==================== sd_data_in_dispatch
Fig. 1: sd_data_in_dispatch, clock wires, drivers and flops
Bar = 50 um.
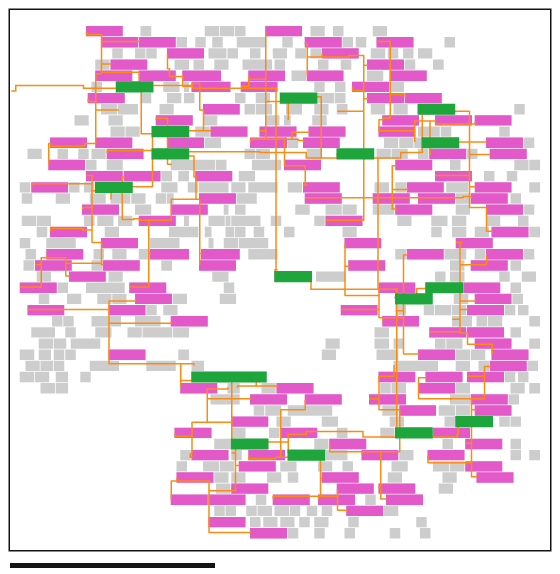
Fig. 2: sd_data_in_dispatch, sequential cells grouped by signal name
Other sequential cells in the stronger grey, the rest of the logic in the fainter grey.
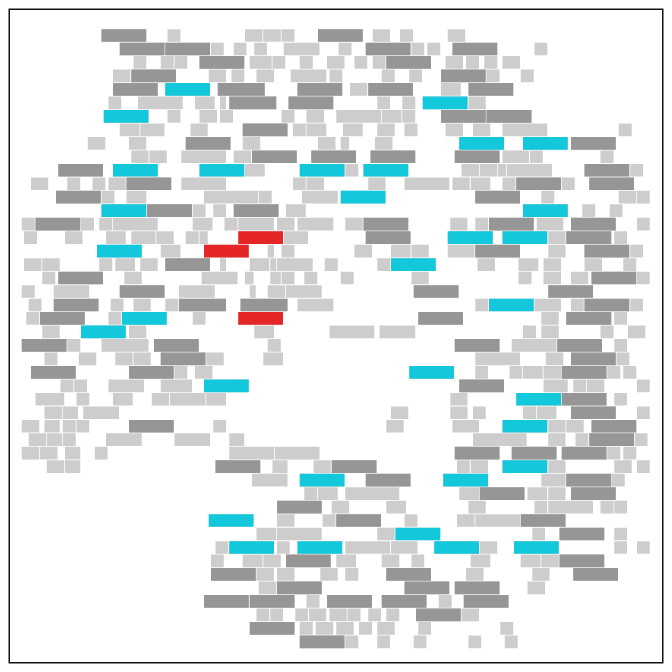
[config.mk]
export PLATFORM = sky130hd
export DESIGN_NAME = sd_data_in_dispatch
export DESIGN_NICKNAME = d
export VERILOG_FILES = /design/src/rtl/sd_data_in_dispatch.sv
export SDC_FILE = /design/constraint.sdc
export NUM_CORES = 1
export LEC_CHECK = 0
export CAP_MARGIN = 20
export CORE_MARGIN = 2
export CORE_UTILIZATION = 31
export DETAILED_ROUTE_END_ITERATION = 8
export SYNTH_ARGS = -nofsm -noshare
export SYNTH_HDL_FRONTEND = slang
export SYNTH_SLANG_ARGS = --single-unit
[constraint.sdc]
create_clock -name clk -period 1.5 [get_ports clk]
set_input_delay 0.225 -clock clk [delete_from_list [all_inputs] [get_ports clk]]
set_output_delay 0.225 -clock clk [all_outputs]
set_load 0.05 [all_outputs]
[src/rtl/sd_data_in_dispatch.sv]
// sd_data_in_dispatch
// -------------------
// Takes one 32-bit word at a time from an SRAM-side valid/ready source and
// forwards it to exactly one of three SD channels.
//
// Routing of each accepted word:
//   - selectid == sram1sd : channel 1 (this match wins when both ids match)
//   - selectid == sram2sd : channel 2
//   - otherwise           : channel 3
//
// A word is accepted in IDLE only. It is then presented in SEND until the
// selected channel handshakes. Valid and data are held while that channel's
// ready stays low; there is no timeout.
//
// Optional feature (macro PARITY_GEN_EN):
//   - RAID5-style parity. The XOR of every accepted word is accumulated.
//   - After the second data word of a stripe completes, the block enters
//     PARITY. It drives the accumulator on the lowest-indexed channel that
//     no word of the stripe used.
//   - When the macro is undefined, no accumulator, count or mask logic is
//     built and SEND always returns to IDLE.
//
// Ports:
//   clk, n_rst                  clock (rising edge), async active-low reset
//   in_valid/in_ready/in_data   SRAM-side word handshake
//   selectid, sram1sd, sram2sd  routing ids, sampled with in_data
//   sdN_valid/sdN_ready/sdN_data  per-channel handshake (N = 1..3)
//   busy                        high whenever the state is not IDLE
module sd_data_in_dispatch (
  input  logic        clk,
  input  logic        n_rst,
  input  logic        in_valid,
  output logic        in_ready,
  input  logic [31:0] in_data,
  input  logic [1:0]  selectid,
  input  logic [1:0]  sram1sd,
  input  logic [1:0]  sram2sd,
  output logic [31:0] sd1_data,
  output logic [31:0] sd2_data,
  output logic [31:0] sd3_data,
  output logic        sd1_valid,
  output logic        sd2_valid,
  output logic        sd3_valid,
  input  logic        sd1_ready,
  input  logic        sd2_ready,
  input  logic        sd3_ready,
  output logic        busy
);

  localparam logic [1:0] ST_IDLE   = 2'd0;
  localparam logic [1:0] ST_SEND   = 2'd1;
`ifdef PARITY_GEN_EN
  localparam logic [1:0] ST_PARITY = 2'd2;
`endif

  // One-hot channel code: bit 0 = ch1, bit 1 = ch2, bit 2 = ch3.
  function automatic logic [2:0] decode_ch(input logic [1:0] sel,
                                           input logic [1:0] id1,
                                           input logic [1:0] id2);
    if (sel == id1) begin
      decode_ch = 3'b001;
    end else if (sel == id2) begin
      decode_ch = 3'b010;
    end else begin
      decode_ch = 3'b100;
    end
  endfunction

`ifdef PARITY_GEN_EN
  // Lowest-indexed channel not yet used by the stripe.
  function automatic logic [2:0] free_ch(input logic [2:0] used);
    if (!used[0]) begin
      free_ch = 3'b001;
    end else if (!used[1]) begin
      free_ch = 3'b010;
    end else begin
      free_ch = 3'b100;
    end
  endfunction

  logic [31:0] acc_q, acc_d;
  logic        cnt_q, cnt_d;
  logic [2:0]  mask_q, mask_d;
`endif

  logic [1:0]  state_q, state_d;
  logic [2:0]  sel_q, sel_d;
  logic [31:0] word_q, word_d;
  logic [2:0]  valid_q, valid_d;
  logic [31:0] data_q [3];
  logic [31:0] data_d [3];
  logic        busy_q, busy_d;
  logic [31:0] payload_s;
  logic [2:0]  sd_ready_s;
  logic        accept_s;
  logic        done_s;

  assign sd_ready_s = {sd3_ready, sd2_ready, sd1_ready};
  // Gated by n_rst so in_ready reads 0 while reset is held, and reads 1 on
  // the first edge after release.
  assign in_ready   = n_rst & (state_q == ST_IDLE);
  assign accept_s   = in_valid & in_ready;
  // Only the driven channel's ready can complete a transfer.
  assign done_s     = |(valid_q & sd_ready_s);

  // Next-state, holding register and registered channel outputs.
  always_comb begin
    state_d   = state_q;
    sel_d     = sel_q;
    word_d    = word_q;
    valid_d   = 3'b000;
    payload_s = 32'd0;
`ifdef PARITY_GEN_EN
    acc_d  = acc_q;
    cnt_d  = cnt_q;
    mask_d = mask_q;
`endif
    case (state_q)
      ST_IDLE: begin
        if (accept_s) begin
          state_d = ST_SEND;
          sel_d   = decode_ch(selectid, sram1sd, sram2sd);
          word_d  = in_data;
`ifdef PARITY_GEN_EN
          acc_d   = acc_q ^ in_data;
`endif
        end else begin
          state_d = ST_IDLE;
        end
      end
      ST_SEND: begin
        if (done_s) begin
`ifdef PARITY_GEN_EN
          mask_d = mask_q | sel_q;
          if (cnt_q) begin
            state_d = ST_PARITY;
          end else begin
            cnt_d   = 1'b1;
            state_d = ST_IDLE;
          end
`else
          state_d = ST_IDLE;
`endif
        end else begin
          state_d = ST_SEND;
        end
      end
`ifdef PARITY_GEN_EN
      ST_PARITY: begin
        if (done_s) begin
          acc_d   = 32'd0;
          cnt_d   = 1'b0;
          mask_d  = 3'b000;
          state_d = ST_IDLE;
        end else begin
          state_d = ST_PARITY;
        end
      end
`endif
      default: begin
        state_d = ST_IDLE;
      end
    endcase

    // Outputs follow the next state so they are valid from the cycle after
    // acceptance and come straight out of flops.
    if (state_d == ST_SEND) begin
      valid_d   = sel_d;
      payload_s = word_d;
`ifdef PARITY_GEN_EN
    end else if (state_d == ST_PARITY) begin
      valid_d   = free_ch(mask_d);
      payload_s = acc_d;
`endif
    end else begin
      valid_d   = 3'b000;
      payload_s = 32'd0;
    end
    for (int i = 0; i < 3; i++) begin
      data_d[i] = valid_d[i] ? payload_s : 32'd0;
    end
    busy_d = (state_d != ST_IDLE);
  end

  // State and output registers, all cleared by the asynchronous reset.
  always_ff @(posedge clk or negedge n_rst) begin
    if (!n_rst) begin
      state_q <= ST_IDLE;
      sel_q   <= 3'b000;
      word_q  <= 32'd0;
      valid_q <= 3'b000;
      busy_q  <= 1'b0;
      for (int i = 0; i < 3; i++) begin
        data_q[i] <= 32'd0;
      end
`ifdef PARITY_GEN_EN
      acc_q  <= 32'd0;
      cnt_q  <= 1'b0;
      mask_q <= 3'b000;
`endif
    end else begin
      state_q <= state_d;
      sel_q   <= sel_d;
      word_q  <= word_d;
      valid_q <= valid_d;
      busy_q  <= busy_d;
      for (int i = 0; i < 3; i++) begin
        data_q[i] <= data_d[i];
      end
`ifdef PARITY_GEN_EN
      acc_q  <= acc_d;
      cnt_q  <= cnt_d;
      mask_q <= mask_d;
`endif
    end
  end

  assign sd1_valid = valid_q[0];
  assign sd2_valid = valid_q[1];
  assign sd3_valid = valid_q[2];
  assign sd1_data  = data_q[0];
  assign sd2_data  = data_q[1];
  assign sd3_data  = data_q[2];
  assign busy      = busy_q;

endmodule

==> flow_metrics.env <==
# flow metrics
export IMPL_final_hold_viol_count=0
export IMPL_ant_nets=0
export IMPL_root_buffer="clkbuf_16"
export IMPL_synthCells=320
export IMPL_seq_share_pct=45.5
export IMPL_die_y_um=132
export IMPL_fp_utilization_pct=31.8
export IMPL_final_layout_top_logic_cells="131 x dfrtp_1, 112 x buf_4, 64 x a32o_1"
export IMPL_comb_power_uw=6620
export IMPL_rrSetupSlack_ps=50
export IMPL_clockBufferDepth=2
export IMPL_leakagePower_uw=0.00350
export IMPL_cp_startpoint="busy$_DFF_PN0_"
export IMPL_critPathMaxFanout=4
export IMPL_htreeDepth=4
export IMPL_grtUsageMet1_pct=20.7
export IMPL_yosys_warnings=0
export IMPL_portBuffers=144
export IMPL_vdd_drop_max_mv=1.17
export IMPL_status="complete, no violations"
Notes on Fig. 1 above:
Green is clock-net drivers, count 17. Orange is clock wires, length 1740 um. Magenta is flip-flops, count 135.
Position of the flops: all over the die. There are 18 routed clock nets.

Notes on Fig. 2 above:
Red is `sel_q`, sequential cells 3. Cyan is `word_q`, sequential cells 32, where all over the die.
Another 100 sequential cells are not coloured.


==================== instruction_fetch_unit
Fig. 3: instruction_fetch_unit, met4 routing
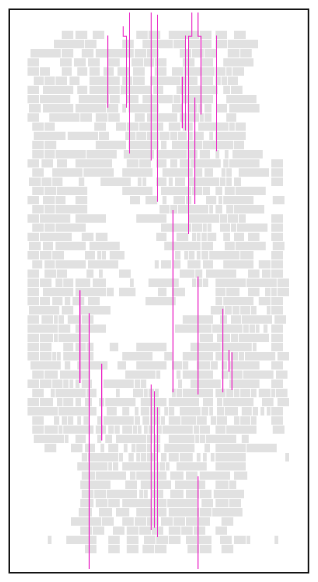
Fig. 4: instruction_fetch_unit, clock wires, drivers and flops
Bar = 20 um.
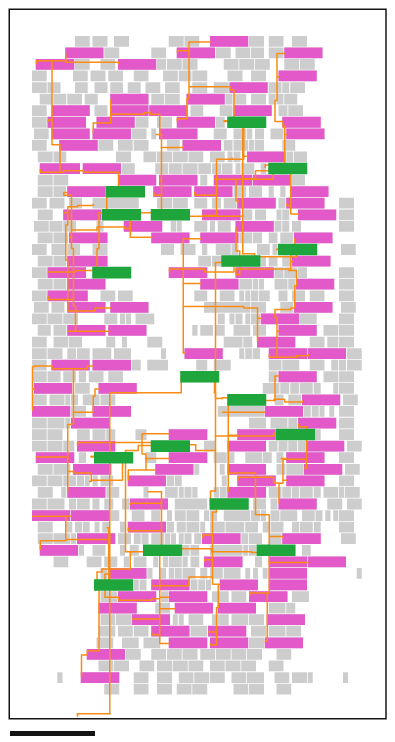
$ cat src/rtl/instruction_fetch_unit_pkg.sv
// Shared constants and helpers for the instruction fetch stage.
package instruction_fetch_unit_pkg;

  // addi x0, x0, 0
  localparam logic [31:0] NOP_INSTR_DEFAULT    = 32'h0000_0013;
  localparam logic [31:0] RESET_VECTOR_DEFAULT = 32'h0000_0000;
  localparam int unsigned IMEM_WORDS_DEFAULT   = 4096;

  // Force a byte address onto a word boundary.
  function automatic logic [31:0] word_align(input logic [31:0] addr);
    return {addr[31:2], 2'b00};
  endfunction

endpackage

$ cat src/rtl/instruction_fetch_unit.sv
// Fetch stage: owns the PC, drives the instruction memory address and
// captures the returned word into the IF/ID register. Handles stall,
// redirect with squash, sticky fault detection and a fetch counter.
module instruction_fetch_unit
  import instruction_fetch_unit_pkg::*;
#(
  parameter logic [31:0] RESET_VECTOR = RESET_VECTOR_DEFAULT,
  parameter int unsigned IMEM_WORDS   = IMEM_WORDS_DEFAULT,
  parameter logic [31:0] NOP_INSTR    = NOP_INSTR_DEFAULT
) (
  input  logic        clk,
  input  logic        rst,
  input  logic        stall,
  input  logic        redirect_valid,
  input  logic [31:0] redirect_target,
  output logic [31:0] imem_addr,
  input  logic [31:0] imem_rdata,
  output logic [31:0] if_id_pc,
  output logic [31:0] if_id_instr,
  output logic        if_id_valid,
  output logic        fetch_fault,
  output logic [31:0] fetch_count
);

  logic [31:0] pc_q, pc_d;
  logic [31:0] if_pc_q, if_pc_d;
  logic [31:0] if_instr_q, if_instr_d;
  logic        if_valid_q, if_valid_d;
  logic        fault_q, fault_d;
  logic [31:0] count_q, count_d;

  logic [31:0] word_idx;
  logic        in_range;

  assign word_idx = {2'b00, pc_q[31:2]};
  assign in_range = (word_idx < IMEM_WORDS);

  // Next-state selection: redirect beats stall beats normal advance.
  always_comb begin
    pc_d       = pc_q;
    if_pc_d    = if_pc_q;
    if_instr_d = if_instr_q;
    if_valid_d = if_valid_q;
    fault_d    = fault_q;
    count_d    = count_q;
    if (redirect_valid) begin
      // Squash: if_id_pc keeps its old value, only the payload is killed.
      pc_d       = word_align(redirect_target);
      if_instr_d = NOP_INSTR;
      if_valid_d = 1'b0;
      if (redirect_target[1:0] != 2'b00) begin
        fault_d = 1'b1;
      end
    end else if (!stall) begin
      pc_d    = pc_q + 32'd4;
      if_pc_d = pc_q;
      if (in_range) begin
        if_instr_d = imem_rdata;
        if_valid_d = 1'b1;
        count_d    = count_q + 32'd1;
      end else begin
        if_instr_d = NOP_INSTR;
        if_valid_d = 1'b0;
        fault_d    = 1'b1;
      end
    end
  end

  // State registers with asynchronous reset.
  always_ff @(posedge clk or posedge rst) begin
    if (rst) begin
      pc_q       <= word_align(RESET_VECTOR);
      if_pc_q    <= 32'h0000_0000;
      if_instr_q <= NOP_INSTR;
      if_valid_q <= 1'b0;
      fault_q    <= 1'b0;
      count_q    <= 32'h0000_0000;
    end else begin
      pc_q       <= pc_d;
      if_pc_q    <= if_pc_d;
      if_instr_q <= if_instr_d;
      if_valid_q <= if_valid_d;
      fault_q    <= fault_d;
      count_q    <= count_d;
    end
  end

  assign imem_addr   = pc_q;
  assign if_id_pc    = if_pc_q;
  assign if_id_instr = if_instr_q;
  assign if_id_valid = if_valid_q;
  assign fetch_fault = fault_q;
  assign fetch_count = count_q;

endmodule

$ cat config.mk
export PLATFORM = sky130hd
export DESIGN_NAME = instruction_fetch_unit
export DESIGN_NICKNAME = d
export VERILOG_FILES = /design/src/rtl/instruction_fetch_unit_pkg.sv /design/src/rtl/instruction_fetch_unit.sv
export SDC_FILE = /design/constraint.sdc
export NUM_CORES = 1
export LEC_CHECK = 0
export CAP_MARGIN = 20
export CORE_ASPECT_RATIO = 2
export CORE_MARGIN = 5
export CORE_UTILIZATION = 45
export CTS_CLUSTER_DIAMETER = 120
export DETAILED_ROUTE_END_ITERATION = 6
export PLACE_DENSITY = 0.92
export SLEW_MARGIN = 20
export SYNTH_ARGS = -nofsm -noshare
export SYNTH_HDL_FRONTEND = slang
export SYNTH_SLANG_ARGS = --single-unit
$ cat constraint.sdc
create_clock -name clk -period 5.01 [get_ports clk]
set_clock_uncertainty 0.1 [all_clocks]
set_input_delay 0.501 -clock clk [delete_from_list [all_inputs] [get_ports clk]]
set_output_delay 0.501 -clock clk [all_outputs]
set_load 0.02 [all_outputs]
==> flow_metrics.env <==
# flow metrics
export IMPL_placed_area_um2=7530
export IMPL_synthArstFlopShare_pct=100
export IMPL_p_int_uw=2090
export IMPL_post_drt_wl_per_cell_um=19.5
export IMPL_leakagePower_uw=0.00343
export IMPL_fillers=886
export IMPL_vias_per_cell=5.46
export IMPL_die_area_um2=14700
export IMPL_ctsResizeCount=0
export IMPL_syn_avg_cell_area_um2=11.6
export IMPL_max_slew_margin_rel_pct=33.0
export IMPL_final_hold_viol_count=0
export IMPL_grtUsageMet1_pct=24.1
export IMPL_comb_power_uw=428
export IMPL_status="complete, no violations"
export IMPL_seq_area_um2=3160
export IMPL_synthCells=475
export IMPL_logic_area_um2=2240
export IMPL_grt_ovfl_total=0
export IMPL_ant_nets=0
export IMPL_dp_hpwl_um=11700
export IMPL_p_switching_uw=706
export IMPL_fin_util_pct=67.4
export IMPL_yosys_warnings=0
export IMPL_final_nets=735
export IMPL_worstPathBufferInverterCount=0
export IMPL_ff2ff_path_depth=5
export IMPL_ys_flops=126
export IMPL_met1_length_um=5460
export IMPL_bufAreaShareNonClock_pct=24.0
export IMPL_clkbuf_count=24
export IMPL_met2_length_um=8870
export IMPL_die_y_um=166
export IMPL_highest_layer="met4"
export IMPL_comb_area_share_pct=27.6
export IMPL_path_cells="nor4_1 -> nand3_1 -> nor4_2 -> nand4_1 -> xnor2_1"
Notes on Fig. 3 above:
21 nets have wire on it. The longest straight run is 75.5 um. The wires run mostly vertical. The layer holds 4.9% of the routed length. The layer carries 794 um of wire.

Notes on Fig. 4 above:
Orange is clock wires, length 1620 um. Green is clock-net drivers, count 17. Magenta is flip-flops, count 126.
There are 18 routed clock nets. Position of the flops: all over the die.


==================== wb_port_arbiter_flat
Fig. 5: wb_port_arbiter_flat, I/O pins on the die edge
Pins as bars across the die edge, other pins in grey.
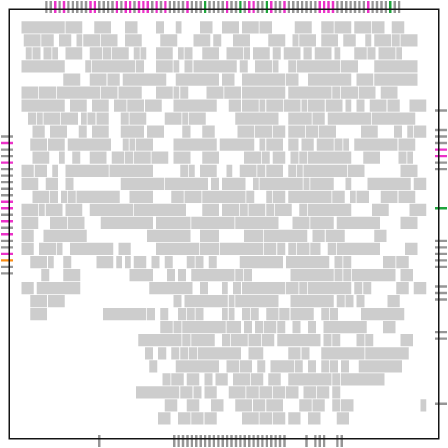
===== src/rtl/wb_pkg.sv =====
// rtl/wb_pkg.sv - shared source tag and default sizing for the register-file write-port arbiter
package wb_pkg;

   localparam int WB_REG_WIDTH    = 32;
   localparam int WB_REG_COUNT    = 32;
   localparam int WB_STARVE_LIMIT = 8;

   typedef enum logic [1:0] {
      WB_SRC_NONE,
      WB_SRC_PIPE,
      WB_SRC_MDU
   } wb_src_e;

endpackage


===== src/rtl/wb_port_arbiter_if.sv =====
// rtl/wb_port_arbiter_if.sv - pipeline, MDU and register-file write-port signals of the arbiter
interface wb_port_arbiter_if
   import wb_pkg::*;
#(
   parameter int REG_WIDTH = WB_REG_WIDTH,
   parameter int REG_COUNT = WB_REG_COUNT
) ();
   localparam int AW = $clog2(REG_COUNT);

   logic                 pipe_we;
   logic [AW-1:0]        pipe_rd;
   logic [REG_WIDTH-1:0] pipe_data;
   logic                 pipe_stall;
   logic                 mdu_issue;
   logic [AW-1:0]        mdu_issue_rd;
   logic                 mdu_valid;
   logic                 mdu_ready;
   logic [AW-1:0]        mdu_rd;
   logic [REG_WIDTH-1:0] mdu_data;
   logic [REG_COUNT-1:0] pending;
   logic [AW-1:0]        rd;
   logic                 RegWrite;
   logic [REG_WIDTH-1:0] BusW;

   // master: writeback/MDU/register-file side; slave: the arbiter itself
   modport master (
      output pipe_we, pipe_rd, pipe_data, mdu_issue, mdu_issue_rd, mdu_valid, mdu_rd, mdu_data,
      input  pipe_stall, mdu_ready, pending, rd, RegWrite, BusW
   );

   modport slave (
      input  pipe_we, pipe_rd, pipe_data, mdu_issue, mdu_issue_rd, mdu_valid, mdu_rd, mdu_data,
      output pipe_stall, mdu_ready, pending, rd, RegWrite, BusW
   );

endinterface


===== src/rtl/wb_pending_scoreboard.sv =====
// rtl/wb_pending_scoreboard.sv - outstanding-MDU-write bit vector; set beats clear, bit 0 hard-wired low
module wb_pending_scoreboard
   import wb_pkg::*;
#(
   parameter int REG_COUNT = WB_REG_COUNT,
   localparam int AW = $clog2(REG_COUNT)
) (
   input  logic                 clk,
   input  logic                 reset,
   input  logic                 set_en,
   input  logic [AW-1:0]        set_idx,
   input  logic                 clr_en,
   input  logic [AW-1:0]        clr_idx,
   output logic [REG_COUNT-1:0] pending
);
   logic [REG_COUNT-1:0] set_mask;
   logic [REG_COUNT-1:0] clr_mask;
   logic [REG_COUNT-1:0] pend_d;
   logic [REG_COUNT-1:0] pend_q;

   always_comb begin
      set_mask = '0;
      clr_mask = '0;
      if (set_en) set_mask[set_idx] = 1'b1;
      if (clr_en) clr_mask[clr_idx] = 1'b1;
      pend_d = (pend_q & ~clr_mask) | set_mask;
   end

   always_ff @(posedge clk or posedge reset) begin
      if (reset) pend_q <= '0;
      else       pend_q <= {pend_d[REG_COUNT-1:1], 1'b0};
   end

   assign pending = pend_q;

endmodule


===== src/rtl/wb_port_arbiter.sv =====
// rtl/wb_port_arbiter.sv - merges pipeline writeback and MDU results onto one register-file write port
// WB_STARVE_GUARD_EN enables the MDU starvation counter and the registered pipe_stall slot.
module wb_port_arbiter
   import wb_pkg::*;
#(
   parameter int REG_WIDTH    = WB_REG_WIDTH,
   parameter int REG_COUNT    = WB_REG_COUNT,
   parameter int STARVE_LIMIT = WB_STARVE_LIMIT
) (
   input logic              clk,
   input logic              reset,
   wb_port_arbiter_if.slave bus
);
   localparam int AW = $clog2(REG_COUNT);

   if (STARVE_LIMIT < 1) begin : g_bad_limit
      $error("STARVE_LIMIT must be at least 1");
   end

   wb_src_e              src_q, src_d;
   logic [AW-1:0]        rd_q, rd_d;
   logic [REG_WIDTH-1:0] busw_q, busw_d;
   logic                 regwrite_q, regwrite_d;
   logic                 stall_q;
   logic                 mdu_ready_w;
   logic                 pipe_fire, mdu_fire;
   logic                 clr_en;

`ifdef WB_STARVE_GUARD_EN
   localparam int CW = $clog2(STARVE_LIMIT + 1);
   logic [CW-1:0] starve_q, starve_d;
   logic          stall_d;

   // counter drops to 0 on any transfer or idle MDU; reaching the limit buys one stalled cycle
   always_comb begin
      starve_d = '0;
      if (bus.mdu_valid && !mdu_ready_w)
         starve_d = (starve_q == CW'(STARVE_LIMIT)) ? starve_q : starve_q + 1'b1;
      stall_d = (starve_d == CW'(STARVE_LIMIT));
   end

   always_ff @(posedge clk or posedge reset) begin
      if (reset) begin
         starve_q <= '0;
         stall_q  <= 1'b0;
      end else begin
         starve_q <= starve_d;
         stall_q  <= stall_d;
      end
   end

   assign mdu_ready_w = !bus.pipe_we || stall_q;
`else
   assign stall_q     = 1'b0;
   assign mdu_ready_w = !bus.pipe_we;
`endif

   assign pipe_fire = bus.pipe_we && !stall_q;
   assign mdu_fire  = bus.mdu_valid && mdu_ready_w;

   always_comb begin
      src_d      = WB_SRC_NONE;
      rd_d       = rd_q;
      busw_d     = busw_q;
      regwrite_d = 1'b0;
      if (pipe_fire) begin
         src_d      = WB_SRC_PIPE;
         rd_d       = bus.pipe_rd;
         busw_d     = bus.pipe_data;
         regwrite_d = (bus.pipe_rd != '0);
      end else if (mdu_fire) begin
         src_d      = WB_SRC_MDU;
         rd_d       = bus.mdu_rd;
         busw_d     = bus.mdu_data;
         regwrite_d = (bus.mdu_rd != '0);
      end
   end

   always_ff @(posedge clk or posedge reset) begin
      if (reset) begin
         src_q      <= WB_SRC_NONE;
         rd_q       <= '0;
         busw_q     <= '0;
         regwrite_q <= 1'b0;
      end else begin
         src_q      <= src_d;
         rd_q       <= rd_d;
         busw_q     <= busw_d;
         regwrite_q <= regwrite_d;
      end
   end

   // the register file consumes the MDU write at the edge ending the RegWrite cycle
   assign clr_en = (src_q == WB_SRC_MDU) && regwrite_q;

   wb_pending_scoreboard #(.REG_COUNT(REG_COUNT)) u_scoreboard (
      .clk     (clk),
      .reset   (reset),
      .set_en  (bus.mdu_issue && (bus.mdu_issue_rd != '0)),
      .set_idx (bus.mdu_issue_rd),
      .clr_en  (clr_en),
      .clr_idx (rd_q),
      .pending (bus.pending)
   );

   assign bus.mdu_ready  = mdu_ready_w;
   assign bus.pipe_stall = stall_q;
   assign bus.rd         = rd_q;
   assign bus.BusW       = busw_q;
   assign bus.RegWrite   = regwrite_q;

`ifndef SYNTHESIS
   a_no_write_in_stall: assert property (@(posedge clk) disable iff (reset)
      !(bus.pipe_we && stall_q));

   a_no_double_issue: assert property (@(posedge clk) disable iff (reset)
      !(bus.mdu_issue && (bus.mdu_issue_rd != '0) && bus.pending[bus.mdu_issue_rd]
        && !(clr_en && (rd_q == bus.mdu_issue_rd))));
`endif

endmodule


===== src/flat_wrapper.sv =====
// flat-port wrapper written by rule: the top's interface ports become plain ports
module wb_port_arbiter_flat import wb_pkg::*;
#(
   parameter int REG_WIDTH    = WB_REG_WIDTH,
   parameter int REG_COUNT    = WB_REG_COUNT,
   parameter int STARVE_LIMIT = WB_STARVE_LIMIT
)
  (clk, reset, bus_pipe_we, bus_pipe_rd, bus_pipe_data, bus_mdu_issue, bus_mdu_issue_rd, bus_mdu_valid, bus_mdu_rd, bus_mdu_data, bus_pipe_stall, bus_mdu_ready, bus_pending, bus_rd, bus_RegWrite, bus_BusW);
  wb_port_arbiter_if #(.REG_WIDTH(REG_WIDTH), .REG_COUNT(REG_COUNT)) bus_i ();
  input logic clk;
  input logic reset;
  input wire logic [$bits(bus_i.pipe_we)-1:0] bus_pipe_we;
  input wire logic [$bits(bus_i.pipe_rd)-1:0] bus_pipe_rd;
  input wire logic [$bits(bus_i.pipe_data)-1:0] bus_pipe_data;
  input wire logic [$bits(bus_i.mdu_issue)-1:0] bus_mdu_issue;
  input wire logic [$bits(bus_i.mdu_issue_rd)-1:0] bus_mdu_issue_rd;
  input wire logic [$bits(bus_i.mdu_valid)-1:0] bus_mdu_valid;
  input wire logic [$bits(bus_i.mdu_rd)-1:0] bus_mdu_rd;
  input wire logic [$bits(bus_i.mdu_data)-1:0] bus_mdu_data;
  output wire logic [$bits(bus_i.pipe_stall)-1:0] bus_pipe_stall;
  output wire logic [$bits(bus_i.mdu_ready)-1:0] bus_mdu_ready;
  output wire logic [$bits(bus_i.pending)-1:0] bus_pending;
  output wire logic [$bits(bus_i.rd)-1:0] bus_rd;
  output wire logic [$bits(bus_i.RegWrite)-1:0] bus_RegWrite;
  output wire logic [$bits(bus_i.BusW)-1:0] bus_BusW;
  assign bus_i.pipe_we = bus_pipe_we;
  assign bus_i.pipe_rd = bus_pipe_rd;
  assign bus_i.pipe_data = bus_pipe_data;
  assign bus_i.mdu_issue = bus_mdu_issue;
  assign bus_i.mdu_issue_rd = bus_mdu_issue_rd;
  assign bus_i.mdu_valid = bus_mdu_valid;
  assign bus_i.mdu_rd = bus_mdu_rd;
  assign bus_i.mdu_data = bus_mdu_data;
  assign bus_pipe_stall = bus_i.pipe_stall;
  assign bus_mdu_ready = bus_i.mdu_ready;
  assign bus_pending = bus_i.pending;
  assign bus_rd = bus_i.rd;
  assign bus_RegWrite = bus_i.RegWrite;
  assign bus_BusW = bus_i.BusW;
  wb_port_arbiter #(.REG_WIDTH(REG_WIDTH), .REG_COUNT(REG_COUNT), .STARVE_LIMIT(STARVE_LIMIT)) u_core (.clk(clk), .reset(reset), .bus(bus_i));
endmodule

===== config.mk =====
export PLATFORM = sky130hd
export DESIGN_NAME = wb_port_arbiter_flat
export DESIGN_NICKNAME = d
export VERILOG_FILES = /design/src/rtl/wb_pkg.sv /design/src/rtl/wb_port_arbiter_if.sv /design/src/rtl/wb_pending_scoreboard.sv /design/src/rtl/wb_port_arbiter.sv /design/src/flat_wrapper.sv
export SDC_FILE = /design/constraint.sdc
export NUM_CORES = 1
export LEC_CHECK = 0
export CORE_MARGIN = 2
export CORE_UTILIZATION = 43
export CTS_CLUSTER_SIZE = 12
export DETAILED_ROUTE_END_ITERATION = 10
export PLACE_DENSITY = 0.85
export SLEW_MARGIN = 15
export SYNTH_ARGS = -nofsm -noshare
export SYNTH_HDL_FRONTEND = slang
export SYNTH_HIERARCHICAL = 1
export SYNTH_SLANG_ARGS = --single-unit

===== constraint.sdc =====
create_clock -name clk -period 2.2 [get_ports clk]
set_input_delay 0.22 -clock clk [delete_from_list [all_inputs] [get_ports clk]]
set_output_delay 0.22 -clock clk [all_outputs]
set_load 0.1 [all_outputs]

==> flow_metrics.env <==
# flow metrics
export IMPL_comb_cells=211
export IMPL_clkbuf_count=11
export IMPL_r2r_start="u_core/bus.RegWrite$_DFF_PP0_"
export IMPL_first_pass_iters=4
export IMPL_fp_dieW_um=89.3
export IMPL_status="complete, no violations"
export IMPL_place_gp_congestion=0.883
export IMPL_portBuffers=153
export IMPL_cts_setup_buffers=0
export IMPL_dominant_cells="flip-flops and latches"
export IMPL_fp_row_count=31
export IMPL_drt_total_wl_um=9200
export IMPL_bufAreaShareNonClock_pct=29.5
export IMPL_cp_data_arrival_time_ps=1920
export IMPL_adder_share_pct=0
export IMPL_powerDensity_nw_per_um2=904
export IMPL_grt_max_degree=48
export IMPL_setup_tns_ps=0
export IMPL_setup_ws_ps=485
export IMPL_worstReg2RegEnd="u_core/u_scoreboard/pending[1]$_DFF_PP0_"
export IMPL_gr_usage_all_layers_pct=22.6
export IMPL_simple_gate_share_pct=11.6
export IMPL_synthArstFlopShare_pct=100
export IMPL_grt_ovfl_total=0
export IMPL_met1_length_um=3620
export IMPL_clockBufferDepth=2
export IMPL_comb_area_share_pct=26.0
export IMPL_path_cells="clkdlybuf4s50_1 -> or4_1 -> o21a_1 -> nand3b_1 -> o21ai_0"
export IMPL_post_drt_wl_per_cell_um=16.4
export IMPL_p_sw_share_pct=41.7
export IMPL_setup_viol=0
export IMPL_cap_violations=0
export IMPL_placed_area_um2=4590
## Picture notes: Fig. 5
Magenta is `bus_pipe_data`, pins 32, direction input, edge 23 top, 7 left, 2 right. Green is `bus_mdu_rd`, pins 5, direction input, edge 4 top, 1 right. Orange is `reset`, pins 1, direction input, edge left.
All pins by edge: 81 top, 33 bottom, 22 left, 20 right.


==================== boot_loader_flat
### src/rtl/boot_loader_if.sv
// ---------------------------------------------------------------------------
// boot_loader_if
//
// Bundles every non-clock signal of the boot loader. It carries the incoming
// program byte stream, the instruction-memory write port and the core
// control/status lines.
//
// Parameters:
//   IMEM_AW    - instruction-memory word-address width
//
// Signals:
//   rx_data    - stream byte
//   rx_valid   - rx_data valid
//   rx_ready   - loader accepts a byte (transfer on rx_valid && rx_ready)
//   imem_we    - one-cycle instruction-memory write strobe
//   imem_addr  - instruction-memory word address
//   imem_wdata - assembled little-endian 32-bit word
//   cpu_nreset - active-low reset to the core
//   done       - image loaded, core released
//   error      - sticky load failure
//
// Modports:
//   slave  - the loader: consumes the byte stream, drives everything else
//   master - the environment: drives the byte stream, observes the rest
// ---------------------------------------------------------------------------
interface boot_loader_if #(
  parameter int IMEM_AW = 10
);

  logic [7:0]         rx_data;
  logic               rx_valid;
  logic               rx_ready;
  logic               imem_we;
  logic [IMEM_AW-1:0] imem_addr;
  logic [31:0]        imem_wdata;
  logic               cpu_nreset;
  logic               done;
  logic               error;

  modport slave (
    input  rx_data,
    input  rx_valid,
    output rx_ready,
    output imem_we,
    output imem_addr,
    output imem_wdata,
    output cpu_nreset,
    output done,
    output error
  );

  modport master (
    output rx_data,
    output rx_valid,
    input  rx_ready,
    input  imem_we,
    input  imem_addr,
    input  imem_wdata,
    input  cpu_nreset,
    input  done,
    input  error
  );

endinterface

### src/rtl/boot_loader.sv
// ---------------------------------------------------------------------------
// boot_loader
//
// Byte-stream program loader placed in front of the CPU core. The core is
// held in reset while a framed program image arrives over an 8-bit
// valid/ready stream. The image is written into instruction memory as
// little-endian 32-bit words from word address 0, and the core is then
// released. A malformed image parks the loader in a sticky error state
// with the core still in reset.
//
// Frame: "BOOT" (42 4F 4F 54), word count N (2 bytes, little-endian),
//        N*4 payload bytes, then an optional XOR checksum byte.
//
// Parameters:
//   IMEM_AW - instruction-memory word-address width (image <= 2^IMEM_AW
//             words); must not exceed 16
//
// Ports:
//   clk  - system clock, rising edge
//   rst  - asynchronous active-high reset
//   bus  - boot_loader_if.slave: byte stream in, imem write port and core
//          control/status out
//
// Configuration macro:
//   BOOT_LOADER_CHECKSUM_EN - when defined, an XOR-of-payload checksum byte
//                             follows the payload and is verified before
//                             the core is released.
// ---------------------------------------------------------------------------
module boot_loader #(
  parameter int IMEM_AW = 10
) (
  input  logic         clk,
  input  logic         rst,
  boot_loader_if.slave bus
);

  typedef enum logic [2:0] {
    INIT,
    MAGIC,
    LEN,
    DATA,
    CSUM,
    DRAIN,
    RUN,
    ERR
  } state_t;

  // Largest legal word count, kept one bit wider than the address so that
  // 2^IMEM_AW itself is representable and the length compare never truncates.
  localparam logic [16:0]        MAX_WORDS = 17'd1 << IMEM_AW;
  localparam logic [IMEM_AW-1:0] ONE_WORD  = 1;

  // Where the FSM goes once the last payload byte has been taken.
`ifdef BOOT_LOADER_CHECKSUM_EN
  localparam state_t AFTER_PAYLOAD = CSUM;
`else
  localparam state_t AFTER_PAYLOAD = DRAIN;
`endif

  state_t             state;
  state_t             next_state;

  logic [1:0]         magic_idx;
  logic [1:0]         magic_idx_next;
  logic               len_hi_phase;
  logic [7:0]         len_lo;
  logic [15:0]        len;
  logic [15:0]        len_full;
  logic [1:0]         byte_cnt;
  logic [IMEM_AW-1:0] word_idx;
  logic [23:0]        word_buf;
  logic               last_word;

`ifdef BOOT_LOADER_CHECKSUM_EN
  logic [7:0]         csum;
`endif

  logic               rx_ready_c;
  logic               accept;

  logic               imem_we_q;
  logic [IMEM_AW-1:0] imem_addr_q;
  logic [31:0]        imem_wdata_q;

  logic               run_c;
  logic               err_c;

  function automatic logic [7:0] magic_byte(input logic [1:0] idx);
    case (idx)
      2'd0:    return 8'h42;
      2'd1:    return 8'h4F;
      2'd2:    return 8'h4F;
      default: return 8'h54;
    endcase
  endfunction

  // The loader only listens while it is still parsing the frame; in every
  // other state rx_valid is ignored and nothing is consumed.
  assign rx_ready_c = (state == MAGIC) || (state == LEN) ||
                      (state == DATA)  || (state == CSUM);
  assign accept     = bus.rx_valid && rx_ready_c;

  // The complete length as it appears on the handshake of the high byte.
  assign len_full   = {bus.rx_data, len_lo};

  // The word currently being assembled is the final one of the image.
  assign last_word  = (({1'b0, len} - 17'd1) ==
                       {{(17 - IMEM_AW){1'b0}}, word_idx});

  // State register. Asynchronous reset parks the loader in INIT, which also
  // pulls cpu_nreset low immediately through the status decode below.
  always_ff @(posedge clk or posedge rst) begin
    if (rst) begin
      state <= INIT;
    end else begin
      state <= next_state;
    end
  end

  // Next-state and status decode. The magic hunt restarts on a mismatch;
  // since 0x42 only appears at the head of "BOOT", a mismatching 0x42 is
  // itself the start of a new candidate and moves the hunt to index 1.
  always_comb begin
    next_state     = state;
    magic_idx_next = magic_idx;
    run_c          = 1'b0;
    err_c          = 1'b0;

    unique case (state)
      INIT: begin
        next_state = MAGIC;
      end

      MAGIC: begin
        if (accept) begin
          if (bus.rx_data == magic_byte(magic_idx)) begin
            if (magic_idx == 2'd3) begin
              next_state     = LEN;
              magic_idx_next = 2'd0;
            end else begin
              magic_idx_next = magic_idx + 2'd1;
            end
          end else begin
            magic_idx_next = (bus.rx_data == 8'h42) ? 2'd1 : 2'd0;
          end
        end
      end

      LEN: begin
        if (accept && len_hi_phase) begin
          if ({1'b0, len_full} > MAX_WORDS) begin
            next_state = ERR;
          end else if (len_full == 16'd0) begin
            next_state = AFTER_PAYLOAD;
          end else begin
            next_state = DATA;
          end
        end
      end

      DATA: begin
        if (accept && (byte_cnt == 2'd3) && last_word) begin
          next_state = AFTER_PAYLOAD;
        end
      end

`ifdef BOOT_LOADER_CHECKSUM_EN
      CSUM: begin
        if (accept) begin
          next_state = (bus.rx_data == csum) ? DRAIN : ERR;
        end
      end
`else
      CSUM: begin
        next_state = ERR;
      end
`endif

      // One spare cycle so the final imem write strobe has completed before
      // the core is let out of reset.
      DRAIN: begin
        next_state = RUN;
      end

      RUN: begin
        run_c = 1'b1;
      end

      ERR: begin
        err_c = 1'b1;
      end

      default: begin
        next_state = ERR;
      end
    endcase
  end

  // Frame datapath: length capture, word assembly, the write strobe and the
  // running checksum. Bytes arrive least-significant first, so each new byte
  // is shifted in from the top and the fourth byte completes the word.
  // The word index stops on the last word so the address never wraps.
  always_ff @(posedge clk or posedge rst) begin
    if (rst) begin
      magic_idx    <= 2'd0;
      len_hi_phase <= 1'b0;
      len_lo       <= 8'h00;
      len          <= 16'h0000;
      byte_cnt     <= 2'd0;
      word_idx     <= '0;
      word_buf     <= 24'h000000;
      imem_we_q    <= 1'b0;
      imem_addr_q  <= '0;
      imem_wdata_q <= 32'h00000000;
`ifdef BOOT_LOADER_CHECKSUM_EN
      csum         <= 8'h00;
`endif
    end else begin
      imem_we_q <= 1'b0;
      magic_idx <= magic_idx_next;

      if (accept) begin
        case (state)
          LEN: begin
            if (!len_hi_phase) begin
              len_lo       <= bus.rx_data;
              len_hi_phase <= 1'b1;
            end else begin
              len <= len_full;
            end
          end

          DATA: begin
`ifdef BOOT_LOADER_CHECKSUM_EN
            csum <= csum ^ bus.rx_data;
`endif
            byte_cnt <= byte_cnt + 2'd1;
            if (byte_cnt == 2'd3) begin
              imem_we_q    <= 1'b1;
              imem_addr_q  <= word_idx;
              imem_wdata_q <= {bus.rx_data, word_buf};
              if (!last_word) begin
                word_idx <= word_idx + ONE_WORD;
              end
            end else begin
              word_buf <= {bus.rx_data, word_buf[23:8]};
            end
          end

          default: begin
          end
        endcase
      end
    end
  end

  assign bus.rx_ready   = rx_ready_c;
  assign bus.imem_we    = imem_we_q;
  assign bus.imem_addr  = imem_addr_q;
  assign bus.imem_wdata = imem_wdata_q;
  assign bus.cpu_nreset = run_c;
  assign bus.done       = run_c;
  assign bus.error      = err_c;

endmodule

### src/flat_wrapper.sv
// flat-port wrapper written by rule: the top's interface ports become plain ports
module boot_loader_flat 
#(
  parameter int IMEM_AW = 10
)
  (clk, rst, bus_rx_data, bus_rx_valid, bus_rx_ready, bus_imem_we, bus_imem_addr, bus_imem_wdata, bus_cpu_nreset, bus_done, bus_error);
  boot_loader_if #(.IMEM_AW(IMEM_AW)) bus_i ();
  input  logic clk;
  input  logic rst;
  input wire logic [$bits(bus_i.rx_data)-1:0] bus_rx_data;
  input wire logic [$bits(bus_i.rx_valid)-1:0] bus_rx_valid;
  output wire logic [$bits(bus_i.rx_ready)-1:0] bus_rx_ready;
  output wire logic [$bits(bus_i.imem_we)-1:0] bus_imem_we;
  output wire logic [$bits(bus_i.imem_addr)-1:0] bus_imem_addr;
  output wire logic [$bits(bus_i.imem_wdata)-1:0] bus_imem_wdata;
  output wire logic [$bits(bus_i.cpu_nreset)-1:0] bus_cpu_nreset;
  output wire logic [$bits(bus_i.done)-1:0] bus_done;
  output wire logic [$bits(bus_i.error)-1:0] bus_error;
  assign bus_i.rx_data = bus_rx_data;
  assign bus_i.rx_valid = bus_rx_valid;
  assign bus_rx_ready = bus_i.rx_ready;
  assign bus_imem_we = bus_i.imem_we;
  assign bus_imem_addr = bus_i.imem_addr;
  assign bus_imem_wdata = bus_i.imem_wdata;
  assign bus_cpu_nreset = bus_i.cpu_nreset;
  assign bus_done = bus_i.done;
  assign bus_error = bus_i.error;
  boot_loader #(.IMEM_AW(IMEM_AW)) u_core (.clk(clk), .rst(rst), .bus(bus_i));
endmodule
### config.mk
export PLATFORM = sky130hd
export DESIGN_NAME = boot_loader_flat
export DESIGN_NICKNAME = d
export VERILOG_FILES = /design/src/rtl/boot_loader_if.sv /design/src/rtl/boot_loader.sv /design/src/flat_wrapper.sv
export SDC_FILE = /design/constraint.sdc
export NUM_CORES = 1
export LEC_CHECK = 0
export CAP_MARGIN = 20
export CORE_ASPECT_RATIO = 0.5
export CORE_MARGIN = 2
export CORE_UTILIZATION = 60
export CTS_CLUSTER_DIAMETER = 50
export DETAILED_ROUTE_END_ITERATION = 8
export PLACE_DENSITY = 0.85
export SETUP_SLACK_MARGIN = 0.02
export SLEW_MARGIN = 30
export SYNTH_ARGS = -nofsm -noshare
export SYNTH_HDL_FRONTEND = slang
export SYNTH_SLANG_ARGS = --single-unit
### constraint.sdc
create_clock -name clk -period 5.6 [get_ports clk]
set_input_delay 0.56 -clock clk [delete_from_list [all_inputs] [get_ports clk]]
set_output_delay 0.56 -clock clk [all_outputs]
set_load 0.02 [all_outputs]
Fig. 6: boot_loader_flat, clock wires, drivers and flops
Bar = 50 um.
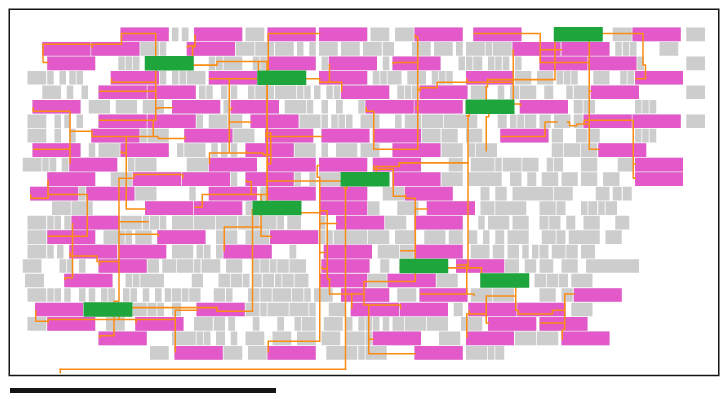
Magenta is flip-flops, count 109. Green is clock-net drivers, count 9. Orange is clock wires, length 1220 um.
There are 10 routed clock nets.

==> flow_metrics.env <==
# flow metrics
export IMPL_status="complete, no violations"
export IMPL_simple_gate_share_pct=20.4
export IMPL_synthAoiAreaFrac_pct=5.44
export IMPL_largest_register_ffs=32
export IMPL_grt_max_degree=68
export IMPL_layout_top_cell="nand2_1"
export IMPL_crit_end="u_core.word_idx[1]$_DFFE_PP0P_"
export IMPL_use_met2_pct=42.4
export IMPL_critPathMaxStageDelay_ps=460
export IMPL_ff2ff_path_depth=9
export IMPL_dp_hpwl_um=7050
export IMPL_cp_data_arrival_time_ps=3050
export IMPL_fin_skew_ps=10.6
export IMPL_htreeDepth=3
export IMPL_highest_layer="met4"
export IMPL_antenna_cells=0
export IMPL_rrSetupSlack_ps=2790
export IMPL_fin_area_um2=5920
export IMPL_ys_flops=109
export IMPL_cap_violations=0
export IMPL_n_all_inverters=12
export IMPL_cp_startpoint="u_core.len[0]$_DFFE_PP0P_"
export IMPL_holdWs_ps=469
export IMPL_p_switching_uw=881
export IMPL_clk_share_pct=4.80
export IMPL_clockPowerShare_pct=23.7
export IMPL_portBuffers=57
export IMPL_ys_sh_xor_pct=4.04
export IMPL_path_class="register to register"
export IMPL_maxPowerGroup="registers"
export IMPL_io_pins=58
export IMPL_startpoint_type="register"
export IMPL_setup_ws_ps=2790
export IMPL_post_place_ws_ps=2800
export IMPL_clk_latency_ps=360
export IMPL_final_hold_viol_count=0
export IMPL_crit_slowest_cell="dfrtp_1"
export IMPL_topCombFamilyByArea="simple AND/OR/NAND/NOR gates"
export IMPL_antenna_found_initial=0
export IMPL_top_cells_by_area="dfrtp_1 55%, mux2_2 11%, nand2_1 11%"
export IMPL_synthArstFlopShare_pct=100
export IMPL_path_depth=9
export IMPL_p_comb_share_pct=31.1
export IMPL_grtUsageMet1_pct=31.9
export IMPL_total_power_uw=2590
Fig. 7: boot_loader_flat, I/O pins on the die edge
Pins as bars across the die edge, other pins in grey.
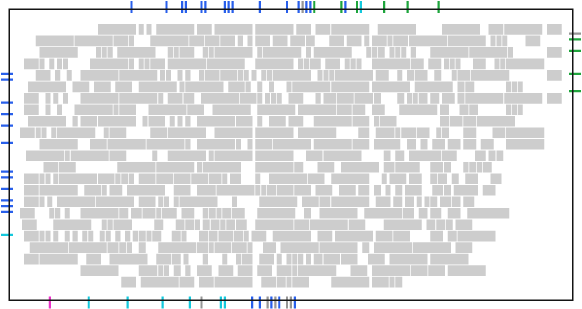
Green is `bus_imem_addr`, pins 10, direction output, edge 6 top, 4 right. Blue is `bus_imem_wdata`, pins 32, direction output, edge 15 top, 12 left, 5 bottom. Magenta is `clk`, pins 1, direction input, edge bottom. Cyan is `bus_rx_data`, pins 8, direction input, edge 6 bottom, 1 left, 1 top.


==================== seq_serializer
Fig. 8: seq_serializer, congestion heat map
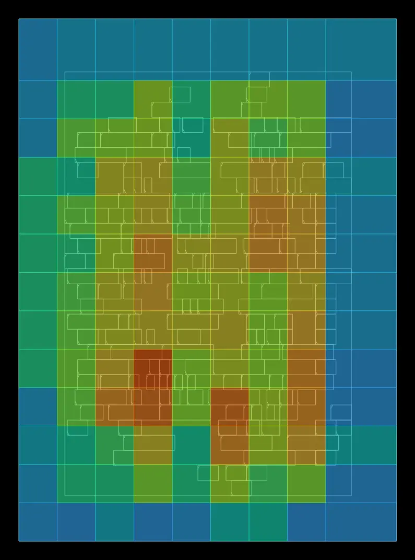
Fig. 9: seq_serializer, I/O pins on the die edge
Pins as bars across the die edge, other pins in grey.
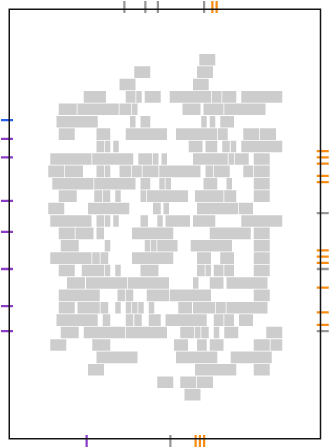
Fig. 10: seq_serializer, routed metal, one colour a layer
Bar = 20 um.
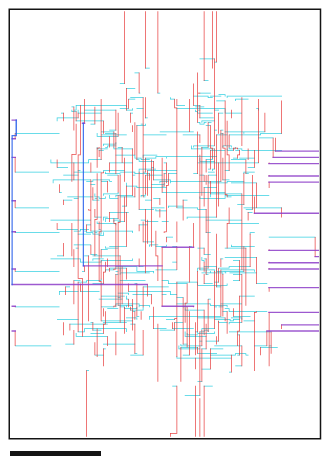
### src/rtl/seq_serializer.sv
// Parallel-to-serial feeder for the sequence detector.
// One-word hold buffer behind a shift register gives gapless streaming.
module seq_serializer #(
  parameter int   WIDTH     = 8,
  parameter logic IDLE_BIT  = 1'b0,
  parameter bit   MSB_FIRST = 1'b1,
  parameter int   WCNT_W    = 16
) (
  input  logic              clk,
  input  logic              rst_n,
  input  logic [WIDTH-1:0]  din,
  input  logic              din_vld,
  output logic              din_rdy,
  input  logic              en,
  output logic              seq_out,
  output logic              seq_vld,
  output logic              word_done,
  output logic              busy,
  output logic [WCNT_W-1:0] word_cnt
);

  localparam int CW = $clog2(WIDTH);
  localparam logic [CW-1:0] LAST = CW'(WIDTH - 1);

  typedef enum logic {
    IDLE,
    SHIFT
  } state_t;

  state_t            state_q;
  state_t            state_d;
  logic [WIDTH-1:0]  sreg_q;
  logic [WIDTH-1:0]  sreg_d;
  logic [WIDTH-1:0]  hold_q;
  logic              hold_full_q;
  logic              hold_full_d;
  logic [CW-1:0]     cnt_q;
  logic [CW-1:0]     cnt_d;
  logic [WCNT_W-1:0] wcnt_q;
  logic [WCNT_W-1:0] wcnt_d;
  logic              accept;
  logic              last;
  logic              load;
  logic              cur_bit;

  assign din_rdy   = !hold_full_q;
  assign accept    = din_vld && din_rdy;
  assign last      = (state_q == SHIFT) && (cnt_q == LAST);
  assign word_done = last && en;
  assign busy      = (state_q == SHIFT) || hold_full_q;
  assign word_cnt  = wcnt_q;
  assign seq_vld   = (state_q == SHIFT);
  assign cur_bit   = MSB_FIRST ? sreg_q[WIDTH-1] : sreg_q[0];
  assign seq_out   = seq_vld ? cur_bit : IDLE_BIT;

  always_comb begin
    state_d     = state_q;
    sreg_d      = sreg_q;
    cnt_d       = cnt_q;
    wcnt_d      = wcnt_q;
    hold_full_d = hold_full_q;
    load        = 1'b0;
    unique case (state_q)
      IDLE: begin
        if (hold_full_q && en) begin
          load    = 1'b1;
          state_d = SHIFT;
        end
      end
      SHIFT: begin
        if (en) begin
          if (cnt_q == LAST) begin
            wcnt_d = wcnt_q + WCNT_W'(1);
            if (hold_full_q) load = 1'b1;
            else state_d = IDLE;
          end else begin
            sreg_d = MSB_FIRST ? (sreg_q << 1) : (sreg_q >> 1);
            cnt_d  = cnt_q + CW'(1);
          end
        end
      end
      default: state_d = IDLE;
    endcase
    // load needs hold_full, accept needs !hold_full: never both
    if (load) begin
      sreg_d      = hold_q;
      cnt_d       = '0;
      hold_full_d = 1'b0;
    end
    if (accept) hold_full_d = 1'b1;
  end

  always_ff @(posedge clk or negedge rst_n) begin
    if (!rst_n) begin
      state_q     <= IDLE;
      sreg_q      <= '0;
      cnt_q       <= '0;
      wcnt_q      <= '0;
      hold_q      <= '0;
      hold_full_q <= 1'b0;
    end else begin
      state_q     <= state_d;
      sreg_q      <= sreg_d;
      cnt_q       <= cnt_d;
      wcnt_q      <= wcnt_d;
      hold_full_q <= hold_full_d;
      if (accept) hold_q <= din;
    end
  end

endmodule

### config.mk
export PLATFORM = sky130hd
export DESIGN_NAME = seq_serializer
export DESIGN_NICKNAME = d
export VERILOG_FILES = /design/src/rtl/seq_serializer.sv
export SDC_FILE = /design/constraint.sdc
export NUM_CORES = 1
export LEC_CHECK = 0
export CAP_MARGIN = 20
export CORE_ASPECT_RATIO = 1.5
export CORE_MARGIN = 8
export CORE_UTILIZATION = 40
export DETAILED_ROUTE_END_ITERATION = 12
export HOLD_SLACK_MARGIN = 0.03
export PLACE_DENSITY = 0.63
export SYNTH_ARGS = -nofsm -noshare
export SYNTH_HDL_FRONTEND = slang
export SYNTH_SLANG_ARGS = --single-unit
export TNS_END_PERCENT = 30
### constraint.sdc
create_clock -name clk -period 2.4 [get_ports clk]
set_input_delay 0.48 -clock clk [delete_from_list [all_inputs] [get_ports clk]]
set_output_delay 0.48 -clock clk [all_outputs]
set_load 0.01 [all_outputs]
==> flow_metrics.env <==
# flow metrics
export IMPL_status="complete, no violations"
export IMPL_leakagePower_uw=0.000937
export IMPL_vdd_drop_max_mv=0.469
export IMPL_antenna_found_initial=0
export IMPL_cap_violations=0
export IMPL_powerClk_uw=428
export IMPL_topCombFamilyByArea="simple AND/OR/NAND/NOR gates"
export IMPL_dp_hpwl_um=2260
export IMPL_die_area_um2=6370
export IMPL_cts_hold_buffers=0
export IMPL_cts_tree="done"
export IMPL_comb_cells=99
export IMPL_drive_gt1_share_pct=16.4
export IMPL_met2_length_um=1560
export IMPL_finalNonFillerCells=228
export IMPL_cp_data_arrival_time_ps=1770
export IMPL_worstPathBufferInverterCount=2
export IMPL_coreArea_um2=3920
export IMPL_simple_gate_share_pct=17.6
export IMPL_path_class="register to output port"
About Fig. 8:
Avg WL per Cell: 13.5 um
met1 Usage GRT: 10.6%

About Fig. 9:
Purple is `din`, pins 8, direction input, edge 7 left, 1 bottom. Orange is `word_cnt`, pins 16, direction output, edge 11 right, 3 bottom, 2 top. Blue is `clk`, pins 1, direction input, edge left.
All pins by edge: 14 right, 8 left, 6 top, 5 bottom.

About Fig. 10:
Blue is M4, wire length 68.2 um. Cyan is M1, wire length 1230 um. Purple is M3, wire length 207 um. Red is M2, wire length 1560 um.


==================== ecc_io_sequencer
Fig. 11: ecc_io_sequencer, routed metal, one colour a layer
Bar = 100 um.
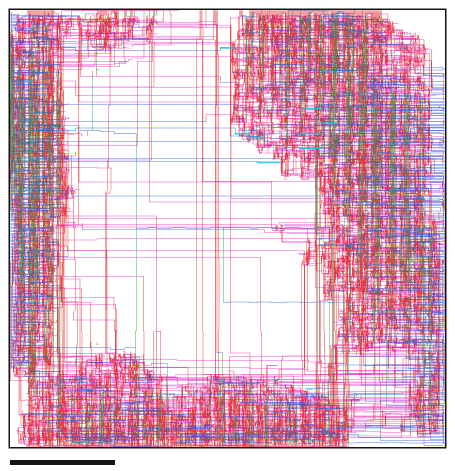
Fig. 12: ecc_io_sequencer, I/O pins on the die edge
Pins as bars across the die edge, other pins in grey.
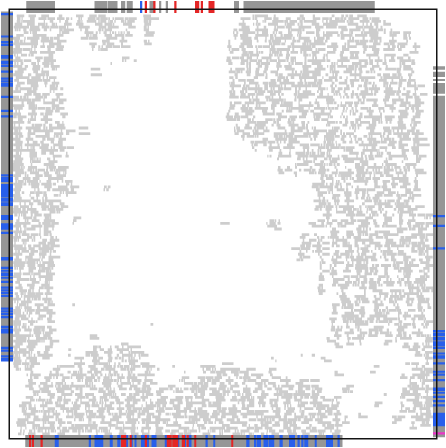
[src/rtl/ecc_io_sequencer.sv]
// ecc_io_sequencer: assembles x/y/k/b operands for a GF(2^M) point-multiplication
// core from a W-bit input stream, and streams the core's dx/dy result back out.
module ecc_io_sequencer #(
    parameter int unsigned M = 163,
    parameter int unsigned W = 32
) (
    input  logic         clk,
    input  logic         rst,
    input  logic         in_valid,
    output logic         in_ready,
    input  logic [W-1:0] in_data,
    output logic         core_start,
    output logic [M-1:0] core_x,
    output logic [M-1:0] core_y,
    output logic [M-1:0] core_k,
    output logic [M-1:0] core_b,
    input  logic         core_done,
    input  logic [M-1:0] core_dx,
    input  logic [M-1:0] core_dy,
    output logic         out_valid,
    input  logic         out_ready,
    output logic [W-1:0] out_data,
    output logic         out_last,
    output logic         busy,
    output logic         k_zero
);
    localparam int unsigned B  = (M + W - 1) / W;
    localparam int unsigned BW = (B > 1) ? $clog2(B) : 1;
    localparam int unsigned OW = $clog2(2 * B);

    typedef enum logic [1:0] {LOAD, START, WAIT, UNLOAD} state_t;
    state_t state, state_nx;

    logic [BW-1:0] beat;
    logic [1:0]    op;
    logic [OW-1:0] ocnt;
    logic [M-1:0]  x_q, y_q, k_q, b_q, dx_q, dy_q;
    logic          kz_q;
    logic          last_beat, last_word;
    logic [OW-1:0] wsel;
    logic [M-1:0]  res;
    logic [W-1:0]  out_word;

    // Widening to B*W lets the bits of the final beat above M fall off on truncation.
    function automatic logic [M-1:0] put_word(input logic [M-1:0] cur,
                                              input logic [W-1:0] d,
                                              input logic [BW-1:0] idx);
        logic [B*W-1:0] msk;
        logic [B*W-1:0] val;
        msk = (B*W)'({W{1'b1}}) << (32'(idx) * W);
        val = (B*W)'(d) << (32'(idx) * W);
        return M'(((B*W)'(cur) & ~msk) | val);
    endfunction

    assign last_beat = (beat == BW'(B - 1));
    assign last_word = (ocnt == OW'(2 * B - 1));

    always_comb begin
        state_nx   = state;
        in_ready   = 1'b0;
        core_start = 1'b0;
        out_valid  = 1'b0;
        out_last   = 1'b0;
        busy       = 1'b1;
        case (state)
            LOAD: begin
                in_ready = ~rst;
                busy     = 1'b0;
                if (in_valid && op == 2'd3 && last_beat) state_nx = START;
            end
            START: begin
                core_start = (k_q != '0);
                state_nx   = (k_q != '0) ? WAIT : UNLOAD;
            end
            WAIT: begin
                if (core_done) state_nx = UNLOAD;
            end
            UNLOAD: begin
                out_valid = 1'b1;
                out_last  = last_word;
                if (out_ready && last_word) state_nx = LOAD;
            end
            default: state_nx = LOAD;
        endcase
    end

    always_comb begin
        wsel     = (ocnt < OW'(B)) ? ocnt : ocnt - OW'(B);
        res      = (ocnt < OW'(B)) ? dx_q : dy_q;
        out_word = W'(res >> (32'(wsel) * W));
    end

    always_ff @(posedge clk) begin
        if (rst) begin
            state <= LOAD;
            beat  <= '0;
            op    <= '0;
            ocnt  <= '0;
            x_q   <= '0;
            y_q   <= '0;
            k_q   <= '0;
            b_q   <= '0;
            dx_q  <= '0;
            dy_q  <= '0;
            kz_q  <= 1'b0;
        end else begin
            state <= state_nx;
            case (state)
                LOAD: begin
                    if (in_valid) begin
                        case (op)
                            2'd0:    x_q <= put_word(x_q, in_data, beat);
                            2'd1:    y_q <= put_word(y_q, in_data, beat);
                            2'd2:    k_q <= put_word(k_q, in_data, beat);
                            default: b_q <= put_word(b_q, in_data, beat);
                        endcase
                        beat <= last_beat ? '0 : beat + 1'b1;
                        if (last_beat) op <= op + 2'd1;
                    end
                end
                START: begin
                    kz_q <= (k_q == '0);
                    if (k_q == '0) begin
                        dx_q <= '0;
                        dy_q <= '0;
                    end
                end
                WAIT: begin
                    if (core_done) begin
                        dx_q <= core_dx;
                        dy_q <= core_dy;
                    end
                end
                UNLOAD: begin
                    if (out_ready) ocnt <= last_word ? '0 : ocnt + 1'b1;
                end
                default: ;
            endcase
        end
    end

    assign core_x   = x_q;
    assign core_y   = y_q;
    assign core_k   = k_q;
    assign core_b   = b_q;
    assign k_zero   = kz_q;
    assign out_data = (state == UNLOAD) ? out_word : '0;
endmodule

[config.mk]
export PLATFORM = sky130hd
export DESIGN_NAME = ecc_io_sequencer
export DESIGN_NICKNAME = d
export VERILOG_FILES = /design/src/rtl/ecc_io_sequencer.sv
export SDC_FILE = /design/constraint.sdc
export NUM_CORES = 2
export LEC_CHECK = 0
export CAP_MARGIN = 25
export CORE_AREA = 2 2 411 413
export DETAILED_ROUTE_END_ITERATION = 10
export DIE_AREA = 0 0 413 415
export DONT_BUFFER_PORTS = 1
export SLEW_MARGIN = 5
export SYNTH_ARGS = -nofsm -noshare
export SYNTH_HDL_FRONTEND = slang
export SYNTH_SLANG_ARGS = --single-unit
[constraint.sdc]
create_clock -name clk -period 6.15 [get_ports clk]
set_input_delay 1.5375 -clock clk [delete_from_list [all_inputs] [get_ports clk]]
set_output_delay 1.5375 -clock clk [all_outputs]
set_load 0.02 [all_outputs]
==> flow_metrics.env <==
# flow metrics
export IMPL_status="finished, violations left"
export IMPL_violations="slew limit"
export IMPL_crit_end="core_start"
export IMPL_seq_power_share_pct=46.1
export IMPL_top_cells_by_area="dfxtp_1 43%, a21oi_1 13%, nand2_1 9.8%"
export IMPL_p_comb_share_pct=9.2
export IMPL_drt_iter0_markers=6814
export IMPL_clkTransAtPathRegs_ps=60
export IMPL_comb_power_uw=1380
export IMPL_cts_buffers=109
export IMPL_p_sw_share_pct=28.6
export IMPL_drive_gt1_share_pct=6.40
export IMPL_antenna_cells=29
export IMPL_portBuffers=0
export IMPL_slew_viol_final=113
export IMPL_topCombFamilyByArea="AND-OR/OR-AND gates"
export IMPL_ys_sh_mux_pct=2.69
export IMPL_fp_dieW_um=413
export IMPL_rsz0062_at_grt="no"
export IMPL_ys_sh_xor_pct=0.0383
Notes on Fig. 11 above:
Cyan is M5, wire length 139 um. Green is M4, wire length 19600 um. Magenta is M1, wire length 83.7 mm. Blue is M3, wire length 31.0 mm. Red is M2, wire length 101 mm.

Notes on Fig. 12 above:
Blue is `core_x`, pins 163, direction output, edge 67 left, 61 bottom, 34 right, 1 top. Magenta is `clk`, pins 1, direction input, edge right. Red is `in_data`, pins 32, direction input, edge 20 bottom, 12 top.
All pins by edge: 333 bottom, 256 right, 249 left, 215 top.


==================== ram_access_ctrl
File: config.mk
export PLATFORM = sky130hd
export DESIGN_NAME = ram_access_ctrl
export DESIGN_NICKNAME = d
export VERILOG_FILES = /design/src/rtl/ram_access_ctrl.sv
export SDC_FILE = /design/constraint.sdc
export NUM_CORES = 1
export LEC_CHECK = 0
export CORE_UTILIZATION = 50
export DETAILED_ROUTE_END_ITERATION = 16
export PLACE_DENSITY_LB_ADDON = 0.15
export SYNTH_ARGS = -nofsm -noshare
export SYNTH_HDL_FRONTEND = slang
export SYNTH_SLANG_ARGS = --single-unit
File: constraint.sdc
create_clock -name Clk -period 2.1 [get_ports Clk]
set_clock_uncertainty 0.2 [all_clocks]
set_input_delay 0.525 -clock Clk [delete_from_list [all_inputs] [get_ports Clk]]
set_output_delay 0.525 -clock Clk [all_outputs]
set_load 0.02 [all_outputs]
File: src/rtl/ram_access_ctrl.sv
`timescale 1ns/1ps
// ram_access_ctrl
// Load/store initiator for the single-port data RAM. It accepts byte-addressed
// byte/halfword/word requests over a valid/ready handshake and drives the
// RAM's word-addressed port. Sub-word stores use read-modify-write, and
// sub-word loads are extracted and then zero- or sign-extended. Each request
// ends in a one-cycle response pulse that carries the load data or an error flag.
//
// Optional feature macro: RAM_ACCESS_BOUNDS_CHECK_EN
//   When defined, a word index >= ENTRIES is rejected as an error.
//
// Ports
//   Clk, Rst       clock (rising edge), asynchronous active-low reset
//   Req_Valid/Ready request handshake; Ready is high only while idle
//   Req_Wr         1 = store, 0 = load
//   Req_Size       00 byte, 01 halfword, 10 word, 11 error
//   Req_Signed     sign-extend sub-word loads
//   Req_Addr       byte address
//   Req_WData      store data, right-aligned
//   Rsp_Valid      one-cycle response pulse
//   Rsp_RData      load result (0 for stores and errors)
//   Rsp_Err        request rejected
//   Ram_A/WD/WE    RAM word address, write data, write enable
//   Ram_RD         RAM read data, combinational from Ram_A
module ram_access_ctrl #(
  parameter int unsigned WORD_WIDTH = 32,
  parameter int unsigned ENTRIES    = 100,
  parameter int unsigned ADDR_W     = $clog2(ENTRIES)
) (
  input  logic                  Clk,
  input  logic                  Rst,
  input  logic                  Req_Valid,
  output logic                  Req_Ready,
  input  logic                  Req_Wr,
  input  logic [1:0]            Req_Size,
  input  logic                  Req_Signed,
  input  logic [ADDR_W+1:0]     Req_Addr,
  input  logic [WORD_WIDTH-1:0] Req_WData,
  output logic                  Rsp_Valid,
  output logic [WORD_WIDTH-1:0] Rsp_RData,
  output logic                  Rsp_Err,
  output logic [ADDR_W-1:0]     Ram_A,
  output logic [WORD_WIDTH-1:0] Ram_WD,
  output logic                  Ram_WE,
  input  logic [WORD_WIDTH-1:0] Ram_RD
);

  typedef enum logic [1:0] {
    IDLE  = 2'b00,
    READ  = 2'b01,
    WRITE = 2'b10,
    RESP  = 2'b11
  } state_e;

  localparam logic [1:0] SZ_BYTE = 2'b00;
  localparam logic [1:0] SZ_HALF = 2'b01;
  localparam logic [1:0] SZ_WORD = 2'b10;

  state_e                  state_q, state_d;
  logic                    ready_q, ready_d;
  logic [ADDR_W+1:0]       addr_q, addr_d;
  logic [1:0]              size_q, size_d;
  logic                    signed_q, signed_d;
  logic                    wr_q, wr_d;
  logic                    err_q, err_d;
  logic [WORD_WIDTH-1:0]   wdata_q, wdata_d;
  logic [WORD_WIDTH-1:0]   rd_word_q, rd_word_d;
  logic [ADDR_W-1:0]       ram_a_q, ram_a_d;
  logic [WORD_WIDTH-1:0]   ram_wd_q, ram_wd_d;
  logic                    ram_we_q, ram_we_d;
  logic                    rsp_valid_q, rsp_valid_d;
  logic [WORD_WIDTH-1:0]   rsp_rdata_q, rsp_rdata_d;
  logic                    rsp_err_q, rsp_err_d;

  logic                    accept;
  logic                    req_err;
  logic [WORD_WIDTH-1:0]   load_data;
  logic [WORD_WIDTH-1:0]   merge_data;

  assign Req_Ready = ready_q;
  assign Rsp_Valid = rsp_valid_q;
  assign Rsp_RData = rsp_rdata_q;
  assign Rsp_Err   = rsp_err_q;
  assign Ram_A     = ram_a_q;
  assign Ram_WD    = ram_wd_q;
  assign Ram_WE    = ram_we_q;

  assign accept = Req_Valid && ready_q && (state_q == IDLE);

  // Misalignment / size (and optionally bounds) check on the incoming request
  always_comb begin
    req_err = 1'b0;
    case (Req_Size)
      SZ_BYTE: req_err = 1'b0;
      SZ_HALF: req_err = Req_Addr[0];
      SZ_WORD: req_err = (Req_Addr[1:0] != 2'b00);
      default: req_err = 1'b1;
    endcase
`ifdef RAM_ACCESS_BOUNDS_CHECK_EN
    if (32'(Req_Addr[ADDR_W+1:2]) >= ENTRIES) begin
      req_err = 1'b1;
    end
`else
`endif
  end

  // Lane extraction and extension of the captured word for loads
  always_comb begin
    logic [7:0]  b;
    logic [15:0] h;
    load_data = '0;
    case (addr_q[1:0])
      2'd0:    b = rd_word_q[7:0];
      2'd1:    b = rd_word_q[15:8];
      2'd2:    b = rd_word_q[23:16];
      default: b = rd_word_q[31:24];
    endcase
    h = addr_q[1] ? rd_word_q[31:16] : rd_word_q[15:0];
    case (size_q)
      SZ_BYTE: load_data = {{24{b[7] & signed_q}}, b};
      SZ_HALF: load_data = {{16{h[15] & signed_q}}, h};
      SZ_WORD: load_data = rd_word_q;
      default: load_data = '0;
    endcase
  end

  // Lane replacement of the captured word for stores
  always_comb begin
    merge_data = rd_word_q;
    case (size_q)
      SZ_BYTE: begin
        case (addr_q[1:0])
          2'd0:    merge_data = {rd_word_q[31:8], wdata_q[7:0]};
          2'd1:    merge_data = {rd_word_q[31:16], wdata_q[7:0], rd_word_q[7:0]};
          2'd2:    merge_data = {rd_word_q[31:24], wdata_q[7:0], rd_word_q[15:0]};
          default: merge_data = {wdata_q[7:0], rd_word_q[23:0]};
        endcase
      end
      SZ_HALF: begin
        merge_data = addr_q[1] ? {wdata_q[15:0], rd_word_q[15:0]}
                               : {rd_word_q[31:16], wdata_q[15:0]};
      end
      default: merge_data = wdata_q;
    endcase
  end

  // Next-state and registered-output logic
  always_comb begin
    state_d     = state_q;
    addr_d      = addr_q;
    size_d      = size_q;
    signed_d    = signed_q;
    wr_d        = wr_q;
    err_d       = err_q;
    wdata_d     = wdata_q;
    rd_word_d   = rd_word_q;
    ram_a_d     = ram_a_q;
    ram_wd_d    = ram_wd_q;
    ram_we_d    = 1'b0;
    rsp_valid_d = 1'b0;
    rsp_rdata_d = '0;
    rsp_err_d   = 1'b0;

    case (state_q)
      IDLE: begin
        if (accept) begin
          addr_d   = Req_Addr;
          size_d   = Req_Size;
          signed_d = Req_Signed;
          wr_d     = Req_Wr;
          err_d    = req_err;
          wdata_d  = Req_WData;
          ram_a_d  = Req_Addr[ADDR_W+1:2];
          if (req_err) begin
            state_d = RESP;
          end else if (Req_Wr && (Req_Size == SZ_WORD)) begin
            state_d = WRITE;
          end else begin
            state_d = READ;
          end
        end
      end
      READ: begin
        rd_word_d = Ram_RD;
        state_d   = wr_q ? WRITE : RESP;
      end
      WRITE: begin
        state_d = RESP;
      end
      default: begin
        state_d = IDLE;
      end
    endcase

    // Outputs lag the state by one register stage
    if (state_q == WRITE) begin
      ram_we_d = 1'b1;
      ram_wd_d = merge_data;
    end
    if (state_q == RESP) begin
      rsp_valid_d = 1'b1;
      rsp_err_d   = err_q;
      rsp_rdata_d = (!err_q && !wr_q) ? load_data : '0;
    end

    ready_d = (state_d == IDLE);
  end

  always_ff @(posedge Clk or negedge Rst) begin
    if (!Rst) begin
      state_q     <= IDLE;
      ready_q     <= 1'b0;
      addr_q      <= '0;
      size_q      <= '0;
      signed_q    <= 1'b0;
      wr_q        <= 1'b0;
      err_q       <= 1'b0;
      wdata_q     <= '0;
      rd_word_q   <= '0;
      ram_a_q     <= '0;
      ram_wd_q    <= '0;
      ram_we_q    <= 1'b0;
      rsp_valid_q <= 1'b0;
      rsp_rdata_q <= '0;
      rsp_err_q   <= 1'b0;
    end else begin
      state_q     <= state_d;
      ready_q     <= ready_d;
      addr_q      <= addr_d;
      size_q      <= size_d;
      signed_q    <= signed_d;
      wr_q        <= wr_d;
      err_q       <= err_d;
      wdata_q     <= wdata_d;
      rd_word_q   <= rd_word_d;
      ram_a_q     <= ram_a_d;
      ram_wd_q    <= ram_wd_d;
      ram_we_q    <= ram_we_d;
      rsp_valid_q <= rsp_valid_d;
      rsp_rdata_q <= rsp_rdata_d;
      rsp_err_q   <= rsp_err_d;
    end
  end

endmodule

Fig. 13: ram_access_ctrl, congestion heat map
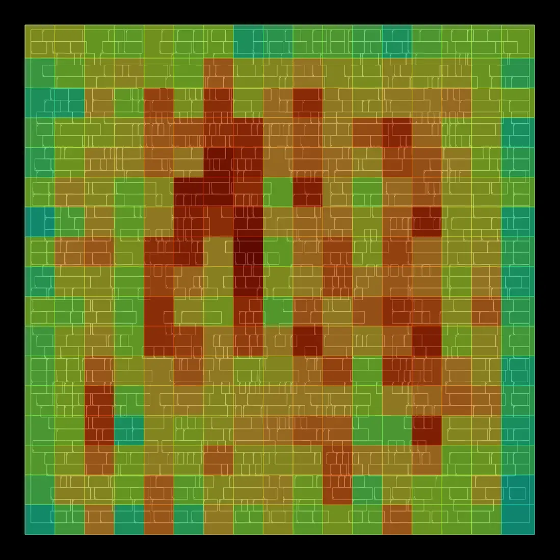
Post-Route Utilization: 70.0%
gr busiest metal: met2

Fig. 14: ram_access_ctrl, sequential cells grouped by signal name
Other sequential cells in the stronger grey, the rest of the logic in the fainter grey.
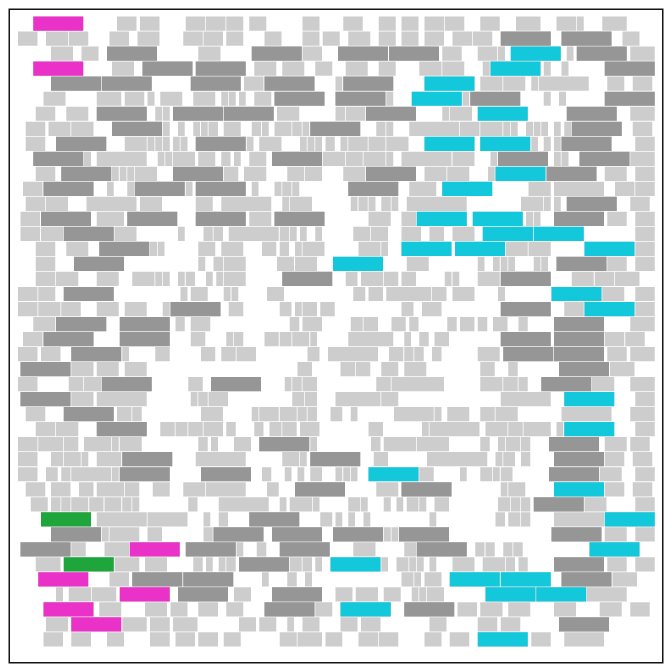
Cyan is `rd_word_q`, sequential cells 32. Magenta is `Ram_A`, sequential cells 7. Green is `state_q`, sequential cells 2.
Another 107 sequential cells are not coloured.

==> flow_metrics.env <==
# flow metrics
export IMPL_fillers=1023
export IMPL_worst_slew_pin_slew_ps=588
export IMPL_gr_usage_all_layers_pct=27.7
export IMPL_grt_use_met3_pct=5.09
export IMPL_grtUsageMet1_pct=36.6
export IMPL_post_drt_wl_per_cell_um=19.4
export IMPL_status="complete, no violations"
export IMPL_comb_cells=403
export IMPL_startpoint_type="register"
export IMPL_cp_startpoint="Ram_WE$_DFF_PN0_"
export IMPL_final_hold_viol_count=0
export IMPL_edf_count=0
export IMPL_synthAoiAreaFrac_pct=10.5
export IMPL_yosys_warnings=0
export IMPL_root_buffer="clkbuf_16"
export IMPL_seq_power_uw=5490
export IMPL_holdWs_ps=251
export IMPL_antenna_cells=0
export IMPL_clkbuf_count=25
export IMPL_simple_gate_share_pct=12.4

==================== vad_hangover_flat
**config.mk**
```make
export PLATFORM = sky130hd
export DESIGN_NAME = vad_hangover_flat
export DESIGN_NICKNAME = d
export VERILOG_FILES = /design/src/rtl/vad_pkg.sv /design/src/rtl/vad_hangover_if.sv /design/src/rtl/sliding_window_count.sv /design/src/rtl/vad_hangover.sv /design/src/flat_wrapper.sv
export SDC_FILE = /design/constraint.sdc
export NUM_CORES = 1
export LEC_CHECK = 0
export CAP_MARGIN = 20
export CORE_MARGIN = 1.5
export CORE_UTILIZATION = 54
export CTS_BUF_LIST = sky130_fd_sc_hd__clkbuf_8
export DETAILED_ROUTE_END_ITERATION = 16
export GPL_TIMING_DRIVEN = 0
export PLACE_DENSITY_LB_ADDON = 0.3
export SYNTH_ARGS = -nofsm -noshare
export SYNTH_HDL_FRONTEND = slang
export SYNTH_HIERARCHICAL = 1
export SYNTH_SLANG_ARGS = --single-unit
```
**constraint.sdc**
```tcl
create_clock -name clk -period 2.7 [get_ports clk]
set_input_delay 0.54 -clock clk [delete_from_list [all_inputs] [get_ports clk]]
set_output_delay 0.54 -clock clk [all_outputs]
set_load 0.02 [all_outputs]
```
**src/rtl/vad_pkg.sv**
```systemverilog
// rtl/vad_pkg.sv - shared state encodings and default parameters for the VAD smoothing stage
package vad_pkg;

    // 2'd3 is never entered; the FSM steers it back to SILENCE on the next frame
    typedef enum logic [1:0] {
        SILENCE  = 2'd0,
        SPEECH   = 2'd1,
        HANGOVER = 2'd2
    } vad_state_e;

    localparam int DEF_WIN_LEN     = 8;
    localparam int DEF_ON_THRESH   = 5;
    localparam int DEF_OFF_THRESH  = 2;
    localparam int DEF_HANG_FRAMES = 3;

endpackage

```
**src/rtl/vad_hangover_if.sv**
```systemverilog
// rtl/vad_hangover_if.sv - classifier-decision input and smoothed VAD output bundle
interface vad_hangover_if;
    import vad_pkg::*;

    logic       tvalid_prediction;
    logic       prediction;
    logic       tvalid_vad;
    logic       vad_flag;
    logic       speech_start;
    logic       speech_end;
    vad_state_e vad_state;

    // Upstream side: drives frame decisions, observes the smoothed result
    modport master (
        output tvalid_prediction, prediction,
        input  tvalid_vad, vad_flag, speech_start, speech_end, vad_state
    );

    // Smoothing block side
    modport slave (
        input  tvalid_prediction, prediction,
        output tvalid_vad, vad_flag, speech_start, speech_end, vad_state
    );

endinterface

```
**src/rtl/sliding_window_count.sv**
```systemverilog
// rtl/sliding_window_count.sv - shift-register window of recent decisions with running popcount
module sliding_window_count
    import vad_pkg::*;
#(
    parameter  int WIN_LEN = DEF_WIN_LEN,
    localparam int CW      = $clog2(WIN_LEN + 1)
) (
    input  logic          clk,
    input  logic          rst,
    input  logic          clear,
    input  logic          accept_i,
    input  logic          bit_i,
    output logic [CW-1:0] cnt_next_o
);

    logic [WIN_LEN-1:0] window_q, window_d;
    logic [CW-1:0]      count_q,  count_d;

    // Count after this frame: newest bit enters, oldest leaves; the oldest
    // bit is already inside count_q so the subtraction never underflows
    always_comb begin
        cnt_next_o = count_q + CW'(bit_i) - CW'(window_q[WIN_LEN-1]);
        window_d   = window_q;
        count_d    = count_q;
        if (clear) begin
            window_d = '0;
            count_d  = '0;
        end else if (accept_i) begin
            window_d = {window_q[WIN_LEN-2:0], bit_i};
            count_d  = cnt_next_o;
        end
    end

    // Window and count registers
    always_ff @(posedge clk or negedge rst) begin
        if (!rst) begin
            window_q <= '0;
            count_q  <= '0;
        end else begin
            window_q <= window_d;
            count_q  <= count_d;
        end
    end

endmodule

```
**src/rtl/vad_hangover.sv**
```systemverilog
// rtl/vad_hangover.sv - majority-window plus hangover smoothing of per-frame speech decisions
module vad_hangover
    import vad_pkg::*;
#(
    parameter int WIN_LEN     = DEF_WIN_LEN,
    parameter int ON_THRESH   = DEF_ON_THRESH,
    parameter int OFF_THRESH  = DEF_OFF_THRESH,
    parameter int HANG_FRAMES = DEF_HANG_FRAMES
) (
    input  logic          clk,
    input  logic          rst,
    input  logic          clear,
    vad_hangover_if.slave bus
);

    localparam int CW = $clog2(WIN_LEN + 1);

    logic          accept;
    logic [CW-1:0] cnt_next;

    vad_state_e    state_q,  state_d;
    logic [7:0]    hang_q,   hang_d;
    logic          tvalid_q, tvalid_d;
    logic          flag_q,   flag_d;
    logic          start_q,  start_d;
    logic          end_q,    end_d;

    // clear wins over a coincident frame, which is then dropped
    assign accept = bus.tvalid_prediction & ~clear;

    sliding_window_count #(
        .WIN_LEN (WIN_LEN)
    ) u_window (
        .clk        (clk),
        .rst        (rst),
        .clear      (clear),
        .accept_i   (accept),
        .bit_i      (bus.prediction),
        .cnt_next_o (cnt_next)
    );

    // Next-state and registered outputs; FSM only advances on accepted frames
    always_comb begin
        state_d  = state_q;
        hang_d   = hang_q;
        flag_d   = flag_q;
        tvalid_d = 1'b0;
        start_d  = 1'b0;
        end_d    = 1'b0;
        if (clear) begin
            state_d = SILENCE;
            hang_d  = '0;
            flag_d  = 1'b0;
        end else if (accept) begin
            tvalid_d = 1'b1;
            case (state_q)
                SILENCE: begin
                    if (cnt_next >= CW'(ON_THRESH)) begin
                        state_d = SPEECH;
                        start_d = 1'b1;
                    end
                end
                SPEECH: begin
                    if (cnt_next <= CW'(OFF_THRESH)) begin
                        state_d = HANGOVER;
                        hang_d  = 8'(HANG_FRAMES);
                    end
                end
                HANGOVER: begin
                    // Re-entering speech during hangover is a continuation, not a new onset
                    if (cnt_next >= CW'(ON_THRESH)) begin
                        state_d = SPEECH;
                    end else if (hang_q == 8'd0) begin
                        state_d = SILENCE;
                        end_d   = 1'b1;
                    end else begin
                        hang_d = hang_q - 8'd1;
                    end
                end
                default: state_d = SILENCE;
            endcase
            flag_d = (state_d != SILENCE);
        end
    end

    // State and output registers
    always_ff @(posedge clk or negedge rst) begin
        if (!rst) begin
            state_q  <= SILENCE;
            hang_q   <= '0;
            tvalid_q <= 1'b0;
            flag_q   <= 1'b0;
            start_q  <= 1'b0;
            end_q    <= 1'b0;
        end else begin
            state_q  <= state_d;
            hang_q   <= hang_d;
            tvalid_q <= tvalid_d;
            flag_q   <= flag_d;
            start_q  <= start_d;
            end_q    <= end_d;
        end
    end

    assign bus.tvalid_vad   = tvalid_q;
    assign bus.vad_flag     = flag_q;
    assign bus.speech_start = start_q;
    assign bus.speech_end   = end_q;
    assign bus.vad_state    = state_q;

endmodule

```
**src/flat_wrapper.sv**
```systemverilog
// flat-port wrapper written by rule: the top's interface ports become plain ports
module vad_hangover_flat import vad_pkg::*;
#(
    parameter int WIN_LEN     = DEF_WIN_LEN,
    parameter int ON_THRESH   = DEF_ON_THRESH,
    parameter int OFF_THRESH  = DEF_OFF_THRESH,
    parameter int HANG_FRAMES = DEF_HANG_FRAMES
)
  (clk, rst, clear, bus_tvalid_prediction, bus_prediction, bus_tvalid_vad, bus_vad_flag, bus_speech_start, bus_speech_end, bus_vad_state);
  vad_hangover_if bus_i ();
  input  logic clk;
  input  logic rst;
  input  logic clear;
  input wire logic [$bits(bus_i.tvalid_prediction)-1:0] bus_tvalid_prediction;
  input wire logic [$bits(bus_i.prediction)-1:0] bus_prediction;
  output wire logic [$bits(bus_i.tvalid_vad)-1:0] bus_tvalid_vad;
  output wire logic [$bits(bus_i.vad_flag)-1:0] bus_vad_flag;
  output wire logic [$bits(bus_i.speech_start)-1:0] bus_speech_start;
  output wire logic [$bits(bus_i.speech_end)-1:0] bus_speech_end;
  output wire logic [$bits(bus_i.vad_state)-1:0] bus_vad_state;
  assign bus_i.tvalid_prediction = bus_tvalid_prediction;
  assign bus_i.prediction = bus_prediction;
  assign bus_tvalid_vad = bus_i.tvalid_vad;
  assign bus_vad_flag = bus_i.vad_flag;
  assign bus_speech_start = bus_i.speech_start;
  assign bus_speech_end = bus_i.speech_end;
  assign bus_vad_state = bus_i.vad_state;
  vad_hangover #(.WIN_LEN(WIN_LEN), .ON_THRESH(ON_THRESH), .OFF_THRESH(OFF_THRESH), .HANG_FRAMES(HANG_FRAMES)) u_core (.clk(clk), .rst(rst), .clear(clear), .bus(bus_i));
endmodule
```
Fig. 15: vad_hangover_flat, routed metal, one colour a layer
Bar = 20 um.
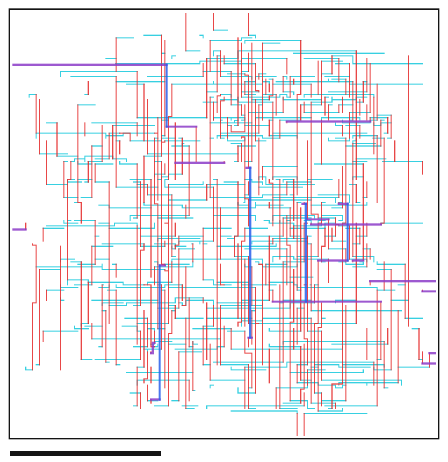
Cyan is M1, wire length 1520 um. Purple is M3, wire length 92.8 um. Red is M2, wire length 1720 um. Blue is M4, wire length 68.7 um.

==> flow_metrics.env <==
# flow metrics
export IMPL_drive_gt1_share_pct=25.8
export IMPL_drc=0
export IMPL_cts_sinks=26
export IMPL_dp_cells=194
export IMPL_post_place_ws_ps=-752
export IMPL_fin_util_pct=73.6
export IMPL_fin_skew_ps=1.21
export IMPL_grt_max_degree=20
export IMPL_met1_length_um=1520
export IMPL_violations="setup timing"
export IMPL_common_cells="26 x dfrtp_1, 21 x nor2_1, 12 x mux2i_1"
export IMPL_max_slew_margin_rel_pct=63.6
export IMPL_seq_area_um2=651
export IMPL_fin_area_um2=2010
export IMPL_setup_viol=5
export IMPL_n_all_inverters=11
export IMPL_p_switching_uw=229
export IMPL_ff2ff_path_depth=12
export IMPL_final_nets=190
export IMPL_grtUsageMet1_pct=30.0
export IMPL_edf_count=0
export IMPL_wl_met3_um=92
export IMPL_status="finished, violations left"
export IMPL_slew_viol_final=0
export IMPL_logic_area_um2=968
export IMPL_p_int_uw=611
export IMPL_setup_ws_ps=-89.4
export IMPL_grt_use_met3_pct=3.69
export IMPL_leakagePower_uw=0.000890
export IMPL_ys_flops=26
export IMPL_synthCells=152
Fig. 16: vad_hangover_flat, congestion heat map
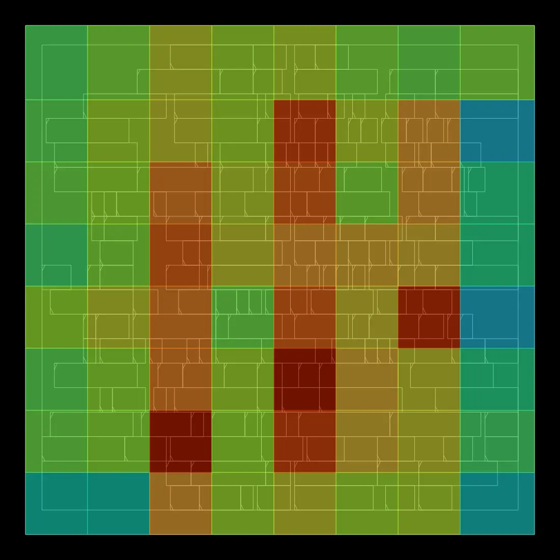
Global Route Usage Sum: 23.3%
Avg WL per Cell: 16.3 um


==================== cpu_controller
Fig. 17: cpu_controller, congestion heat map
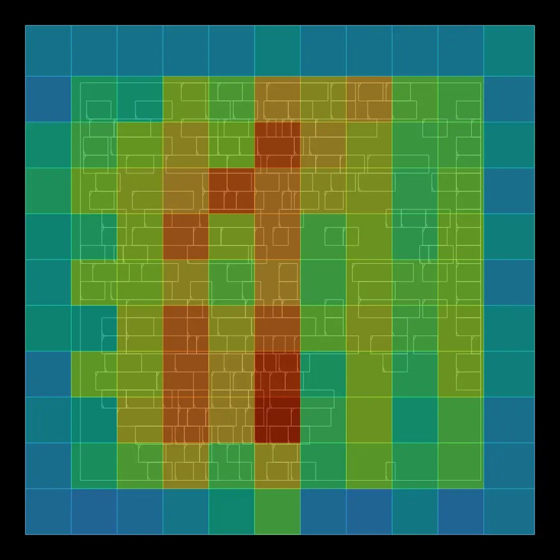
File: config.mk
export PLATFORM = sky130hd
export DESIGN_NAME = cpu_controller
export DESIGN_NICKNAME = d
export VERILOG_FILES = /design/src/rtl/cpu_pkg.sv /design/src/rtl/inst_decoder.sv /design/src/rtl/cpu_controller.sv
export SDC_FILE = /design/constraint.sdc
export NUM_CORES = 1
export LEC_CHECK = 0
export CAP_MARGIN = 20
export CORE_MARGIN = 8
export CORE_UTILIZATION = 41
export DETAILED_ROUTE_END_ITERATION = 8
export PLACE_DENSITY = 0.8
export SLEW_MARGIN = 20
export SYNTH_ARGS = -nofsm -noshare
export SYNTH_HDL_FRONTEND = slang
export SYNTH_HIERARCHICAL = 1
export SYNTH_SLANG_ARGS = --single-unit
File: constraint.sdc
create_clock -name clk -period 2.35 [get_ports clk]
set_input_delay 0.47 -clock clk [delete_from_list [all_inputs] [get_ports clk]]
set_output_delay 0.47 -clock clk [all_outputs]
set_load 0.005 [all_outputs]
File: src/rtl/cpu_pkg.sv
// rtl/cpu_pkg.sv - shared types and encodings for the CPU instruction controller
package cpu_pkg;

    typedef enum logic [2:0] {
        S_WAIT      = 3'd0,
        S_DECODE    = 3'd1,
        S_WRITE_IMM = 3'd2,
        S_GET_A     = 3'd3,
        S_GET_B     = 3'd4,
        S_ALU       = 3'd5,
        S_WRITE_REG = 3'd6
    } state_e;

    typedef enum logic [2:0] {
        C_UNSUP   = 3'd0,
        C_MOV_IMM = 3'd1,
        C_MOV_REG = 3'd2,
        C_ADD     = 3'd3,
        C_CMP     = 3'd4,
        C_AND     = 3'd5,
        C_MVN     = 3'd6
    } iclass_e;

    localparam logic [2:0] OPC_MOV = 3'b110;
    localparam logic [2:0] OPC_ALU = 3'b101;

    localparam logic [1:0] OP_MOV_IMM = 2'b10;
    localparam logic [1:0] OP_MOV_REG = 2'b00;
    localparam logic [1:0] OP_ADD     = 2'b00;
    localparam logic [1:0] OP_CMP     = 2'b01;
    localparam logic [1:0] OP_AND     = 2'b10;
    localparam logic [1:0] OP_MVN     = 2'b11;

    localparam logic [3:0] VSEL_MDATA  = 4'b1000;
    localparam logic [3:0] VSEL_SXIMM8 = 4'b0100;
    localparam logic [3:0] VSEL_PC     = 4'b0010;
    localparam logic [3:0] VSEL_C      = 4'b0001;

    localparam logic [1:0] SHIFT_NONE = 2'b00;
    localparam logic [1:0] ALUOP_ADD  = 2'b00;

    function automatic iclass_e classify(input logic [2:0] opcode, input logic [1:0] op);
        iclass_e cls;
        cls = C_UNSUP;
        if (opcode == OPC_MOV) begin
            if (op == OP_MOV_IMM)      cls = C_MOV_IMM;
            else if (op == OP_MOV_REG) cls = C_MOV_REG;
        end else if (opcode == OPC_ALU) begin
            case (op)
                OP_ADD:  cls = C_ADD;
                OP_CMP:  cls = C_CMP;
                OP_AND:  cls = C_AND;
                default: cls = C_MVN;
            endcase
        end
        return cls;
    endfunction

endpackage

File: src/rtl/inst_decoder.sv
// rtl/inst_decoder.sv - combinational IR field split, immediate sign extension and class decode
module inst_decoder
    import cpu_pkg::*;
(
    input  logic [15:0] ir,
    output logic [1:0]  op,
    output logic [2:0]  rn,
    output logic [2:0]  rd,
    output logic [1:0]  sh,
    output logic [2:0]  rm,
    output logic [15:0] sximm8,
    output logic [15:0] sximm5,
    output iclass_e     cls
);

    assign op     = ir[12:11];
    assign rn     = ir[10:8];
    assign rd     = ir[7:5];
    assign sh     = ir[4:3];
    assign rm     = ir[2:0];
    assign sximm8 = {{8{ir[7]}}, ir[7:0]};
    assign sximm5 = {{11{ir[4]}}, ir[4:0]};
    assign cls    = classify(ir[15:13], ir[12:11]);

endmodule

File: src/rtl/cpu_controller.sv
// rtl/cpu_controller.sv - instruction sequencer driving the 16-bit datapath strobes and selects
module cpu_controller
    import cpu_pkg::*;
(
    input  logic        clk,
    input  logic        reset,
    input  logic        s,
    input  logic [15:0] in,
    output logic        w,
    output logic [3:0]  vsel,
    output logic [2:0]  readnum,
    output logic [2:0]  writenum,
    output logic        write,
    output logic        loada,
    output logic        loadb,
    output logic        loadc,
    output logic        loads,
    output logic        asel,
    output logic        bsel,
    output logic [1:0]  shift,
    output logic [1:0]  ALUop,
    output logic [15:0] sximm8,
    output logic [15:0] sximm5
);

    state_e      state_q, state_d;
    logic [15:0] ir_q, ir_d;

    logic [1:0]  op;
    logic [2:0]  rn, rd, rm;
    logic [1:0]  sh;
    iclass_e     cls;

    inst_decoder u_dec (
        .ir     (ir_q),
        .op     (op),
        .rn     (rn),
        .rd     (rd),
        .sh     (sh),
        .rm     (rm),
        .sximm8 (sximm8),
        .sximm5 (sximm5),
        .cls    (cls)
    );

    always_ff @(posedge clk or posedge reset) begin
        if (reset) begin
            state_q <= S_WAIT;
            ir_q    <= 16'h0000;
        end else begin
            state_q <= state_d;
            ir_q    <= ir_d;
        end
    end

    // IR only loads on an accept, so it holds across the whole instruction
    always_comb begin
        state_d = state_q;
        ir_d    = ir_q;
        case (state_q)
            S_WAIT: begin
                if (s) begin
                    state_d = S_DECODE;
                    ir_d    = in;
                end
            end
            S_DECODE: begin
                case (cls)
                    C_MOV_IMM:             state_d = S_WRITE_IMM;
                    C_ADD, C_CMP, C_AND:   state_d = S_GET_A;
                    C_MOV_REG, C_MVN:      state_d = S_GET_B;
                    default:               state_d = S_WAIT;
                endcase
            end
            S_WRITE_IMM: state_d = S_WAIT;
            S_GET_A:     state_d = S_GET_B;
            S_GET_B:     state_d = S_ALU;
            S_ALU:       state_d = (cls == C_CMP) ? S_WAIT : S_WRITE_REG;
            S_WRITE_REG: state_d = S_WAIT;
            default:     state_d = S_WAIT;
        endcase
    end

    always_comb begin
        w        = 1'b0;
        vsel     = VSEL_C;
        readnum  = 3'd0;
        writenum = 3'd0;
        write    = 1'b0;
        loada    = 1'b0;
        loadb    = 1'b0;
        loadc    = 1'b0;
        loads    = 1'b0;
        asel     = 1'b0;
        bsel     = 1'b0;
        shift    = SHIFT_NONE;
        ALUop    = ALUOP_ADD;
        case (state_q)
            S_WAIT: w = 1'b1;
            S_WRITE_IMM: begin
                vsel     = VSEL_SXIMM8;
                writenum = rn;
                write    = 1'b1;
            end
            S_GET_A: begin
                readnum = rn;
                loada   = 1'b1;
            end
            S_GET_B: begin
                readnum = rm;
                loadb   = 1'b1;
            end
            S_ALU: begin
                shift = sh;
                // MOV reg is computed as 0 + B, so force A to zero and add
                if (cls == C_MOV_REG) begin
                    ALUop = ALUOP_ADD;
                    asel  = 1'b1;
                end else begin
                    ALUop = op;
                end
                if (cls == C_CMP) loads = 1'b1;
                else              loadc = 1'b1;
            end
            S_WRITE_REG: begin
                vsel     = VSEL_C;
                writenum = rd;
                write    = 1'b1;
            end
            default: ;
        endcase
    end

    // memory and PC writeback paths and sximm5 operand belong to later extensions
    a_reserved_sel: assert property (@(posedge clk) disable iff (reset)
        (vsel != VSEL_MDATA) && (vsel != VSEL_PC) && !bsel);

endmodule

==> flow_metrics.env <==
# flow metrics
export IMPL_seq_area_um2=479
export IMPL_worstReg2RegEnd="ir_q[10]$_DFFE_PP0P_"
export IMPL_placed_area_um2=1880
export IMPL_r2r_start="state_q[2]$_DFFE_PP0P_"
export IMPL_rrSetupSlack_ps=610
export IMPL_fin_crit_sh_pct=97.6
export IMPL_buffers=86
export IMPL_yosysChipArea_um2=1510
export IMPL_fin_skew_ps=0.961
export IMPL_cap_violations=0
export IMPL_area_growth_syn_to_layout_pct=34.9
export IMPL_clk_latency_ps=250
export IMPL_io_pins=73
export IMPL_ant_nets=0
export IMPL_clkTransAtPathRegs_ps=80
export IMPL_drt_iter0_markers=13
export IMPL_syn_area_um2=1510
export IMPL_antenna_found_initial=0
export IMPL_setup_viol=0
export IMPL_p_comb_share_pct=64.1
export IMPL_crit_family="simple AND/OR/NAND/NOR gates"
export IMPL_drt_total_wl_um=3550
export IMPL_status="complete, no violations"
export IMPL_hold_class="register to register"
export IMPL_maxPowerGroup="combinational cells"
Notes on Fig. 17 above:
gr busiest metal: met2
met2 Resource Use GR: 20.5%
Global Route Usage Sum: 11.7%
routing usage on met3: 4.48%
Post-Route Utilization: 56.4%


==================== uart_alu_sequencer
Fig. 18: uart_alu_sequencer, clock wires, drivers and flops
Bar = 20 um.
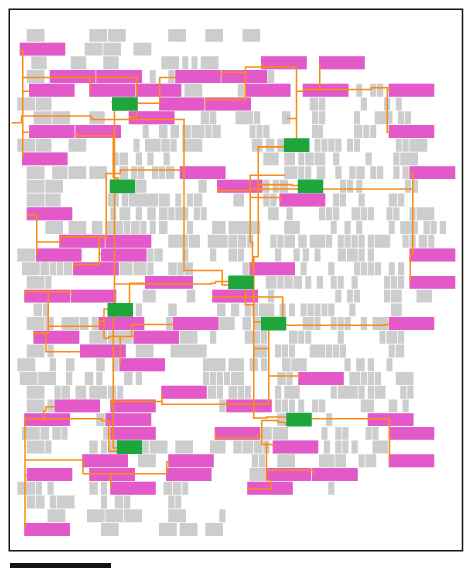
--- src/rtl/uart_alu_sequencer.sv ---
// uart_alu_sequencer: control FSM sitting between a UART RX/TX pair and an ALU.
// It collects operand A, operand B and an opcode byte, validates the opcode,
// fires the ALU and sends the result back out (or an error byte for an
// illegal opcode). It also aborts a transaction on an inter-byte timeout and
// flags bytes that arrive while it is busy.
module uart_alu_sequencer #(
    parameter int                  NB_DATA     = 8,
    parameter int                  NB_OP       = 6,
    parameter int                  ALU_LAT     = 1,
    parameter int                  TIMEOUT_CYC = 50000000,
    parameter logic [NB_DATA-1:0]  ERR_CODE    = NB_DATA'(8'hFF)
) (
    input  logic               clk,
    input  logic               i_rst,
    input  logic [NB_DATA-1:0] i_rx_data,
    input  logic               i_rx_done,
    input  logic [NB_DATA-1:0] i_alu_result,
    input  logic               i_tx_done,
    output logic [NB_DATA-1:0] o_data_a,
    output logic [NB_DATA-1:0] o_data_b,
    output logic [NB_OP-1:0]   o_op,
    output logic               o_alu_valid,
    output logic [NB_DATA-1:0] o_tx_data,
    output logic               o_tx_start,
    output logic [3:0]         o_leds,
    output logic               o_err,
    output logic               o_overrun
);

    typedef enum logic [2:0] {
        S_WAIT_A,
        S_WAIT_B,
        S_WAIT_OP,
        S_EXEC,
        S_SEND,
        S_WAIT_TX
    } state_t;

    localparam logic [3:0] LEDS_A    = 4'b0001;
    localparam logic [3:0] LEDS_B    = 4'b0010;
    localparam logic [3:0] LEDS_OP   = 4'b0100;
    localparam logic [3:0] LEDS_BUSY = 4'b1000;

    // Inter-byte timeout counter; a zero TIMEOUT_CYC disables the timeout.
    localparam bit            T_EN   = (TIMEOUT_CYC > 0);
    localparam int            TW     = (TIMEOUT_CYC > 1) ? $clog2(TIMEOUT_CYC) : 1;
    localparam logic [TW-1:0] T_LAST = (TIMEOUT_CYC > 0) ? TW'(TIMEOUT_CYC - 1) : '0;

    // ALU latency counter; ALU_LAT is at least 1.
    localparam int            LW     = (ALU_LAT > 1) ? $clog2(ALU_LAT) : 1;
    localparam logic [LW-1:0] L_LAST = LW'(ALU_LAT - 1);

    state_t        state;
    logic [TW-1:0] t_cnt;
    logic [LW-1:0] l_cnt;

    // Only the listed opcodes are executed; anything else gets an error reply.
    function automatic logic op_legal(input logic [NB_OP-1:0] op);
        return op inside {NB_OP'(6'h20), NB_OP'(6'h22), NB_OP'(6'h24), NB_OP'(6'h25),
                          NB_OP'(6'h26), NB_OP'(6'h27), NB_OP'(6'h03), NB_OP'(6'h02)};
    endfunction

    logic [NB_OP-1:0] rx_op;
    assign rx_op = i_rx_data[NB_OP-1:0];

    // Transaction FSM: every output is a register updated alongside the state.
    always_ff @(posedge clk or posedge i_rst) begin
        if (i_rst) begin
            state       <= S_WAIT_A;
            t_cnt       <= '0;
            l_cnt       <= '0;
            o_data_a    <= '0;
            o_data_b    <= '0;
            o_op        <= '0;
            o_alu_valid <= 1'b0;
            o_tx_data   <= '0;
            o_tx_start  <= 1'b0;
            o_leds      <= LEDS_A;
            o_err       <= 1'b0;
            o_overrun   <= 1'b0;
        end else begin
            // NOTE: non-blocking assignments everywhere here, so every branch sees
            // the pre-edge register values regardless of statement order.
            o_alu_valid <= 1'b0;
            o_tx_start  <= 1'b0;

            if (i_rx_done && (state inside {S_EXEC, S_SEND, S_WAIT_TX}))
                o_overrun <= 1'b1;

            case (state)
                S_WAIT_A: begin
                    if (i_rx_done) begin
                        o_data_a <= i_rx_data;
                        o_err    <= 1'b0;
                        t_cnt    <= '0;
                        state    <= S_WAIT_B;
                        o_leds   <= LEDS_B;
                    end
                end

                S_WAIT_B: begin
                    if (i_rx_done) begin
                        o_data_b <= i_rx_data;
                        t_cnt    <= '0;
                        state    <= S_WAIT_OP;
                        o_leds   <= LEDS_OP;
                    end else if (T_EN && t_cnt == T_LAST) begin
                        o_err  <= 1'b1;
                        state  <= S_WAIT_A;
                        o_leds <= LEDS_A;
                    end else if (T_EN) begin
                        t_cnt <= t_cnt + 1'b1;
                    end
                end

                S_WAIT_OP: begin
                    if (i_rx_done) begin
                        t_cnt  <= '0;
                        o_leds <= LEDS_BUSY;
                        if (op_legal(rx_op)) begin
                            o_op        <= rx_op;
                            o_alu_valid <= 1'b1;
                            l_cnt       <= '0;
                            state       <= S_EXEC;
                        end else begin
                            o_err      <= 1'b1;
                            o_tx_data  <= ERR_CODE;
                            o_tx_start <= 1'b1;
                            state      <= S_SEND;
                        end
                    end else if (T_EN && t_cnt == T_LAST) begin
                        o_err  <= 1'b1;
                        state  <= S_WAIT_A;
                        o_leds <= LEDS_A;
                    end else if (T_EN) begin
                        t_cnt <= t_cnt + 1'b1;
                    end
                end

                S_EXEC: begin
                    if (l_cnt == L_LAST) begin
                        o_tx_data  <= i_alu_result;
                        o_tx_start <= 1'b1;
                        state      <= S_SEND;
                    end else begin
                        l_cnt <= l_cnt + 1'b1;
                    end
                end

                // o_tx_start was raised on entry; it drops back here after one cycle.
                S_SEND: begin
                    state <= S_WAIT_TX;
                end

                S_WAIT_TX: begin
                    if (i_tx_done) begin
                        state  <= S_WAIT_A;
                        o_leds <= LEDS_A;
                    end
                end

                default: begin
                    state  <= S_WAIT_A;
                    o_leds <= LEDS_A;
                end
            endcase
        end
    end

endmodule

--- config.mk ---
export PLATFORM = sky130hd
export DESIGN_NAME = uart_alu_sequencer
export DESIGN_NICKNAME = d
export VERILOG_FILES = /design/src/rtl/uart_alu_sequencer.sv
export SDC_FILE = /design/constraint.sdc
export NUM_CORES = 1
export LEC_CHECK = 0
export ABC_AREA = 1
export CORE_ASPECT_RATIO = 1.2
export CORE_UTILIZATION = 40
export CTS_CLUSTER_DIAMETER = 40
export DETAILED_ROUTE_END_ITERATION = 8
export SYNTH_ARGS = -nofsm -noshare
export SYNTH_HDL_FRONTEND = slang
export SYNTH_SLANG_ARGS = --single-unit
--- constraint.sdc ---
create_clock -name clk -period 3.7 [get_ports clk]
set_input_delay 0.925 -clock clk [delete_from_list [all_inputs] [get_ports clk]]
set_output_delay 0.925 -clock clk [all_outputs]
set_load 0.005 [all_outputs]
==> flow_metrics.env <==
# flow metrics
export IMPL_path_class="input port to register"
export IMPL_fp_utilization_pct=42.0
export IMPL_cts_hold_buffers=0
export IMPL_num_vias=3323
export IMPL_rsz0062_at_grt="no"
export IMPL_htreeDepth=3
export IMPL_critPathMaxFanout=22
export IMPL_r2r_start="t_cnt[1]$_DFFE_PP0P_"
export IMPL_regMostFlops="t_cnt"
export IMPL_n_tap_cell=117
export IMPL_met1_length_um=4050
export IMPL_final_nets=559
export IMPL_grt_max_degree=28
export IMPL_simple_gate_share_pct=34.2
export IMPL_fp_nets=498
export IMPL_clk_latency_ps=350
export IMPL_warnings=26
export IMPL_cts_sinks=67
export IMPL_status="complete, no violations"
export IMPL_n_all_inverters=53
Notes on Fig. 18 above:
Green is clock-net drivers, count 9. Orange is clock wires, length 960 um. Magenta is flip-flops, count 67.
Position of the flops: all over the die. There are 10 routed clock nets.


==================== multi_edge_detect
Fig. 19: multi_edge_detect, sequential cells grouped by signal name
Other sequential cells in the stronger grey, the rest of the logic in the fainter grey.
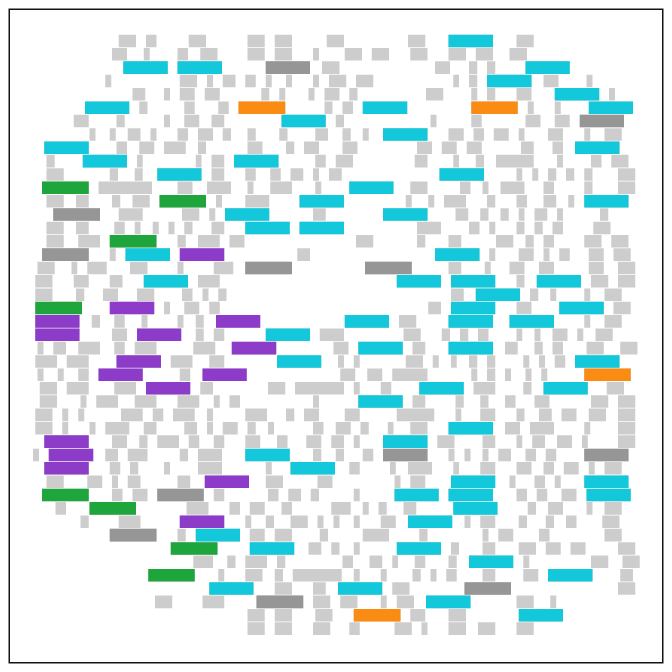
$ cat config.mk
export PLATFORM = sky130hd
export DESIGN_NAME = multi_edge_detect
export DESIGN_NICKNAME = d
export VERILOG_FILES = /design/src/rtl/multi_edge_detect.sv
export SDC_FILE = /design/constraint.sdc
export NUM_CORES = 1
export LEC_CHECK = 0
export CELL_PAD_IN_SITES_DETAIL_PLACEMENT = 2
export CELL_PAD_IN_SITES_GLOBAL_PLACEMENT = 2
export CORE_MARGIN = 4
export CORE_UTILIZATION = 35
export CTS_BUF_LIST = sky130_fd_sc_hd__clkbuf_8
export DETAILED_ROUTE_END_ITERATION = 10
export PLACE_DENSITY = 0.89
export SLEW_MARGIN = 20
export SYNTH_ARGS = -nofsm -noshare
export SYNTH_HDL_FRONTEND = slang
export SYNTH_SLANG_ARGS = --single-unit
$ cat constraint.sdc
create_clock -name clock -period 2.4 [get_ports clock]
set_clock_uncertainty 0.05 [all_clocks]
set_input_delay 0.24 -clock clock [delete_from_list [all_inputs] [get_ports clock]]
set_output_delay 0.24 -clock clock [all_outputs]
set_load 0.05 [all_outputs]
$ cat src/rtl/multi_edge_detect.sv
// Multi-channel edge detector: per-channel synchroniser, stability filter,
// selectable rising/falling edge strobe (active low) and saturating edge counter.
module multi_edge_detect #(
   parameter int CH          = 4,
   parameter int SYNC_STAGES = 2,
   parameter int FILT_W      = 4,
   parameter int CNT_W       = 16
) (
   input  logic                  clock,
   input  logic                  reset,
   input  logic [CH-1:0]         pluse,
   input  logic [FILT_W-1:0]     filt_len,
   input  logic [2*CH-1:0]       mode,
   input  logic                  cnt_clr,
   output logic [CH-1:0]         edge_n,
   output logic [CH-1:0]         level,
   output logic [CH*CNT_W-1:0]   edge_cnt,
   output logic [CH-1:0]         overflow
);

   localparam logic [CNT_W-1:0]  CNT_MAX  = {CNT_W{1'b1}};
   localparam logic [CNT_W-1:0]  CNT_ONE  = {{(CNT_W-1){1'b0}}, 1'b1};
   localparam logic [FILT_W:0]   FILT_ONE = {{FILT_W{1'b0}}, 1'b1};

   genvar g;
   generate
      for (g = 0; g < CH; g++) begin : g_ch
         logic [SYNC_STAGES-1:0] sync_r;
         logic                   sync_s;
         logic [FILT_W-1:0]      fcnt_r;
         logic [FILT_W-1:0]      fcnt_nxt_s;
         logic [FILT_W:0]        fcnt_inc_s;
         logic                   level_r;
         logic                   level_nxt_s;
         logic                   level_d_r;
         logic                   rise_s;
         logic                   fall_s;
         logic                   event_s;
         logic                   edge_n_r;
         logic [CNT_W-1:0]       cnt_r;
         logic [CNT_W-1:0]       cnt_nxt_s;
         logic                   ovf_r;
         logic                   ovf_nxt_s;

         assign sync_s = sync_r[SYNC_STAGES-1];

         // Filter, edge qualification and counter next-state for this channel
         always_comb begin
            fcnt_inc_s  = {1'b0, fcnt_r} + FILT_ONE;
            fcnt_nxt_s  = fcnt_r;
            level_nxt_s = level_r;
            cnt_nxt_s   = cnt_r;
            ovf_nxt_s   = ovf_r;

            // Compare one bit wider so a shortened filt_len releases at once
            if (sync_s == level_r) begin
               fcnt_nxt_s = {FILT_W{1'b0}};
            end else if (fcnt_inc_s >= {1'b0, filt_len}) begin
               level_nxt_s = sync_s;
               fcnt_nxt_s  = {FILT_W{1'b0}};
            end else begin
               fcnt_nxt_s = fcnt_inc_s[FILT_W-1:0];
            end

            rise_s  = level_r & ~level_d_r;
            fall_s  = ~level_r & level_d_r;
            event_s = (mode[2*g] & rise_s) | (mode[2*g+1] & fall_s);

            if (cnt_clr) begin
               cnt_nxt_s = event_s ? CNT_ONE : {CNT_W{1'b0}};
               ovf_nxt_s = 1'b0;
            end else if (event_s) begin
               if (cnt_r == CNT_MAX) begin
                  cnt_nxt_s = cnt_r;
                  ovf_nxt_s = 1'b1;
               end else begin
                  cnt_nxt_s = cnt_r + CNT_ONE;
                  ovf_nxt_s = ovf_r;
               end
            end else begin
               cnt_nxt_s = cnt_r;
               ovf_nxt_s = ovf_r;
            end
         end

         // Channel state registers; idle level is high to match encoder lines
         always_ff @(posedge clock or negedge reset) begin
            if (!reset) begin
               sync_r    <= {SYNC_STAGES{1'b1}};
               fcnt_r    <= {FILT_W{1'b0}};
               level_r   <= 1'b1;
               level_d_r <= 1'b1;
               edge_n_r  <= 1'b1;
               cnt_r     <= {CNT_W{1'b0}};
               ovf_r     <= 1'b0;
            end else begin
               sync_r    <= {sync_r[SYNC_STAGES-2:0], pluse[g]};
               fcnt_r    <= fcnt_nxt_s;
               level_r   <= level_nxt_s;
               level_d_r <= level_r;
               edge_n_r  <= ~event_s;
               cnt_r     <= cnt_nxt_s;
               ovf_r     <= ovf_nxt_s;
            end
         end

         assign edge_n[g]                  = edge_n_r;
         assign level[g]                   = level_r;
         assign edge_cnt[g*CNT_W +: CNT_W] = cnt_r;
         assign overflow[g]                = ovf_r;
      end
   endgenerate

endmodule

==> flow_metrics.env <==
# flow metrics
export IMPL_grt_busiest_layer="met2"
export IMPL_path_class="register to output port"
export IMPL_hold_depth=1
export IMPL_yosysChipArea_um2=5450
export IMPL_grt_max_degree=73
export IMPL_ys_sh_xor_pct=7.88
export IMPL_worst_slew_pin_slew_ps=721
export IMPL_first_pass_iters=4
export IMPL_ctsResizeCount=0
export IMPL_grt_use_met3_pct=3.95
export IMPL_critPathMaxFanout=4
export IMPL_synthArstFlopShare_pct=100
export IMPL_yosys_warnings=0
export IMPL_wl_met3_um=523
export IMPL_clkbuf_count=11
export IMPL_leakagePower_uw=0.00280
export IMPL_die_area_um2=17600
export IMPL_ant_nets=0
export IMPL_topCombFamilyByArea="simple AND/OR/NAND/NOR gates"
export IMPL_edf_count=0
export IMPL_p_sw_share_pct=38.1
export IMPL_fin_util_pct=44.5
export IMPL_crit_end="level[1]"
export IMPL_vdd_drop_max_mv=0.476
export IMPL_worstPathBufferInverterCount=2
export IMPL_period_needed_ps=2240
export IMPL_status="complete, no violations"
export IMPL_finalNonFillerCells=821
export IMPL_rsz0062_at_grt="no"
export IMPL_largest_register_ffs=64
export IMPL_comb_cells=391
Notes on Fig. 19 above:
Orange is `g_ch.edge_n_r`, sequential cells 4. Green is `g_ch.sync_r`, sequential cells 8. Cyan is `g_ch.cnt_r`, sequential cells 64, where all over the die. Purple is `g_ch.fcnt_r`, sequential cells 16, where left middle.
Another 12 sequential cells are not coloured.


==================== reset_sequencer
Fig. 20: reset_sequencer, congestion heat map
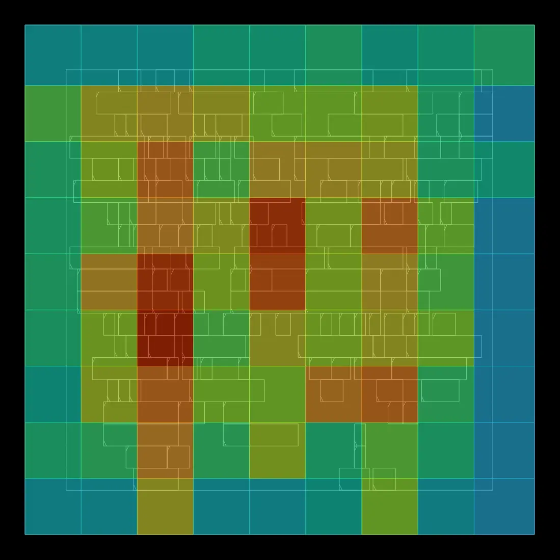
$ cat config.mk
export PLATFORM = sky130hd
export DESIGN_NAME = reset_sequencer
export DESIGN_NICKNAME = d
export VERILOG_FILES = /design/src/rtl/reset_sequencer.sv
export SDC_FILE = /design/constraint.sdc
export NUM_CORES = 1
export LEC_CHECK = 0
export CORE_MARGIN = 5
export CORE_UTILIZATION = 50
export DETAILED_ROUTE_END_ITERATION = 10
export GPL_TIMING_DRIVEN = 0
export PLACE_DENSITY = 0.76
export SLEW_MARGIN = 20
export SYNTH_ARGS = -nofsm -noshare
export SYNTH_HDL_FRONTEND = slang
export SYNTH_SLANG_ARGS = --single-unit
$ cat constraint.sdc
create_clock -name clk -period 1.6 [get_ports clk]
set_input_delay 0.16 -clock clk [delete_from_list [all_inputs] [get_ports clk]]
set_output_delay 0.16 -clock clk [all_outputs]
set_load 0.1 [all_outputs]
$ cat src/rtl/reset_sequencer.sv
`default_nettype none
// +----------------------------------------------------------------------------+
// | Module   : reset_sequencer                                                 |
// | Purpose  : Generates the active-low system reset for the CPU, UART and     |
// |            clock-divider logic. Merges PLL lock, the debounced reset       |
// |            button and a CPU soft-reset strobe, stretches every reset to a  |
// |            minimum length, and records why the last reset happened.        |
// | Option   : define RESET_SEQ_WDT_EN to build the watchdog (cause 4).        |
// | Ports    : clk      - system clock (PLL output)                            |
// |            reset    - asynchronous active-high reset                       |
// |            lock     - PLL lock, asynchronous                               |
// |            sw_n     - reset push-button, asynchronous, 0 = pressed         |
// |            soft_req - one-cycle soft-reset strobe, clk domain              |
// |            wdt_kick - watchdog kick strobe, clk domain                     |
// |            reset_b  - registered system reset, active-low                  |
// |            cause    - last reset cause: 0 power/async, 1 lock loss,        |
// |                       2 button, 3 soft, 4 watchdog                         |
// |            running  - high while in RUN (LED drive)                        |
// | Revision : 1.0 - initial release                                           |
// +----------------------------------------------------------------------------+
module reset_sequencer #(
  parameter int unsigned RESET_CYCLES    = 16,
  parameter int unsigned DEBOUNCE_CYCLES = 65536,
  parameter int unsigned WDT_CYCLES      = 4194304
) (
  input  logic       clk,
  input  logic       reset,
  input  logic       lock,
  input  logic       sw_n,
  input  logic       soft_req,
  input  logic       wdt_kick,
  output logic       reset_b,
  output logic [2:0] cause,
  output logic       running
);

  localparam int unsigned CNT_W = $clog2(RESET_CYCLES);
  localparam int unsigned DB_W  = $clog2(DEBOUNCE_CYCLES);

  localparam logic [CNT_W-1:0] CNT_LOAD = CNT_W'(RESET_CYCLES - 1);
  localparam logic [DB_W-1:0]  DB_LAST  = DB_W'(DEBOUNCE_CYCLES - 1);

  localparam logic [2:0] CAUSE_POR  = 3'd0;
  localparam logic [2:0] CAUSE_LOCK = 3'd1;
  localparam logic [2:0] CAUSE_BTN  = 3'd2;
  localparam logic [2:0] CAUSE_SOFT = 3'd3;
  localparam logic [2:0] CAUSE_WDT  = 3'd4;

  typedef enum logic [1:0] {
    HOLD    = 2'd0,
    STRETCH = 2'd1,
    RUN     = 2'd2
  } state_t;

  state_t           state, state_nxt;
  logic [CNT_W-1:0] cnt, cnt_nxt;
  logic [2:0]       cause_nxt;
  logic             wdt_expire;

  // Two-flop synchronisers. The button idles released (1) so that a reset
  // never looks like a press.
  logic lock_meta, lock_s;
  logic sw_meta, sw_s;

  always_ff @(posedge clk or posedge reset) begin
    if (reset) begin
      lock_meta <= 1'b0;
      lock_s    <= 1'b0;
      sw_meta   <= 1'b1;
      sw_s      <= 1'b1;
    end else begin
      lock_meta <= lock;
      lock_s    <= lock_meta;
      sw_meta   <= sw_n;
      sw_s      <= sw_meta;
    end
  end

  // Debounce: the accepted level flips only after the synchronised input has
  // disagreed with it on DEBOUNCE_CYCLES consecutive cycles.
  logic            btn_stable;
  logic [DB_W-1:0] db_cnt;

  always_ff @(posedge clk or posedge reset) begin
    if (reset) begin
      btn_stable <= 1'b1;
      db_cnt     <= '0;
    end else if (sw_s == btn_stable) begin
      db_cnt <= '0;
    end else if (db_cnt == DB_LAST) begin
      btn_stable <= sw_s;
      db_cnt     <= '0;
    end else begin
      db_cnt <= db_cnt + DB_W'(1);
    end
  end

`ifdef RESET_SEQ_WDT_EN
  localparam int unsigned      WDT_W    = $clog2(WDT_CYCLES);
  // Expiry fires on the cycle whose increment would reach WDT_CYCLES-1, so
  // the terminal cycle itself can still be rescued by a kick.
  localparam logic [WDT_W-1:0] WDT_TERM = WDT_W'(WDT_CYCLES - 2);

  logic [WDT_W-1:0] wdt_cnt;

  // Held at zero outside RUN, which also gives a clean start on RUN entry.
  always_ff @(posedge clk or posedge reset) begin
    if (reset) begin
      wdt_cnt <= '0;
    end else if ((state != RUN) || wdt_kick) begin
      wdt_cnt <= '0;
    end else begin
      wdt_cnt <= wdt_cnt + WDT_W'(1);
    end
  end

  assign wdt_expire = (state == RUN) && !wdt_kick && (wdt_cnt == WDT_TERM);
`else
  // Watchdog not built: this tie-off is constant 0 for any legal WDT_CYCLES.
  assign wdt_expire = wdt_kick & (WDT_CYCLES == 0);
`endif

  always_comb begin
    state_nxt = state;
    cnt_nxt   = cnt;
    cause_nxt = cause;
    case (state)
      HOLD: begin
        if (lock_s && btn_stable) begin
          state_nxt = STRETCH;
          cnt_nxt   = CNT_LOAD;
        end
      end
      STRETCH: begin
        // An abort here keeps the cause of the reset that got us here.
        if (!lock_s || !btn_stable) begin
          state_nxt = HOLD;
        end else if (cnt == '0) begin
          state_nxt = RUN;
        end else begin
          cnt_nxt = cnt - CNT_W'(1);
        end
      end
      RUN: begin
        if (!lock_s) begin
          state_nxt = HOLD;
          cause_nxt = CAUSE_LOCK;
        end else if (!btn_stable) begin
          state_nxt = HOLD;
          cause_nxt = CAUSE_BTN;
        end else if (soft_req) begin
          state_nxt = HOLD;
          cause_nxt = CAUSE_SOFT;
        end else if (wdt_expire) begin
          state_nxt = HOLD;
          cause_nxt = CAUSE_WDT;
        end
      end
      default: state_nxt = HOLD;
    endcase
  end

  // Outputs are registered from the next state so reset_b is glitch-free.
  always_ff @(posedge clk or posedge reset) begin
    if (reset) begin
      state   <= HOLD;
      cnt     <= '0;
      cause   <= CAUSE_POR;
      reset_b <= 1'b0;
      running <= 1'b0;
    end else begin
      state   <= state_nxt;
      cnt     <= cnt_nxt;
      cause   <= cause_nxt;
      reset_b <= (state_nxt == RUN);
      running <= (state_nxt == RUN);
    end
  end

endmodule
`default_nettype wire
==> flow_metrics.env <==
# flow metrics
export IMPL_ctsResizeCount=14
export IMPL_post_place_ws_ps=-103
export IMPL_dp_hpwl_um=1620
export IMPL_crit_family="flip-flops"
export IMPL_seq_share_pct=46.9
export IMPL_vdd_drop_max_mv=0.567
export IMPL_setup_tns_ps=0
export IMPL_status="complete, no violations"
export IMPL_fp_row_count=19
export IMPL_p_comb_share_pct=5.1
export IMPL_clockPowerShare_pct=35.5
export IMPL_yosysChipArea_um2=1390
export IMPL_powerDensity_nw_per_um2=818
export IMPL_critPathMaxStageDelay_ps=410
export IMPL_dp_cells=171
export IMPL_grt_ovfl_total=0
export IMPL_crit_slowest_cell="dfrtp_1"
export IMPL_cts_tree="done"
export IMPL_grt_pass1_vias=970
export IMPL_synth_cell_types=38
export IMPL_placed_area_um2=1500
export IMPL_die_area_um2=3920
export IMPL_max_freq_mhz=662
export IMPL_met2_length_um=1170
export IMPL_drive_gt1_share_pct=18.8
export IMPL_setup_viol=0
export IMPL_total_power_uw=1320
export IMPL_htreeDepth=2
export IMPL_finalNonFillerCells=180
export IMPL_met1_length_um=1040
export IMPL_cts_setup_buffers=0
export IMPL_clkTransAtPathRegs_ps=90
export IMPL_synth_main_ff_cell="dfrtp_1"
export IMPL_grt_max_degree=31
export IMPL_fin_area_um2=1610
export IMPL_clockBufferDepth=2
export IMPL_drt_total_wl_um=2400
export IMPL_grt_use_met3_pct=5.22
export IMPL_cap_violations=0
export IMPL_worstReg2RegEnd="db_cnt[10]$_DFF_PP0_"
export IMPL_ant_nets=0
export IMPL_clk_latency_ps=340
About Fig. 20:
Post-Route Utilization: 59.4%
Avg WL per Cell: 13.3 um
gr busiest metal: met2
Global Route Usage Sum: 13.9%
met2 Resource Use GR: 21.9%


==================== interface_hcsr04_multi
Fig. 21: interface_hcsr04_multi, routed metal, one colour a layer
Bar = 20 um.
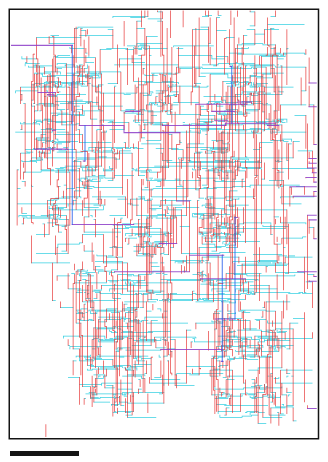
### config.mk
export PLATFORM = sky130hd
export DESIGN_NAME = interface_hcsr04_multi
export DESIGN_NICKNAME = d
export VERILOG_FILES = /design/src/rtl/hcsr04_pkg.sv /design/src/rtl/hcsr04_echo_timer.sv /design/src/rtl/interface_hcsr04_multi.sv
export SDC_FILE = /design/constraint.sdc
export NUM_CORES = 1
export LEC_CHECK = 0
export CORE_ASPECT_RATIO = 1.4
export CORE_UTILIZATION = 45
export CTS_CLUSTER_DIAMETER = 100
export CTS_CLUSTER_SIZE = 28
export DETAILED_ROUTE_END_ITERATION = 7
export HOLD_SLACK_MARGIN = 0.03
export MAX_ROUTING_LAYER = met4
export RECOVER_POWER = 100
export REMOVE_ABC_BUFFERS = 1
export SYNTH_ARGS = -nofsm -noshare
export SYNTH_HDL_FRONTEND = slang
export SYNTH_SLANG_ARGS = --single-unit
### constraint.sdc
create_clock -name clock -period 2.5 [get_ports clock]
set_clock_uncertainty 0.1 [all_clocks]
set_input_delay 0.75 -clock clock [delete_from_list [all_inputs] [get_ports clock]]
set_output_delay 0.75 -clock clock [all_outputs]
set_load 0.1 [all_outputs]
### src/rtl/hcsr04_pkg.sv
// hcsr04_pkg: FSM state codes, debug encoding and 50 MHz timing defaults for the HC-SR04 interface.
package hcsr04_pkg;
  localparam logic [2:0] S_IDLE   = 3'd0;
  localparam logic [2:0] S_TRIG   = 3'd1;
  localparam logic [2:0] S_WAIT   = 3'd2;
  localparam logic [2:0] S_MEAS   = 3'd3;
  localparam logic [2:0] S_STORE  = 3'd4;
  localparam logic [2:0] S_SETTLE = 3'd5;
  localparam int DEF_TRIG_CYC    = 500;
  localparam int DEF_CYC_PER_CM  = 2941;
  localparam int DEF_TIMEOUT_CYC = 1500000;
  localparam int DEF_SETTLE_CYC  = 3000000;
  function automatic logic [3:0] db_code(input logic [2:0] s);
    return {1'b0, s};
  endfunction
endpackage

### src/rtl/hcsr04_echo_timer.sv
// hcsr04_echo_timer: echo-high prescaler, saturating centimetre counter and measurement timeout counter.
module hcsr04_echo_timer
  import hcsr04_pkg::*;
#(
  parameter int DIST_W      = 12,
  parameter int CYC_PER_CM  = DEF_CYC_PER_CM,
  parameter int TIMEOUT_CYC = DEF_TIMEOUT_CYC
) (
  input  logic              clock,
  input  logic              reset,
  input  logic              clr,
  input  logic              run,
  input  logic              echo,
  output logic [DIST_W-1:0] cm,
  output logic              fim_timeout
);
  localparam int PW = (CYC_PER_CM > 1) ? $clog2(CYC_PER_CM) : 1;
  localparam int TW = $clog2(TIMEOUT_CYC + 1);
  logic [PW-1:0] pre_q, pre_d;
  logic [DIST_W-1:0] cm_q, cm_d;
  logic [TW-1:0] tmo_q, tmo_d;
  logic tick;
  always_comb begin
    tick  = run & echo & (pre_q == PW'(CYC_PER_CM - 1));
    pre_d = clr ? '0 : (run & echo) ? (tick ? '0 : pre_q + 1'b1) : pre_q;
    cm_d  = clr ? '0 : (tick && !(&cm_q)) ? cm_q + 1'b1 : cm_q;
    tmo_d = clr ? '0 : (run && !fim_timeout) ? tmo_q + 1'b1 : tmo_q;
  end
  always_ff @(posedge clock or negedge reset)
    if (!reset) begin
      pre_q <= '0;
      cm_q  <= '0;
      tmo_q <= '0;
    end else begin
      pre_q <= pre_d;
      cm_q  <= cm_d;
      tmo_q <= tmo_d;
    end
  assign cm          = cm_q;
  assign fim_timeout = tmo_q == TW'(TIMEOUT_CYC - 1);
endmodule

### src/rtl/interface_hcsr04_multi.sv
// interface_hcsr04_multi: round-robin HC-SR04 ranging of N_CH sensors on one shared echo timer.
// Define HCSR04_ECHO_SYNC_EN to pass every echo line through a two-flop synchroniser.
module interface_hcsr04_multi
  import hcsr04_pkg::*;
#(
  parameter int N_CH        = 4,
  parameter int DIST_W      = 12,
  parameter int TRIG_CYC    = DEF_TRIG_CYC,
  parameter int CYC_PER_CM  = DEF_CYC_PER_CM,
  parameter int TIMEOUT_CYC = DEF_TIMEOUT_CYC,
  parameter int SETTLE_CYC  = DEF_SETTLE_CYC,
  localparam int CH_W       = (N_CH > 1) ? $clog2(N_CH) : 1
) (
  input  logic              clock,
  input  logic              reset,
  input  logic              medir,
  input  logic              continuo,
  input  logic              parar,
  input  logic [N_CH-1:0]   echo,
  output logic [N_CH-1:0]   trigger,
  output logic [DIST_W-1:0] medida,
  output logic [CH_W-1:0]   canal,
  output logic              pronto,
  output logic              timeout,
  output logic              fim_varredura,
  output logic              ocupado,
  output logic [3:0]        db_estado
);
  localparam int CNT_W = $clog2(((TRIG_CYC > SETTLE_CYC) ? TRIG_CYC : SETTLE_CYC) + 1);
  logic [2:0] state_q, state_d;
  logic [CNT_W-1:0] cnt_q, cnt_d;
  logic [CH_W-1:0] ptr_q, ptr_d, canal_q, canal_d;
  logic [DIST_W-1:0] medida_q, medida_d, cm;
  logic cont_q, cont_d, stop_q, stop_d, pronto_q, pronto_d, tmo_q, tmo_d, fim_q, fim_d;
  logic echo_s, fim_tmo, last_ch, store, store_tmo;
`ifdef HCSR04_ECHO_SYNC_EN
  logic [N_CH-1:0] sync1_q, sync2_q;
  always_ff @(posedge clock or negedge reset)
    if (!reset) begin
      sync1_q <= '0;
      sync2_q <= '0;
    end else begin
      sync1_q <= echo;
      sync2_q <= sync1_q;
    end
  assign echo_s = sync2_q[ptr_q];
`else
  assign echo_s = echo[ptr_q];
`endif
  hcsr04_echo_timer #(
    .DIST_W(DIST_W), .CYC_PER_CM(CYC_PER_CM), .TIMEOUT_CYC(TIMEOUT_CYC)
  ) u_timer (
    .clock, .reset,
    .clr(state_q == S_TRIG),
    .run(state_q == S_WAIT || state_q == S_MEAS),
    .echo(echo_s),
    .cm,
    .fim_timeout(fim_tmo)
  );
  assign last_ch = ptr_q == CH_W'(N_CH - 1);
  always_comb begin
    state_d   = state_q;
    cnt_d     = cnt_q + 1'b1;
    ptr_d     = ptr_q;
    cont_d    = cont_q;
    stop_d    = stop_q | (parar & (state_q != S_IDLE));
    store     = 1'b0;
    store_tmo = 1'b0;
    case (state_q)
      S_IDLE: begin
        cnt_d = '0;
        if (medir) begin
          state_d = S_TRIG;
          ptr_d   = '0;
          cont_d  = continuo;
          stop_d  = 1'b0;
        end
      end
      S_TRIG: if (cnt_q == CNT_W'(TRIG_CYC - 1)) state_d = S_WAIT;
      S_WAIT: begin
        store     = fim_tmo;
        store_tmo = fim_tmo;
        if (!fim_tmo && echo_s) state_d = S_MEAS;
      end
      // an echo fall on the timeout cycle still yields a valid distance
      S_MEAS: begin
        store     = !echo_s || fim_tmo;
        store_tmo = echo_s && fim_tmo;
      end
      S_STORE: begin
        state_d = S_SETTLE;
        cnt_d   = '0;
      end
      S_SETTLE: if (cnt_q == CNT_W'(SETTLE_CYC - 1)) begin
        cnt_d   = '0;
        state_d = (stop_q || (last_ch && !cont_q)) ? S_IDLE : S_TRIG;
        ptr_d   = last_ch ? '0 : ptr_q + 1'b1;
      end
      default: state_d = S_IDLE;
    endcase
    if (store) state_d = S_STORE;
    medida_d = store ? (store_tmo ? '1 : cm) : medida_q;
    canal_d  = store ? ptr_q : canal_q;
    tmo_d    = store ? store_tmo : tmo_q;
    pronto_d = store;
    fim_d    = store & last_ch;
  end
  always_ff @(posedge clock or negedge reset)
    if (!reset) begin
      state_q  <= S_IDLE;
      cnt_q    <= '0;
      ptr_q    <= '0;
      cont_q   <= 1'b0;
      stop_q   <= 1'b0;
      medida_q <= '0;
      canal_q  <= '0;
      tmo_q    <= 1'b0;
      pronto_q <= 1'b0;
      fim_q    <= 1'b0;
    end else begin
      state_q  <= state_d;
      cnt_q    <= cnt_d;
      ptr_q    <= ptr_d;
      cont_q   <= cont_d;
      stop_q   <= stop_d;
      medida_q <= medida_d;
      canal_q  <= canal_d;
      tmo_q    <= tmo_d;
      pronto_q <= pronto_d;
      fim_q    <= fim_d;
    end
  assign trigger       = N_CH'(state_q == S_TRIG) << ptr_q;
  assign medida        = medida_q;
  assign canal         = canal_q;
  assign pronto        = pronto_q;
  assign timeout       = tmo_q;
  assign fim_varredura = fim_q;
  assign ocupado       = state_q != S_IDLE;
  assign db_estado     = db_code(state_q);
endmodule

==> flow_metrics.env <==
# flow metrics
export IMPL_grt_ovfl_total=0
export IMPL_antenna_cells=0
export IMPL_most_common_cell="dfrtp_1"
export IMPL_ys_sh_mux_pct=1.61
export IMPL_root_buffer="clkbuf_16"
export IMPL_highest_layer="met4"
export IMPL_ys_seq_share_pct=48.1
export IMPL_yosys_warnings=0
export IMPL_cts_tree="done"
export IMPL_fp_dieW_um=88.7
export IMPL_fin_crit_sh_pct=97.6
export IMPL_seq_area_um2=2280
export IMPL_drt_total_wl_um=10400
export IMPL_p_int_uw=2550
export IMPL_path_depth=3
export IMPL_placed_area_um2=5350
export IMPL_setup_ws_ps=60.1
export IMPL_dp_hpwl_um=7500
export IMPL_crit_slowest_cell="or3b_4"
export IMPL_common_cells="91 x dfrtp_1, 54 x nor2_1, 43 x nand2_1"
export IMPL_bufAreaShareNonClock_pct=9.64
export IMPL_final_nets=549
export IMPL_clk_share_pct=5.79
export IMPL_grt_pass1_wl_um=17800
export IMPL_clk_latency_ps=340
export IMPL_rsz0062_at_grt="yes"
export IMPL_status="complete, no violations"
export IMPL_place_gp_congestion=0.826
export IMPL_final_hold_viol_count=0
export IMPL_setup_tns_ps=0
export IMPL_path_cells="or3b_4 -> nor3b_4 -> buf_12"
## Picture notes: Fig. 21
Cyan is M1, wire length 4420 um. Red is M2, wire length 5520 um. Blue is M4, wire length 138 um. Purple is M3, wire length 278 um.


==================== stopwatch_timer_core_flat
File: src/rtl/stopwatch_timer_core_if.sv
// Control and status bundle between the stopwatch core and its host logic
// (front-panel controls, 7-segment driver, alarm/LED logic).
interface stopwatch_timer_core_if #(
    parameter int unsigned MIN_W = 7
);
    logic             clear;
    logic             run;
    logic             dir;
    logic             load;
    logic [MIN_W-1:0] load_min;
    logic [5:0]       load_sec;
    logic             lap;
    logic [MIN_W-1:0] minutes;
    logic [5:0]       seconds;
    logic [MIN_W-1:0] lap_minutes;
    logic [5:0]       lap_seconds;
    logic             lap_valid;
    logic             tick;
    logic             done;
    logic             overflow;

    modport master (
        output clear, run, dir, load, load_min, load_sec, lap,
        input  minutes, seconds, lap_minutes, lap_seconds, lap_valid, tick, done, overflow
    );

    modport slave (
        input  clear, run, dir, load, load_min, load_sec, lap,
        output minutes, seconds, lap_minutes, lap_seconds, lap_valid, tick, done, overflow
    );
endinterface

File: src/rtl/stopwatch_timer_core.sv
// mm:ss up/down time-keeping core with prescaler, preload, pause, lap capture
// and wrap/saturate at full scale.
module stopwatch_timer_core #(
    parameter int unsigned CLK_HZ  = 50000000,
    parameter int unsigned TICK_HZ = 1,
    parameter int unsigned MIN_W   = 7,
    parameter int unsigned MAX_MIN = 99,
    parameter int unsigned WRAP    = 1
) (
    input  logic                  clock,
    input  logic                  reset_n,
    stopwatch_timer_core_if.slave bus
);
    localparam int unsigned DIV  = CLK_HZ / TICK_HZ;
    localparam int unsigned PS_W = (DIV > 1) ? $clog2(DIV) : 1;
    localparam logic [PS_W-1:0]  PS_MAX    = PS_W'(DIV - 1);
    localparam logic [MIN_W-1:0] MAX_MIN_C = MIN_W'(MAX_MIN);

    typedef enum logic [1:0] {ST_IDLE, ST_RUN, ST_PAUSE, ST_DONE} state_e;

    state_e           state_q;
    logic [PS_W-1:0]  ps_q;
    logic [MIN_W-1:0] min_q, lap_min_q;
    logic [5:0]       sec_q, lap_sec_q;
    logic             lap_valid_q, tick_q, done_q, overflow_q;

    logic [MIN_W-1:0] min_d, ld_min_s;
    logic [5:0]       sec_d, ld_sec_s;
    logic             at_end_s, full_s, changes_s, zero_s;

    // Time value one tick ahead in the sampled direction, plus end-of-range flags.
    always_comb begin
        min_d    = min_q;
        sec_d    = sec_q;
        at_end_s = 1'b0;
        full_s   = 1'b0;
        if (bus.dir == 1'b0) begin
            if (sec_q == 6'd59) begin
                if (min_q == MAX_MIN_C) begin
                    full_s = 1'b1;
                    if (WRAP != 0) begin
                        min_d = '0;
                        sec_d = 6'd0;
                    end else begin
                        at_end_s = 1'b1;
                    end
                end else begin
                    min_d = min_q + MIN_W'(1);
                    sec_d = 6'd0;
                end
            end else begin
                sec_d = sec_q + 6'd1;
            end
        end else begin
            if (sec_q == 6'd0) begin
                if (min_q == '0) begin
                    at_end_s = 1'b1;
                end else begin
                    min_d = min_q - MIN_W'(1);
                    sec_d = 6'd59;
                end
            end else begin
                sec_d = sec_q - 6'd1;
                if ((min_q == '0) && (sec_q == 6'd1)) begin
                    at_end_s = 1'b1;
                end else begin
                    at_end_s = 1'b0;
                end
            end
        end
        changes_s = (min_d != min_q) || (sec_d != sec_q);
        zero_s    = (min_q == '0) && (sec_q == 6'd0);
        ld_min_s  = (bus.load_min > MAX_MIN_C) ? MAX_MIN_C : bus.load_min;
        ld_sec_s  = (bus.load_sec > 6'd59) ? 6'd59 : bus.load_sec;
    end

    // Control FSM, prescaler, time/lap registers and pulse outputs.
    always_ff @(posedge clock or negedge reset_n) begin
        if (!reset_n) begin
            state_q     <= ST_IDLE;
            ps_q        <= '0;
            min_q       <= '0;
            sec_q       <= 6'd0;
            lap_min_q   <= '0;
            lap_sec_q   <= 6'd0;
            lap_valid_q <= 1'b0;
            tick_q      <= 1'b0;
            done_q      <= 1'b0;
            overflow_q  <= 1'b0;
        end else begin
            tick_q <= 1'b0;
            done_q <= 1'b0;
            if (bus.clear) begin
                state_q     <= ST_IDLE;
                ps_q        <= '0;
                min_q       <= '0;
                sec_q       <= 6'd0;
                lap_min_q   <= '0;
                lap_sec_q   <= 6'd0;
                lap_valid_q <= 1'b0;
                overflow_q  <= 1'b0;
            end else if (bus.load) begin
                state_q <= ST_IDLE;
                ps_q    <= '0;
                min_q   <= ld_min_s;
                sec_q   <= ld_sec_s;
            end else begin
                // Lap samples the pre-tick value even when a tick lands on this edge.
                if (bus.lap) begin
                    lap_min_q   <= min_q;
                    lap_sec_q   <= sec_q;
                    lap_valid_q <= 1'b1;
                end
                case (state_q)
                    ST_IDLE: begin
                        if (bus.run && bus.dir && zero_s) begin
                            state_q <= ST_DONE;
                            done_q  <= 1'b1;
                        end else if (bus.run) begin
                            state_q <= ST_RUN;
                        end else begin
                            state_q <= ST_IDLE;
                        end
                    end
                    ST_RUN: begin
                        if (!bus.run) begin
                            state_q <= ST_PAUSE;
                        end else if (ps_q == PS_MAX) begin
                            ps_q   <= '0;
                            min_q  <= min_d;
                            sec_q  <= sec_d;
                            tick_q <= changes_s;
                            if (full_s) begin
                                overflow_q <= 1'b1;
                            end
                            if (at_end_s) begin
                                done_q  <= 1'b1;
                                state_q <= ST_DONE;
                            end
                        end else begin
                            ps_q <= ps_q + PS_W'(1);
                        end
                    end
                    ST_PAUSE: begin
                        state_q <= bus.run ? ST_RUN : ST_PAUSE;
                    end
                    ST_DONE: begin
                        state_q <= ST_DONE;
                    end
                    default: begin
                        state_q <= ST_IDLE;
                    end
                endcase
            end
        end
    end

    assign bus.minutes     = min_q;
    assign bus.seconds     = sec_q;
    assign bus.lap_minutes = lap_min_q;
    assign bus.lap_seconds = lap_sec_q;
    assign bus.lap_valid   = lap_valid_q;
    assign bus.tick        = tick_q;
    assign bus.done        = done_q;
    assign bus.overflow    = overflow_q;
endmodule
File: src/flat_wrapper.sv
// flat-port wrapper written by rule: the top's interface ports become plain ports
module stopwatch_timer_core_flat 
#(
    parameter int unsigned CLK_HZ  = 50000000,
    parameter int unsigned TICK_HZ = 1,
    parameter int unsigned MIN_W   = 7,
    parameter int unsigned MAX_MIN = 99,
    parameter int unsigned WRAP    = 1
)
  (clock, reset_n, bus_clear, bus_run, bus_dir, bus_load, bus_load_min, bus_load_sec, bus_lap, bus_minutes, bus_seconds, bus_lap_minutes, bus_lap_seconds, bus_lap_valid, bus_tick, bus_done, bus_overflow);
  stopwatch_timer_core_if #(.MIN_W(MIN_W)) bus_i ();
  input  logic clock;
  input  logic reset_n;
  input wire logic [$bits(bus_i.clear)-1:0] bus_clear;
  input wire logic [$bits(bus_i.run)-1:0] bus_run;
  input wire logic [$bits(bus_i.dir)-1:0] bus_dir;
  input wire logic [$bits(bus_i.load)-1:0] bus_load;
  input wire logic [$bits(bus_i.load_min)-1:0] bus_load_min;
  input wire logic [$bits(bus_i.load_sec)-1:0] bus_load_sec;
  input wire logic [$bits(bus_i.lap)-1:0] bus_lap;
  output wire logic [$bits(bus_i.minutes)-1:0] bus_minutes;
  output wire logic [$bits(bus_i.seconds)-1:0] bus_seconds;
  output wire logic [$bits(bus_i.lap_minutes)-1:0] bus_lap_minutes;
  output wire logic [$bits(bus_i.lap_seconds)-1:0] bus_lap_seconds;
  output wire logic [$bits(bus_i.lap_valid)-1:0] bus_lap_valid;
  output wire logic [$bits(bus_i.tick)-1:0] bus_tick;
  output wire logic [$bits(bus_i.done)-1:0] bus_done;
  output wire logic [$bits(bus_i.overflow)-1:0] bus_overflow;
  assign bus_i.clear = bus_clear;
  assign bus_i.run = bus_run;
  assign bus_i.dir = bus_dir;
  assign bus_i.load = bus_load;
  assign bus_i.load_min = bus_load_min;
  assign bus_i.load_sec = bus_load_sec;
  assign bus_i.lap = bus_lap;
  assign bus_minutes = bus_i.minutes;
  assign bus_seconds = bus_i.seconds;
  assign bus_lap_minutes = bus_i.lap_minutes;
  assign bus_lap_seconds = bus_i.lap_seconds;
  assign bus_lap_valid = bus_i.lap_valid;
  assign bus_tick = bus_i.tick;
  assign bus_done = bus_i.done;
  assign bus_overflow = bus_i.overflow;
  stopwatch_timer_core #(.CLK_HZ(CLK_HZ), .TICK_HZ(TICK_HZ), .MIN_W(MIN_W), .MAX_MIN(MAX_MIN), .WRAP(WRAP)) u_core (.clock(clock), .reset_n(reset_n), .bus(bus_i));
endmodule
File: config.mk
export PLATFORM = sky130hd
export DESIGN_NAME = stopwatch_timer_core_flat
export DESIGN_NICKNAME = d
export VERILOG_FILES = /design/src/rtl/stopwatch_timer_core_if.sv /design/src/rtl/stopwatch_timer_core.sv /design/src/flat_wrapper.sv
export SDC_FILE = /design/constraint.sdc
export NUM_CORES = 1
export LEC_CHECK = 0
export ABC_AREA = 1
export CAP_MARGIN = 10
export CELL_PAD_IN_SITES_DETAIL_PLACEMENT = 1
export CELL_PAD_IN_SITES_GLOBAL_PLACEMENT = 1
export CORE_MARGIN = 2
export CORE_UTILIZATION = 35
export CTS_BUF_LIST = sky130_fd_sc_hd__clkbuf_2
export CTS_CLUSTER_SIZE = 30
export DETAILED_ROUTE_END_ITERATION = 7
export PLACE_DENSITY_LB_ADDON = 0.1
export SETUP_SLACK_MARGIN = 0.4
export SLEW_MARGIN = 0
export SYNTH_ARGS = -nofsm -noshare
export SYNTH_HDL_FRONTEND = slang
export SYNTH_SLANG_ARGS = --single-unit
File: constraint.sdc
create_clock -name clock -period 4.49 [get_ports clock]
set_input_delay 0.898 -clock clock [delete_from_list [all_inputs] [get_ports clock]]
set_output_delay 0.898 -clock clock [all_outputs]
set_load 0.1 [all_outputs]
Fig. 22: stopwatch_timer_core_flat, sequential cells grouped by signal name
Other sequential cells in the stronger grey, the rest of the logic in the fainter grey.
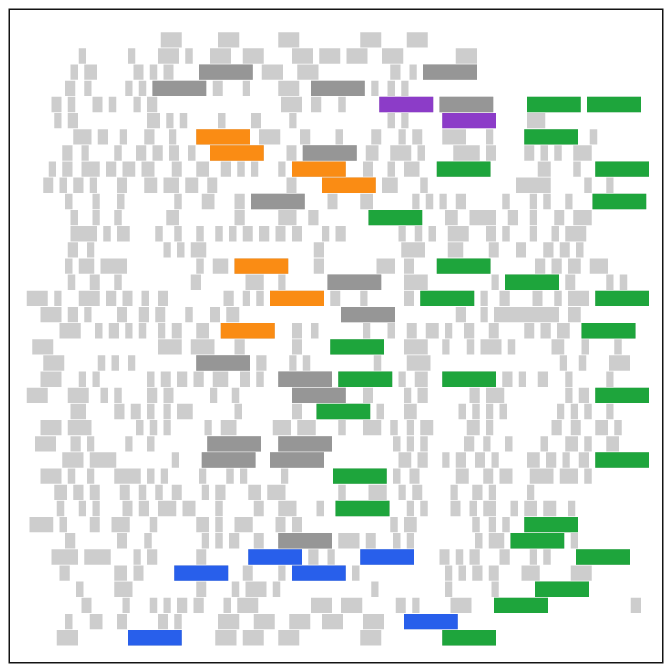
Blue is `u_core.bus.lap_seconds`, sequential cells 6. Green is `u_core.ps_q`, sequential cells 26. Orange is `u_core.bus.minutes`, sequential cells 7, where top middle. Purple is `u_core.state_q`, sequential cells 2.
Another 17 sequential cells are not coloured.

Fig. 23: stopwatch_timer_core_flat, I/O pins on the die edge
Pins as bars across the die edge, other pins in grey.
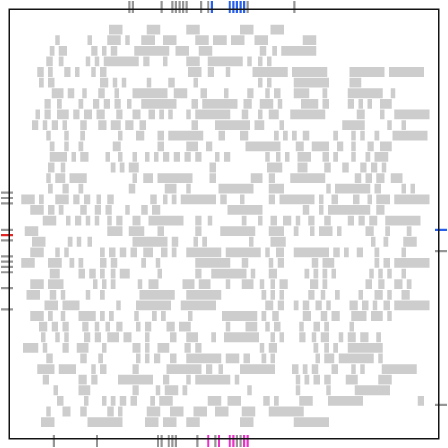
Red is `bus_load`, pins 1, direction input, edge left. Blue is `bus_lap_minutes`, pins 7, direction output, edge 6 top, 1 right. Magenta is `bus_lap_seconds`, pins 6, direction output, edge bottom.
All pins by edge: 18 top, 17 bottom, 12 left, 3 right.

==> flow_metrics.env <==
# flow metrics
export IMPL_fin_crit_sh_pct=73.5
export IMPL_cts_hold_buffers=0
export IMPL_leakagePower_uw=0.00198
export IMPL_n_tap_cell=140
export IMPL_cts_setup_buffers=0
export IMPL_grtUsageMet1_pct=30.7
export IMPL_largest_register_ffs=26
export IMPL_warnings=30
export IMPL_topCombFamilyByArea="simple AND/OR/NAND/NOR gates"
export IMPL_ys_seq_share_pct=37.1
export IMPL_adder_share_pct=2.24
export IMPL_cts_buffers=9
export IMPL_dp_cells=711
export IMPL_final_hold_viol_count=0
export IMPL_fin_skew_ps=18.4
export IMPL_p_comb_share_pct=35.3
export IMPL_crit_slowest_cell="clkdlybuf4s50_1"
export IMPL_edf_count=0
export IMPL_finalNonFillerCells=727
export IMPL_fin_area_um2=4580
export IMPL_clkTransAtPathRegs_ps=170
export IMPL_place_gp_congestion=0.862
export IMPL_yosys_warnings=0
export IMPL_status="complete, no violations"
export IMPL_hold_class="input port to async pin"
export IMPL_required_ps=3590
export IMPL_comb_cells=400
export IMPL_highest_layer="met4"
export IMPL_synthArstFlopShare_pct=100
export IMPL_coreArea_um2=10900
export IMPL_setup_ws_ps=1190
export IMPL_fp_utilization_pct=35.9
export IMPL_grt_pass1_vias=4136
export IMPL_top_area_cell="dfrtp_1"
export IMPL_dominant_cells="combinational gates"
export IMPL_top_area_share_pct=37.1
export IMPL_use_met2_pct=39.3
export IMPL_startpoint_type="register"
export IMPL_dp_hpwl_um=9980
export IMPL_grt_pass1_wl_um=21200
export IMPL_syn_area_um2=3910
export IMPL_synth_cell_types=42
export IMPL_crit_end="bus_seconds[2]"
export IMPL_setup_tns_ps=0
export IMPL_maxPowerGroup="registers"

==================== shift_unit_scheduler
===== config.mk =====
export PLATFORM = sky130hd
export DESIGN_NAME = shift_unit_scheduler
export DESIGN_NICKNAME = d
export VERILOG_FILES = /design/src/rtl/shift_unit_scheduler.sv
export SDC_FILE = /design/constraint.sdc
export NUM_CORES = 1
export LEC_CHECK = 0
export CAP_MARGIN = 15
export CORE_MARGIN = 4
export CORE_UTILIZATION = 40
export DETAILED_ROUTE_END_ITERATION = 8
export GPL_TIMING_DRIVEN = 0
export PLACE_DENSITY = 0.77
export REMOVE_ABC_BUFFERS = 1
export SLEW_MARGIN = 20
export SYNTH_ARGS = -nofsm -noshare
export SYNTH_HDL_FRONTEND = slang
export SYNTH_SLANG_ARGS = --single-unit
export TNS_END_PERCENT = 50

===== constraint.sdc =====
create_clock -name clk -period 1.95 [get_ports clk]
set_input_delay 0.195 -clock clk [delete_from_list [all_inputs] [get_ports clk]]
set_output_delay 0.195 -clock clk [all_outputs]
set_load 0.05 [all_outputs]

===== src/rtl/shift_unit_scheduler.sv =====
// Shares one external left-only barrel shifter between two requesters and
// derives SLL, SRL and SRA from it, with round-robin arbitration.
module shift_unit_scheduler #(
  parameter int XLEN      = 32,
  parameter int SHW       = 5,
  parameter int FIRST_PRI = 0
) (
  input  logic            clk,
  input  logic            rst,
  input  logic            req0_valid,
  output logic            req0_ready,
  input  logic [1:0]      req0_op,
  input  logic [XLEN-1:0] req0_data,
  input  logic [SHW-1:0]  req0_amt,
  input  logic            req1_valid,
  output logic            req1_ready,
  input  logic [1:0]      req1_op,
  input  logic [XLEN-1:0] req1_data,
  input  logic [SHW-1:0]  req1_amt,
  output logic            resp_valid,
  input  logic            resp_ready,
  output logic            resp_id,
  output logic [XLEN-1:0] resp_data,
  output logic [XLEN-1:0] sh_water,
  output logic [XLEN-1:0] sh_shift,
  input  logic [XLEN-1:0] sh_wine,
  output logic            busy,
  output logic [1:0]      state_dbg
);

  // Handshakes: a request transfers on a rising edge where reqN_valid and
  // reqN_ready are both high; the result transfers where resp_valid and
  // resp_ready are both high. Valid may drop before ready without effect.

  typedef enum logic [1:0] {
    IDLE   = 2'd0,
    PASS_D = 2'd1,
    PASS_M = 2'd2,
    RESP   = 2'd3
  } state_t;

  localparam logic [1:0] OP_SLL  = 2'b00;
  localparam logic [1:0] OP_SRL  = 2'b01;
  localparam logic [1:0] OP_SRA  = 2'b10;
  localparam logic [1:0] OP_PASS = 2'b11;

  state_t            state;
  state_t            state_nxt;
  logic              rr_last;
  logic [1:0]        op_q;
  logic [XLEN-1:0]   data_q;
  logic [SHW-1:0]    amt_q;
  logic              id_q;
  logic [XLEN-1:0]   res_q;
  logic [XLEN-1:0]   res_nxt;
  logic [XLEN-1:0]   fill;
  logic              grant0;
  logic              grant1;
  logic              accept;
  logic              is_right;

  function automatic logic [XLEN-1:0] rev(input logic [XLEN-1:0] v);
    logic [XLEN-1:0] r;
    for (int i = 0; i < XLEN; i++) begin
      r[i] = v[XLEN-1-i];
    end
    return r;
  endfunction

  // Arbitration: a lone valid wins; on contention the requester that did
  // not win last time is granted.
  always_comb begin
    grant0 = 1'b0;
    grant1 = 1'b0;
    if (state == IDLE && !rst) begin
      if (req0_valid && req1_valid) begin
        grant0 = rr_last;
        grant1 = ~rr_last;
      end else begin
        grant0 = req0_valid;
        grant1 = req1_valid;
      end
    end
  end

  assign req0_ready = grant0;
  assign req1_ready = grant1;
  assign accept     = grant0 | grant1;
  assign is_right   = (op_q == OP_SRL) || (op_q == OP_SRA);

  always_comb begin
    state_nxt = state;
    sh_water  = '0;
    sh_shift  = '0;
    res_nxt   = res_q;
    fill      = '0;
    case (state)
      IDLE: begin
        if (accept) state_nxt = PASS_D;
      end
      PASS_D: begin
        sh_water = is_right ? rev(data_q) : data_q;
        if (op_q != OP_PASS) sh_shift = {{(XLEN-SHW){1'b0}}, amt_q};
        res_nxt   = is_right ? rev(sh_wine) : sh_wine;
        state_nxt = (op_q == OP_SRA) ? PASS_M : RESP;
      end
      PASS_M: begin
        // All-ones shifted left by amt, reversed and inverted, leaves ones
        // in exactly the top amt bits: the sign-extension region.
        sh_water  = '1;
        sh_shift  = {{(XLEN-SHW){1'b0}}, amt_q};
        fill      = ~rev(sh_wine);
        res_nxt   = data_q[XLEN-1] ? (res_q | fill) : res_q;
        state_nxt = RESP;
      end
      RESP: begin
        if (resp_ready) state_nxt = IDLE;
      end
      default: state_nxt = IDLE;
    endcase
  end

  always_ff @(posedge clk) begin
    if (rst) begin
      state     <= IDLE;
      rr_last   <= (FIRST_PRI == 0) ? 1'b1 : 1'b0;
      op_q      <= '0;
      data_q    <= '0;
      amt_q     <= '0;
      id_q      <= 1'b0;
      res_q     <= '0;
      resp_data <= '0;
      resp_id   <= 1'b0;
    end else begin
      state <= state_nxt;
      res_q <= res_nxt;
      if (accept) begin
        op_q    <= grant1 ? req1_op : req0_op;
        data_q  <= grant1 ? req1_data : req0_data;
        amt_q   <= grant1 ? req1_amt : req0_amt;
        id_q    <= grant1;
        rr_last <= grant1;
      end
      // Response registers change only when a new result is published.
      if ((state == PASS_D || state == PASS_M) && state_nxt == RESP) begin
        resp_data <= res_nxt;
        resp_id   <= id_q;
      end
    end
  end

  assign resp_valid = (state == RESP);
  assign busy       = (state != IDLE);
  assign state_dbg  = state;

endmodule


==> flow_metrics.env <==
# flow metrics
export IMPL_status="finished, violations left"
export IMPL_seq_share_pct=23.4
export IMPL_p_sw_share_pct=33.4
export IMPL_comb_power_uw=2790
export IMPL_top_area_cell="dfxtp_1"
export IMPL_ys_sh_mux_pct=19.1
export IMPL_max_freq_mhz=459
export IMPL_cts_sinks=108
export IMPL_place_gp_congestion=0.736
export IMPL_ff2ff_path_depth=10
export IMPL_grtUsageMet1_pct=27.0
export IMPL_yosys_warnings=0
export IMPL_p_comb_share_pct=39.0
export IMPL_critPathMaxFanout=6
export IMPL_powerClk_uw=1910
export IMPL_grt_use_met3_pct=8.07
export IMPL_setup_ws_ps=-227
export IMPL_p_switching_uw=2390
export IMPL_logic_area_um2=3750
export IMPL_antenna_cells=0
export IMPL_setup_viol=65
export IMPL_crit_end="sh_water[3]"
export IMPL_ff_count=108
export IMPL_ys_cells=644
export IMPL_highest_layer="met4"
export IMPL_die_area_um2=16200
export IMPL_cts_tree="done"
export IMPL_violations="setup timing"
export IMPL_root_buffer="clkbuf_16"
export IMPL_adder_share_pct=1.54
export IMPL_fp_dieW_um=127
export IMPL_leakagePower_uw=0.00361
export IMPL_fin_skew_ps=6.47
export IMPL_buffers=243
export IMPL_clkbuf_count=12
export IMPL_fin_util_pct=66.5
export IMPL_io_pins=218
export IMPL_worst_slew_pin_slew_ps=565
export IMPL_common_cells="108 x dfxtp_1, 88 x mux2_2, 80 x nor2_1"
export IMPL_grt_busiest_layer="met2"
export IMPL_htreeDepth=3
export IMPL_startpoint_type="register"
export IMPL_final_hold_viol_count=0
export IMPL_fillers=1113
export IMPL_num_vias=5493
Fig. 24: shift_unit_scheduler, sequential cells grouped by signal name
Other sequential cells in the stronger grey, the rest of the logic in the fainter grey.
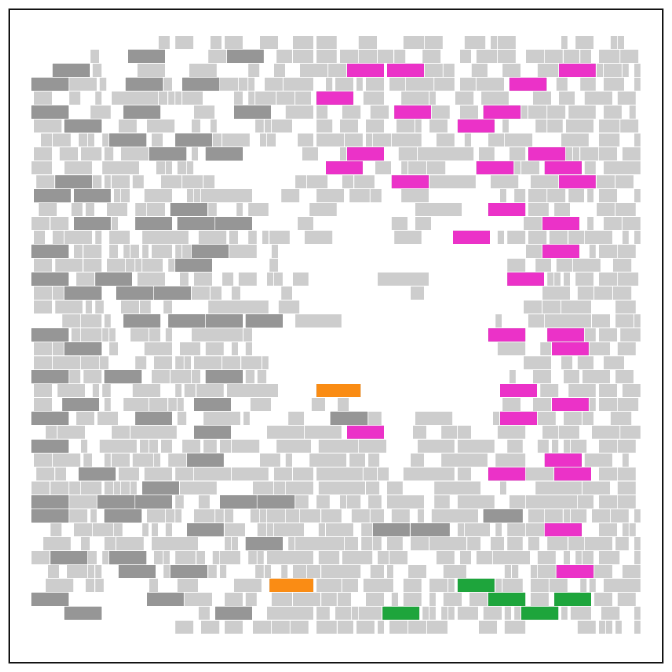
Orange is `state_dbg`, sequential cells 2. Magenta is `data_q`, sequential cells 32. Green is `amt_q`, sequential cells 5, where bottom right.
Another 69 sequential cells are not coloured.


==================== ext_wb_master
**src/rtl/ext_wb_pkg.sv**
```systemverilog
// ext_wb_pkg: shared types and constants for the ext-to-Wishbone master bridge.
package ext_wb_pkg;

  typedef enum logic [1:0] {
    IDLE = 2'd0,
    BUS  = 2'd1,
    RESP = 2'd2
  } state_e;

  localparam logic [31:0] ERR_DATA_DEF = 32'hDEAD_BEEF;

  function automatic int strb_w(input int dw);
    return dw / 8;
  endfunction

endpackage

```
**src/rtl/ext_wb_timeout.sv**
```systemverilog
// ext_wb_timeout: loadable up-counter with clear/enable and terminal count.
// TIMEOUT_CYCLES == 0 disables the terminal-count output.
module ext_wb_timeout #(
  parameter int TIMEOUT_CYCLES = 255,
  parameter int CW = (TIMEOUT_CYCLES < 2) ? 1 : $clog2(TIMEOUT_CYCLES)
) (
  input  logic          clk,
  input  logic          reset,
  input  logic          clr_i,
  input  logic          en_i,
  input  logic          load_i,
  input  logic [CW-1:0] load_val_i,
  output logic          tc_o
);

  logic [CW-1:0] cnt_q, cnt_d;

  always_comb begin
    cnt_d = cnt_q;
    if (clr_i)       cnt_d = '0;
    else if (load_i) cnt_d = load_val_i;
    else if (en_i)   cnt_d = cnt_q + 1'b1;
  end

  always_ff @(posedge clk) begin
    if (!reset) cnt_q <= '0;
    else        cnt_q <= cnt_d;
  end

  if (TIMEOUT_CYCLES == 0) begin : g_off
    assign tc_o = 1'b0;
  end else begin : g_on
    assign tc_o = (cnt_q == CW'(TIMEOUT_CYCLES - 1));
  end

endmodule

```
**src/rtl/ext_wb_master.sv**
```systemverilog
// ext_wb_master: core ext request port to Wishbone B4 classic master, with bus timeout.
// Optional sticky error status outputs under EXT_WB_ERR_STATUS_EN.
module ext_wb_master
  import ext_wb_pkg::*;
#(
  parameter int ADDR_W = 32,
  parameter int DATA_W = 32,
  parameter int TIMEOUT_CYCLES = 255,
  parameter logic [DATA_W-1:0] ERR_DATA = ERR_DATA_DEF
) (
  input  logic                        clk,
  input  logic                        reset,
  input  logic                        ext_valid,
  output logic                        ext_ready,
  input  logic [ADDR_W-1:0]           ext_address,
  input  logic [DATA_W-1:0]           ext_write_data,
  input  logic [strb_w(DATA_W)-1:0]   ext_write_strobe,
  input  logic                        ext_instruction,
  output logic [DATA_W-1:0]           ext_read_data,
  output logic                        wbm_cyc_o,
  output logic                        wbm_stb_o,
  output logic                        wbm_we_o,
  output logic [ADDR_W-1:0]           wbm_adr_o,
  output logic [DATA_W-1:0]           wbm_dat_o,
  output logic [strb_w(DATA_W)-1:0]   wbm_sel_o,
  output logic                        wbm_tgc_o,
  input  logic [DATA_W-1:0]           wbm_dat_i,
  input  logic                        wbm_ack_i,
  input  logic                        wbm_err_i
`ifdef EXT_WB_ERR_STATUS_EN
  ,
  output logic                        bus_error,
  output logic [ADDR_W-1:0]           err_address
`endif
);

  localparam int SW = strb_w(DATA_W);

  state_e            state_q, state_d;
  logic [ADDR_W-1:0] adr_q, adr_d;
  logic [DATA_W-1:0] dat_q, dat_d;
  logic [SW-1:0]     sel_q, sel_d;
  logic              we_q, we_d;
  logic              tgc_q, tgc_d;
  logic [DATA_W-1:0] rdata_q, rdata_d;
  logic              tc;
  logic              accept;

  assign accept = (state_q == IDLE) && ext_valid;

  ext_wb_timeout #(
    .TIMEOUT_CYCLES(TIMEOUT_CYCLES)
  ) u_timeout (
    .clk       (clk),
    .reset     (reset),
    .clr_i     (state_q == RESP),
    .en_i      (state_q == BUS),
    .load_i    (accept),
    .load_val_i('0),
    .tc_o      (tc)
  );

  always_comb begin
    state_d = state_q;
    adr_d   = adr_q;
    dat_d   = dat_q;
    sel_d   = sel_q;
    we_d    = we_q;
    tgc_d   = tgc_q;
    rdata_d = rdata_q;
    unique case (state_q)
      IDLE: begin
        if (ext_valid) begin
          state_d = BUS;
          adr_d   = {ext_address[ADDR_W-1:2], 2'b00};
          dat_d   = ext_write_data;
          we_d    = |ext_write_strobe;
          sel_d   = we_d ? ext_write_strobe : '1;
          tgc_d   = ext_instruction;
        end
      end
      BUS: begin
        // ack has priority over a simultaneous err
        if (wbm_ack_i) begin
          state_d = RESP;
          rdata_d = we_q ? '0 : wbm_dat_i;
        end else if (wbm_err_i || tc) begin
          state_d = RESP;
          rdata_d = we_q ? '0 : ERR_DATA;
        end
      end
      RESP:    state_d = IDLE;
      default: state_d = IDLE;
    endcase
  end

  always_ff @(posedge clk) begin
    if (!reset) begin
      state_q <= IDLE;
      adr_q   <= '0;
      dat_q   <= '0;
      sel_q   <= '0;
      we_q    <= 1'b0;
      tgc_q   <= 1'b0;
      rdata_q <= '0;
    end else begin
      state_q <= state_d;
      adr_q   <= adr_d;
      dat_q   <= dat_d;
      sel_q   <= sel_d;
      we_q    <= we_d;
      tgc_q   <= tgc_d;
      rdata_q <= rdata_d;
    end
  end

  assign wbm_cyc_o     = (state_q == BUS);
  assign wbm_stb_o     = (state_q == BUS);
  assign wbm_we_o      = we_q;
  assign wbm_adr_o     = adr_q;
  assign wbm_dat_o     = dat_q;
  assign wbm_sel_o     = sel_q;
  assign wbm_tgc_o     = tgc_q;
  assign ext_ready     = (state_q == RESP);
  assign ext_read_data = rdata_q;

`ifdef EXT_WB_ERR_STATUS_EN
  logic              bus_error_q, bus_error_d;
  logic [ADDR_W-1:0] err_adr_q, err_adr_d;

  always_comb begin
    bus_error_d = bus_error_q;
    err_adr_d   = err_adr_q;
    if (state_q == BUS && !wbm_ack_i && (wbm_err_i || tc)) begin
      bus_error_d = 1'b1;
      if (!bus_error_q) err_adr_d = adr_q;
    end
  end

  always_ff @(posedge clk) begin
    if (!reset) begin
      bus_error_q <= 1'b0;
      err_adr_q   <= '0;
    end else begin
      bus_error_q <= bus_error_d;
      err_adr_q   <= err_adr_d;
    end
  end

  assign bus_error   = bus_error_q;
  assign err_address = err_adr_q;
`else
  // error completions are only visible through ERR_DATA
`endif

endmodule
```
**config.mk**
```make
export PLATFORM = sky130hd
export DESIGN_NAME = ext_wb_master
export DESIGN_NICKNAME = d
export VERILOG_FILES = /design/src/rtl/ext_wb_pkg.sv /design/src/rtl/ext_wb_timeout.sv /design/src/rtl/ext_wb_master.sv
export SDC_FILE = /design/constraint.sdc
export NUM_CORES = 1
export LEC_CHECK = 0
export CAP_MARGIN = 20
export CORE_ASPECT_RATIO = 0.75
export CORE_MARGIN = 8
export CORE_UTILIZATION = 40
export DETAILED_ROUTE_END_ITERATION = 10
export PLACE_DENSITY = 0.73
export SLEW_MARGIN = 15
export SYNTH_ARGS = -nofsm -noshare
export SYNTH_HDL_FRONTEND = slang
export SYNTH_HIERARCHICAL = 1
export SYNTH_SLANG_ARGS = --single-unit
```
**constraint.sdc**
```tcl
create_clock -name clk -period 5 [get_ports clk]
set_clock_uncertainty 0.15 [all_clocks]
set_input_delay 0.5 -clock clk [delete_from_list [all_inputs] [get_ports clk]]
set_output_delay 0.5 -clock clk [all_outputs]
set_load 0.02 [all_outputs]
```
Fig. 25: ext_wb_master, sequential cells grouped by signal name
Other sequential cells in the stronger grey, the rest of the logic in the fainter grey.
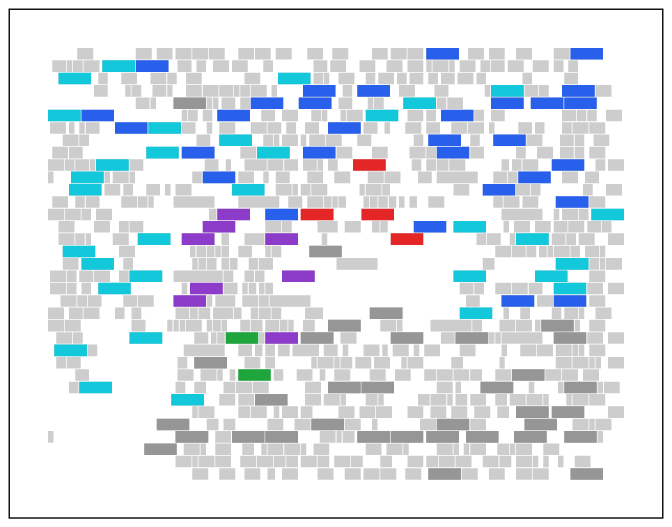
Cyan is `wbm_dat_o`, sequential cells 32. Purple is `u_timeout/cnt_q`, sequential cells 8. Green is `state_q`, sequential cells 2. Red is `wbm_sel_o`, sequential cells 4, where middle. Blue is `wbm_adr_o`, sequential cells 30.
Another 34 sequential cells are not coloured.

Fig. 26: ext_wb_master, congestion heat map
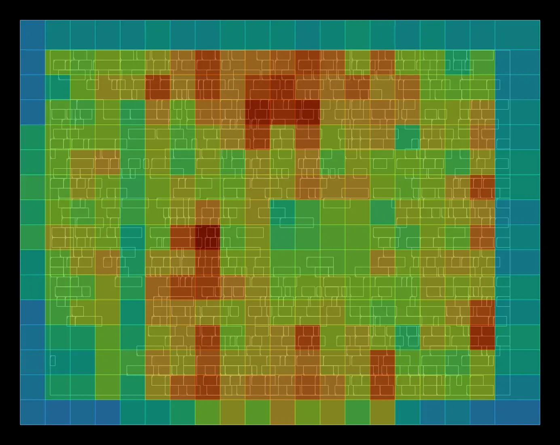
routing usage on met3: 5.00%
gr busiest metal: met2
met2 Resource Use GR: 30.1%
Avg WL per Cell: 16.1 um
Global Route Usage Sum: 17.1%

==> flow_metrics.env <==
# flow metrics
export IMPL_fin_crit_sh_pct=57.0
export IMPL_cts_buffers=9
export IMPL_htreeDepth=3
export IMPL_powerClk_uw=714
export IMPL_num_vias=4135
export IMPL_n_tap_cell=166
export IMPL_p_switching_uw=589
export IMPL_path_depth=2
export IMPL_top_cells_by_area="dfxtp_1 45%, a21oi_2 11%, nand2_2 11%"
export IMPL_logic_area_um2=2350
export IMPL_rrSetupSlack_ps=2460
export IMPL_antenna_cells=0
export IMPL_rsz0062_at_grt="no"
export IMPL_max_slew_margin_rel_pct=28.8
export IMPL_coreArea_um2=12100
export IMPL_period_needed_ps=2850
export IMPL_vias_per_cell=4.75
export IMPL_worst_slew_pin_slew_ps=1070
export IMPL_hp_start="ext_read_data[17]$_SDFFE_PN0P_"
export IMPL_yosys_warnings=6
export IMPL_hold_class="register to register"
export IMPL_ys_cells=512
export IMPL_clk_latency_ps=340
export IMPL_top_area_share_pct=45.1
export IMPL_ys_sh_xor_pct=0.718
export IMPL_fillers=1065
export IMPL_fp_row_count=35
export IMPL_fin_util_pct=59.4
export IMPL_highest_layer="met4"
export IMPL_syn_avg_cell_area_um2=9.53
export IMPL_ctsResizeCount=0
export IMPL_drt_total_wl_um=14000
export IMPL_final_hold_viol_count=0
export IMPL_buffers=209
export IMPL_dp_cells=854
export IMPL_drc=0
export IMPL_wl_met3_um=934
export IMPL_die_area_um2=16000
export IMPL_worstReg2RegEnd="ext_read_data[10]$_SDFFE_PN0P_"
export IMPL_grt_pass1_vias=4245
export IMPL_synth_main_ff_cell="dfxtp_1"
export IMPL_status="complete, no violations"
Fig. 27: ext_wb_master, clock wires, drivers and flops
Bar = 50 um.
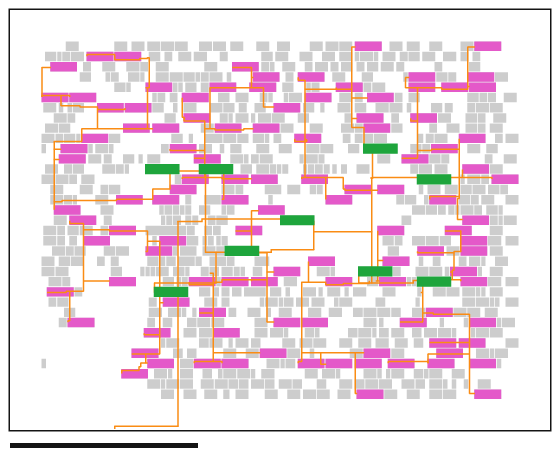
Orange is clock wires, length 1290 um. Magenta is flip-flops, count 110. Green is clock-net drivers, count 9.
There are 10 routed clock nets.


==================== aidc_lite_buffer_drain_flat
### src/rtl/aidc_lite_buffer_drain_if.sv
// Buffer read port plus the registered valid/ready output stream of the
// AIDC-Lite buffer drain; master is the drain, slave is buffer + downstream.
interface aidc_lite_buffer_drain_if #(
  parameter int ADDR_WIDTH = 3
);
  logic [ADDR_WIDTH-1:0] raddr;
  logic [63:0]           rdata;
  logic                  valid;
  logic [63:0]           data;
  logic                  last;
  logic                  ready;

  modport master (
    output raddr,
    input  rdata,
    output valid,
    output data,
    output last,
    input  ready
  );

  modport slave (
    input  raddr,
    output rdata,
    input  valid,
    input  data,
    input  last,
    output ready
  );
endinterface

### src/rtl/aidc_lite_buffer_drain.sv
// Read-side sequencer for the AIDC-Lite 64-bit word buffer: walks a wrapping
// address range and streams each word out with last/done signalling.
module aidc_lite_buffer_drain #(
  parameter int ADDR_WIDTH = 3
) (
  input  logic                  clk,
  input  logic                  rst_n,
  input  logic                  start_i,
  input  logic [ADDR_WIDTH-1:0] base_i,
  input  logic [ADDR_WIDTH:0]   cnt_i,
  output logic                  busy_o,
  output logic                  done_o,
  aidc_lite_buffer_drain_if.master bus
);

  localparam int                DEPTH_INT = 1 << ADDR_WIDTH;
  localparam logic [ADDR_WIDTH:0] DEPTH   = DEPTH_INT[ADDR_WIDTH:0];
  localparam logic [ADDR_WIDTH:0] ONE     = {{ADDR_WIDTH{1'b0}}, 1'b1};

  typedef enum logic [1:0] {
    IDLE = 2'd0,
    RUN  = 2'd1,
    DONE = 2'd2
  } state_t;

  state_t                state_q, state_d;
  logic [ADDR_WIDTH-1:0] rd_ptr_q, rd_ptr_d;
  logic [ADDR_WIDTH:0]   rd_left_q, rd_left_d;
  logic [ADDR_WIDTH:0]   out_left_q, out_left_d;
  logic                  valid_q, valid_d;
  logic [63:0]           data_q, data_d;
  logic                  last_q, last_d;
  logic                  busy_q, busy_d;
  logic                  done_q, done_d;

  logic                  hs;
  logic                  load;
  logic [ADDR_WIDTH:0]   cnt_clamped;

  always_comb begin
    state_d     = state_q;
    rd_ptr_d    = rd_ptr_q;
    rd_left_d   = rd_left_q;
    out_left_d  = out_left_q;
    valid_d     = valid_q;
    data_d      = data_q;
    last_d      = last_q;

    hs          = valid_q && bus.ready;
    load        = (state_q == RUN) && (rd_left_q != '0) && (!valid_q || bus.ready);
    cnt_clamped = (cnt_i > DEPTH) ? DEPTH : cnt_i;

    case (state_q)
      IDLE: begin
        if (start_i) begin
          if (cnt_clamped == '0) begin
            state_d = DONE;
          end else begin
            state_d    = RUN;
            rd_ptr_d   = base_i;
            rd_left_d  = cnt_clamped;
            out_left_d = cnt_clamped;
          end
        end
      end
      RUN: begin
        // A new word may replace the current one in the same cycle it is taken
        if (load) begin
          data_d    = bus.rdata;
          valid_d   = 1'b1;
          last_d    = (rd_left_q == ONE);
          rd_ptr_d  = rd_ptr_q + 1'b1;
          rd_left_d = rd_left_q - 1'b1;
        end else if (hs) begin
          valid_d = 1'b0;
          last_d  = 1'b0;
        end
        if (hs) begin
          out_left_d = out_left_q - 1'b1;
          if (out_left_q == ONE) begin
            state_d = DONE;
          end
        end
      end
      DONE: begin
        state_d = IDLE;
      end
      default: begin
        state_d = IDLE;
      end
    endcase

    busy_d = (state_d != IDLE);
    done_d = (state_d == DONE);
  end

  always_ff @(posedge clk or negedge rst_n) begin
    if (!rst_n) begin
      state_q    <= IDLE;
      rd_ptr_q   <= '0;
      rd_left_q  <= '0;
      out_left_q <= '0;
      valid_q    <= 1'b0;
      data_q     <= '0;
      last_q     <= 1'b0;
      busy_q     <= 1'b0;
      done_q     <= 1'b0;
    end else begin
      state_q    <= state_d;
      rd_ptr_q   <= rd_ptr_d;
      rd_left_q  <= rd_left_d;
      out_left_q <= out_left_d;
      valid_q    <= valid_d;
      data_q     <= data_d;
      last_q     <= last_d;
      busy_q     <= busy_d;
      done_q     <= done_d;
    end
  end

  assign busy_o    = busy_q;
  assign done_o    = done_q;
  assign bus.raddr = rd_ptr_q;
  assign bus.valid = valid_q;
  assign bus.data  = data_q;
  assign bus.last  = last_q;

endmodule
### src/flat_wrapper.sv
// flat-port wrapper written by rule: the top's interface ports become plain ports
module aidc_lite_buffer_drain_flat 
#(
  parameter int ADDR_WIDTH = 3
)
  (clk, rst_n, start_i, base_i, cnt_i, busy_o, done_o, bus_raddr, bus_rdata, bus_valid, bus_data, bus_last, bus_ready);
  aidc_lite_buffer_drain_if #(.ADDR_WIDTH(ADDR_WIDTH)) bus_i ();
  input  logic clk;
  input  logic rst_n;
  input  logic start_i;
  input  logic [ADDR_WIDTH-1:0] base_i;
  input  logic [ADDR_WIDTH:0] cnt_i;
  output logic busy_o;
  output logic done_o;
  output wire logic [$bits(bus_i.raddr)-1:0] bus_raddr;
  input wire logic [$bits(bus_i.rdata)-1:0] bus_rdata;
  output wire logic [$bits(bus_i.valid)-1:0] bus_valid;
  output wire logic [$bits(bus_i.data)-1:0] bus_data;
  output wire logic [$bits(bus_i.last)-1:0] bus_last;
  input wire logic [$bits(bus_i.ready)-1:0] bus_ready;
  assign bus_raddr = bus_i.raddr;
  assign bus_i.rdata = bus_rdata;
  assign bus_valid = bus_i.valid;
  assign bus_data = bus_i.data;
  assign bus_last = bus_i.last;
  assign bus_i.ready = bus_ready;
  aidc_lite_buffer_drain #(.ADDR_WIDTH(ADDR_WIDTH)) u_core (.clk(clk), .rst_n(rst_n), .start_i(start_i), .base_i(base_i), .cnt_i(cnt_i), .busy_o(busy_o), .done_o(done_o), .bus(bus_i));
endmodule
### config.mk
export PLATFORM = sky130hd
export DESIGN_NAME = aidc_lite_buffer_drain_flat
export DESIGN_NICKNAME = d
export VERILOG_FILES = /design/src/rtl/aidc_lite_buffer_drain_if.sv /design/src/rtl/aidc_lite_buffer_drain.sv /design/src/flat_wrapper.sv
export SDC_FILE = /design/constraint.sdc
export NUM_CORES = 1
export LEC_CHECK = 0
export CORE_ASPECT_RATIO = 1.5
export CORE_MARGIN = 4
export CORE_UTILIZATION = 30
export DETAILED_ROUTE_END_ITERATION = 8
export SLEW_MARGIN = 10
export SYNTH_ARGS = -nofsm -noshare
export SYNTH_HDL_FRONTEND = slang
export SYNTH_SLANG_ARGS = --single-unit
### constraint.sdc
create_clock -name clk -period 1.8 [get_ports clk]
set_input_delay 0.36 -clock clk [delete_from_list [all_inputs] [get_ports clk]]
set_output_delay 0.36 -clock clk [all_outputs]
set_load 0.02 [all_outputs]
Fig. 28: aidc_lite_buffer_drain_flat, sequential cells grouped by signal name
Other sequential cells in the stronger grey, the rest of the logic in the fainter grey.
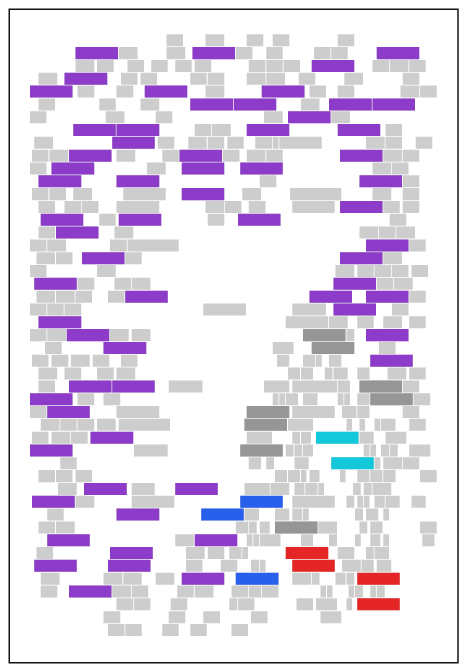
Red is `u_core.out_left_q`, sequential cells 4, where bottom right. Blue is `u_core.bus.raddr`, sequential cells 3. Cyan is `u_core.state_q`, sequential cells 2. Purple is `u_core.bus.data`, sequential cells 64, where all over the die.

==> flow_metrics.env <==
# flow metrics
export IMPL_grt_max_degree=47
export IMPL_slew_viol_final=0
export IMPL_setup_tns_ps=0
export IMPL_dp_hpwl_um=6550
export IMPL_path_cells="clkdlybuf4s50_1 -> or4_4 -> and3_4 -> nor2_4 -> mux2_4"
export IMPL_first_pass_iters=4
export IMPL_finalNonFillerCells=567
export IMPL_placed_area_um2=5130
export IMPL_drc=0
export IMPL_r2r_start="u_core.rd_left_q[1]$_DFFE_PN0P_"
export IMPL_drt_total_wl_um=8900
export IMPL_status="complete, no violations"
export IMPL_crit_path_end_kind="register"
export IMPL_comb_cells=144
export IMPL_final_nets=495
export IMPL_ff2ff_path_depth=7
export IMPL_antenna_cells=0
export IMPL_wl_met3_um=855
export IMPL_fillers=1016
export IMPL_logic_area_um2=1290
export IMPL_dp_cells=545
export IMPL_warnings=29
export IMPL_clkTransAtPathRegs_ps=60
export IMPL_die_y_um=138
export IMPL_post_place_ws_ps=-412
export IMPL_ant_nets=0
export IMPL_period_needed_ps=1780
export IMPL_clockPowerShare_pct=18.7
Fig. 29: aidc_lite_buffer_drain_flat, congestion heat map
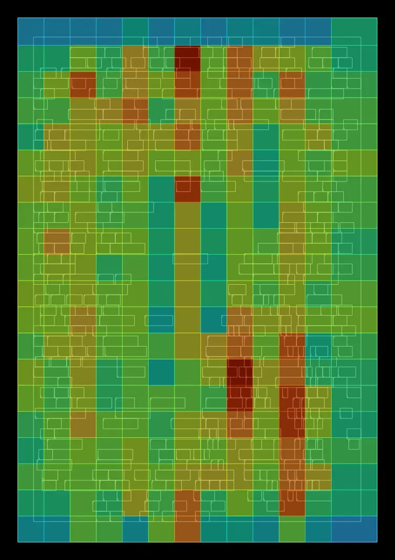
gr busiest metal: met2
Global Route Usage Sum: 13.6%


==================== seg_to_bcd_capture
Fig. 30: seg_to_bcd_capture, I/O pins on the die edge
Pins as bars across the die edge, other pins in grey.
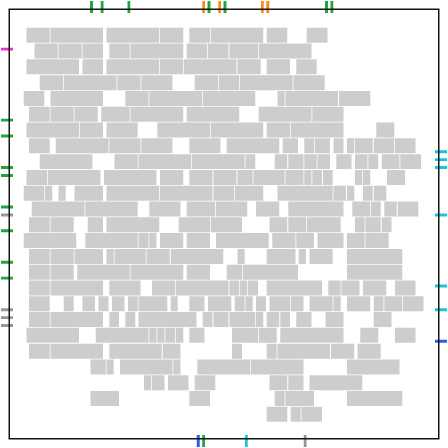
Fig. 31: seg_to_bcd_capture, congestion heat map
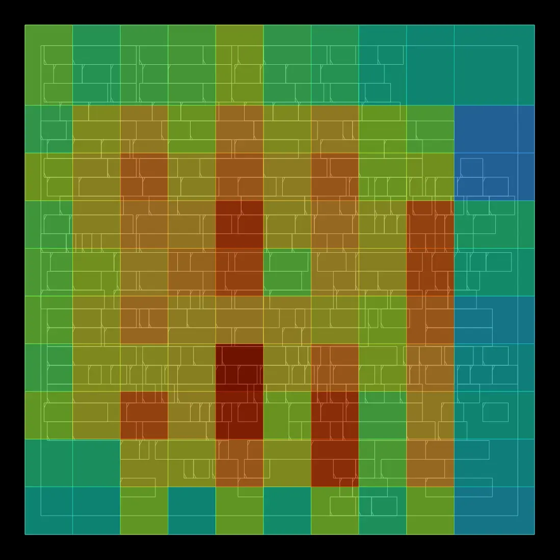
===== src/rtl/seg_pkg.sv =====
// rtl/seg_pkg.sv - shared seven-segment pattern constants and capture defaults
//
// Purpose: single source of truth for the active-low segment patterns
//          (bit0=a .. bit6=g) used by the decoder and the capture block.
// Ports:   none (package).
package seg_pkg;

  // Default number of multiplexed digit slots per frame.
  localparam int DEFAULT_NUM_DIGITS = 4;

  // Active-low patterns, written g..a (bit6..bit0).
  localparam logic [6:0] SEG_0     = 7'b1000000;
  localparam logic [6:0] SEG_1     = 7'b1111001;
  localparam logic [6:0] SEG_2     = 7'b0100100;
  localparam logic [6:0] SEG_3     = 7'b0110000;
  localparam logic [6:0] SEG_4     = 7'b0011001;
  localparam logic [6:0] SEG_5     = 7'b0010010;
  localparam logic [6:0] SEG_6     = 7'b0000010;
  localparam logic [6:0] SEG_7     = 7'b1111000;
  localparam logic [6:0] SEG_8     = 7'b0000000;
  localparam logic [6:0] SEG_9     = 7'b0010000;
  localparam logic [6:0] SEG_BLANK = 7'b1111111;

  // Value reported for any pattern that is not a decimal digit.
  localparam logic [3:0] ERR_CODE = 4'hF;

  // Stability counter width and saturation value.
  localparam int         CNT_W   = 4;
  localparam logic [3:0] CNT_MAX = 4'd15;

  // Sampled {dig_sel, seg_n} pair tracked by the stability logic.
  typedef struct packed {
    logic [1:0] sel;
    logic [6:0] seg;
  } sample_pair_t;

endpackage


===== src/rtl/seg7_decode.sv =====
// rtl/seg7_decode.sv - combinational active-low seven-segment to BCD decoder
//
// Purpose: exact inverse of the display encoder table; anything that is not
//          one of the ten digit patterns (blank included) decodes to ERR_CODE
//          with err set.
// Ports:
//   seg_n  in   7  active-low segment pattern, bit0=a .. bit6=g
//   bcd    out  4  decoded digit, or ERR_CODE for an illegal pattern
//   err    out  1  high when the pattern is not a decimal digit
module seg7_decode
  import seg_pkg::*;
(
  input  logic [6:0] seg_n,
  output logic [3:0] bcd,
  output logic       err
);

  always_comb begin
    bcd = ERR_CODE;
    err = 1'b0;
    case (seg_n)
      SEG_0:   bcd = 4'd0;
      SEG_1:   bcd = 4'd1;
      SEG_2:   bcd = 4'd2;
      SEG_3:   bcd = 4'd3;
      SEG_4:   bcd = 4'd4;
      SEG_5:   bcd = 4'd5;
      SEG_6:   bcd = 4'd6;
      SEG_7:   bcd = 4'd7;
      SEG_8:   bcd = 4'd8;
      SEG_9:   bcd = 4'd9;
      default: begin
        bcd = ERR_CODE;
        err = 1'b1;
      end
    endcase
  end

endmodule


===== src/rtl/seg_to_bcd_capture.sv =====
// rtl/seg_to_bcd_capture.sv - debounced capture of a multiplexed 7-seg display into BCD frames
//
// Purpose: samples a multiplexed active-low seven-segment bus, accepts a digit
//          once its {dig_sel, seg_n} pair has been seen STABLE_CNT times in a
//          row, gathers one digit per slot into a staging frame and hands the
//          completed frame to a valid/ready consumer.
// Ports:
//   clk          in   1             rising-edge clock
//   rst          in   1             asynchronous active-high reset
//   sample_en    in   1             strobe; seg_n/dig_sel are sampled when high
//   seg_n        in   7             active-low segment pattern (bit0=a .. bit6=g)
//   dig_sel      in   2             slot currently driven; >= NUM_DIGITS never writes
//   bcd_out      out  4*NUM_DIGITS  captured frame, slot k in [4k+3:4k]
//   digit_err    out  NUM_DIGITS    per-slot illegal-pattern flag
//   frame_valid  out  1             a captured frame is held on the outputs
//   frame_ready  in   1             consumer accepts when frame_valid && frame_ready
//   overrun      out  1             sticky: a completed frame was dropped
module seg_to_bcd_capture
  import seg_pkg::*;
#(
  parameter int NUM_DIGITS = DEFAULT_NUM_DIGITS,
  parameter int STABLE_CNT = 3
) (
  input  logic                    clk,
  input  logic                    rst,
  input  logic                    sample_en,
  input  logic [6:0]              seg_n,
  input  logic [1:0]              dig_sel,
  output logic [4*NUM_DIGITS-1:0] bcd_out,
  output logic [NUM_DIGITS-1:0]   digit_err,
  output logic                    frame_valid,
  input  logic                    frame_ready,
  output logic                    overrun
);

  localparam logic [CNT_W-1:0] STABLE_Q = CNT_W'(STABLE_CNT);

  sample_pair_t                cur_pair;
  sample_pair_t                pair_q;
  logic [CNT_W-1:0]            cnt_q;
  logic [CNT_W-1:0]            cnt_d;
  logic                        pair_match;
  logic                        accept;

  logic [3:0]                  dec_bcd;
  logic                        dec_err;

  logic [NUM_DIGITS-1:0]       slot_hit;
  logic                        slot_write;
  logic [NUM_DIGITS-1:0]       mask_q;
  logic [NUM_DIGITS-1:0]       mask_d;
  logic [4*NUM_DIGITS-1:0]     stage_bcd_q;
  logic [4*NUM_DIGITS-1:0]     stage_bcd_d;
  logic [NUM_DIGITS-1:0]       stage_err_q;
  logic [NUM_DIGITS-1:0]       stage_err_d;

  logic                        complete;
  logic                        handshake;
  logic                        load_frame;

  seg7_decode u_decode (
    .seg_n (seg_n),
    .bcd   (dec_bcd),
    .err   (dec_err)
  );

  assign cur_pair = '{sel: dig_sel, seg: seg_n};

  // Stability counter. A digit is accepted only on the strobe where the
  // count reaches STABLE_CNT; a saturated counter never re-reaches it, so a
  // held digit is accepted once until the pair changes.
  always_comb begin
    pair_match = (cur_pair == pair_q);
    cnt_d      = cnt_q;
    accept     = 1'b0;
    if (sample_en) begin
      if (pair_match) begin
        if (cnt_q != CNT_MAX) begin
          cnt_d  = cnt_q + 1'b1;
          accept = (cnt_d == STABLE_Q);
        end
      end else begin
        cnt_d  = CNT_W'(1);
        accept = (STABLE_Q == CNT_W'(1));
      end
    end
  end

  always_ff @(posedge clk or posedge rst) begin
    if (rst) begin
      cnt_q  <= '0;
      pair_q <= '{sel: 2'd0, seg: SEG_BLANK};
    end else if (sample_en) begin
      cnt_q <= cnt_d;
      if (!pair_match) begin
        pair_q <= cur_pair;
      end
    end
  end

  // One-hot slot select; an out-of-range dig_sel matches no slot.
  always_comb begin
    slot_hit = '0;
    for (int k = 0; k < NUM_DIGITS; k++) begin
      slot_hit[k] = (dig_sel == 2'(k));
    end
  end

  assign slot_write = accept && (|slot_hit);

  // Next staging contents include the digit being accepted this cycle, so a
  // completing frame can be loaded straight from them.
  always_comb begin
    stage_bcd_d = stage_bcd_q;
    stage_err_d = stage_err_q;
    mask_d      = mask_q;
    for (int k = 0; k < NUM_DIGITS; k++) begin
      if (accept && slot_hit[k]) begin
        stage_bcd_d[4*k +: 4] = dec_bcd;
        stage_err_d[k]        = dec_err;
        mask_d[k]             = 1'b1;
      end
    end
  end

  assign complete   = slot_write && (&mask_d);
  assign handshake  = frame_valid && frame_ready;
  assign load_frame = complete && (!frame_valid || frame_ready);

  always_ff @(posedge clk or posedge rst) begin
    if (rst) begin
      stage_bcd_q <= '0;
      stage_err_q <= '0;
      mask_q      <= '0;
    end else begin
      stage_bcd_q <= stage_bcd_d;
      stage_err_q <= stage_err_d;
      mask_q      <= complete ? '0 : mask_d;
    end
  end

  // Output frame. A load that coincides with a handshake keeps frame_valid
  // high; a completion that cannot load is dropped and flagged.
  always_ff @(posedge clk or posedge rst) begin
    if (rst) begin
      bcd_out     <= '0;
      digit_err   <= '0;
      frame_valid <= 1'b0;
      overrun     <= 1'b0;
    end else begin
      if (load_frame) begin
        bcd_out     <= stage_bcd_d;
        digit_err   <= stage_err_d;
        frame_valid <= 1'b1;
      end else if (handshake) begin
        frame_valid <= 1'b0;
      end

      if (complete && !load_frame) begin
        overrun <= 1'b1;
      end else if (handshake) begin
        overrun <= 1'b0;
      end
    end
  end

endmodule


===== config.mk =====
export PLATFORM = sky130hd
export DESIGN_NAME = seg_to_bcd_capture
export DESIGN_NICKNAME = d
export VERILOG_FILES = /design/src/rtl/seg_pkg.sv /design/src/rtl/seg7_decode.sv /design/src/rtl/seg_to_bcd_capture.sv
export SDC_FILE = /design/constraint.sdc
export NUM_CORES = 1
export LEC_CHECK = 0
export CORE_MARGIN = 2
export CORE_UTILIZATION = 59
export DETAILED_ROUTE_END_ITERATION = 7
export GPL_ROUTABILITY_DRIVEN = 0
export PLACE_DENSITY = 0.9
export RECOVER_POWER = 25
export SYNTH_ARGS = -nofsm -noshare
export SYNTH_HDL_FRONTEND = slang
export SYNTH_SLANG_ARGS = --single-unit

===== constraint.sdc =====
create_clock -name clk -period 4.9 [get_ports clk]
set_input_delay 0.49 -clock clk [delete_from_list [all_inputs] [get_ports clk]]
set_output_delay 0.49 -clock clk [all_outputs]
set_load 0.1 [all_outputs]

==> flow_metrics.env <==
# flow metrics
export IMPL_top_cells_by_area="dfrtp_1 45%, mux2_2 13%, mux2_4 7.9%"
export IMPL_violations="capacitance limit, slew limit"
export IMPL_die_y_um=73.7
export IMPL_slew_viol_final=60
export IMPL_fp_dieW_um=73.7
export IMPL_grt_pass1_wl_um=9120
export IMPL_final_hold_viol_count=0
export IMPL_worstPathBufferInverterCount=1
export IMPL_common_cells="52 x dfrtp_1, 34 x mux2_2, 15 x mux2_4"
export IMPL_cap_violations=1
export IMPL_highest_layer="met4"
export IMPL_post_drt_wl_per_cell_um=17.9
export IMPL_io_pins=35
export IMPL_clk_latency_ps=340
export IMPL_hold_end="stage_bcd_q[0]$_DFF_PP0_"
export IMPL_clkTransAtPathRegs_ps=70
export IMPL_coreArea_um2=4690
export IMPL_status="finished, violations left"
export IMPL_fin_util_pct=71.9
export IMPL_maxPowerGroup="registers"
export IMPL_p_int_uw=775
About Fig. 30:
Green is `bcd_out`, pins 16, direction output, edge 8 left, 7 top, 1 bottom. Magenta is `clk`, pins 1, direction input, edge left. Orange is `digit_err`, pins 4, direction output, edge top. Cyan is `seg_n`, pins 7, direction input, edge 6 right, 1 bottom. Blue is `dig_sel`, pins 2, direction input, edge 1 bottom, 1 right.
All pins by edge: 13 left, 11 top, 7 right, 4 bottom.

About Fig. 31:
met2 Resource Use GR: 35.7%
Global Route Usage Sum: 23.1%
met1 Usage GRT: 30.6%
routing usage on met3: 7.82%


==================== stage_mixer
Fig. 32: stage_mixer, sequential cells grouped by signal name
Other sequential cells in the stronger grey, the rest of the logic in the fainter grey.
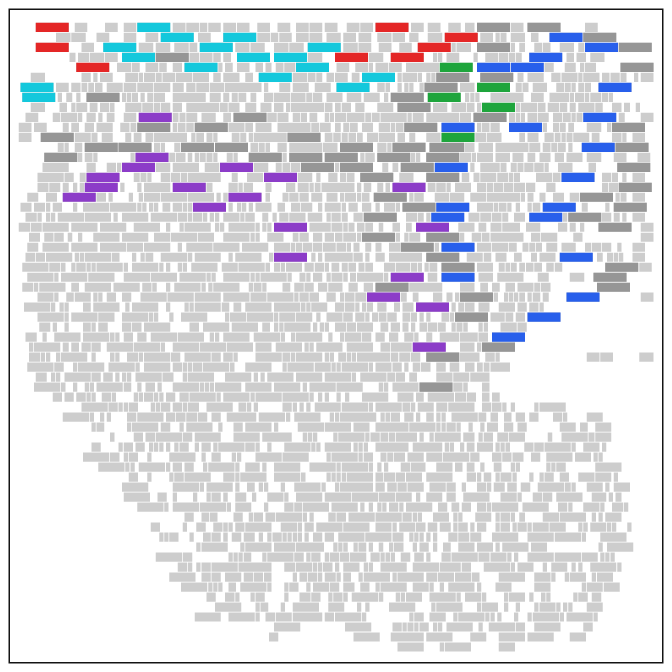
## src/rtl/stage_mixer_pkg.sv

```systemverilog
// stage_mixer_pkg: shared operator-pipeline types, sizing constants, carrier reciprocals and saturation helper.
package stage_mixer_pkg;
  localparam int NUM_VOICES = 32;
  localparam int NUM_OPERATORS = 6;
  localparam int NUM_VOICE_OPERATORS = NUM_VOICES * NUM_OPERATORS;
  localparam int SAMPLE_SHIFT = 5;
  localparam logic [2:0] LAST_OP = 3'(NUM_OPERATORS - 1);
  localparam logic [4:0] LAST_VOICE = 5'(NUM_VOICES - 1);
  typedef struct packed {
    logic [4:0] voice;
    logic [2:0] op;
  } VoiceOperatorID_t;
  typedef struct packed {
    logic       is_a_carrier;
    logic [2:0] num_carriers;
  } AlgorithmWord_t;
  // 1/n in Q16; n=1 bypasses the multiply, n=0 and n=7 are invalid and scale to zero
  localparam logic [16:0] CARRIER_RECIP [8] = '{17'd0, 17'd0, 17'd32768, 17'd21845,
                                                17'd16384, 17'd13107, 17'd10923, 17'd0};
  function automatic logic signed [15:0] sat16(input logic signed [21:0] x);
    return x > 22'sd32767 ? 16'sd32767 : x < -22'sd32768 ? -16'sd32768 : x[15:0];
  endfunction
endpackage

```

## src/rtl/stage_mixer_voice_scale.sv

```systemverilog
// mixer_voice_scale: registered multiply of a voice sum by 1/NumCarriers, one cycle latency.
module mixer_voice_scale
  import stage_mixer_pkg::*;
(
  input  logic               i_Clock,
  input  logic               i_Reset_n,
  input  logic               i_Valid,
  input  logic signed [18:0] i_Sum,
  input  logic [2:0]         i_NumCarriers,
  input  logic [4:0]         i_Voice,
  output logic               o_Valid,
  output logic signed [15:0] o_Scaled,
  output logic [4:0]         o_Voice
);
  logic               valid_q, valid_d;
  logic signed [15:0] scaled_q, scaled_d;
  logic [4:0]         voice_q, voice_d;
  always_comb begin
    valid_d = i_Valid;
    voice_d = i_Valid ? i_Voice : voice_q;
    // both operands widened to 36 bits first so the product is computed at full width
    scaled_d = !i_Valid ? scaled_q :
               i_NumCarriers == 3'd1 ? i_Sum[15:0] :
               16'((36'(i_Sum) * 36'($signed({1'b0, CARRIER_RECIP[i_NumCarriers]}))) >>> 16);
  end
  always_ff @(posedge i_Clock or negedge i_Reset_n)
    if (!i_Reset_n) begin
      valid_q  <= 1'b0;
      scaled_q <= '0;
      voice_q  <= '0;
    end else begin
      valid_q  <= valid_d;
      scaled_q <= scaled_d;
      voice_q  <= voice_d;
    end
  assign o_Valid  = valid_q;
  assign o_Scaled = scaled_q;
  assign o_Voice  = voice_q;
endmodule

```

## src/rtl/stage_mixer.sv

```systemverilog
// stage_mixer: operator writeback, per-voice carrier sum and scaling, and frame mix to one 16-bit sample.
module stage_mixer
  import stage_mixer_pkg::*;
(
  input  logic               i_Clock,
  input  logic               i_Reset_n,
  input  logic               i_Valid,
  input  VoiceOperatorID_t   i_VoiceOperator,
  input  AlgorithmWord_t     i_AlgorithmWord,
  input  logic signed [15:0] i_Value,
  output VoiceOperatorID_t   o_OperatorWritebackID,
  output logic signed [15:0] o_OperatorWritebackValue,
  output logic signed [15:0] o_Sample,
  output logic               o_SampleValid
);
  VoiceOperatorID_t   wb_id_q, wb_id_d;
  logic signed [15:0] wb_val_q, wb_val_d;
  logic signed [18:0] voice_acc_q, voice_acc_d, sum_q, sum_d, contrib, acc_sum;
  logic               sum_valid_q, sum_valid_d, slot_ok;
  logic [2:0]         sum_num_q, sum_num_d;
  logic [4:0]         sum_voice_q, sum_voice_d, scale_voice;
  logic               scale_valid;
  logic signed [15:0] scaled;
  logic signed [21:0] frame_acc_q, frame_acc_d;
  logic               frame_done_q, frame_done_d;
  logic signed [15:0] sample_q, sample_d;
  logic               sample_valid_q, sample_valid_d;
  mixer_voice_scale u_scale (
    .i_Clock      (i_Clock),
    .i_Reset_n    (i_Reset_n),
    .i_Valid      (sum_valid_q),
    .i_Sum        (sum_q),
    .i_NumCarriers(sum_num_q),
    .i_Voice      (sum_voice_q),
    .o_Valid      (scale_valid),
    .o_Scaled     (scaled),
    .o_Voice      (scale_voice)
  );
  always_comb begin
    slot_ok = i_Valid && (i_VoiceOperator.op <= LAST_OP);
    contrib = i_AlgorithmWord.is_a_carrier ? 19'(i_Value) : 19'sd0;
    acc_sum = (i_VoiceOperator.op == 3'd0 ? 19'sd0 : voice_acc_q) + contrib;
    wb_id_d = i_Valid ? i_VoiceOperator : wb_id_q;
    wb_val_d = i_Valid ? i_Value : wb_val_q;
    voice_acc_d = slot_ok ? acc_sum : voice_acc_q;
    // the last operator's own contribution is folded into the sum handed to scaling
    sum_valid_d = slot_ok && (i_VoiceOperator.op == LAST_OP);
    sum_d = sum_valid_d ? acc_sum : sum_q;
    sum_num_d = sum_valid_d ? i_AlgorithmWord.num_carriers : sum_num_q;
    sum_voice_d = sum_valid_d ? i_VoiceOperator.voice : sum_voice_q;
    frame_acc_d = scale_valid ? (scale_voice == 5'd0 ? 22'sd0 : frame_acc_q) + 22'(scaled) : frame_acc_q;
    frame_done_d = scale_valid && (scale_voice == LAST_VOICE);
    sample_d = frame_done_q ? sat16(frame_acc_q >>> SAMPLE_SHIFT) : sample_q;
    sample_valid_d = frame_done_q;
  end
  always_ff @(posedge i_Clock or negedge i_Reset_n)
    if (!i_Reset_n) begin
      wb_id_q        <= '0;
      wb_val_q       <= '0;
      voice_acc_q    <= '0;
      sum_q          <= '0;
      sum_valid_q    <= 1'b0;
      sum_num_q      <= '0;
      sum_voice_q    <= '0;
      frame_acc_q    <= '0;
      frame_done_q   <= 1'b0;
      sample_q       <= '0;
      sample_valid_q <= 1'b0;
    end else begin
      wb_id_q        <= wb_id_d;
      wb_val_q       <= wb_val_d;
      voice_acc_q    <= voice_acc_d;
      sum_q          <= sum_d;
      sum_valid_q    <= sum_valid_d;
      sum_num_q      <= sum_num_d;
      sum_voice_q    <= sum_voice_d;
      frame_acc_q    <= frame_acc_d;
      frame_done_q   <= frame_done_d;
      sample_q       <= sample_d;
      sample_valid_q <= sample_valid_d;
    end
  assign o_OperatorWritebackID    = wb_id_q;
  assign o_OperatorWritebackValue = wb_val_q;
  assign o_Sample                 = sample_q;
  assign o_SampleValid            = sample_valid_q;
endmodule

```

## config.mk

```make
export PLATFORM = sky130hd
export DESIGN_NAME = stage_mixer
export DESIGN_NICKNAME = d
export VERILOG_FILES = /design/src/rtl/stage_mixer_pkg.sv /design/src/rtl/stage_mixer_voice_scale.sv /design/src/rtl/stage_mixer.sv
export SDC_FILE = /design/constraint.sdc
export NUM_CORES = 1
export LEC_CHECK = 0
export CORE_MARGIN = 2
export CORE_UTILIZATION = 55
export DETAILED_ROUTE_END_ITERATION = 8
export PLACE_DENSITY = 0.79
export REMOVE_ABC_BUFFERS = 1
export SETUP_SLACK_MARGIN = 0.02
export SLEW_MARGIN = 20
export SYNTH_ARGS = -nofsm -noshare
export SYNTH_HDL_FRONTEND = slang
export SYNTH_SLANG_ARGS = --single-unit
```

## constraint.sdc

```tcl
create_clock -name i_Clock -period 6.35 [get_ports i_Clock]
set_clock_uncertainty 0.1 [all_clocks]
set_input_delay 0.9525 -clock i_Clock [delete_from_list [all_inputs] [get_ports i_Clock]]
set_output_delay 0.9525 -clock i_Clock [all_outputs]
set_load 0.01 [all_outputs]
```

==> flow_metrics.env <==
# flow metrics
export IMPL_dp_cells=2378
export IMPL_setup_ws_ps=-512
export IMPL_clk_share_pct=2.82
export IMPL_seq_power_share_pct=14.0
export IMPL_setup_viol=15
export IMPL_violations="setup timing"
export IMPL_comb_area_share_pct=58.3
export IMPL_dominant_cells="combinational gates"
export IMPL_ant_nets=0
export IMPL_status="finished, violations left"
export IMPL_drc=0
export IMPL_grt_use_met3_pct=3.98
export IMPL_antenna_cells=0
export IMPL_warnings=30
export IMPL_hold_depth=2
Notes on Fig. 32 above:
Green is `u_scale.o_Voice`, sequential cells 5. Cyan is `o_OperatorWritebackValue`, sequential cells 16. Purple is `sum_q`, sequential cells 19. Blue is `frame_acc_q`, sequential cells 22. Red is `o_OperatorWritebackID`, sequential cells 8.
Another 63 sequential cells are not coloured.


==================== core_mem_arbiter
<file path="config.mk">
export PLATFORM = sky130hd
export DESIGN_NAME = core_mem_arbiter
export DESIGN_NICKNAME = d
export VERILOG_FILES = /design/src/rtl/core_mem_arbiter_pkg.sv /design/src/rtl/core_mem_arbiter.sv
export SDC_FILE = /design/constraint.sdc
export NUM_CORES = 1
export LEC_CHECK = 0
export ABC_AREA = 1
export CORE_AREA = 2 2 107 109
export DETAILED_ROUTE_END_ITERATION = 8
export DIE_AREA = 0 0 109 111
export GPL_TIMING_DRIVEN = 0
export PLACE_DENSITY_LB_ADDON = 0.2
export SKIP_CTS_REPAIR_TIMING = 1
export SYNTH_ARGS = -nofsm -noshare
export SYNTH_HDL_FRONTEND = slang
export SYNTH_SLANG_ARGS = --single-unit
</file>
<file path="constraint.sdc">
create_clock -name g_clk -period 1.2 [get_ports g_clk]
set_input_delay 0.18 -clock g_clk [delete_from_list [all_inputs] [get_ports g_clk]]
set_output_delay 0.18 -clock g_clk [all_outputs]
set_load 0.01 [all_outputs]
</file>
<file path="src/rtl/core_mem_arbiter_pkg.sv">
// core_mem_arbiter_pkg: shared memory-bus widths and arbiter FSM state encoding.
package core_mem_arbiter_pkg;
   localparam int MEM_ADDR_R = 31;
   localparam int MEM_DATA_R = 31;
   localparam int MEM_STRB_R = 3;
   typedef enum logic [1:0] {IDLE, OWN_I, OWN_D} state_t;
endpackage

</file>
<file path="src/rtl/core_mem_arbiter.sv">
// core_mem_arbiter: two-requester (fetch/data) arbiter onto one shared memory port.
// Define CORE_MEM_ARB_RR_EN for round-robin on simultaneous requests; default is fixed dmem priority.
module core_mem_arbiter
   import core_mem_arbiter_pkg::*;
(
   input  logic                  g_clk,
   input  logic                  g_resetn,
   input  logic                  imem_req,
   input  logic [MEM_ADDR_R:0]   imem_addr,
   output logic                  imem_gnt,
   output logic                  imem_err,
   output logic [MEM_DATA_R:0]   imem_rdata,
   input  logic                  dmem_req,
   input  logic [MEM_ADDR_R:0]   dmem_addr,
   input  logic                  dmem_wen,
   input  logic [MEM_STRB_R:0]   dmem_strb,
   input  logic [MEM_DATA_R:0]   dmem_wdata,
   output logic                  dmem_gnt,
   output logic                  dmem_err,
   output logic [MEM_DATA_R:0]   dmem_rdata,
   output logic                  mem_req,
   output logic [MEM_ADDR_R:0]   mem_addr,
   output logic                  mem_wen,
   output logic [MEM_STRB_R:0]   mem_strb,
   output logic [MEM_DATA_R:0]   mem_wdata,
   input  logic                  mem_gnt,
   input  logic                  mem_err,
   input  logic [MEM_DATA_R:0]   mem_rdata
);
   state_t state_q, state_d;
   logic   win_d, fwd_i, fwd_d;
`ifdef CORE_MEM_ARB_RR_EN
   logic   last_dmem_q;
   assign win_d = dmem_req & (~imem_req | ~last_dmem_q);
   always_ff @(posedge g_clk or negedge g_resetn)
      if (!g_resetn) last_dmem_q <= 1'b0;
      else if (mem_req & mem_gnt) last_dmem_q <= fwd_d;
`else
   assign win_d = dmem_req;
`endif
   // Reset gates forwarding combinationally so mem_req drops the instant reset asserts.
   always_comb begin
      fwd_i   = g_resetn & ((state_q == OWN_I) ? imem_req : ((state_q == IDLE) & imem_req & ~win_d));
      fwd_d   = g_resetn & ((state_q == OWN_D) ? dmem_req : ((state_q == IDLE) & win_d));
      state_d = (mem_gnt | ~(fwd_i | fwd_d)) ? IDLE : fwd_d ? OWN_D : OWN_I;
   end
   always_ff @(posedge g_clk or negedge g_resetn)
      if (!g_resetn) state_q <= IDLE;
      else state_q <= state_d;
   assign mem_req    = fwd_i | fwd_d;
   assign mem_addr   = fwd_d ? dmem_addr : fwd_i ? imem_addr : '0;
   assign mem_wen    = fwd_d & dmem_wen;
   assign mem_strb   = fwd_d ? dmem_strb : {(MEM_STRB_R + 1){fwd_i}};
   assign mem_wdata  = fwd_d ? dmem_wdata : '0;
   assign imem_gnt   = fwd_i & mem_gnt;
   assign dmem_gnt   = fwd_d & mem_gnt;
   assign imem_err   = imem_gnt & mem_err;
   assign dmem_err   = dmem_gnt & mem_err;
   assign imem_rdata = imem_gnt ? mem_rdata : '0;
   assign dmem_rdata = dmem_gnt ? mem_rdata : '0;
endmodule
</file>
Fig. 33: core_mem_arbiter, I/O pins on the die edge
Pins as bars across the die edge, other pins in grey.
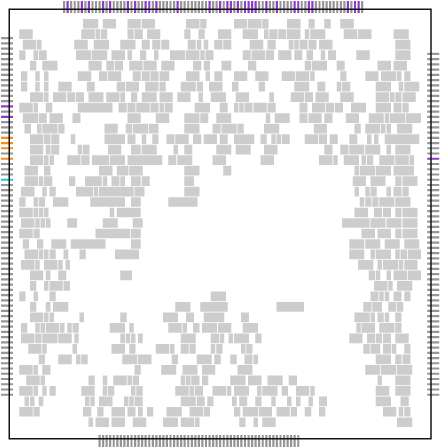
Cyan is `g_resetn`, pins 1, direction input, edge left. Orange is `dmem_strb`, pins 4, direction input, edge left. Purple is `imem_addr`, pins 32, direction input, edge 29 top, 2 left, 1 right.

Fig. 34: core_mem_arbiter, congestion heat map
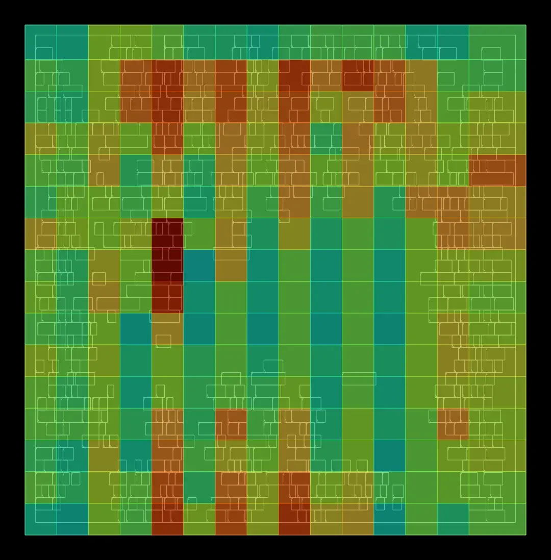
routing usage on met3: 3.53%
Avg WL per Cell: 13.7 um
Global Route Usage Sum: 13.3%
met2 Resource Use GR: 27.2%
met1 Usage GRT: 13.4%

==> flow_metrics.env <==
# flow metrics
export IMPL_io_pins=277
export IMPL_syn_avg_cell_area_um2=4.44
export IMPL_logic_area_um2=1340
export IMPL_warnings=28
export IMPL_drt_total_wl_um=10600
export IMPL_setup_ws_ps=-553
export IMPL_regMostFlops="state_q"
export IMPL_ys_seq_share_pct=3.66
export IMPL_grt_ovfl_total=0
export IMPL_worst_slew_pin_slew_ps=324
export IMPL_synthCells=308
export IMPL_setup_viol=138
export IMPL_adder_share_pct=0
export IMPL_met1_length_um=3540
export IMPL_cp_startpoint="state_q[1]$_DFF_PN0_"
export IMPL_crit_family="buffers and inverters"
export IMPL_seq_power_share_pct=3.6
export IMPL_final_layout_top_logic_cells="134 x clkdlybuf4s50_1, 95 x buf_2, 73 x buf_6"
export IMPL_violations="setup timing"
export IMPL_status="finished, violations left"
export IMPL_most_common_cell="nor2_1"
export IMPL_dp_hpwl_um=7670

==================== motor_cmd_sequencer_flat
Fig. 35: motor_cmd_sequencer_flat, congestion heat map
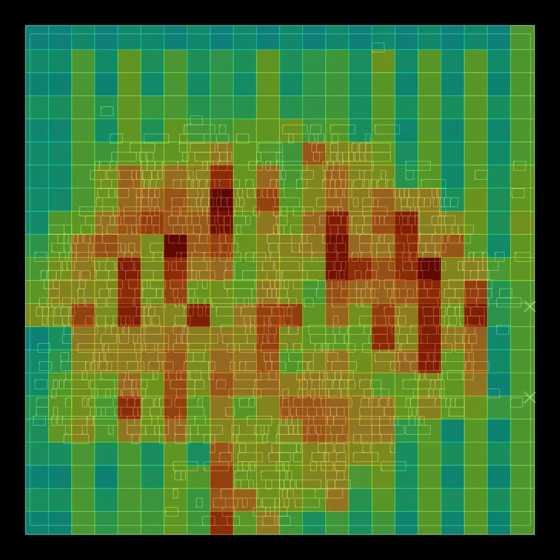
Fig. 36: motor_cmd_sequencer_flat, I/O pins on the die edge
Pins as bars across the die edge, other pins in grey.
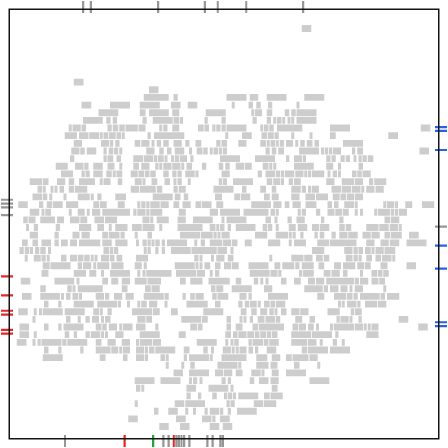
`config.mk`:
```
export PLATFORM = sky130hd
export DESIGN_NAME = motor_cmd_sequencer_flat
export DESIGN_NICKNAME = d
export VERILOG_FILES = /design/src/rtl/motor_pkg.sv /design/src/rtl/motor_cmd_sequencer_if.sv /design/src/rtl/motor_ramp.sv /design/src/rtl/motor_cmd_sequencer.sv /design/src/flat_wrapper.sv
export SDC_FILE = /design/constraint.sdc
export NUM_CORES = 1
export LEC_CHECK = 0
export CAP_MARGIN = 40
export CORE_UTILIZATION = 30
export DETAILED_ROUTE_END_ITERATION = 16
export GPL_ROUTABILITY_DRIVEN = 0
export SLEW_MARGIN = 0
export SYNTH_ARGS = -nofsm -noshare
export SYNTH_HDL_FRONTEND = slang
export SYNTH_HIERARCHICAL = 1
export SYNTH_SLANG_ARGS = --single-unit
```
`constraint.sdc`:
```
create_clock -name clk -period 5.6 [get_ports clk]
set_clock_uncertainty 0.15 [all_clocks]
set_input_delay 0.84 -clock clk [delete_from_list [all_inputs] [get_ports clk]]
set_output_delay 0.84 -clock clk [all_outputs]
set_load 0.01 [all_outputs]
```
`src/rtl/motor_pkg.sv`:
```
// Shared types, FSM state encodings and command-decode helpers for the
// two-channel motor command sequencer.
package motor_pkg;

  localparam int MAX_DUTY_DEFAULT = 100;

  typedef logic [7:0] duty_t;

  typedef logic [1:0] motor_state_t;
  localparam motor_state_t RAMP  = 2'd0;
  localparam motor_state_t DECEL = 2'd1;
  localparam motor_state_t DEAD  = 2'd2;

  // Magnitude of a signed command; -128 maps to 128 before clamping.
  function automatic duty_t cmd_to_mag(input logic [7:0] cmd, input duty_t max_duty);
    duty_t mag;
    mag = cmd[7] ? (8'd0 - cmd) : cmd;
    if (mag > max_duty) mag = max_duty;
    return mag;
  endfunction

  // A zero command keeps whatever direction the motor already has.
  function automatic logic cmd_to_dir(input logic [7:0] cmd, input logic cur_dir);
    if (cmd == 8'd0) return cur_dir;
    return ~cmd[7];
  endfunction

endpackage

```
`src/rtl/motor_cmd_sequencer_if.sv`:
```
// Command handshake between the balance-loop command source (master) and
// the sequencer (slave).
interface motor_cmd_sequencer_if;
  logic       cmd_valid;
  logic       cmd_ready;
  logic [7:0] cmd_motor1;
  logic [7:0] cmd_motor2;

  modport master (output cmd_valid, output cmd_motor1, output cmd_motor2, input cmd_ready);
  modport slave  (input cmd_valid, input cmd_motor1, input cmd_motor2, output cmd_ready);
endinterface

```
`src/rtl/motor_ramp.sv`:
```
// One motor channel: slew-limited duty, decel-to-zero and coast dead-time
// before any direction reversal. Advances only on period_tick.
module motor_ramp
  import motor_pkg::*;
#(
  parameter int STEP             = 4,
  parameter int DEADTIME_PERIODS = 2
) (
  input  logic       clk,
  input  logic       reset,
  input  logic       period_tick,
  input  logic       target_dir,
  input  duty_t      target_mag,
  output logic       sign,
  output logic [6:0] upperlimit,
  output logic       hold
);
  localparam int CNT_W = (DEADTIME_PERIODS < 1) ? 1 : $clog2(DEADTIME_PERIODS + 1);
  localparam duty_t STEP_D = duty_t'(STEP);

  motor_state_t      state_reg, state_next;
  duty_t             mag_reg, mag_next, dec_mag;
  logic              sign_reg, sign_next, hold_reg;
  logic [CNT_W-1:0]  cnt_reg, cnt_next;

  assign dec_mag = (mag_reg > STEP_D) ? (mag_reg - STEP_D) : '0;

  always_comb begin
    state_next = state_reg;
    mag_next   = mag_reg;
    sign_next  = sign_reg;
    cnt_next   = cnt_reg;
    if (period_tick) begin
      case (state_reg)
        RAMP: begin
          if (target_dir != sign_reg) begin
            state_next = DECEL;
          end else if (mag_reg < target_mag) begin
            mag_next = ((target_mag - mag_reg) > STEP_D) ? (mag_reg + STEP_D) : target_mag;
          end else if (mag_reg > target_mag) begin
            mag_next = ((mag_reg - target_mag) > STEP_D) ? (mag_reg - STEP_D) : target_mag;
          end
        end
        DECEL: begin
          if (target_dir == sign_reg) begin
            state_next = RAMP;
          end else begin
            mag_next = dec_mag;
            if (dec_mag == '0) begin
              state_next = DEAD;
              cnt_next   = CNT_W'(DEADTIME_PERIODS);
            end
          end
        end
        DEAD: begin
          // Flip on the tick that takes the counter to zero; ramping starts next tick.
          if (target_dir == sign_reg) begin
            state_next = RAMP;
          end else if (cnt_reg <= CNT_W'(1)) begin
            cnt_next   = '0;
            sign_next  = ~sign_reg;
            state_next = RAMP;
          end else begin
            cnt_next = cnt_reg - 1'b1;
          end
        end
        default: state_next = RAMP;
      endcase
    end
  end

  always_ff @(posedge clk) begin
    if (reset) begin
      state_reg <= RAMP;
      mag_reg   <= '0;
      sign_reg  <= 1'b1;
      cnt_reg   <= '0;
      hold_reg  <= 1'b1;
    end else begin
      state_reg <= state_next;
      mag_reg   <= mag_next;
      sign_reg  <= sign_next;
      cnt_reg   <= cnt_next;
      hold_reg  <= (mag_next == '0) || (state_next == DEAD);
    end
  end

  assign sign       = sign_reg;
  assign upperlimit = mag_reg[6:0];
  assign hold       = hold_reg;
endmodule

```
`src/rtl/motor_cmd_sequencer.sv`:
```
// Command handshake, pending register and watchdog feeding two motor_ramp
// channels; new targets take effect only at PWM period boundaries.
module motor_cmd_sequencer
  import motor_pkg::*;
#(
  parameter int MAX_DUTY         = MAX_DUTY_DEFAULT,
  parameter int STEP             = 4,
  parameter int DEADTIME_PERIODS = 2,
  parameter int TIMEOUT_PERIODS  = 50
) (
  input  logic                 clk,
  input  logic                 reset,
  input  logic                 period_tick,
  motor_cmd_sequencer_if.slave cmd,
  output logic                 motor1_sign,
  output logic [6:0]           motor1_upperlimit,
  output logic                 motor1_hold,
  output logic                 motor2_sign,
  output logic [6:0]           motor2_upperlimit,
  output logic                 motor2_hold,
  output logic                 fault_timeout
);
  localparam int WD_W = $clog2(TIMEOUT_PERIODS + 1);

  logic             pending_reg, fault_reg;
  logic [WD_W-1:0]  wd_reg, wd_next;
  logic             accept, apply, timeout_next;
  logic [1:0][7:0]  cmd_in;
  logic [1:0]       sign_w, hold_w;
  logic [1:0][6:0]  upper_w;

  assign cmd_in[0]     = cmd.cmd_motor1;
  assign cmd_in[1]     = cmd.cmd_motor2;
  assign cmd.cmd_ready = ~pending_reg;
  assign accept        = cmd.cmd_valid && ~pending_reg;
  assign apply         = period_tick && pending_reg;

  // Accept wins over an expiring watchdog in the same cycle.
  always_comb begin
    wd_next = wd_reg;
    if (accept) begin
      wd_next = '0;
    end else if (period_tick && (wd_reg != WD_W'(TIMEOUT_PERIODS))) begin
      wd_next = wd_reg + 1'b1;
    end
  end
  assign timeout_next = (wd_next == WD_W'(TIMEOUT_PERIODS));

  always_ff @(posedge clk) begin
    if (reset) begin
      pending_reg <= 1'b0;
      wd_reg      <= '0;
      fault_reg   <= 1'b0;
    end else begin
      if (accept) pending_reg <= 1'b1;
      else if (apply) pending_reg <= 1'b0;
      wd_reg    <= wd_next;
      fault_reg <= timeout_next;
    end
  end

  generate
    for (genvar gi = 0; gi < 2; gi++) begin : g_motor
      logic [7:0] pend_reg;
      logic       tgt_dir_reg, tgt_dir_next;
      duty_t      tgt_mag_reg, tgt_mag_next;

      // The ramp sees the target being applied on this very tick.
      always_comb begin
        tgt_dir_next = tgt_dir_reg;
        tgt_mag_next = tgt_mag_reg;
        if (apply) begin
          tgt_dir_next = cmd_to_dir(pend_reg, sign_w[gi]);
          tgt_mag_next = cmd_to_mag(pend_reg, duty_t'(MAX_DUTY));
        end else if (timeout_next) begin
          tgt_mag_next = '0;
        end
      end

      always_ff @(posedge clk) begin
        if (reset) begin
          pend_reg    <= '0;
          tgt_dir_reg <= 1'b1;
          tgt_mag_reg <= '0;
        end else begin
          if (accept) pend_reg <= cmd_in[gi];
          tgt_dir_reg <= tgt_dir_next;
          tgt_mag_reg <= tgt_mag_next;
        end
      end

      motor_ramp #(
        .STEP             (STEP),
        .DEADTIME_PERIODS (DEADTIME_PERIODS)
      ) u_ramp (
        .clk         (clk),
        .reset       (reset),
        .period_tick (period_tick),
        .target_dir  (tgt_dir_next),
        .target_mag  (tgt_mag_next),
        .sign        (sign_w[gi]),
        .upperlimit  (upper_w[gi]),
        .hold        (hold_w[gi])
      );
    end
  endgenerate

  assign motor1_sign       = sign_w[0];
  assign motor1_upperlimit = upper_w[0];
  assign motor1_hold       = hold_w[0];
  assign motor2_sign       = sign_w[1];
  assign motor2_upperlimit = upper_w[1];
  assign motor2_hold       = hold_w[1];
  assign fault_timeout     = fault_reg;
endmodule
```
`src/flat_wrapper.sv`:
```
// flat-port wrapper written by rule: the top's interface ports become plain ports
module motor_cmd_sequencer_flat import motor_pkg::*;
#(
  parameter int MAX_DUTY         = MAX_DUTY_DEFAULT,
  parameter int STEP             = 4,
  parameter int DEADTIME_PERIODS = 2,
  parameter int TIMEOUT_PERIODS  = 50
)
  (clk, reset, period_tick, motor1_sign, motor1_upperlimit, motor1_hold, motor2_sign, motor2_upperlimit, motor2_hold, fault_timeout, cmd_cmd_valid, cmd_cmd_motor1, cmd_cmd_motor2, cmd_cmd_ready);
  motor_cmd_sequencer_if cmd_i ();
  input  logic clk;
  input  logic reset;
  input  logic period_tick;
  output logic motor1_sign;
  output logic [6:0] motor1_upperlimit;
  output logic motor1_hold;
  output logic motor2_sign;
  output logic [6:0] motor2_upperlimit;
  output logic motor2_hold;
  output logic fault_timeout;
  input wire logic [$bits(cmd_i.cmd_valid)-1:0] cmd_cmd_valid;
  input wire logic [$bits(cmd_i.cmd_motor1)-1:0] cmd_cmd_motor1;
  input wire logic [$bits(cmd_i.cmd_motor2)-1:0] cmd_cmd_motor2;
  output wire logic [$bits(cmd_i.cmd_ready)-1:0] cmd_cmd_ready;
  assign cmd_i.cmd_valid = cmd_cmd_valid;
  assign cmd_i.cmd_motor1 = cmd_cmd_motor1;
  assign cmd_i.cmd_motor2 = cmd_cmd_motor2;
  assign cmd_cmd_ready = cmd_i.cmd_ready;
  motor_cmd_sequencer #(.MAX_DUTY(MAX_DUTY), .STEP(STEP), .DEADTIME_PERIODS(DEADTIME_PERIODS), .TIMEOUT_PERIODS(TIMEOUT_PERIODS)) u_core (.clk(clk), .reset(reset), .period_tick(period_tick), .cmd(cmd_i), .motor1_sign(motor1_sign), .motor1_upperlimit(motor1_upperlimit), .motor1_hold(motor1_hold), .motor2_sign(motor2_sign), .motor2_upperlimit(motor2_upperlimit), .motor2_hold(motor2_hold), .fault_timeout(fault_timeout));
endmodule
```
==> flow_metrics.env <==
# flow metrics
export IMPL_ff2ff_path_depth=19
export IMPL_comb_cells=692
export IMPL_fin_crit_sh_pct=94.4
export IMPL_vdd_drop_max_mv=0.257
export IMPL_grt_max_degree=41
export IMPL_status="finished, violations left"
export IMPL_comb_power_uw=2830
export IMPL_hold_class="register to register"
export IMPL_met1_length_um=8780
export IMPL_cts_tree="done"
export IMPL_startpoint_type="input port"
export IMPL_total_power_uw=4110
export IMPL_r2r_start="u_core/g_motor[0].pend_reg[1]$_SDFFE_PP0P_"
export IMPL_coreArea_um2=22000
export IMPL_ys_sh_mux_pct=3.74
export IMPL_synth_main_ff_cell="dfxtp_1"
export IMPL_synthAoiAreaFrac_pct=28.4
export IMPL_num_vias=6602
export IMPL_finalNonFillerCells=1195
export IMPL_simple_gate_share_pct=25.7
export IMPL_drc=4
export IMPL_required_ps=5730
export IMPL_top_area_share_pct=20.7
export IMPL_syn_area_um2=6760
export IMPL_path_cells="clkdlybuf4s50_1 -> buf_12 -> nand4_1 -> xor2_1 -> a211oi_2 -> a31oi_4 -> buf_4 -> a22o_1 -> inv_1 -> ha_1 -> a21oi_1 -> nand4_1 -> a211o_1 -> o32ai_1 -> mux2i_1 -> o21ai_2 -> a211oi_1 -> a31o_1"
export IMPL_violations="DRC"
export IMPL_fp_nets=949
## Picture notes: Fig. 35
routing usage on met3: 2.54%
met2 Resource Use GR: 27.5%
met1 Usage GRT: 21.4%
gr busiest metal: met2
Post-Route Utilization: 34.9%

## Picture notes: Fig. 36
Green is `reset`, pins 1, direction input, edge bottom. Red is `cmd_cmd_motor2`, pins 8, direction input, edge 6 left, 2 bottom. Blue is `motor1_upperlimit`, pins 7, direction output, edge right.
All pins by edge: 15 bottom, 10 left, 8 right, 7 top.


==================== data_memory_pipe
Fig. 37: data_memory_pipe, clock wires, drivers and flops
Bar = 200 um.
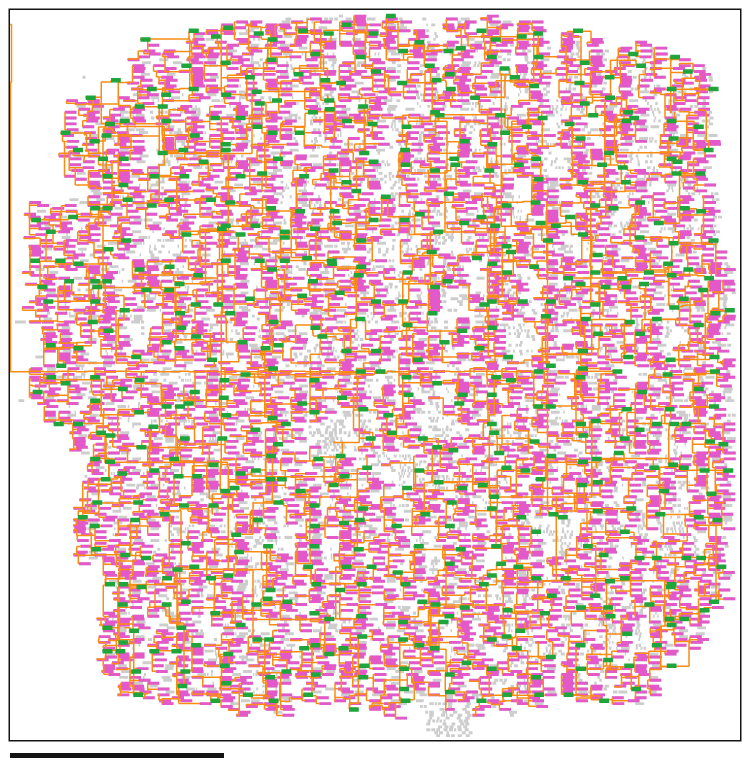
Fig. 38: data_memory_pipe, congestion heat map
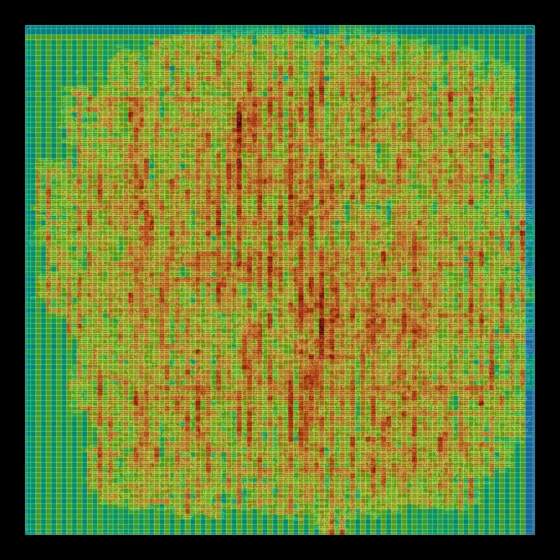
Fig. 39: data_memory_pipe, met4 routing
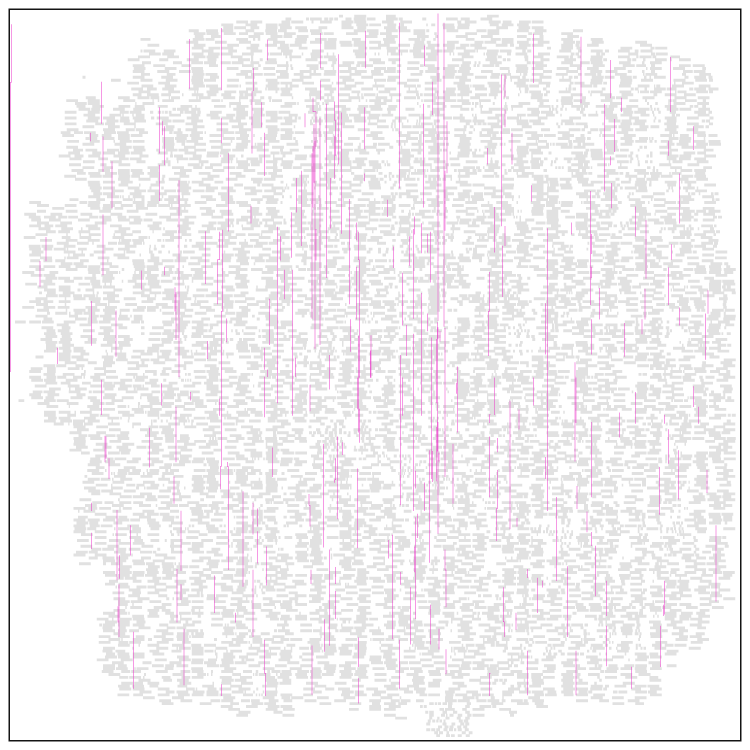
### src/rtl/data_memory_pipe.sv
// data_memory_pipe
// MEM-stage data memory for the pipelined datapath.
// After reset a CLEAR sequence writes zero to every word, one word per
// cycle, then `ready` rises and requests are accepted.
// Writes are masked by byte lane. Reads return after READ_LATENCY cycles
// with a one-cycle `read_valid` strobe.
// Out-of-range requests produce a one-cycle `addr_fault` pulse.
//
// Ports:
//   clk        - clock, rising-edge active
//   rst        - asynchronous active-high reset
//   address    - word address (ADDR_WIDTH bits)
//   data_write - store data
//   byte_en    - per-byte write enable, lane i = data_write[8i+7:8i]
//   memo_read  - read request
//   memo_write - write request
//   data_read  - read data; holds its value while read_valid=0
//   read_valid - one-cycle strobe per accepted read
//   addr_fault - one-cycle pulse for an out-of-range request
//   ready      - initialisation complete
module data_memory_pipe #(
    parameter int DATA_WIDTH   = 16,
    parameter int ADDR_WIDTH   = 16,
    parameter int DEPTH_LOG2   = 8,
    parameter int READ_LATENCY = 1
) (
    input  logic                      clk,
    input  logic                      rst,
    input  logic [ADDR_WIDTH-1:0]     address,
    input  logic [DATA_WIDTH-1:0]     data_write,
    input  logic [DATA_WIDTH/8-1:0]   byte_en,
    input  logic                      memo_read,
    input  logic                      memo_write,
    output logic [DATA_WIDTH-1:0]     data_read,
    output logic                      read_valid,
    output logic                      addr_fault,
    output logic                      ready
);

    localparam int DEPTH   = 2 ** DEPTH_LOG2;
    localparam int N_LANES = DATA_WIDTH / 8;

    typedef enum logic {
        S_CLEAR = 1'b0,
        S_READY = 1'b1
    } state_t;

    state_t                  state_r;
    state_t                  state_next_s;
    logic [DEPTH_LOG2-1:0]   clear_ptr_r;
    logic [DEPTH_LOG2-1:0]   clear_ptr_next_s;
    logic                    ready_r;
    logic                    fault_r;

    logic [DATA_WIDTH-1:0]   mem_r [DEPTH];

    logic                    in_range_s;
    logic [DEPTH_LOG2-1:0]   word_idx_s;
    logic                    rd_accept_s;
    logic                    wr_accept_s;
    logic                    fault_s;
    logic [DATA_WIDTH-1:0]   rd_data_s;

    // Stage i of the read pipeline holds a read sampled i edges ago;
    // the last stage drives the outputs directly.
    logic [READ_LATENCY-1:0] v_pipe_r;
    logic [DATA_WIDTH-1:0]   d_pipe_r [READ_LATENCY];

    // Next-state logic for the initialisation FSM.
    always_comb begin
        state_next_s     = state_r;
        clear_ptr_next_s = clear_ptr_r;
        case (state_r)
            S_CLEAR: begin
                clear_ptr_next_s = clear_ptr_r + DEPTH_LOG2'(1);
                if (clear_ptr_r == {DEPTH_LOG2{1'b1}}) begin
                    state_next_s = S_READY;
                end else begin
                    state_next_s = S_CLEAR;
                end
            end
            S_READY: begin
                state_next_s = S_READY;
            end
            default: begin
                state_next_s     = S_CLEAR;
                clear_ptr_next_s = {DEPTH_LOG2{1'b0}};
            end
        endcase
    end

    // State register, clear pointer and the ready flag.
    always_ff @(posedge clk or posedge rst) begin
        if (rst) begin
            state_r     <= S_CLEAR;
            clear_ptr_r <= {DEPTH_LOG2{1'b0}};
            ready_r     <= 1'b0;
        end else begin
            state_r     <= state_next_s;
            clear_ptr_r <= clear_ptr_next_s;
            ready_r     <= (state_next_s == S_READY);
        end
    end

    // Request decode. The shift-compare handles DEPTH_LOG2 == ADDR_WIDTH,
    // where every address is in range.
    always_comb begin
        in_range_s  = ((address >> DEPTH_LOG2) == {ADDR_WIDTH{1'b0}});
        word_idx_s  = address[DEPTH_LOG2-1:0];
        rd_accept_s = ready_r && memo_read;
        wr_accept_s = ready_r && memo_write && in_range_s;
        fault_s     = ready_r && (memo_read || memo_write) && !in_range_s;
        if (in_range_s) begin
            rd_data_s = mem_r[word_idx_s];
        end else begin
            rd_data_s = {DATA_WIDTH{1'b0}};
        end
    end

    // Memory array: zero-fill during CLEAR, byte-masked store when ready.
    // Reads capture the array before this edge's write (read-first).
    always_ff @(posedge clk) begin
        if (state_r == S_CLEAR) begin
            mem_r[clear_ptr_r] <= {DATA_WIDTH{1'b0}};
        end else if (wr_accept_s) begin
            for (int i = 0; i < N_LANES; i++) begin
                if (byte_en[i]) begin
                    mem_r[word_idx_s][8*i +: 8] <= data_write[8*i +: 8];
                end
            end
        end
    end

    // Read pipeline. Data stages load only alongside a valid read, so
    // the final stage holds the last returned word between strobes.
    always_ff @(posedge clk or posedge rst) begin
        if (rst) begin
            v_pipe_r <= {READ_LATENCY{1'b0}};
            for (int i = 0; i < READ_LATENCY; i++) begin
                d_pipe_r[i] <= {DATA_WIDTH{1'b0}};
            end
        end else begin
            v_pipe_r[0] <= rd_accept_s;
            if (rd_accept_s) begin
                d_pipe_r[0] <= rd_data_s;
            end
            for (int i = 1; i < READ_LATENCY; i++) begin
                v_pipe_r[i] <= v_pipe_r[i-1];
                if (v_pipe_r[i-1]) begin
                    d_pipe_r[i] <= d_pipe_r[i-1];
                end
            end
        end
    end

    // Address fault pulse: one per faulting cycle, even with read and write.
    always_ff @(posedge clk or posedge rst) begin
        if (rst) begin
            fault_r <= 1'b0;
        end else begin
            fault_r <= fault_s;
        end
    end

    assign data_read  = d_pipe_r[READ_LATENCY-1];
    assign read_valid = v_pipe_r[READ_LATENCY-1];
    assign addr_fault = fault_r;
    assign ready      = ready_r;

endmodule

### config.mk
export PLATFORM = sky130hd
export DESIGN_NAME = data_memory_pipe
export DESIGN_NICKNAME = d
export VERILOG_FILES = /design/src/rtl/data_memory_pipe.sv
export SDC_FILE = /design/constraint.sdc
export NUM_CORES = 2
export LEC_CHECK = 0
export CELL_PAD_IN_SITES_DETAIL_PLACEMENT = 1
export CELL_PAD_IN_SITES_GLOBAL_PLACEMENT = 1
export CORE_MARGIN = 2
export CORE_UTILIZATION = 35
export CTS_CLUSTER_SIZE = 8
export DETAILED_ROUTE_END_ITERATION = 8
export PLACE_DENSITY_LB_ADDON = 0.1
export SYNTH_ARGS = -nofsm -noshare
export SYNTH_HDL_FRONTEND = slang
export SYNTH_SLANG_ARGS = --single-unit
### constraint.sdc
create_clock -name clk -period 6.6 [get_ports clk]
set_input_delay 0.99 -clock clk [delete_from_list [all_inputs] [get_ports clk]]
set_output_delay 0.99 -clock clk [all_outputs]
set_load 0.005 [all_outputs]
==> flow_metrics.env <==
# flow metrics
export IMPL_grt_pass1_wl_um=725000
export IMPL_path_cells="o21a_1 -> nand4_1 -> buf_4 -> or3_1 -> o31ai_1 -> buf_4 -> nand2_4 -> buf_4 -> nor2_1"
export IMPL_fillers=42749
export IMPL_crit_path_end_kind="register"
export IMPL_p_switching_uw=12100
export IMPL_cts_setup_buffers=0
export IMPL_fin_area_um2=185000
export IMPL_p_int_uw=45100
export IMPL_crit_family="simple AND/OR/NAND/NOR gates"
export IMPL_status="complete, no violations"
export IMPL_topCombFamilyByArea="multiplexers"
export IMPL_holdWs_ps=492
export IMPL_path_depth=9
export IMPL_num_vias=81100
export IMPL_met2_length_um=254000
export IMPL_n_all_inverters=9
export IMPL_syn_area_um2=161000
Notes on Fig. 37 above:
Orange is clock wires, length 56.5 mm. Magenta is flip-flops, count 4123. Green is clock-net drivers, count 588.
There are 589 routed clock nets.

Notes on Fig. 38 above:
Global Route Usage Sum: 22.3%
gr busiest metal: met2
Avg WL per Cell: 36.0 um

Notes on Fig. 39 above:
The longest straight run is 287 um. The layer holds 2.4% of the routed length.


==================== wrr_burst_arb
Fig. 40: wrr_burst_arb, sequential cells grouped by signal name
Other sequential cells in the stronger grey, the rest of the logic in the fainter grey.
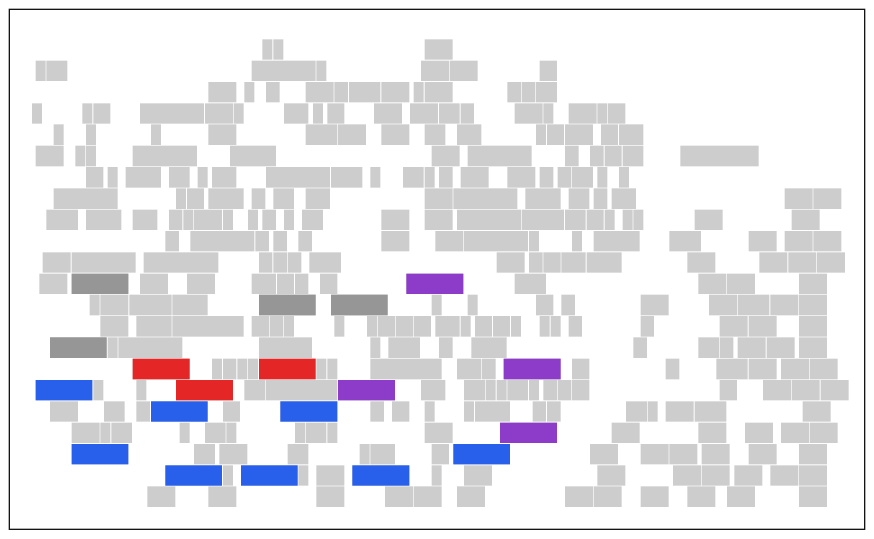
Fig. 41: wrr_burst_arb, I/O pins on the die edge
Pins as bars across the die edge, other pins in grey.
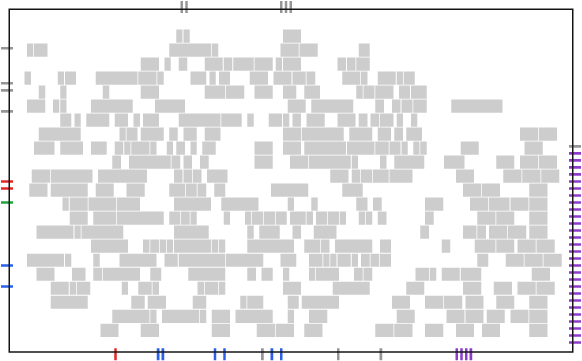
Fig. 42: wrr_burst_arb, clock wires, drivers and flops
Bar = 20 um.
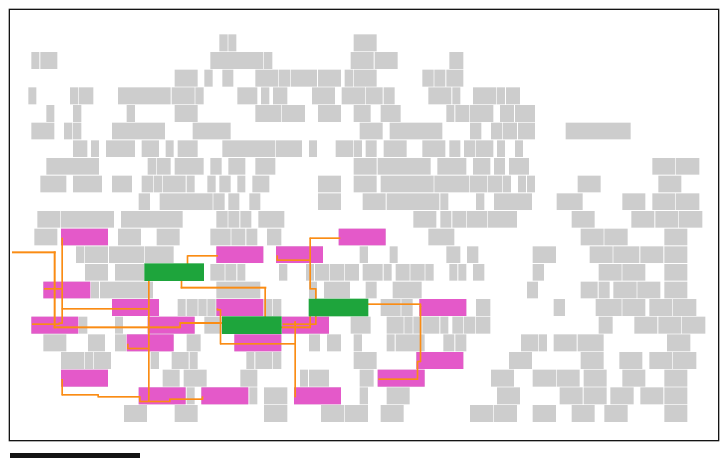
**config.mk**
```make
export PLATFORM = sky130hd
export DESIGN_NAME = wrr_burst_arb
export DESIGN_NICKNAME = d
export VERILOG_FILES = /design/src/rtl/wrr_burst_arb.sv
export SDC_FILE = /design/constraint.sdc
export NUM_CORES = 1
export LEC_CHECK = 0
export CAP_MARGIN = 10
export CORE_ASPECT_RATIO = 0.6
export CORE_UTILIZATION = 35
export DETAILED_ROUTE_END_ITERATION = 8
export GPL_TIMING_DRIVEN = 0
export PLACE_DENSITY = 0.58
export SYNTH_ARGS = -nofsm -noshare
export SYNTH_HDL_FRONTEND = slang
export SYNTH_SLANG_ARGS = --single-unit
```
**constraint.sdc**
```tcl
create_clock -name clk -period 6.8 [get_ports clk]
set_input_delay 1.02 -clock clk [delete_from_list [all_inputs] [get_ports clk]]
set_output_delay 1.02 -clock clk [all_outputs]
set_load 0.1 [all_outputs]
```
**src/rtl/wrr_burst_arb.sv**
```systemverilog
`default_nettype none
// ============================================================================
// Module      : wrr_burst_arb
// Description : Weighted round-robin burst arbiter; optional forced-release
//               timeout enabled by defining WRR_ARB_TIMEOUT_EN.
// Revision    : 1.0
// ============================================================================
module wrr_burst_arb #(
   parameter int NUM_INPUTS  = 8,
   parameter int WEIGHT_W    = 4,
   parameter int TIMEOUT_CYC = 64
) (
   input  logic                             clk,
   input  logic                             rstn,
   input  logic [NUM_INPUTS-1:0]            i_grant,
   input  logic                             i_valid,
   input  logic [NUM_INPUTS*WEIGHT_W-1:0]   i_weight,
   input  logic                             i_done,
   output logic [NUM_INPUTS-1:0]            o_grant,
   output logic                             o_valid,
   output logic [$clog2(NUM_INPUTS)-1:0]    o_gnt_id,
   output logic                             o_timeout
);

   localparam int c_ID_W = $clog2(NUM_INPUTS);

   typedef enum logic [0:0] {
      S_IDLE  = 1'b0,
      S_GRANT = 1'b1
   } state_t;

   state_t                r_state,   w_state_nxt;
   logic [NUM_INPUTS-1:0] r_grant,   w_grant_nxt;
   logic                  r_valid,   w_valid_nxt;
   logic [c_ID_W-1:0]     r_gnt_id,  w_gnt_id_nxt;
   logic [c_ID_W-1:0]     r_ptr,     w_ptr_nxt;
   logic [WEIGHT_W-1:0]   r_quota,   w_quota_nxt;
   logic                  r_timeout, w_timeout_nxt;

   logic [WEIGHT_W-1:0]   w_wt_arr [NUM_INPUTS];
   logic [c_ID_W-1:0]     w_adv_ptr;
   logic [c_ID_W-1:0]     w_sel_ptr;
   logic [c_ID_W:0]       w_pick;
   logic                  w_found;
   logic [c_ID_W-1:0]     w_pick_idx;
   logic [WEIGHT_W-1:0]   w_pick_wt;
   logic [WEIGHT_W-1:0]   w_load_quota;
   logic                  w_tmo_fire;
   logic                  w_release;
   logic                  w_load;
   logic                  w_clear;

   // Circular first-set search starting at 'start'; returns {found, index}.
   function automatic logic [c_ID_W:0] f_pick(input logic [NUM_INPUTS-1:0] req,
                                              input logic [c_ID_W-1:0]     start);
      logic              found;
      logic [c_ID_W-1:0] idx;
      logic [c_ID_W-1:0] kk;
      int                k;
      found = 1'b0;
      idx   = '0;
      for (int i = 0; i < NUM_INPUTS; i++) begin
         k = int'(start) + i;
         if (k >= NUM_INPUTS) begin
            k = k - NUM_INPUTS;
         end
         kk = c_ID_W'(k);
         if (!found && req[kk]) begin
            found = 1'b1;
            idx   = kk;
         end
      end
      return {found, idx};
   endfunction

   generate
      for (genvar n = 0; n < NUM_INPUTS; n++) begin : g_wt
         assign w_wt_arr[n] = i_weight[n*WEIGHT_W +: WEIGHT_W];
      end
   endgenerate

   assign w_adv_ptr    = (r_gnt_id == c_ID_W'(NUM_INPUTS-1)) ? '0 : r_gnt_id + 1'b1;
   // In GRANT the only selection that matters is the one after a release.
   assign w_sel_ptr    = (r_state == S_GRANT) ? w_adv_ptr : r_ptr;
   assign w_pick       = f_pick(i_grant, w_sel_ptr);
   assign w_found      = w_pick[c_ID_W];
   assign w_pick_idx   = w_pick[c_ID_W-1:0];
   assign w_pick_wt    = w_wt_arr[w_pick_idx];
   assign w_load_quota = (w_pick_wt == '0) ? WEIGHT_W'(1) : w_pick_wt;

`ifdef WRR_ARB_TIMEOUT_EN
   localparam int c_TMO_W = $clog2(TIMEOUT_CYC + 1);

   logic [c_TMO_W-1:0] r_tmo_cnt, w_tmo_nxt;

   assign w_tmo_fire = (r_state == S_GRANT) && !i_done &&
                       (r_tmo_cnt == c_TMO_W'(TIMEOUT_CYC - 1));
`else
   logic w_unused_tmo;

   assign w_unused_tmo = (TIMEOUT_CYC > 0);
   assign w_tmo_fire   = 1'b0;
`endif

   assign w_release = (i_done && (r_quota == WEIGHT_W'(1))) ||
                      !i_grant[r_gnt_id] || w_tmo_fire;

   always_comb begin
      w_state_nxt   = r_state;
      w_grant_nxt   = r_grant;
      w_valid_nxt   = r_valid;
      w_gnt_id_nxt  = r_gnt_id;
      w_ptr_nxt     = r_ptr;
      w_quota_nxt   = r_quota;
      w_timeout_nxt = 1'b0;
      w_load        = 1'b0;
      w_clear       = 1'b0;
`ifdef WRR_ARB_TIMEOUT_EN
      w_tmo_nxt     = r_tmo_cnt;
`endif

      case (r_state)
         S_IDLE: begin
            if (i_valid && (|i_grant)) begin
               w_load = 1'b1;
            end
         end
         S_GRANT: begin
            if (!i_valid) begin
               w_clear   = 1'b1;
               w_ptr_nxt = w_adv_ptr;
            end else if (w_release) begin
               w_ptr_nxt     = w_adv_ptr;
               w_timeout_nxt = w_tmo_fire;
               if (w_found) begin
                  w_load = 1'b1;
               end else begin
                  w_clear = 1'b1;
               end
            end else if (i_done) begin
               w_quota_nxt = r_quota - 1'b1;
`ifdef WRR_ARB_TIMEOUT_EN
               w_tmo_nxt   = '0;
`endif
            end else begin
`ifdef WRR_ARB_TIMEOUT_EN
               w_tmo_nxt   = r_tmo_cnt + 1'b1;
`endif
            end
         end
         default: begin
            w_clear = 1'b1;
         end
      endcase

      if (w_load) begin
         w_state_nxt  = S_GRANT;
         w_grant_nxt  = {{(NUM_INPUTS-1){1'b0}}, 1'b1} << w_pick_idx;
         w_valid_nxt  = 1'b1;
         w_gnt_id_nxt = w_pick_idx;
         w_quota_nxt  = w_load_quota;
`ifdef WRR_ARB_TIMEOUT_EN
         w_tmo_nxt    = '0;
`endif
      end else if (w_clear) begin
         w_state_nxt  = S_IDLE;
         w_grant_nxt  = '0;
         w_valid_nxt  = 1'b0;
         w_gnt_id_nxt = '0;
      end
   end

   always_ff @(posedge clk) begin
      if (!rstn) begin
         r_state   <= S_IDLE;
         r_grant   <= '0;
         r_valid   <= 1'b0;
         r_gnt_id  <= '0;
         r_ptr     <= '0;
         r_quota   <= '0;
         r_timeout <= 1'b0;
      end else begin
         r_state   <= w_state_nxt;
         r_grant   <= w_grant_nxt;
         r_valid   <= w_valid_nxt;
         r_gnt_id  <= w_gnt_id_nxt;
         r_ptr     <= w_ptr_nxt;
         r_quota   <= w_quota_nxt;
         r_timeout <= w_timeout_nxt;
      end
   end

`ifdef WRR_ARB_TIMEOUT_EN
   always_ff @(posedge clk) begin
      if (!rstn) begin
         r_tmo_cnt <= '0;
      end else begin
         r_tmo_cnt <= w_tmo_nxt;
      end
   end
`endif

   assign o_grant   = r_grant;
   assign o_valid   = r_valid;
   assign o_gnt_id  = r_gnt_id;
   assign o_timeout = r_timeout;

endmodule
`default_nettype wire
```
==> flow_metrics.env <==
# flow metrics
export IMPL_hold_class="register to register"
export IMPL_setup_viol=0
export IMPL_edf_count=0
export IMPL_topCombFamilyByArea="multiplexers"
export IMPL_placed_area_um2=3020
export IMPL_buffers=70
export IMPL_layout_top_cell="clkdlybuf4s50_1"
export IMPL_rrSetupSlack_ps=1820
export IMPL_seq_power_share_pct=19.1
export IMPL_ctsResizeCount=0
export IMPL_logic_area_um2=1880
export IMPL_gr_usage_all_layers_pct=19.8
export IMPL_syn_avg_cell_area_um2=8.76
export IMPL_status="complete, no violations"
export IMPL_place_gp_congestion=0.929
export IMPL_critPathMaxFanout=10
export IMPL_cp_startpoint="o_gnt_id[0]$_SDFFE_PN0P_"
export IMPL_post_drt_wl_per_cell_um=16.6
export IMPL_ff_count=19
export IMPL_crit_slowest_cell="dfxtp_1"
export IMPL_n_all_inverters=9
export IMPL_p_comb_share_pct=64.1
export IMPL_vias_per_cell=5.62
export IMPL_p_int_uw=398
export IMPL_coreArea_um2=6360
export IMPL_critPathMaxStageDelay_ps=540
export IMPL_drt_total_wl_um=6870
export IMPL_root_buffer="clkbuf_16"
export IMPL_drive_gt1_share_pct=14.8
export IMPL_period_needed_ps=4980
export IMPL_ff2ff_path_depth=17
export IMPL_setup_tns_ps=0
## Picture notes: Fig. 40
Purple is `r_quota`, sequential cells 4. Red is `o_gnt_id`, sequential cells 3. Blue is `o_grant`, sequential cells 8.
Another 4 sequential cells are not coloured.

## Picture notes: Fig. 41
Red is `o_gnt_id`, pins 3, direction output, edge 2 left, 1 bottom. Blue is `o_grant`, pins 8, direction output, edge 6 bottom, 2 left. Purple is `i_weight`, pins 32, direction input, edge 28 right, 4 bottom. Green is `clk`, pins 1, direction input, edge left.
All pins by edge: 29 right, 14 bottom, 9 left, 5 top.

## Picture notes: Fig. 42
Orange is clock wires, length 271 um. Green is clock-net drivers, count 3. Magenta is flip-flops, count 19.
There are 4 routed clock nets.


==================== inst_check_stage
Fig. 43: inst_check_stage, I/O pins on the die edge
Pins as bars across the die edge, other pins in grey.
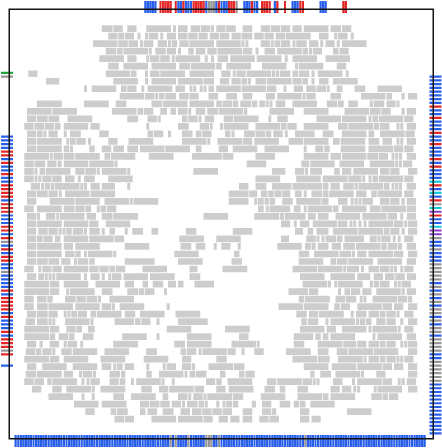
Fig. 44: inst_check_stage, sequential cells grouped by signal name
Other sequential cells in the stronger grey, the rest of the logic in the fainter grey.
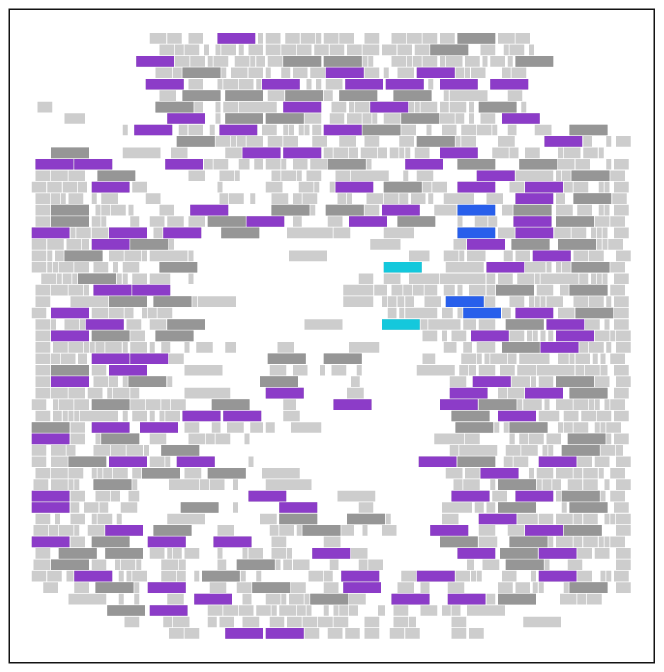
### src/rtl/inst_check_pkg.sv
// Shared constants and the decoded-slot record for the instruction check stage.
package inst_check_pkg;

    // Bit positions inside one instruction packet.
    localparam int VALID_BIT   = 65;
    localparam int PRED_BIT    = 16;
    localparam int STR_EN_BIT  = 25;
    localparam int MODE_HI     = 31;
    localparam int MODE_LO     = 30;
    localparam int NO_EXE_HI   = 21;
    localparam int NO_EXE_LO   = 19;

    // Recovery PC carried per slot.
    localparam int PC_W        = 16;

    // One decoded instruction slot.
    typedef struct packed {
        logic            inst_val;
        logic            pr_need;
        logic            str_en;
        logic            spec_brch;
        logic            brch_pred_res;
        logic            no_exe;
        logic            jr;
        logic [1:0]      brch_mode;
        logic [PC_W-1:0] rcvr_pc;
    } decoded_slot_t;

endpackage

### src/rtl/inst_field_decode.sv
// Combinational decode of a single instruction packet into its ROB fields.
module inst_field_decode
    import inst_check_pkg::*;
#(
    parameter int INST_W = 66,
    parameter int JR_BIT = 17
) (
    input  logic [INST_W-1:0] inst_i,
    output decoded_slot_t     dec_o
);

    // Only a handful of packet bits matter here; fold the rest away.
    logic unused_bits;
    assign unused_bits = ^inst_i;

    // Pull each field out of its fixed bit position.
    always_comb begin
        dec_o               = '0;
        dec_o.inst_val      = inst_i[VALID_BIT];
        dec_o.pr_need       = inst_i[PRED_BIT];
        dec_o.brch_pred_res = inst_i[PRED_BIT];
        dec_o.str_en        = inst_i[STR_EN_BIT];
        dec_o.brch_mode     = inst_i[MODE_HI:MODE_LO];
        dec_o.spec_brch     = |inst_i[MODE_HI:MODE_LO];
        dec_o.no_exe        = ~(|inst_i[NO_EXE_HI:NO_EXE_LO]);
        dec_o.jr            = inst_i[JR_BIT];
        dec_o.rcvr_pc       = inst_i[PC_W-1:0];
    end

endmodule

### src/rtl/inst_check_stage.sv
// Decodes instruction groups on acceptance and buffers them in a 2-entry FIFO
// for the ROB. Handshake: a transfer happens on a rising edge where valid and
// ready are both high (and flush is low); ready never depends on valid, and
// in_ready depends only on occupancy, so a full FIFO does not take a group
// even in the cycle it is being drained.
module inst_check_stage
    import inst_check_pkg::*;
#(
    parameter int WIDTH  = 4,
    parameter int INST_W = 66,
    parameter int TAG_W  = 4,
    parameter int JR_BIT = 17
) (
    input  logic                         clk,
    input  logic                         rst_n,
    input  logic                         in_valid,
    output logic                         in_ready,
    input  logic [WIDTH*INST_W-1:0]      in_inst,
    input  logic                         flush,
    output logic                         out_valid,
    input  logic                         out_ready,
    output logic [WIDTH-1:0]             inst_val_to_rob,
    output logic [WIDTH-1:0]             pr_need_inst_out,
    output logic [WIDTH-1:0]             str_en_to_rob,
    output logic [WIDTH-1:0]             spec_brch_to_rob,
    output logic [WIDTH-1:0]             brch_pred_res_to_rob,
    output logic [WIDTH-1:0]             no_exe_to_rob,
    output logic [WIDTH-1:0]             jr_to_rob,
    output logic [2*WIDTH-1:0]           brch_mode_to_rob,
    output logic [16*WIDTH-1:0]          rcvr_pc_to_rob,
    output logic [$clog2(WIDTH+1)-1:0]   inst_cnt_out,
    output logic [TAG_W-1:0]             group_tag_out
);

    localparam int CNT_W = $clog2(WIDTH+1);
    localparam int ENT_W = 9*WIDTH + PC_W*WIDTH + CNT_W + TAG_W;

    decoded_slot_t        dec [WIDTH];
    logic [WIDTH-1:0]     n_val, n_pr, n_str, n_spec, n_bpr, n_noexe, n_jr;
    logic [2*WIDTH-1:0]   n_mode;
    logic [PC_W*WIDTH-1:0] n_pc;
    logic [CNT_W-1:0]     n_cnt;
    logic [ENT_W-1:0]     new_ent;
    logic [ENT_W-1:0]     head_ent;

    logic [1:0]           occ_q, occ_d;
    logic [TAG_W-1:0]     tag_q, tag_d;
    logic [ENT_W-1:0]     mem0_q, mem0_d;
    logic [ENT_W-1:0]     mem1_q, mem1_d;

    logic                 accept, push, pop;

    for (genvar g = 0; g < WIDTH; g++) begin : g_dec
        inst_field_decode #(
            .INST_W (INST_W),
            .JR_BIT (JR_BIT)
        ) u_dec (
            .inst_i (in_inst[g*INST_W +: INST_W]),
            .dec_o  (dec[g])
        );
    end

    // Gather per-slot decode results into group vectors and count valid slots.
    always_comb begin
        n_val   = '0;
        n_pr    = '0;
        n_str   = '0;
        n_spec  = '0;
        n_bpr   = '0;
        n_noexe = '0;
        n_jr    = '0;
        n_mode  = '0;
        n_pc    = '0;
        n_cnt   = '0;
        for (int i = 0; i < WIDTH; i++) begin
            n_val[i]              = dec[i].inst_val;
            n_pr[i]               = dec[i].pr_need;
            n_str[i]              = dec[i].str_en;
            n_spec[i]             = dec[i].spec_brch;
            n_bpr[i]              = dec[i].brch_pred_res;
            n_noexe[i]            = dec[i].no_exe;
            n_jr[i]               = dec[i].jr;
            n_mode[2*i +: 2]      = dec[i].brch_mode;
            n_pc[PC_W*i +: PC_W]  = dec[i].rcvr_pc;
            n_cnt                 = n_cnt + CNT_W'(dec[i].inst_val);
        end
    end

    assign new_ent = {n_val, n_pr, n_str, n_spec, n_bpr, n_noexe, n_jr,
                      n_mode, n_pc, n_cnt, tag_q};

    assign in_ready  = rst_n & (occ_q != 2'd2);
    assign out_valid = (occ_q != 2'd0);
    assign accept    = in_valid & in_ready & ~flush;
    // Groups with no valid slot are consumed but never stored.
    assign push      = accept & (|n_val);
    assign pop       = out_valid & out_ready & ~flush;

    // FIFO next state: entry 0 is always the head; a pop shifts entry 1 down.
    always_comb begin
        occ_d  = occ_q;
        tag_d  = tag_q;
        mem0_d = mem0_q;
        mem1_d = mem1_q;
        if (flush) begin
            occ_d = 2'd0;
        end else begin
            if (push) begin
                tag_d = tag_q + TAG_W'(1);
            end
            if (push && pop) begin
                // Only reachable at occupancy 1: the new group replaces the head.
                mem0_d = new_ent;
            end else if (pop) begin
                mem0_d = mem1_q;
                occ_d  = occ_q - 2'd1;
            end else if (push) begin
                if (occ_q == 2'd0) begin
                    mem0_d = new_ent;
                end else begin
                    mem1_d = new_ent;
                end
                occ_d = occ_q + 2'd1;
            end
        end
    end

    // State registers with asynchronous clear.
    always_ff @(posedge clk or negedge rst_n) begin
        if (!rst_n) begin
            occ_q  <= 2'd0;
            tag_q  <= '0;
            mem0_q <= '0;
            mem1_q <= '0;
        end else begin
            occ_q  <= occ_d;
            tag_q  <= tag_d;
            mem0_q <= mem0_d;
            mem1_q <= mem1_d;
        end
    end

    assign head_ent = out_valid ? mem0_q : '0;
    assign {inst_val_to_rob, pr_need_inst_out, str_en_to_rob, spec_brch_to_rob,
            brch_pred_res_to_rob, no_exe_to_rob, jr_to_rob, brch_mode_to_rob,
            rcvr_pc_to_rob, inst_cnt_out, group_tag_out} = head_ent;

endmodule

### config.mk
export PLATFORM = sky130hd
export DESIGN_NAME = inst_check_stage
export DESIGN_NICKNAME = d
export VERILOG_FILES = /design/src/rtl/inst_check_pkg.sv /design/src/rtl/inst_field_decode.sv /design/src/rtl/inst_check_stage.sv
export SDC_FILE = /design/constraint.sdc
export NUM_CORES = 1
export LEC_CHECK = 0
export CAP_MARGIN = 20
export CORE_AREA = 5 5 148 150
export DETAILED_ROUTE_END_ITERATION = 12
export DIE_AREA = 0 0 153 155
export HOLD_SLACK_MARGIN = 0.15
export PLACE_DENSITY = 0.95
export SYNTH_ARGS = -nofsm -noshare
export SYNTH_HDL_FRONTEND = slang
export SYNTH_SLANG_ARGS = --single-unit
### constraint.sdc
create_clock -name clk -period 2.8 [get_ports clk]
set_input_delay 0.42 -clock clk [delete_from_list [all_inputs] [get_ports clk]]
set_output_delay 0.42 -clock clk [all_outputs]
set_load 0.03 [all_outputs]
==> flow_metrics.env <==
# flow metrics
export IMPL_top_regs="mem0_q: 103 flops, mem1_q: 103 flops, tag_q: 4 flops"
export IMPL_top_area_share_pct=55.2
export IMPL_clockPowerShare_pct=35.4
export IMPL_cp_data_arrival_time_ps=2290
export IMPL_fp_row_count=53
export IMPL_synth_cell_types=35
export IMPL_cts_setup_buffers=0
export IMPL_setup_viol=0
export IMPL_ant_nets=0
export IMPL_hold_depth=1
export IMPL_antenna_cells=0
export IMPL_most_common_cell="dfrtp_1"
export IMPL_worstReg2RegEnd="mem0_q[65]$_DFFE_PN0P_"
export IMPL_simple_gate_share_pct=5.87
export IMPL_comb_area_share_pct=27.9
export IMPL_holdWs_ps=490
export IMPL_seq_power_uw=4120
export IMPL_hold_end="mem1_q[33]$_DFFE_PN0P_"
export IMPL_crit_end="jr_to_rob[1]"
export IMPL_yosys_warnings=0
export IMPL_ys_sh_xor_pct=0.364
export IMPL_status="complete, no violations"
export IMPL_comb_power_uw=1660
export IMPL_ys_flops=212
export IMPL_edf_count=0
export IMPL_common_cells="212 x dfrtp_1, 107 x inv_1, 104 x nor2_1"
export IMPL_p_comb_share_pct=18.5
export IMPL_buffers=235
export IMPL_fp_dieW_um=153
export IMPL_path_class="register to output port"
export IMPL_required_ps=2380
## Picture notes: Fig. 43
Red is `rcvr_pc_to_rob`, pins 64, direction output, edge 28 left, 27 top, 9 right. Purple is `inst_cnt_out`, pins 3, direction output, edge right. Green is `clk`, pins 1, direction input, edge left. Cyan is `group_tag_out`, pins 4, direction output, edge right. Blue is `in_inst`, pins 264, direction input, edge 154 bottom, 54 right, 29 left, 27 top.

## Picture notes: Fig. 44
Cyan is `occ_q`, sequential cells 2. Blue is `tag_q`, sequential cells 4, where right middle. Purple is `mem1_q`, sequential cells 103, where all over the die.
Another 103 sequential cells are not coloured.



## Gallery

Congestion heat map.
picture 1
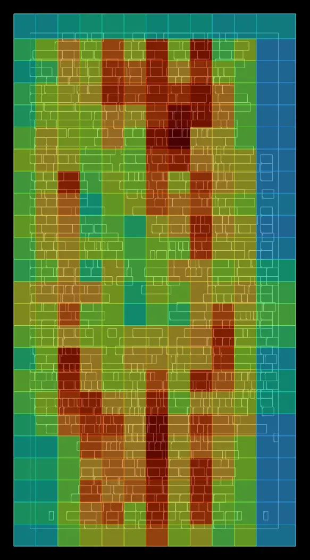
picture 2
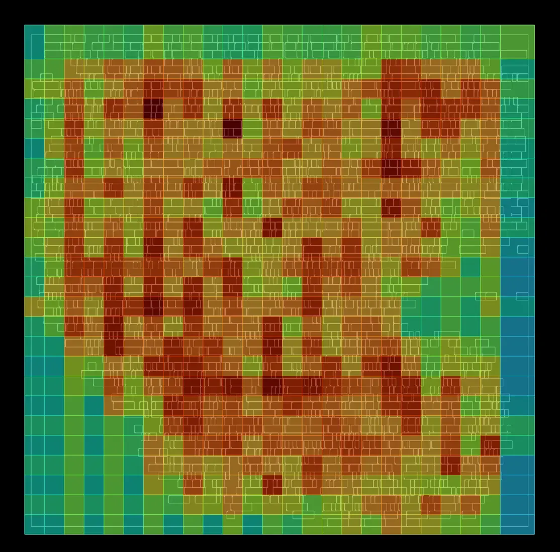
picture 3
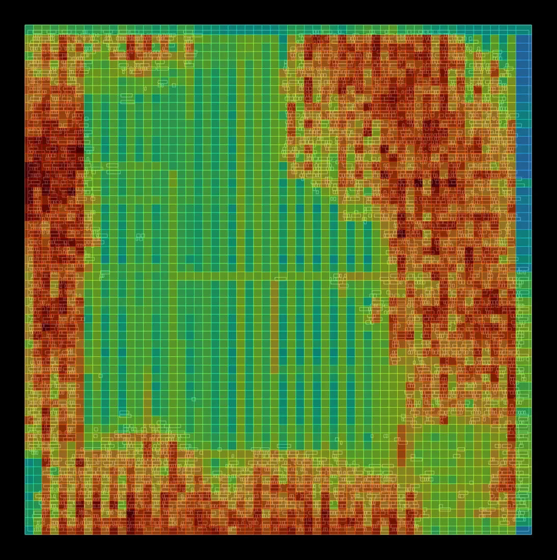
picture 4
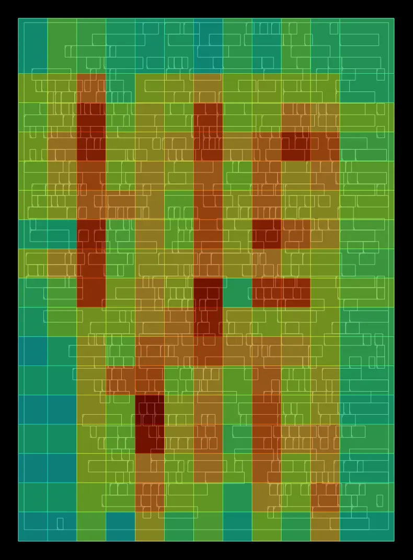
picture 5
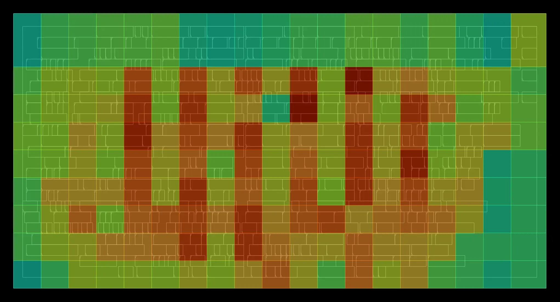
picture 6
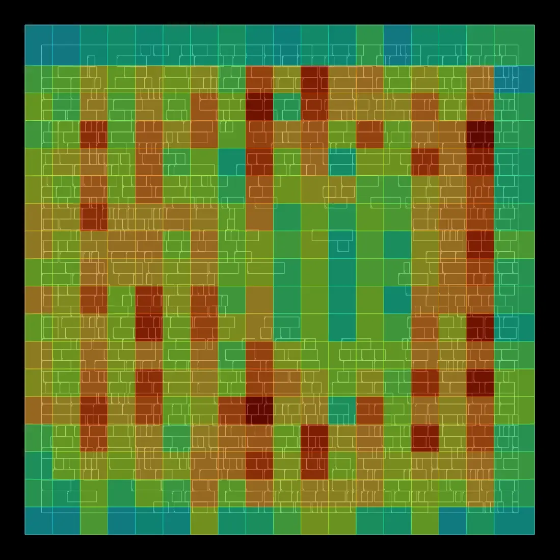
- picture 2 = stage_mixer
- picture 4 = interface_hcsr04_multi
- picture 3 = ecc_io_sequencer
- picture 1 = instruction_fetch_unit
- picture 5 = boot_loader_flat
- picture 6 = shift_unit_scheduler
Of these, most wire per cell: picture 3


==> layout pictures side by side <==
Routed metal, one colour a layer.
shot_01.png
Bar = 20 um.
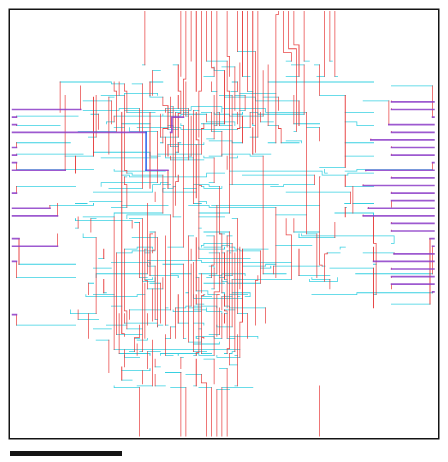
shot_02.png
Bar = 50 um.
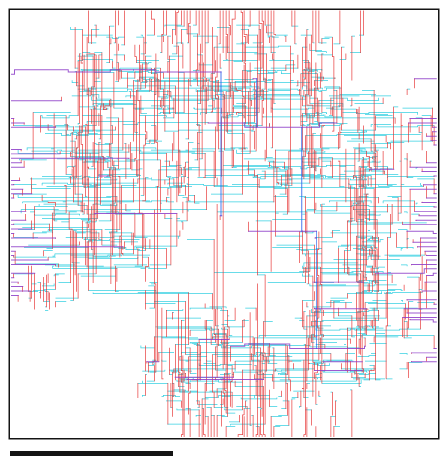
shot_03.png
Bar = 20 um.
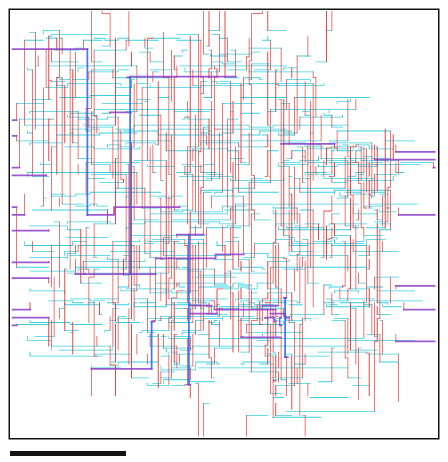
shot_04.png
Bar = 20 um.
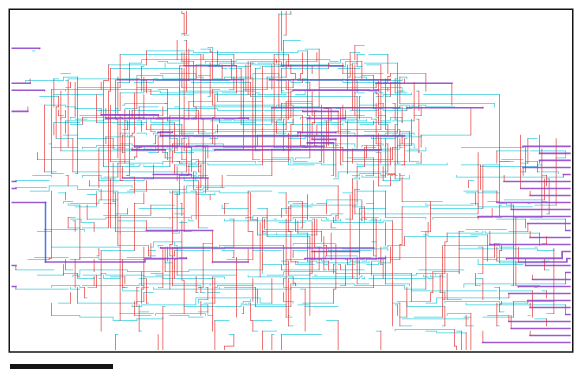
shot_05.png
Bar = 20 um.
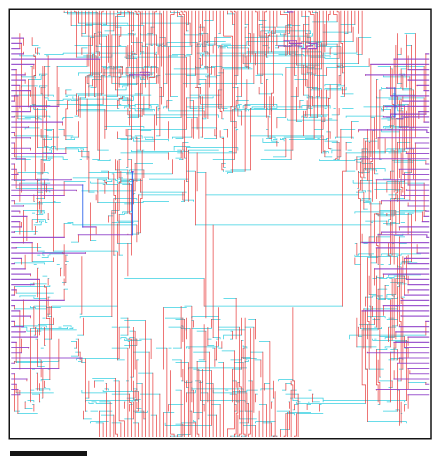
shot_06.png
Bar = 20 um.
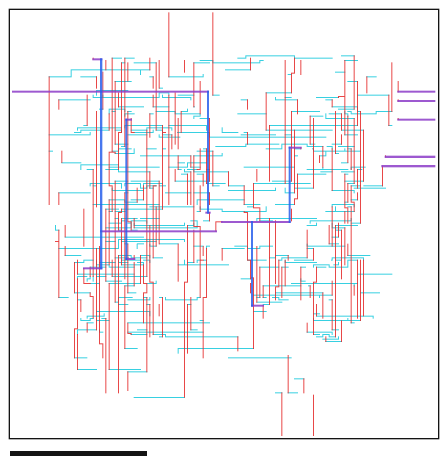
shot_04.png: wrr_burst_arb
shot_01.png: cpu_controller
shot_02.png: sd_data_in_dispatch
shot_03.png: seg_to_bcd_capture
shot_05.png: core_mem_arbiter
shot_06.png: reset_sequencer
- largest die: shot_02.png
- most wire: shot_02.png

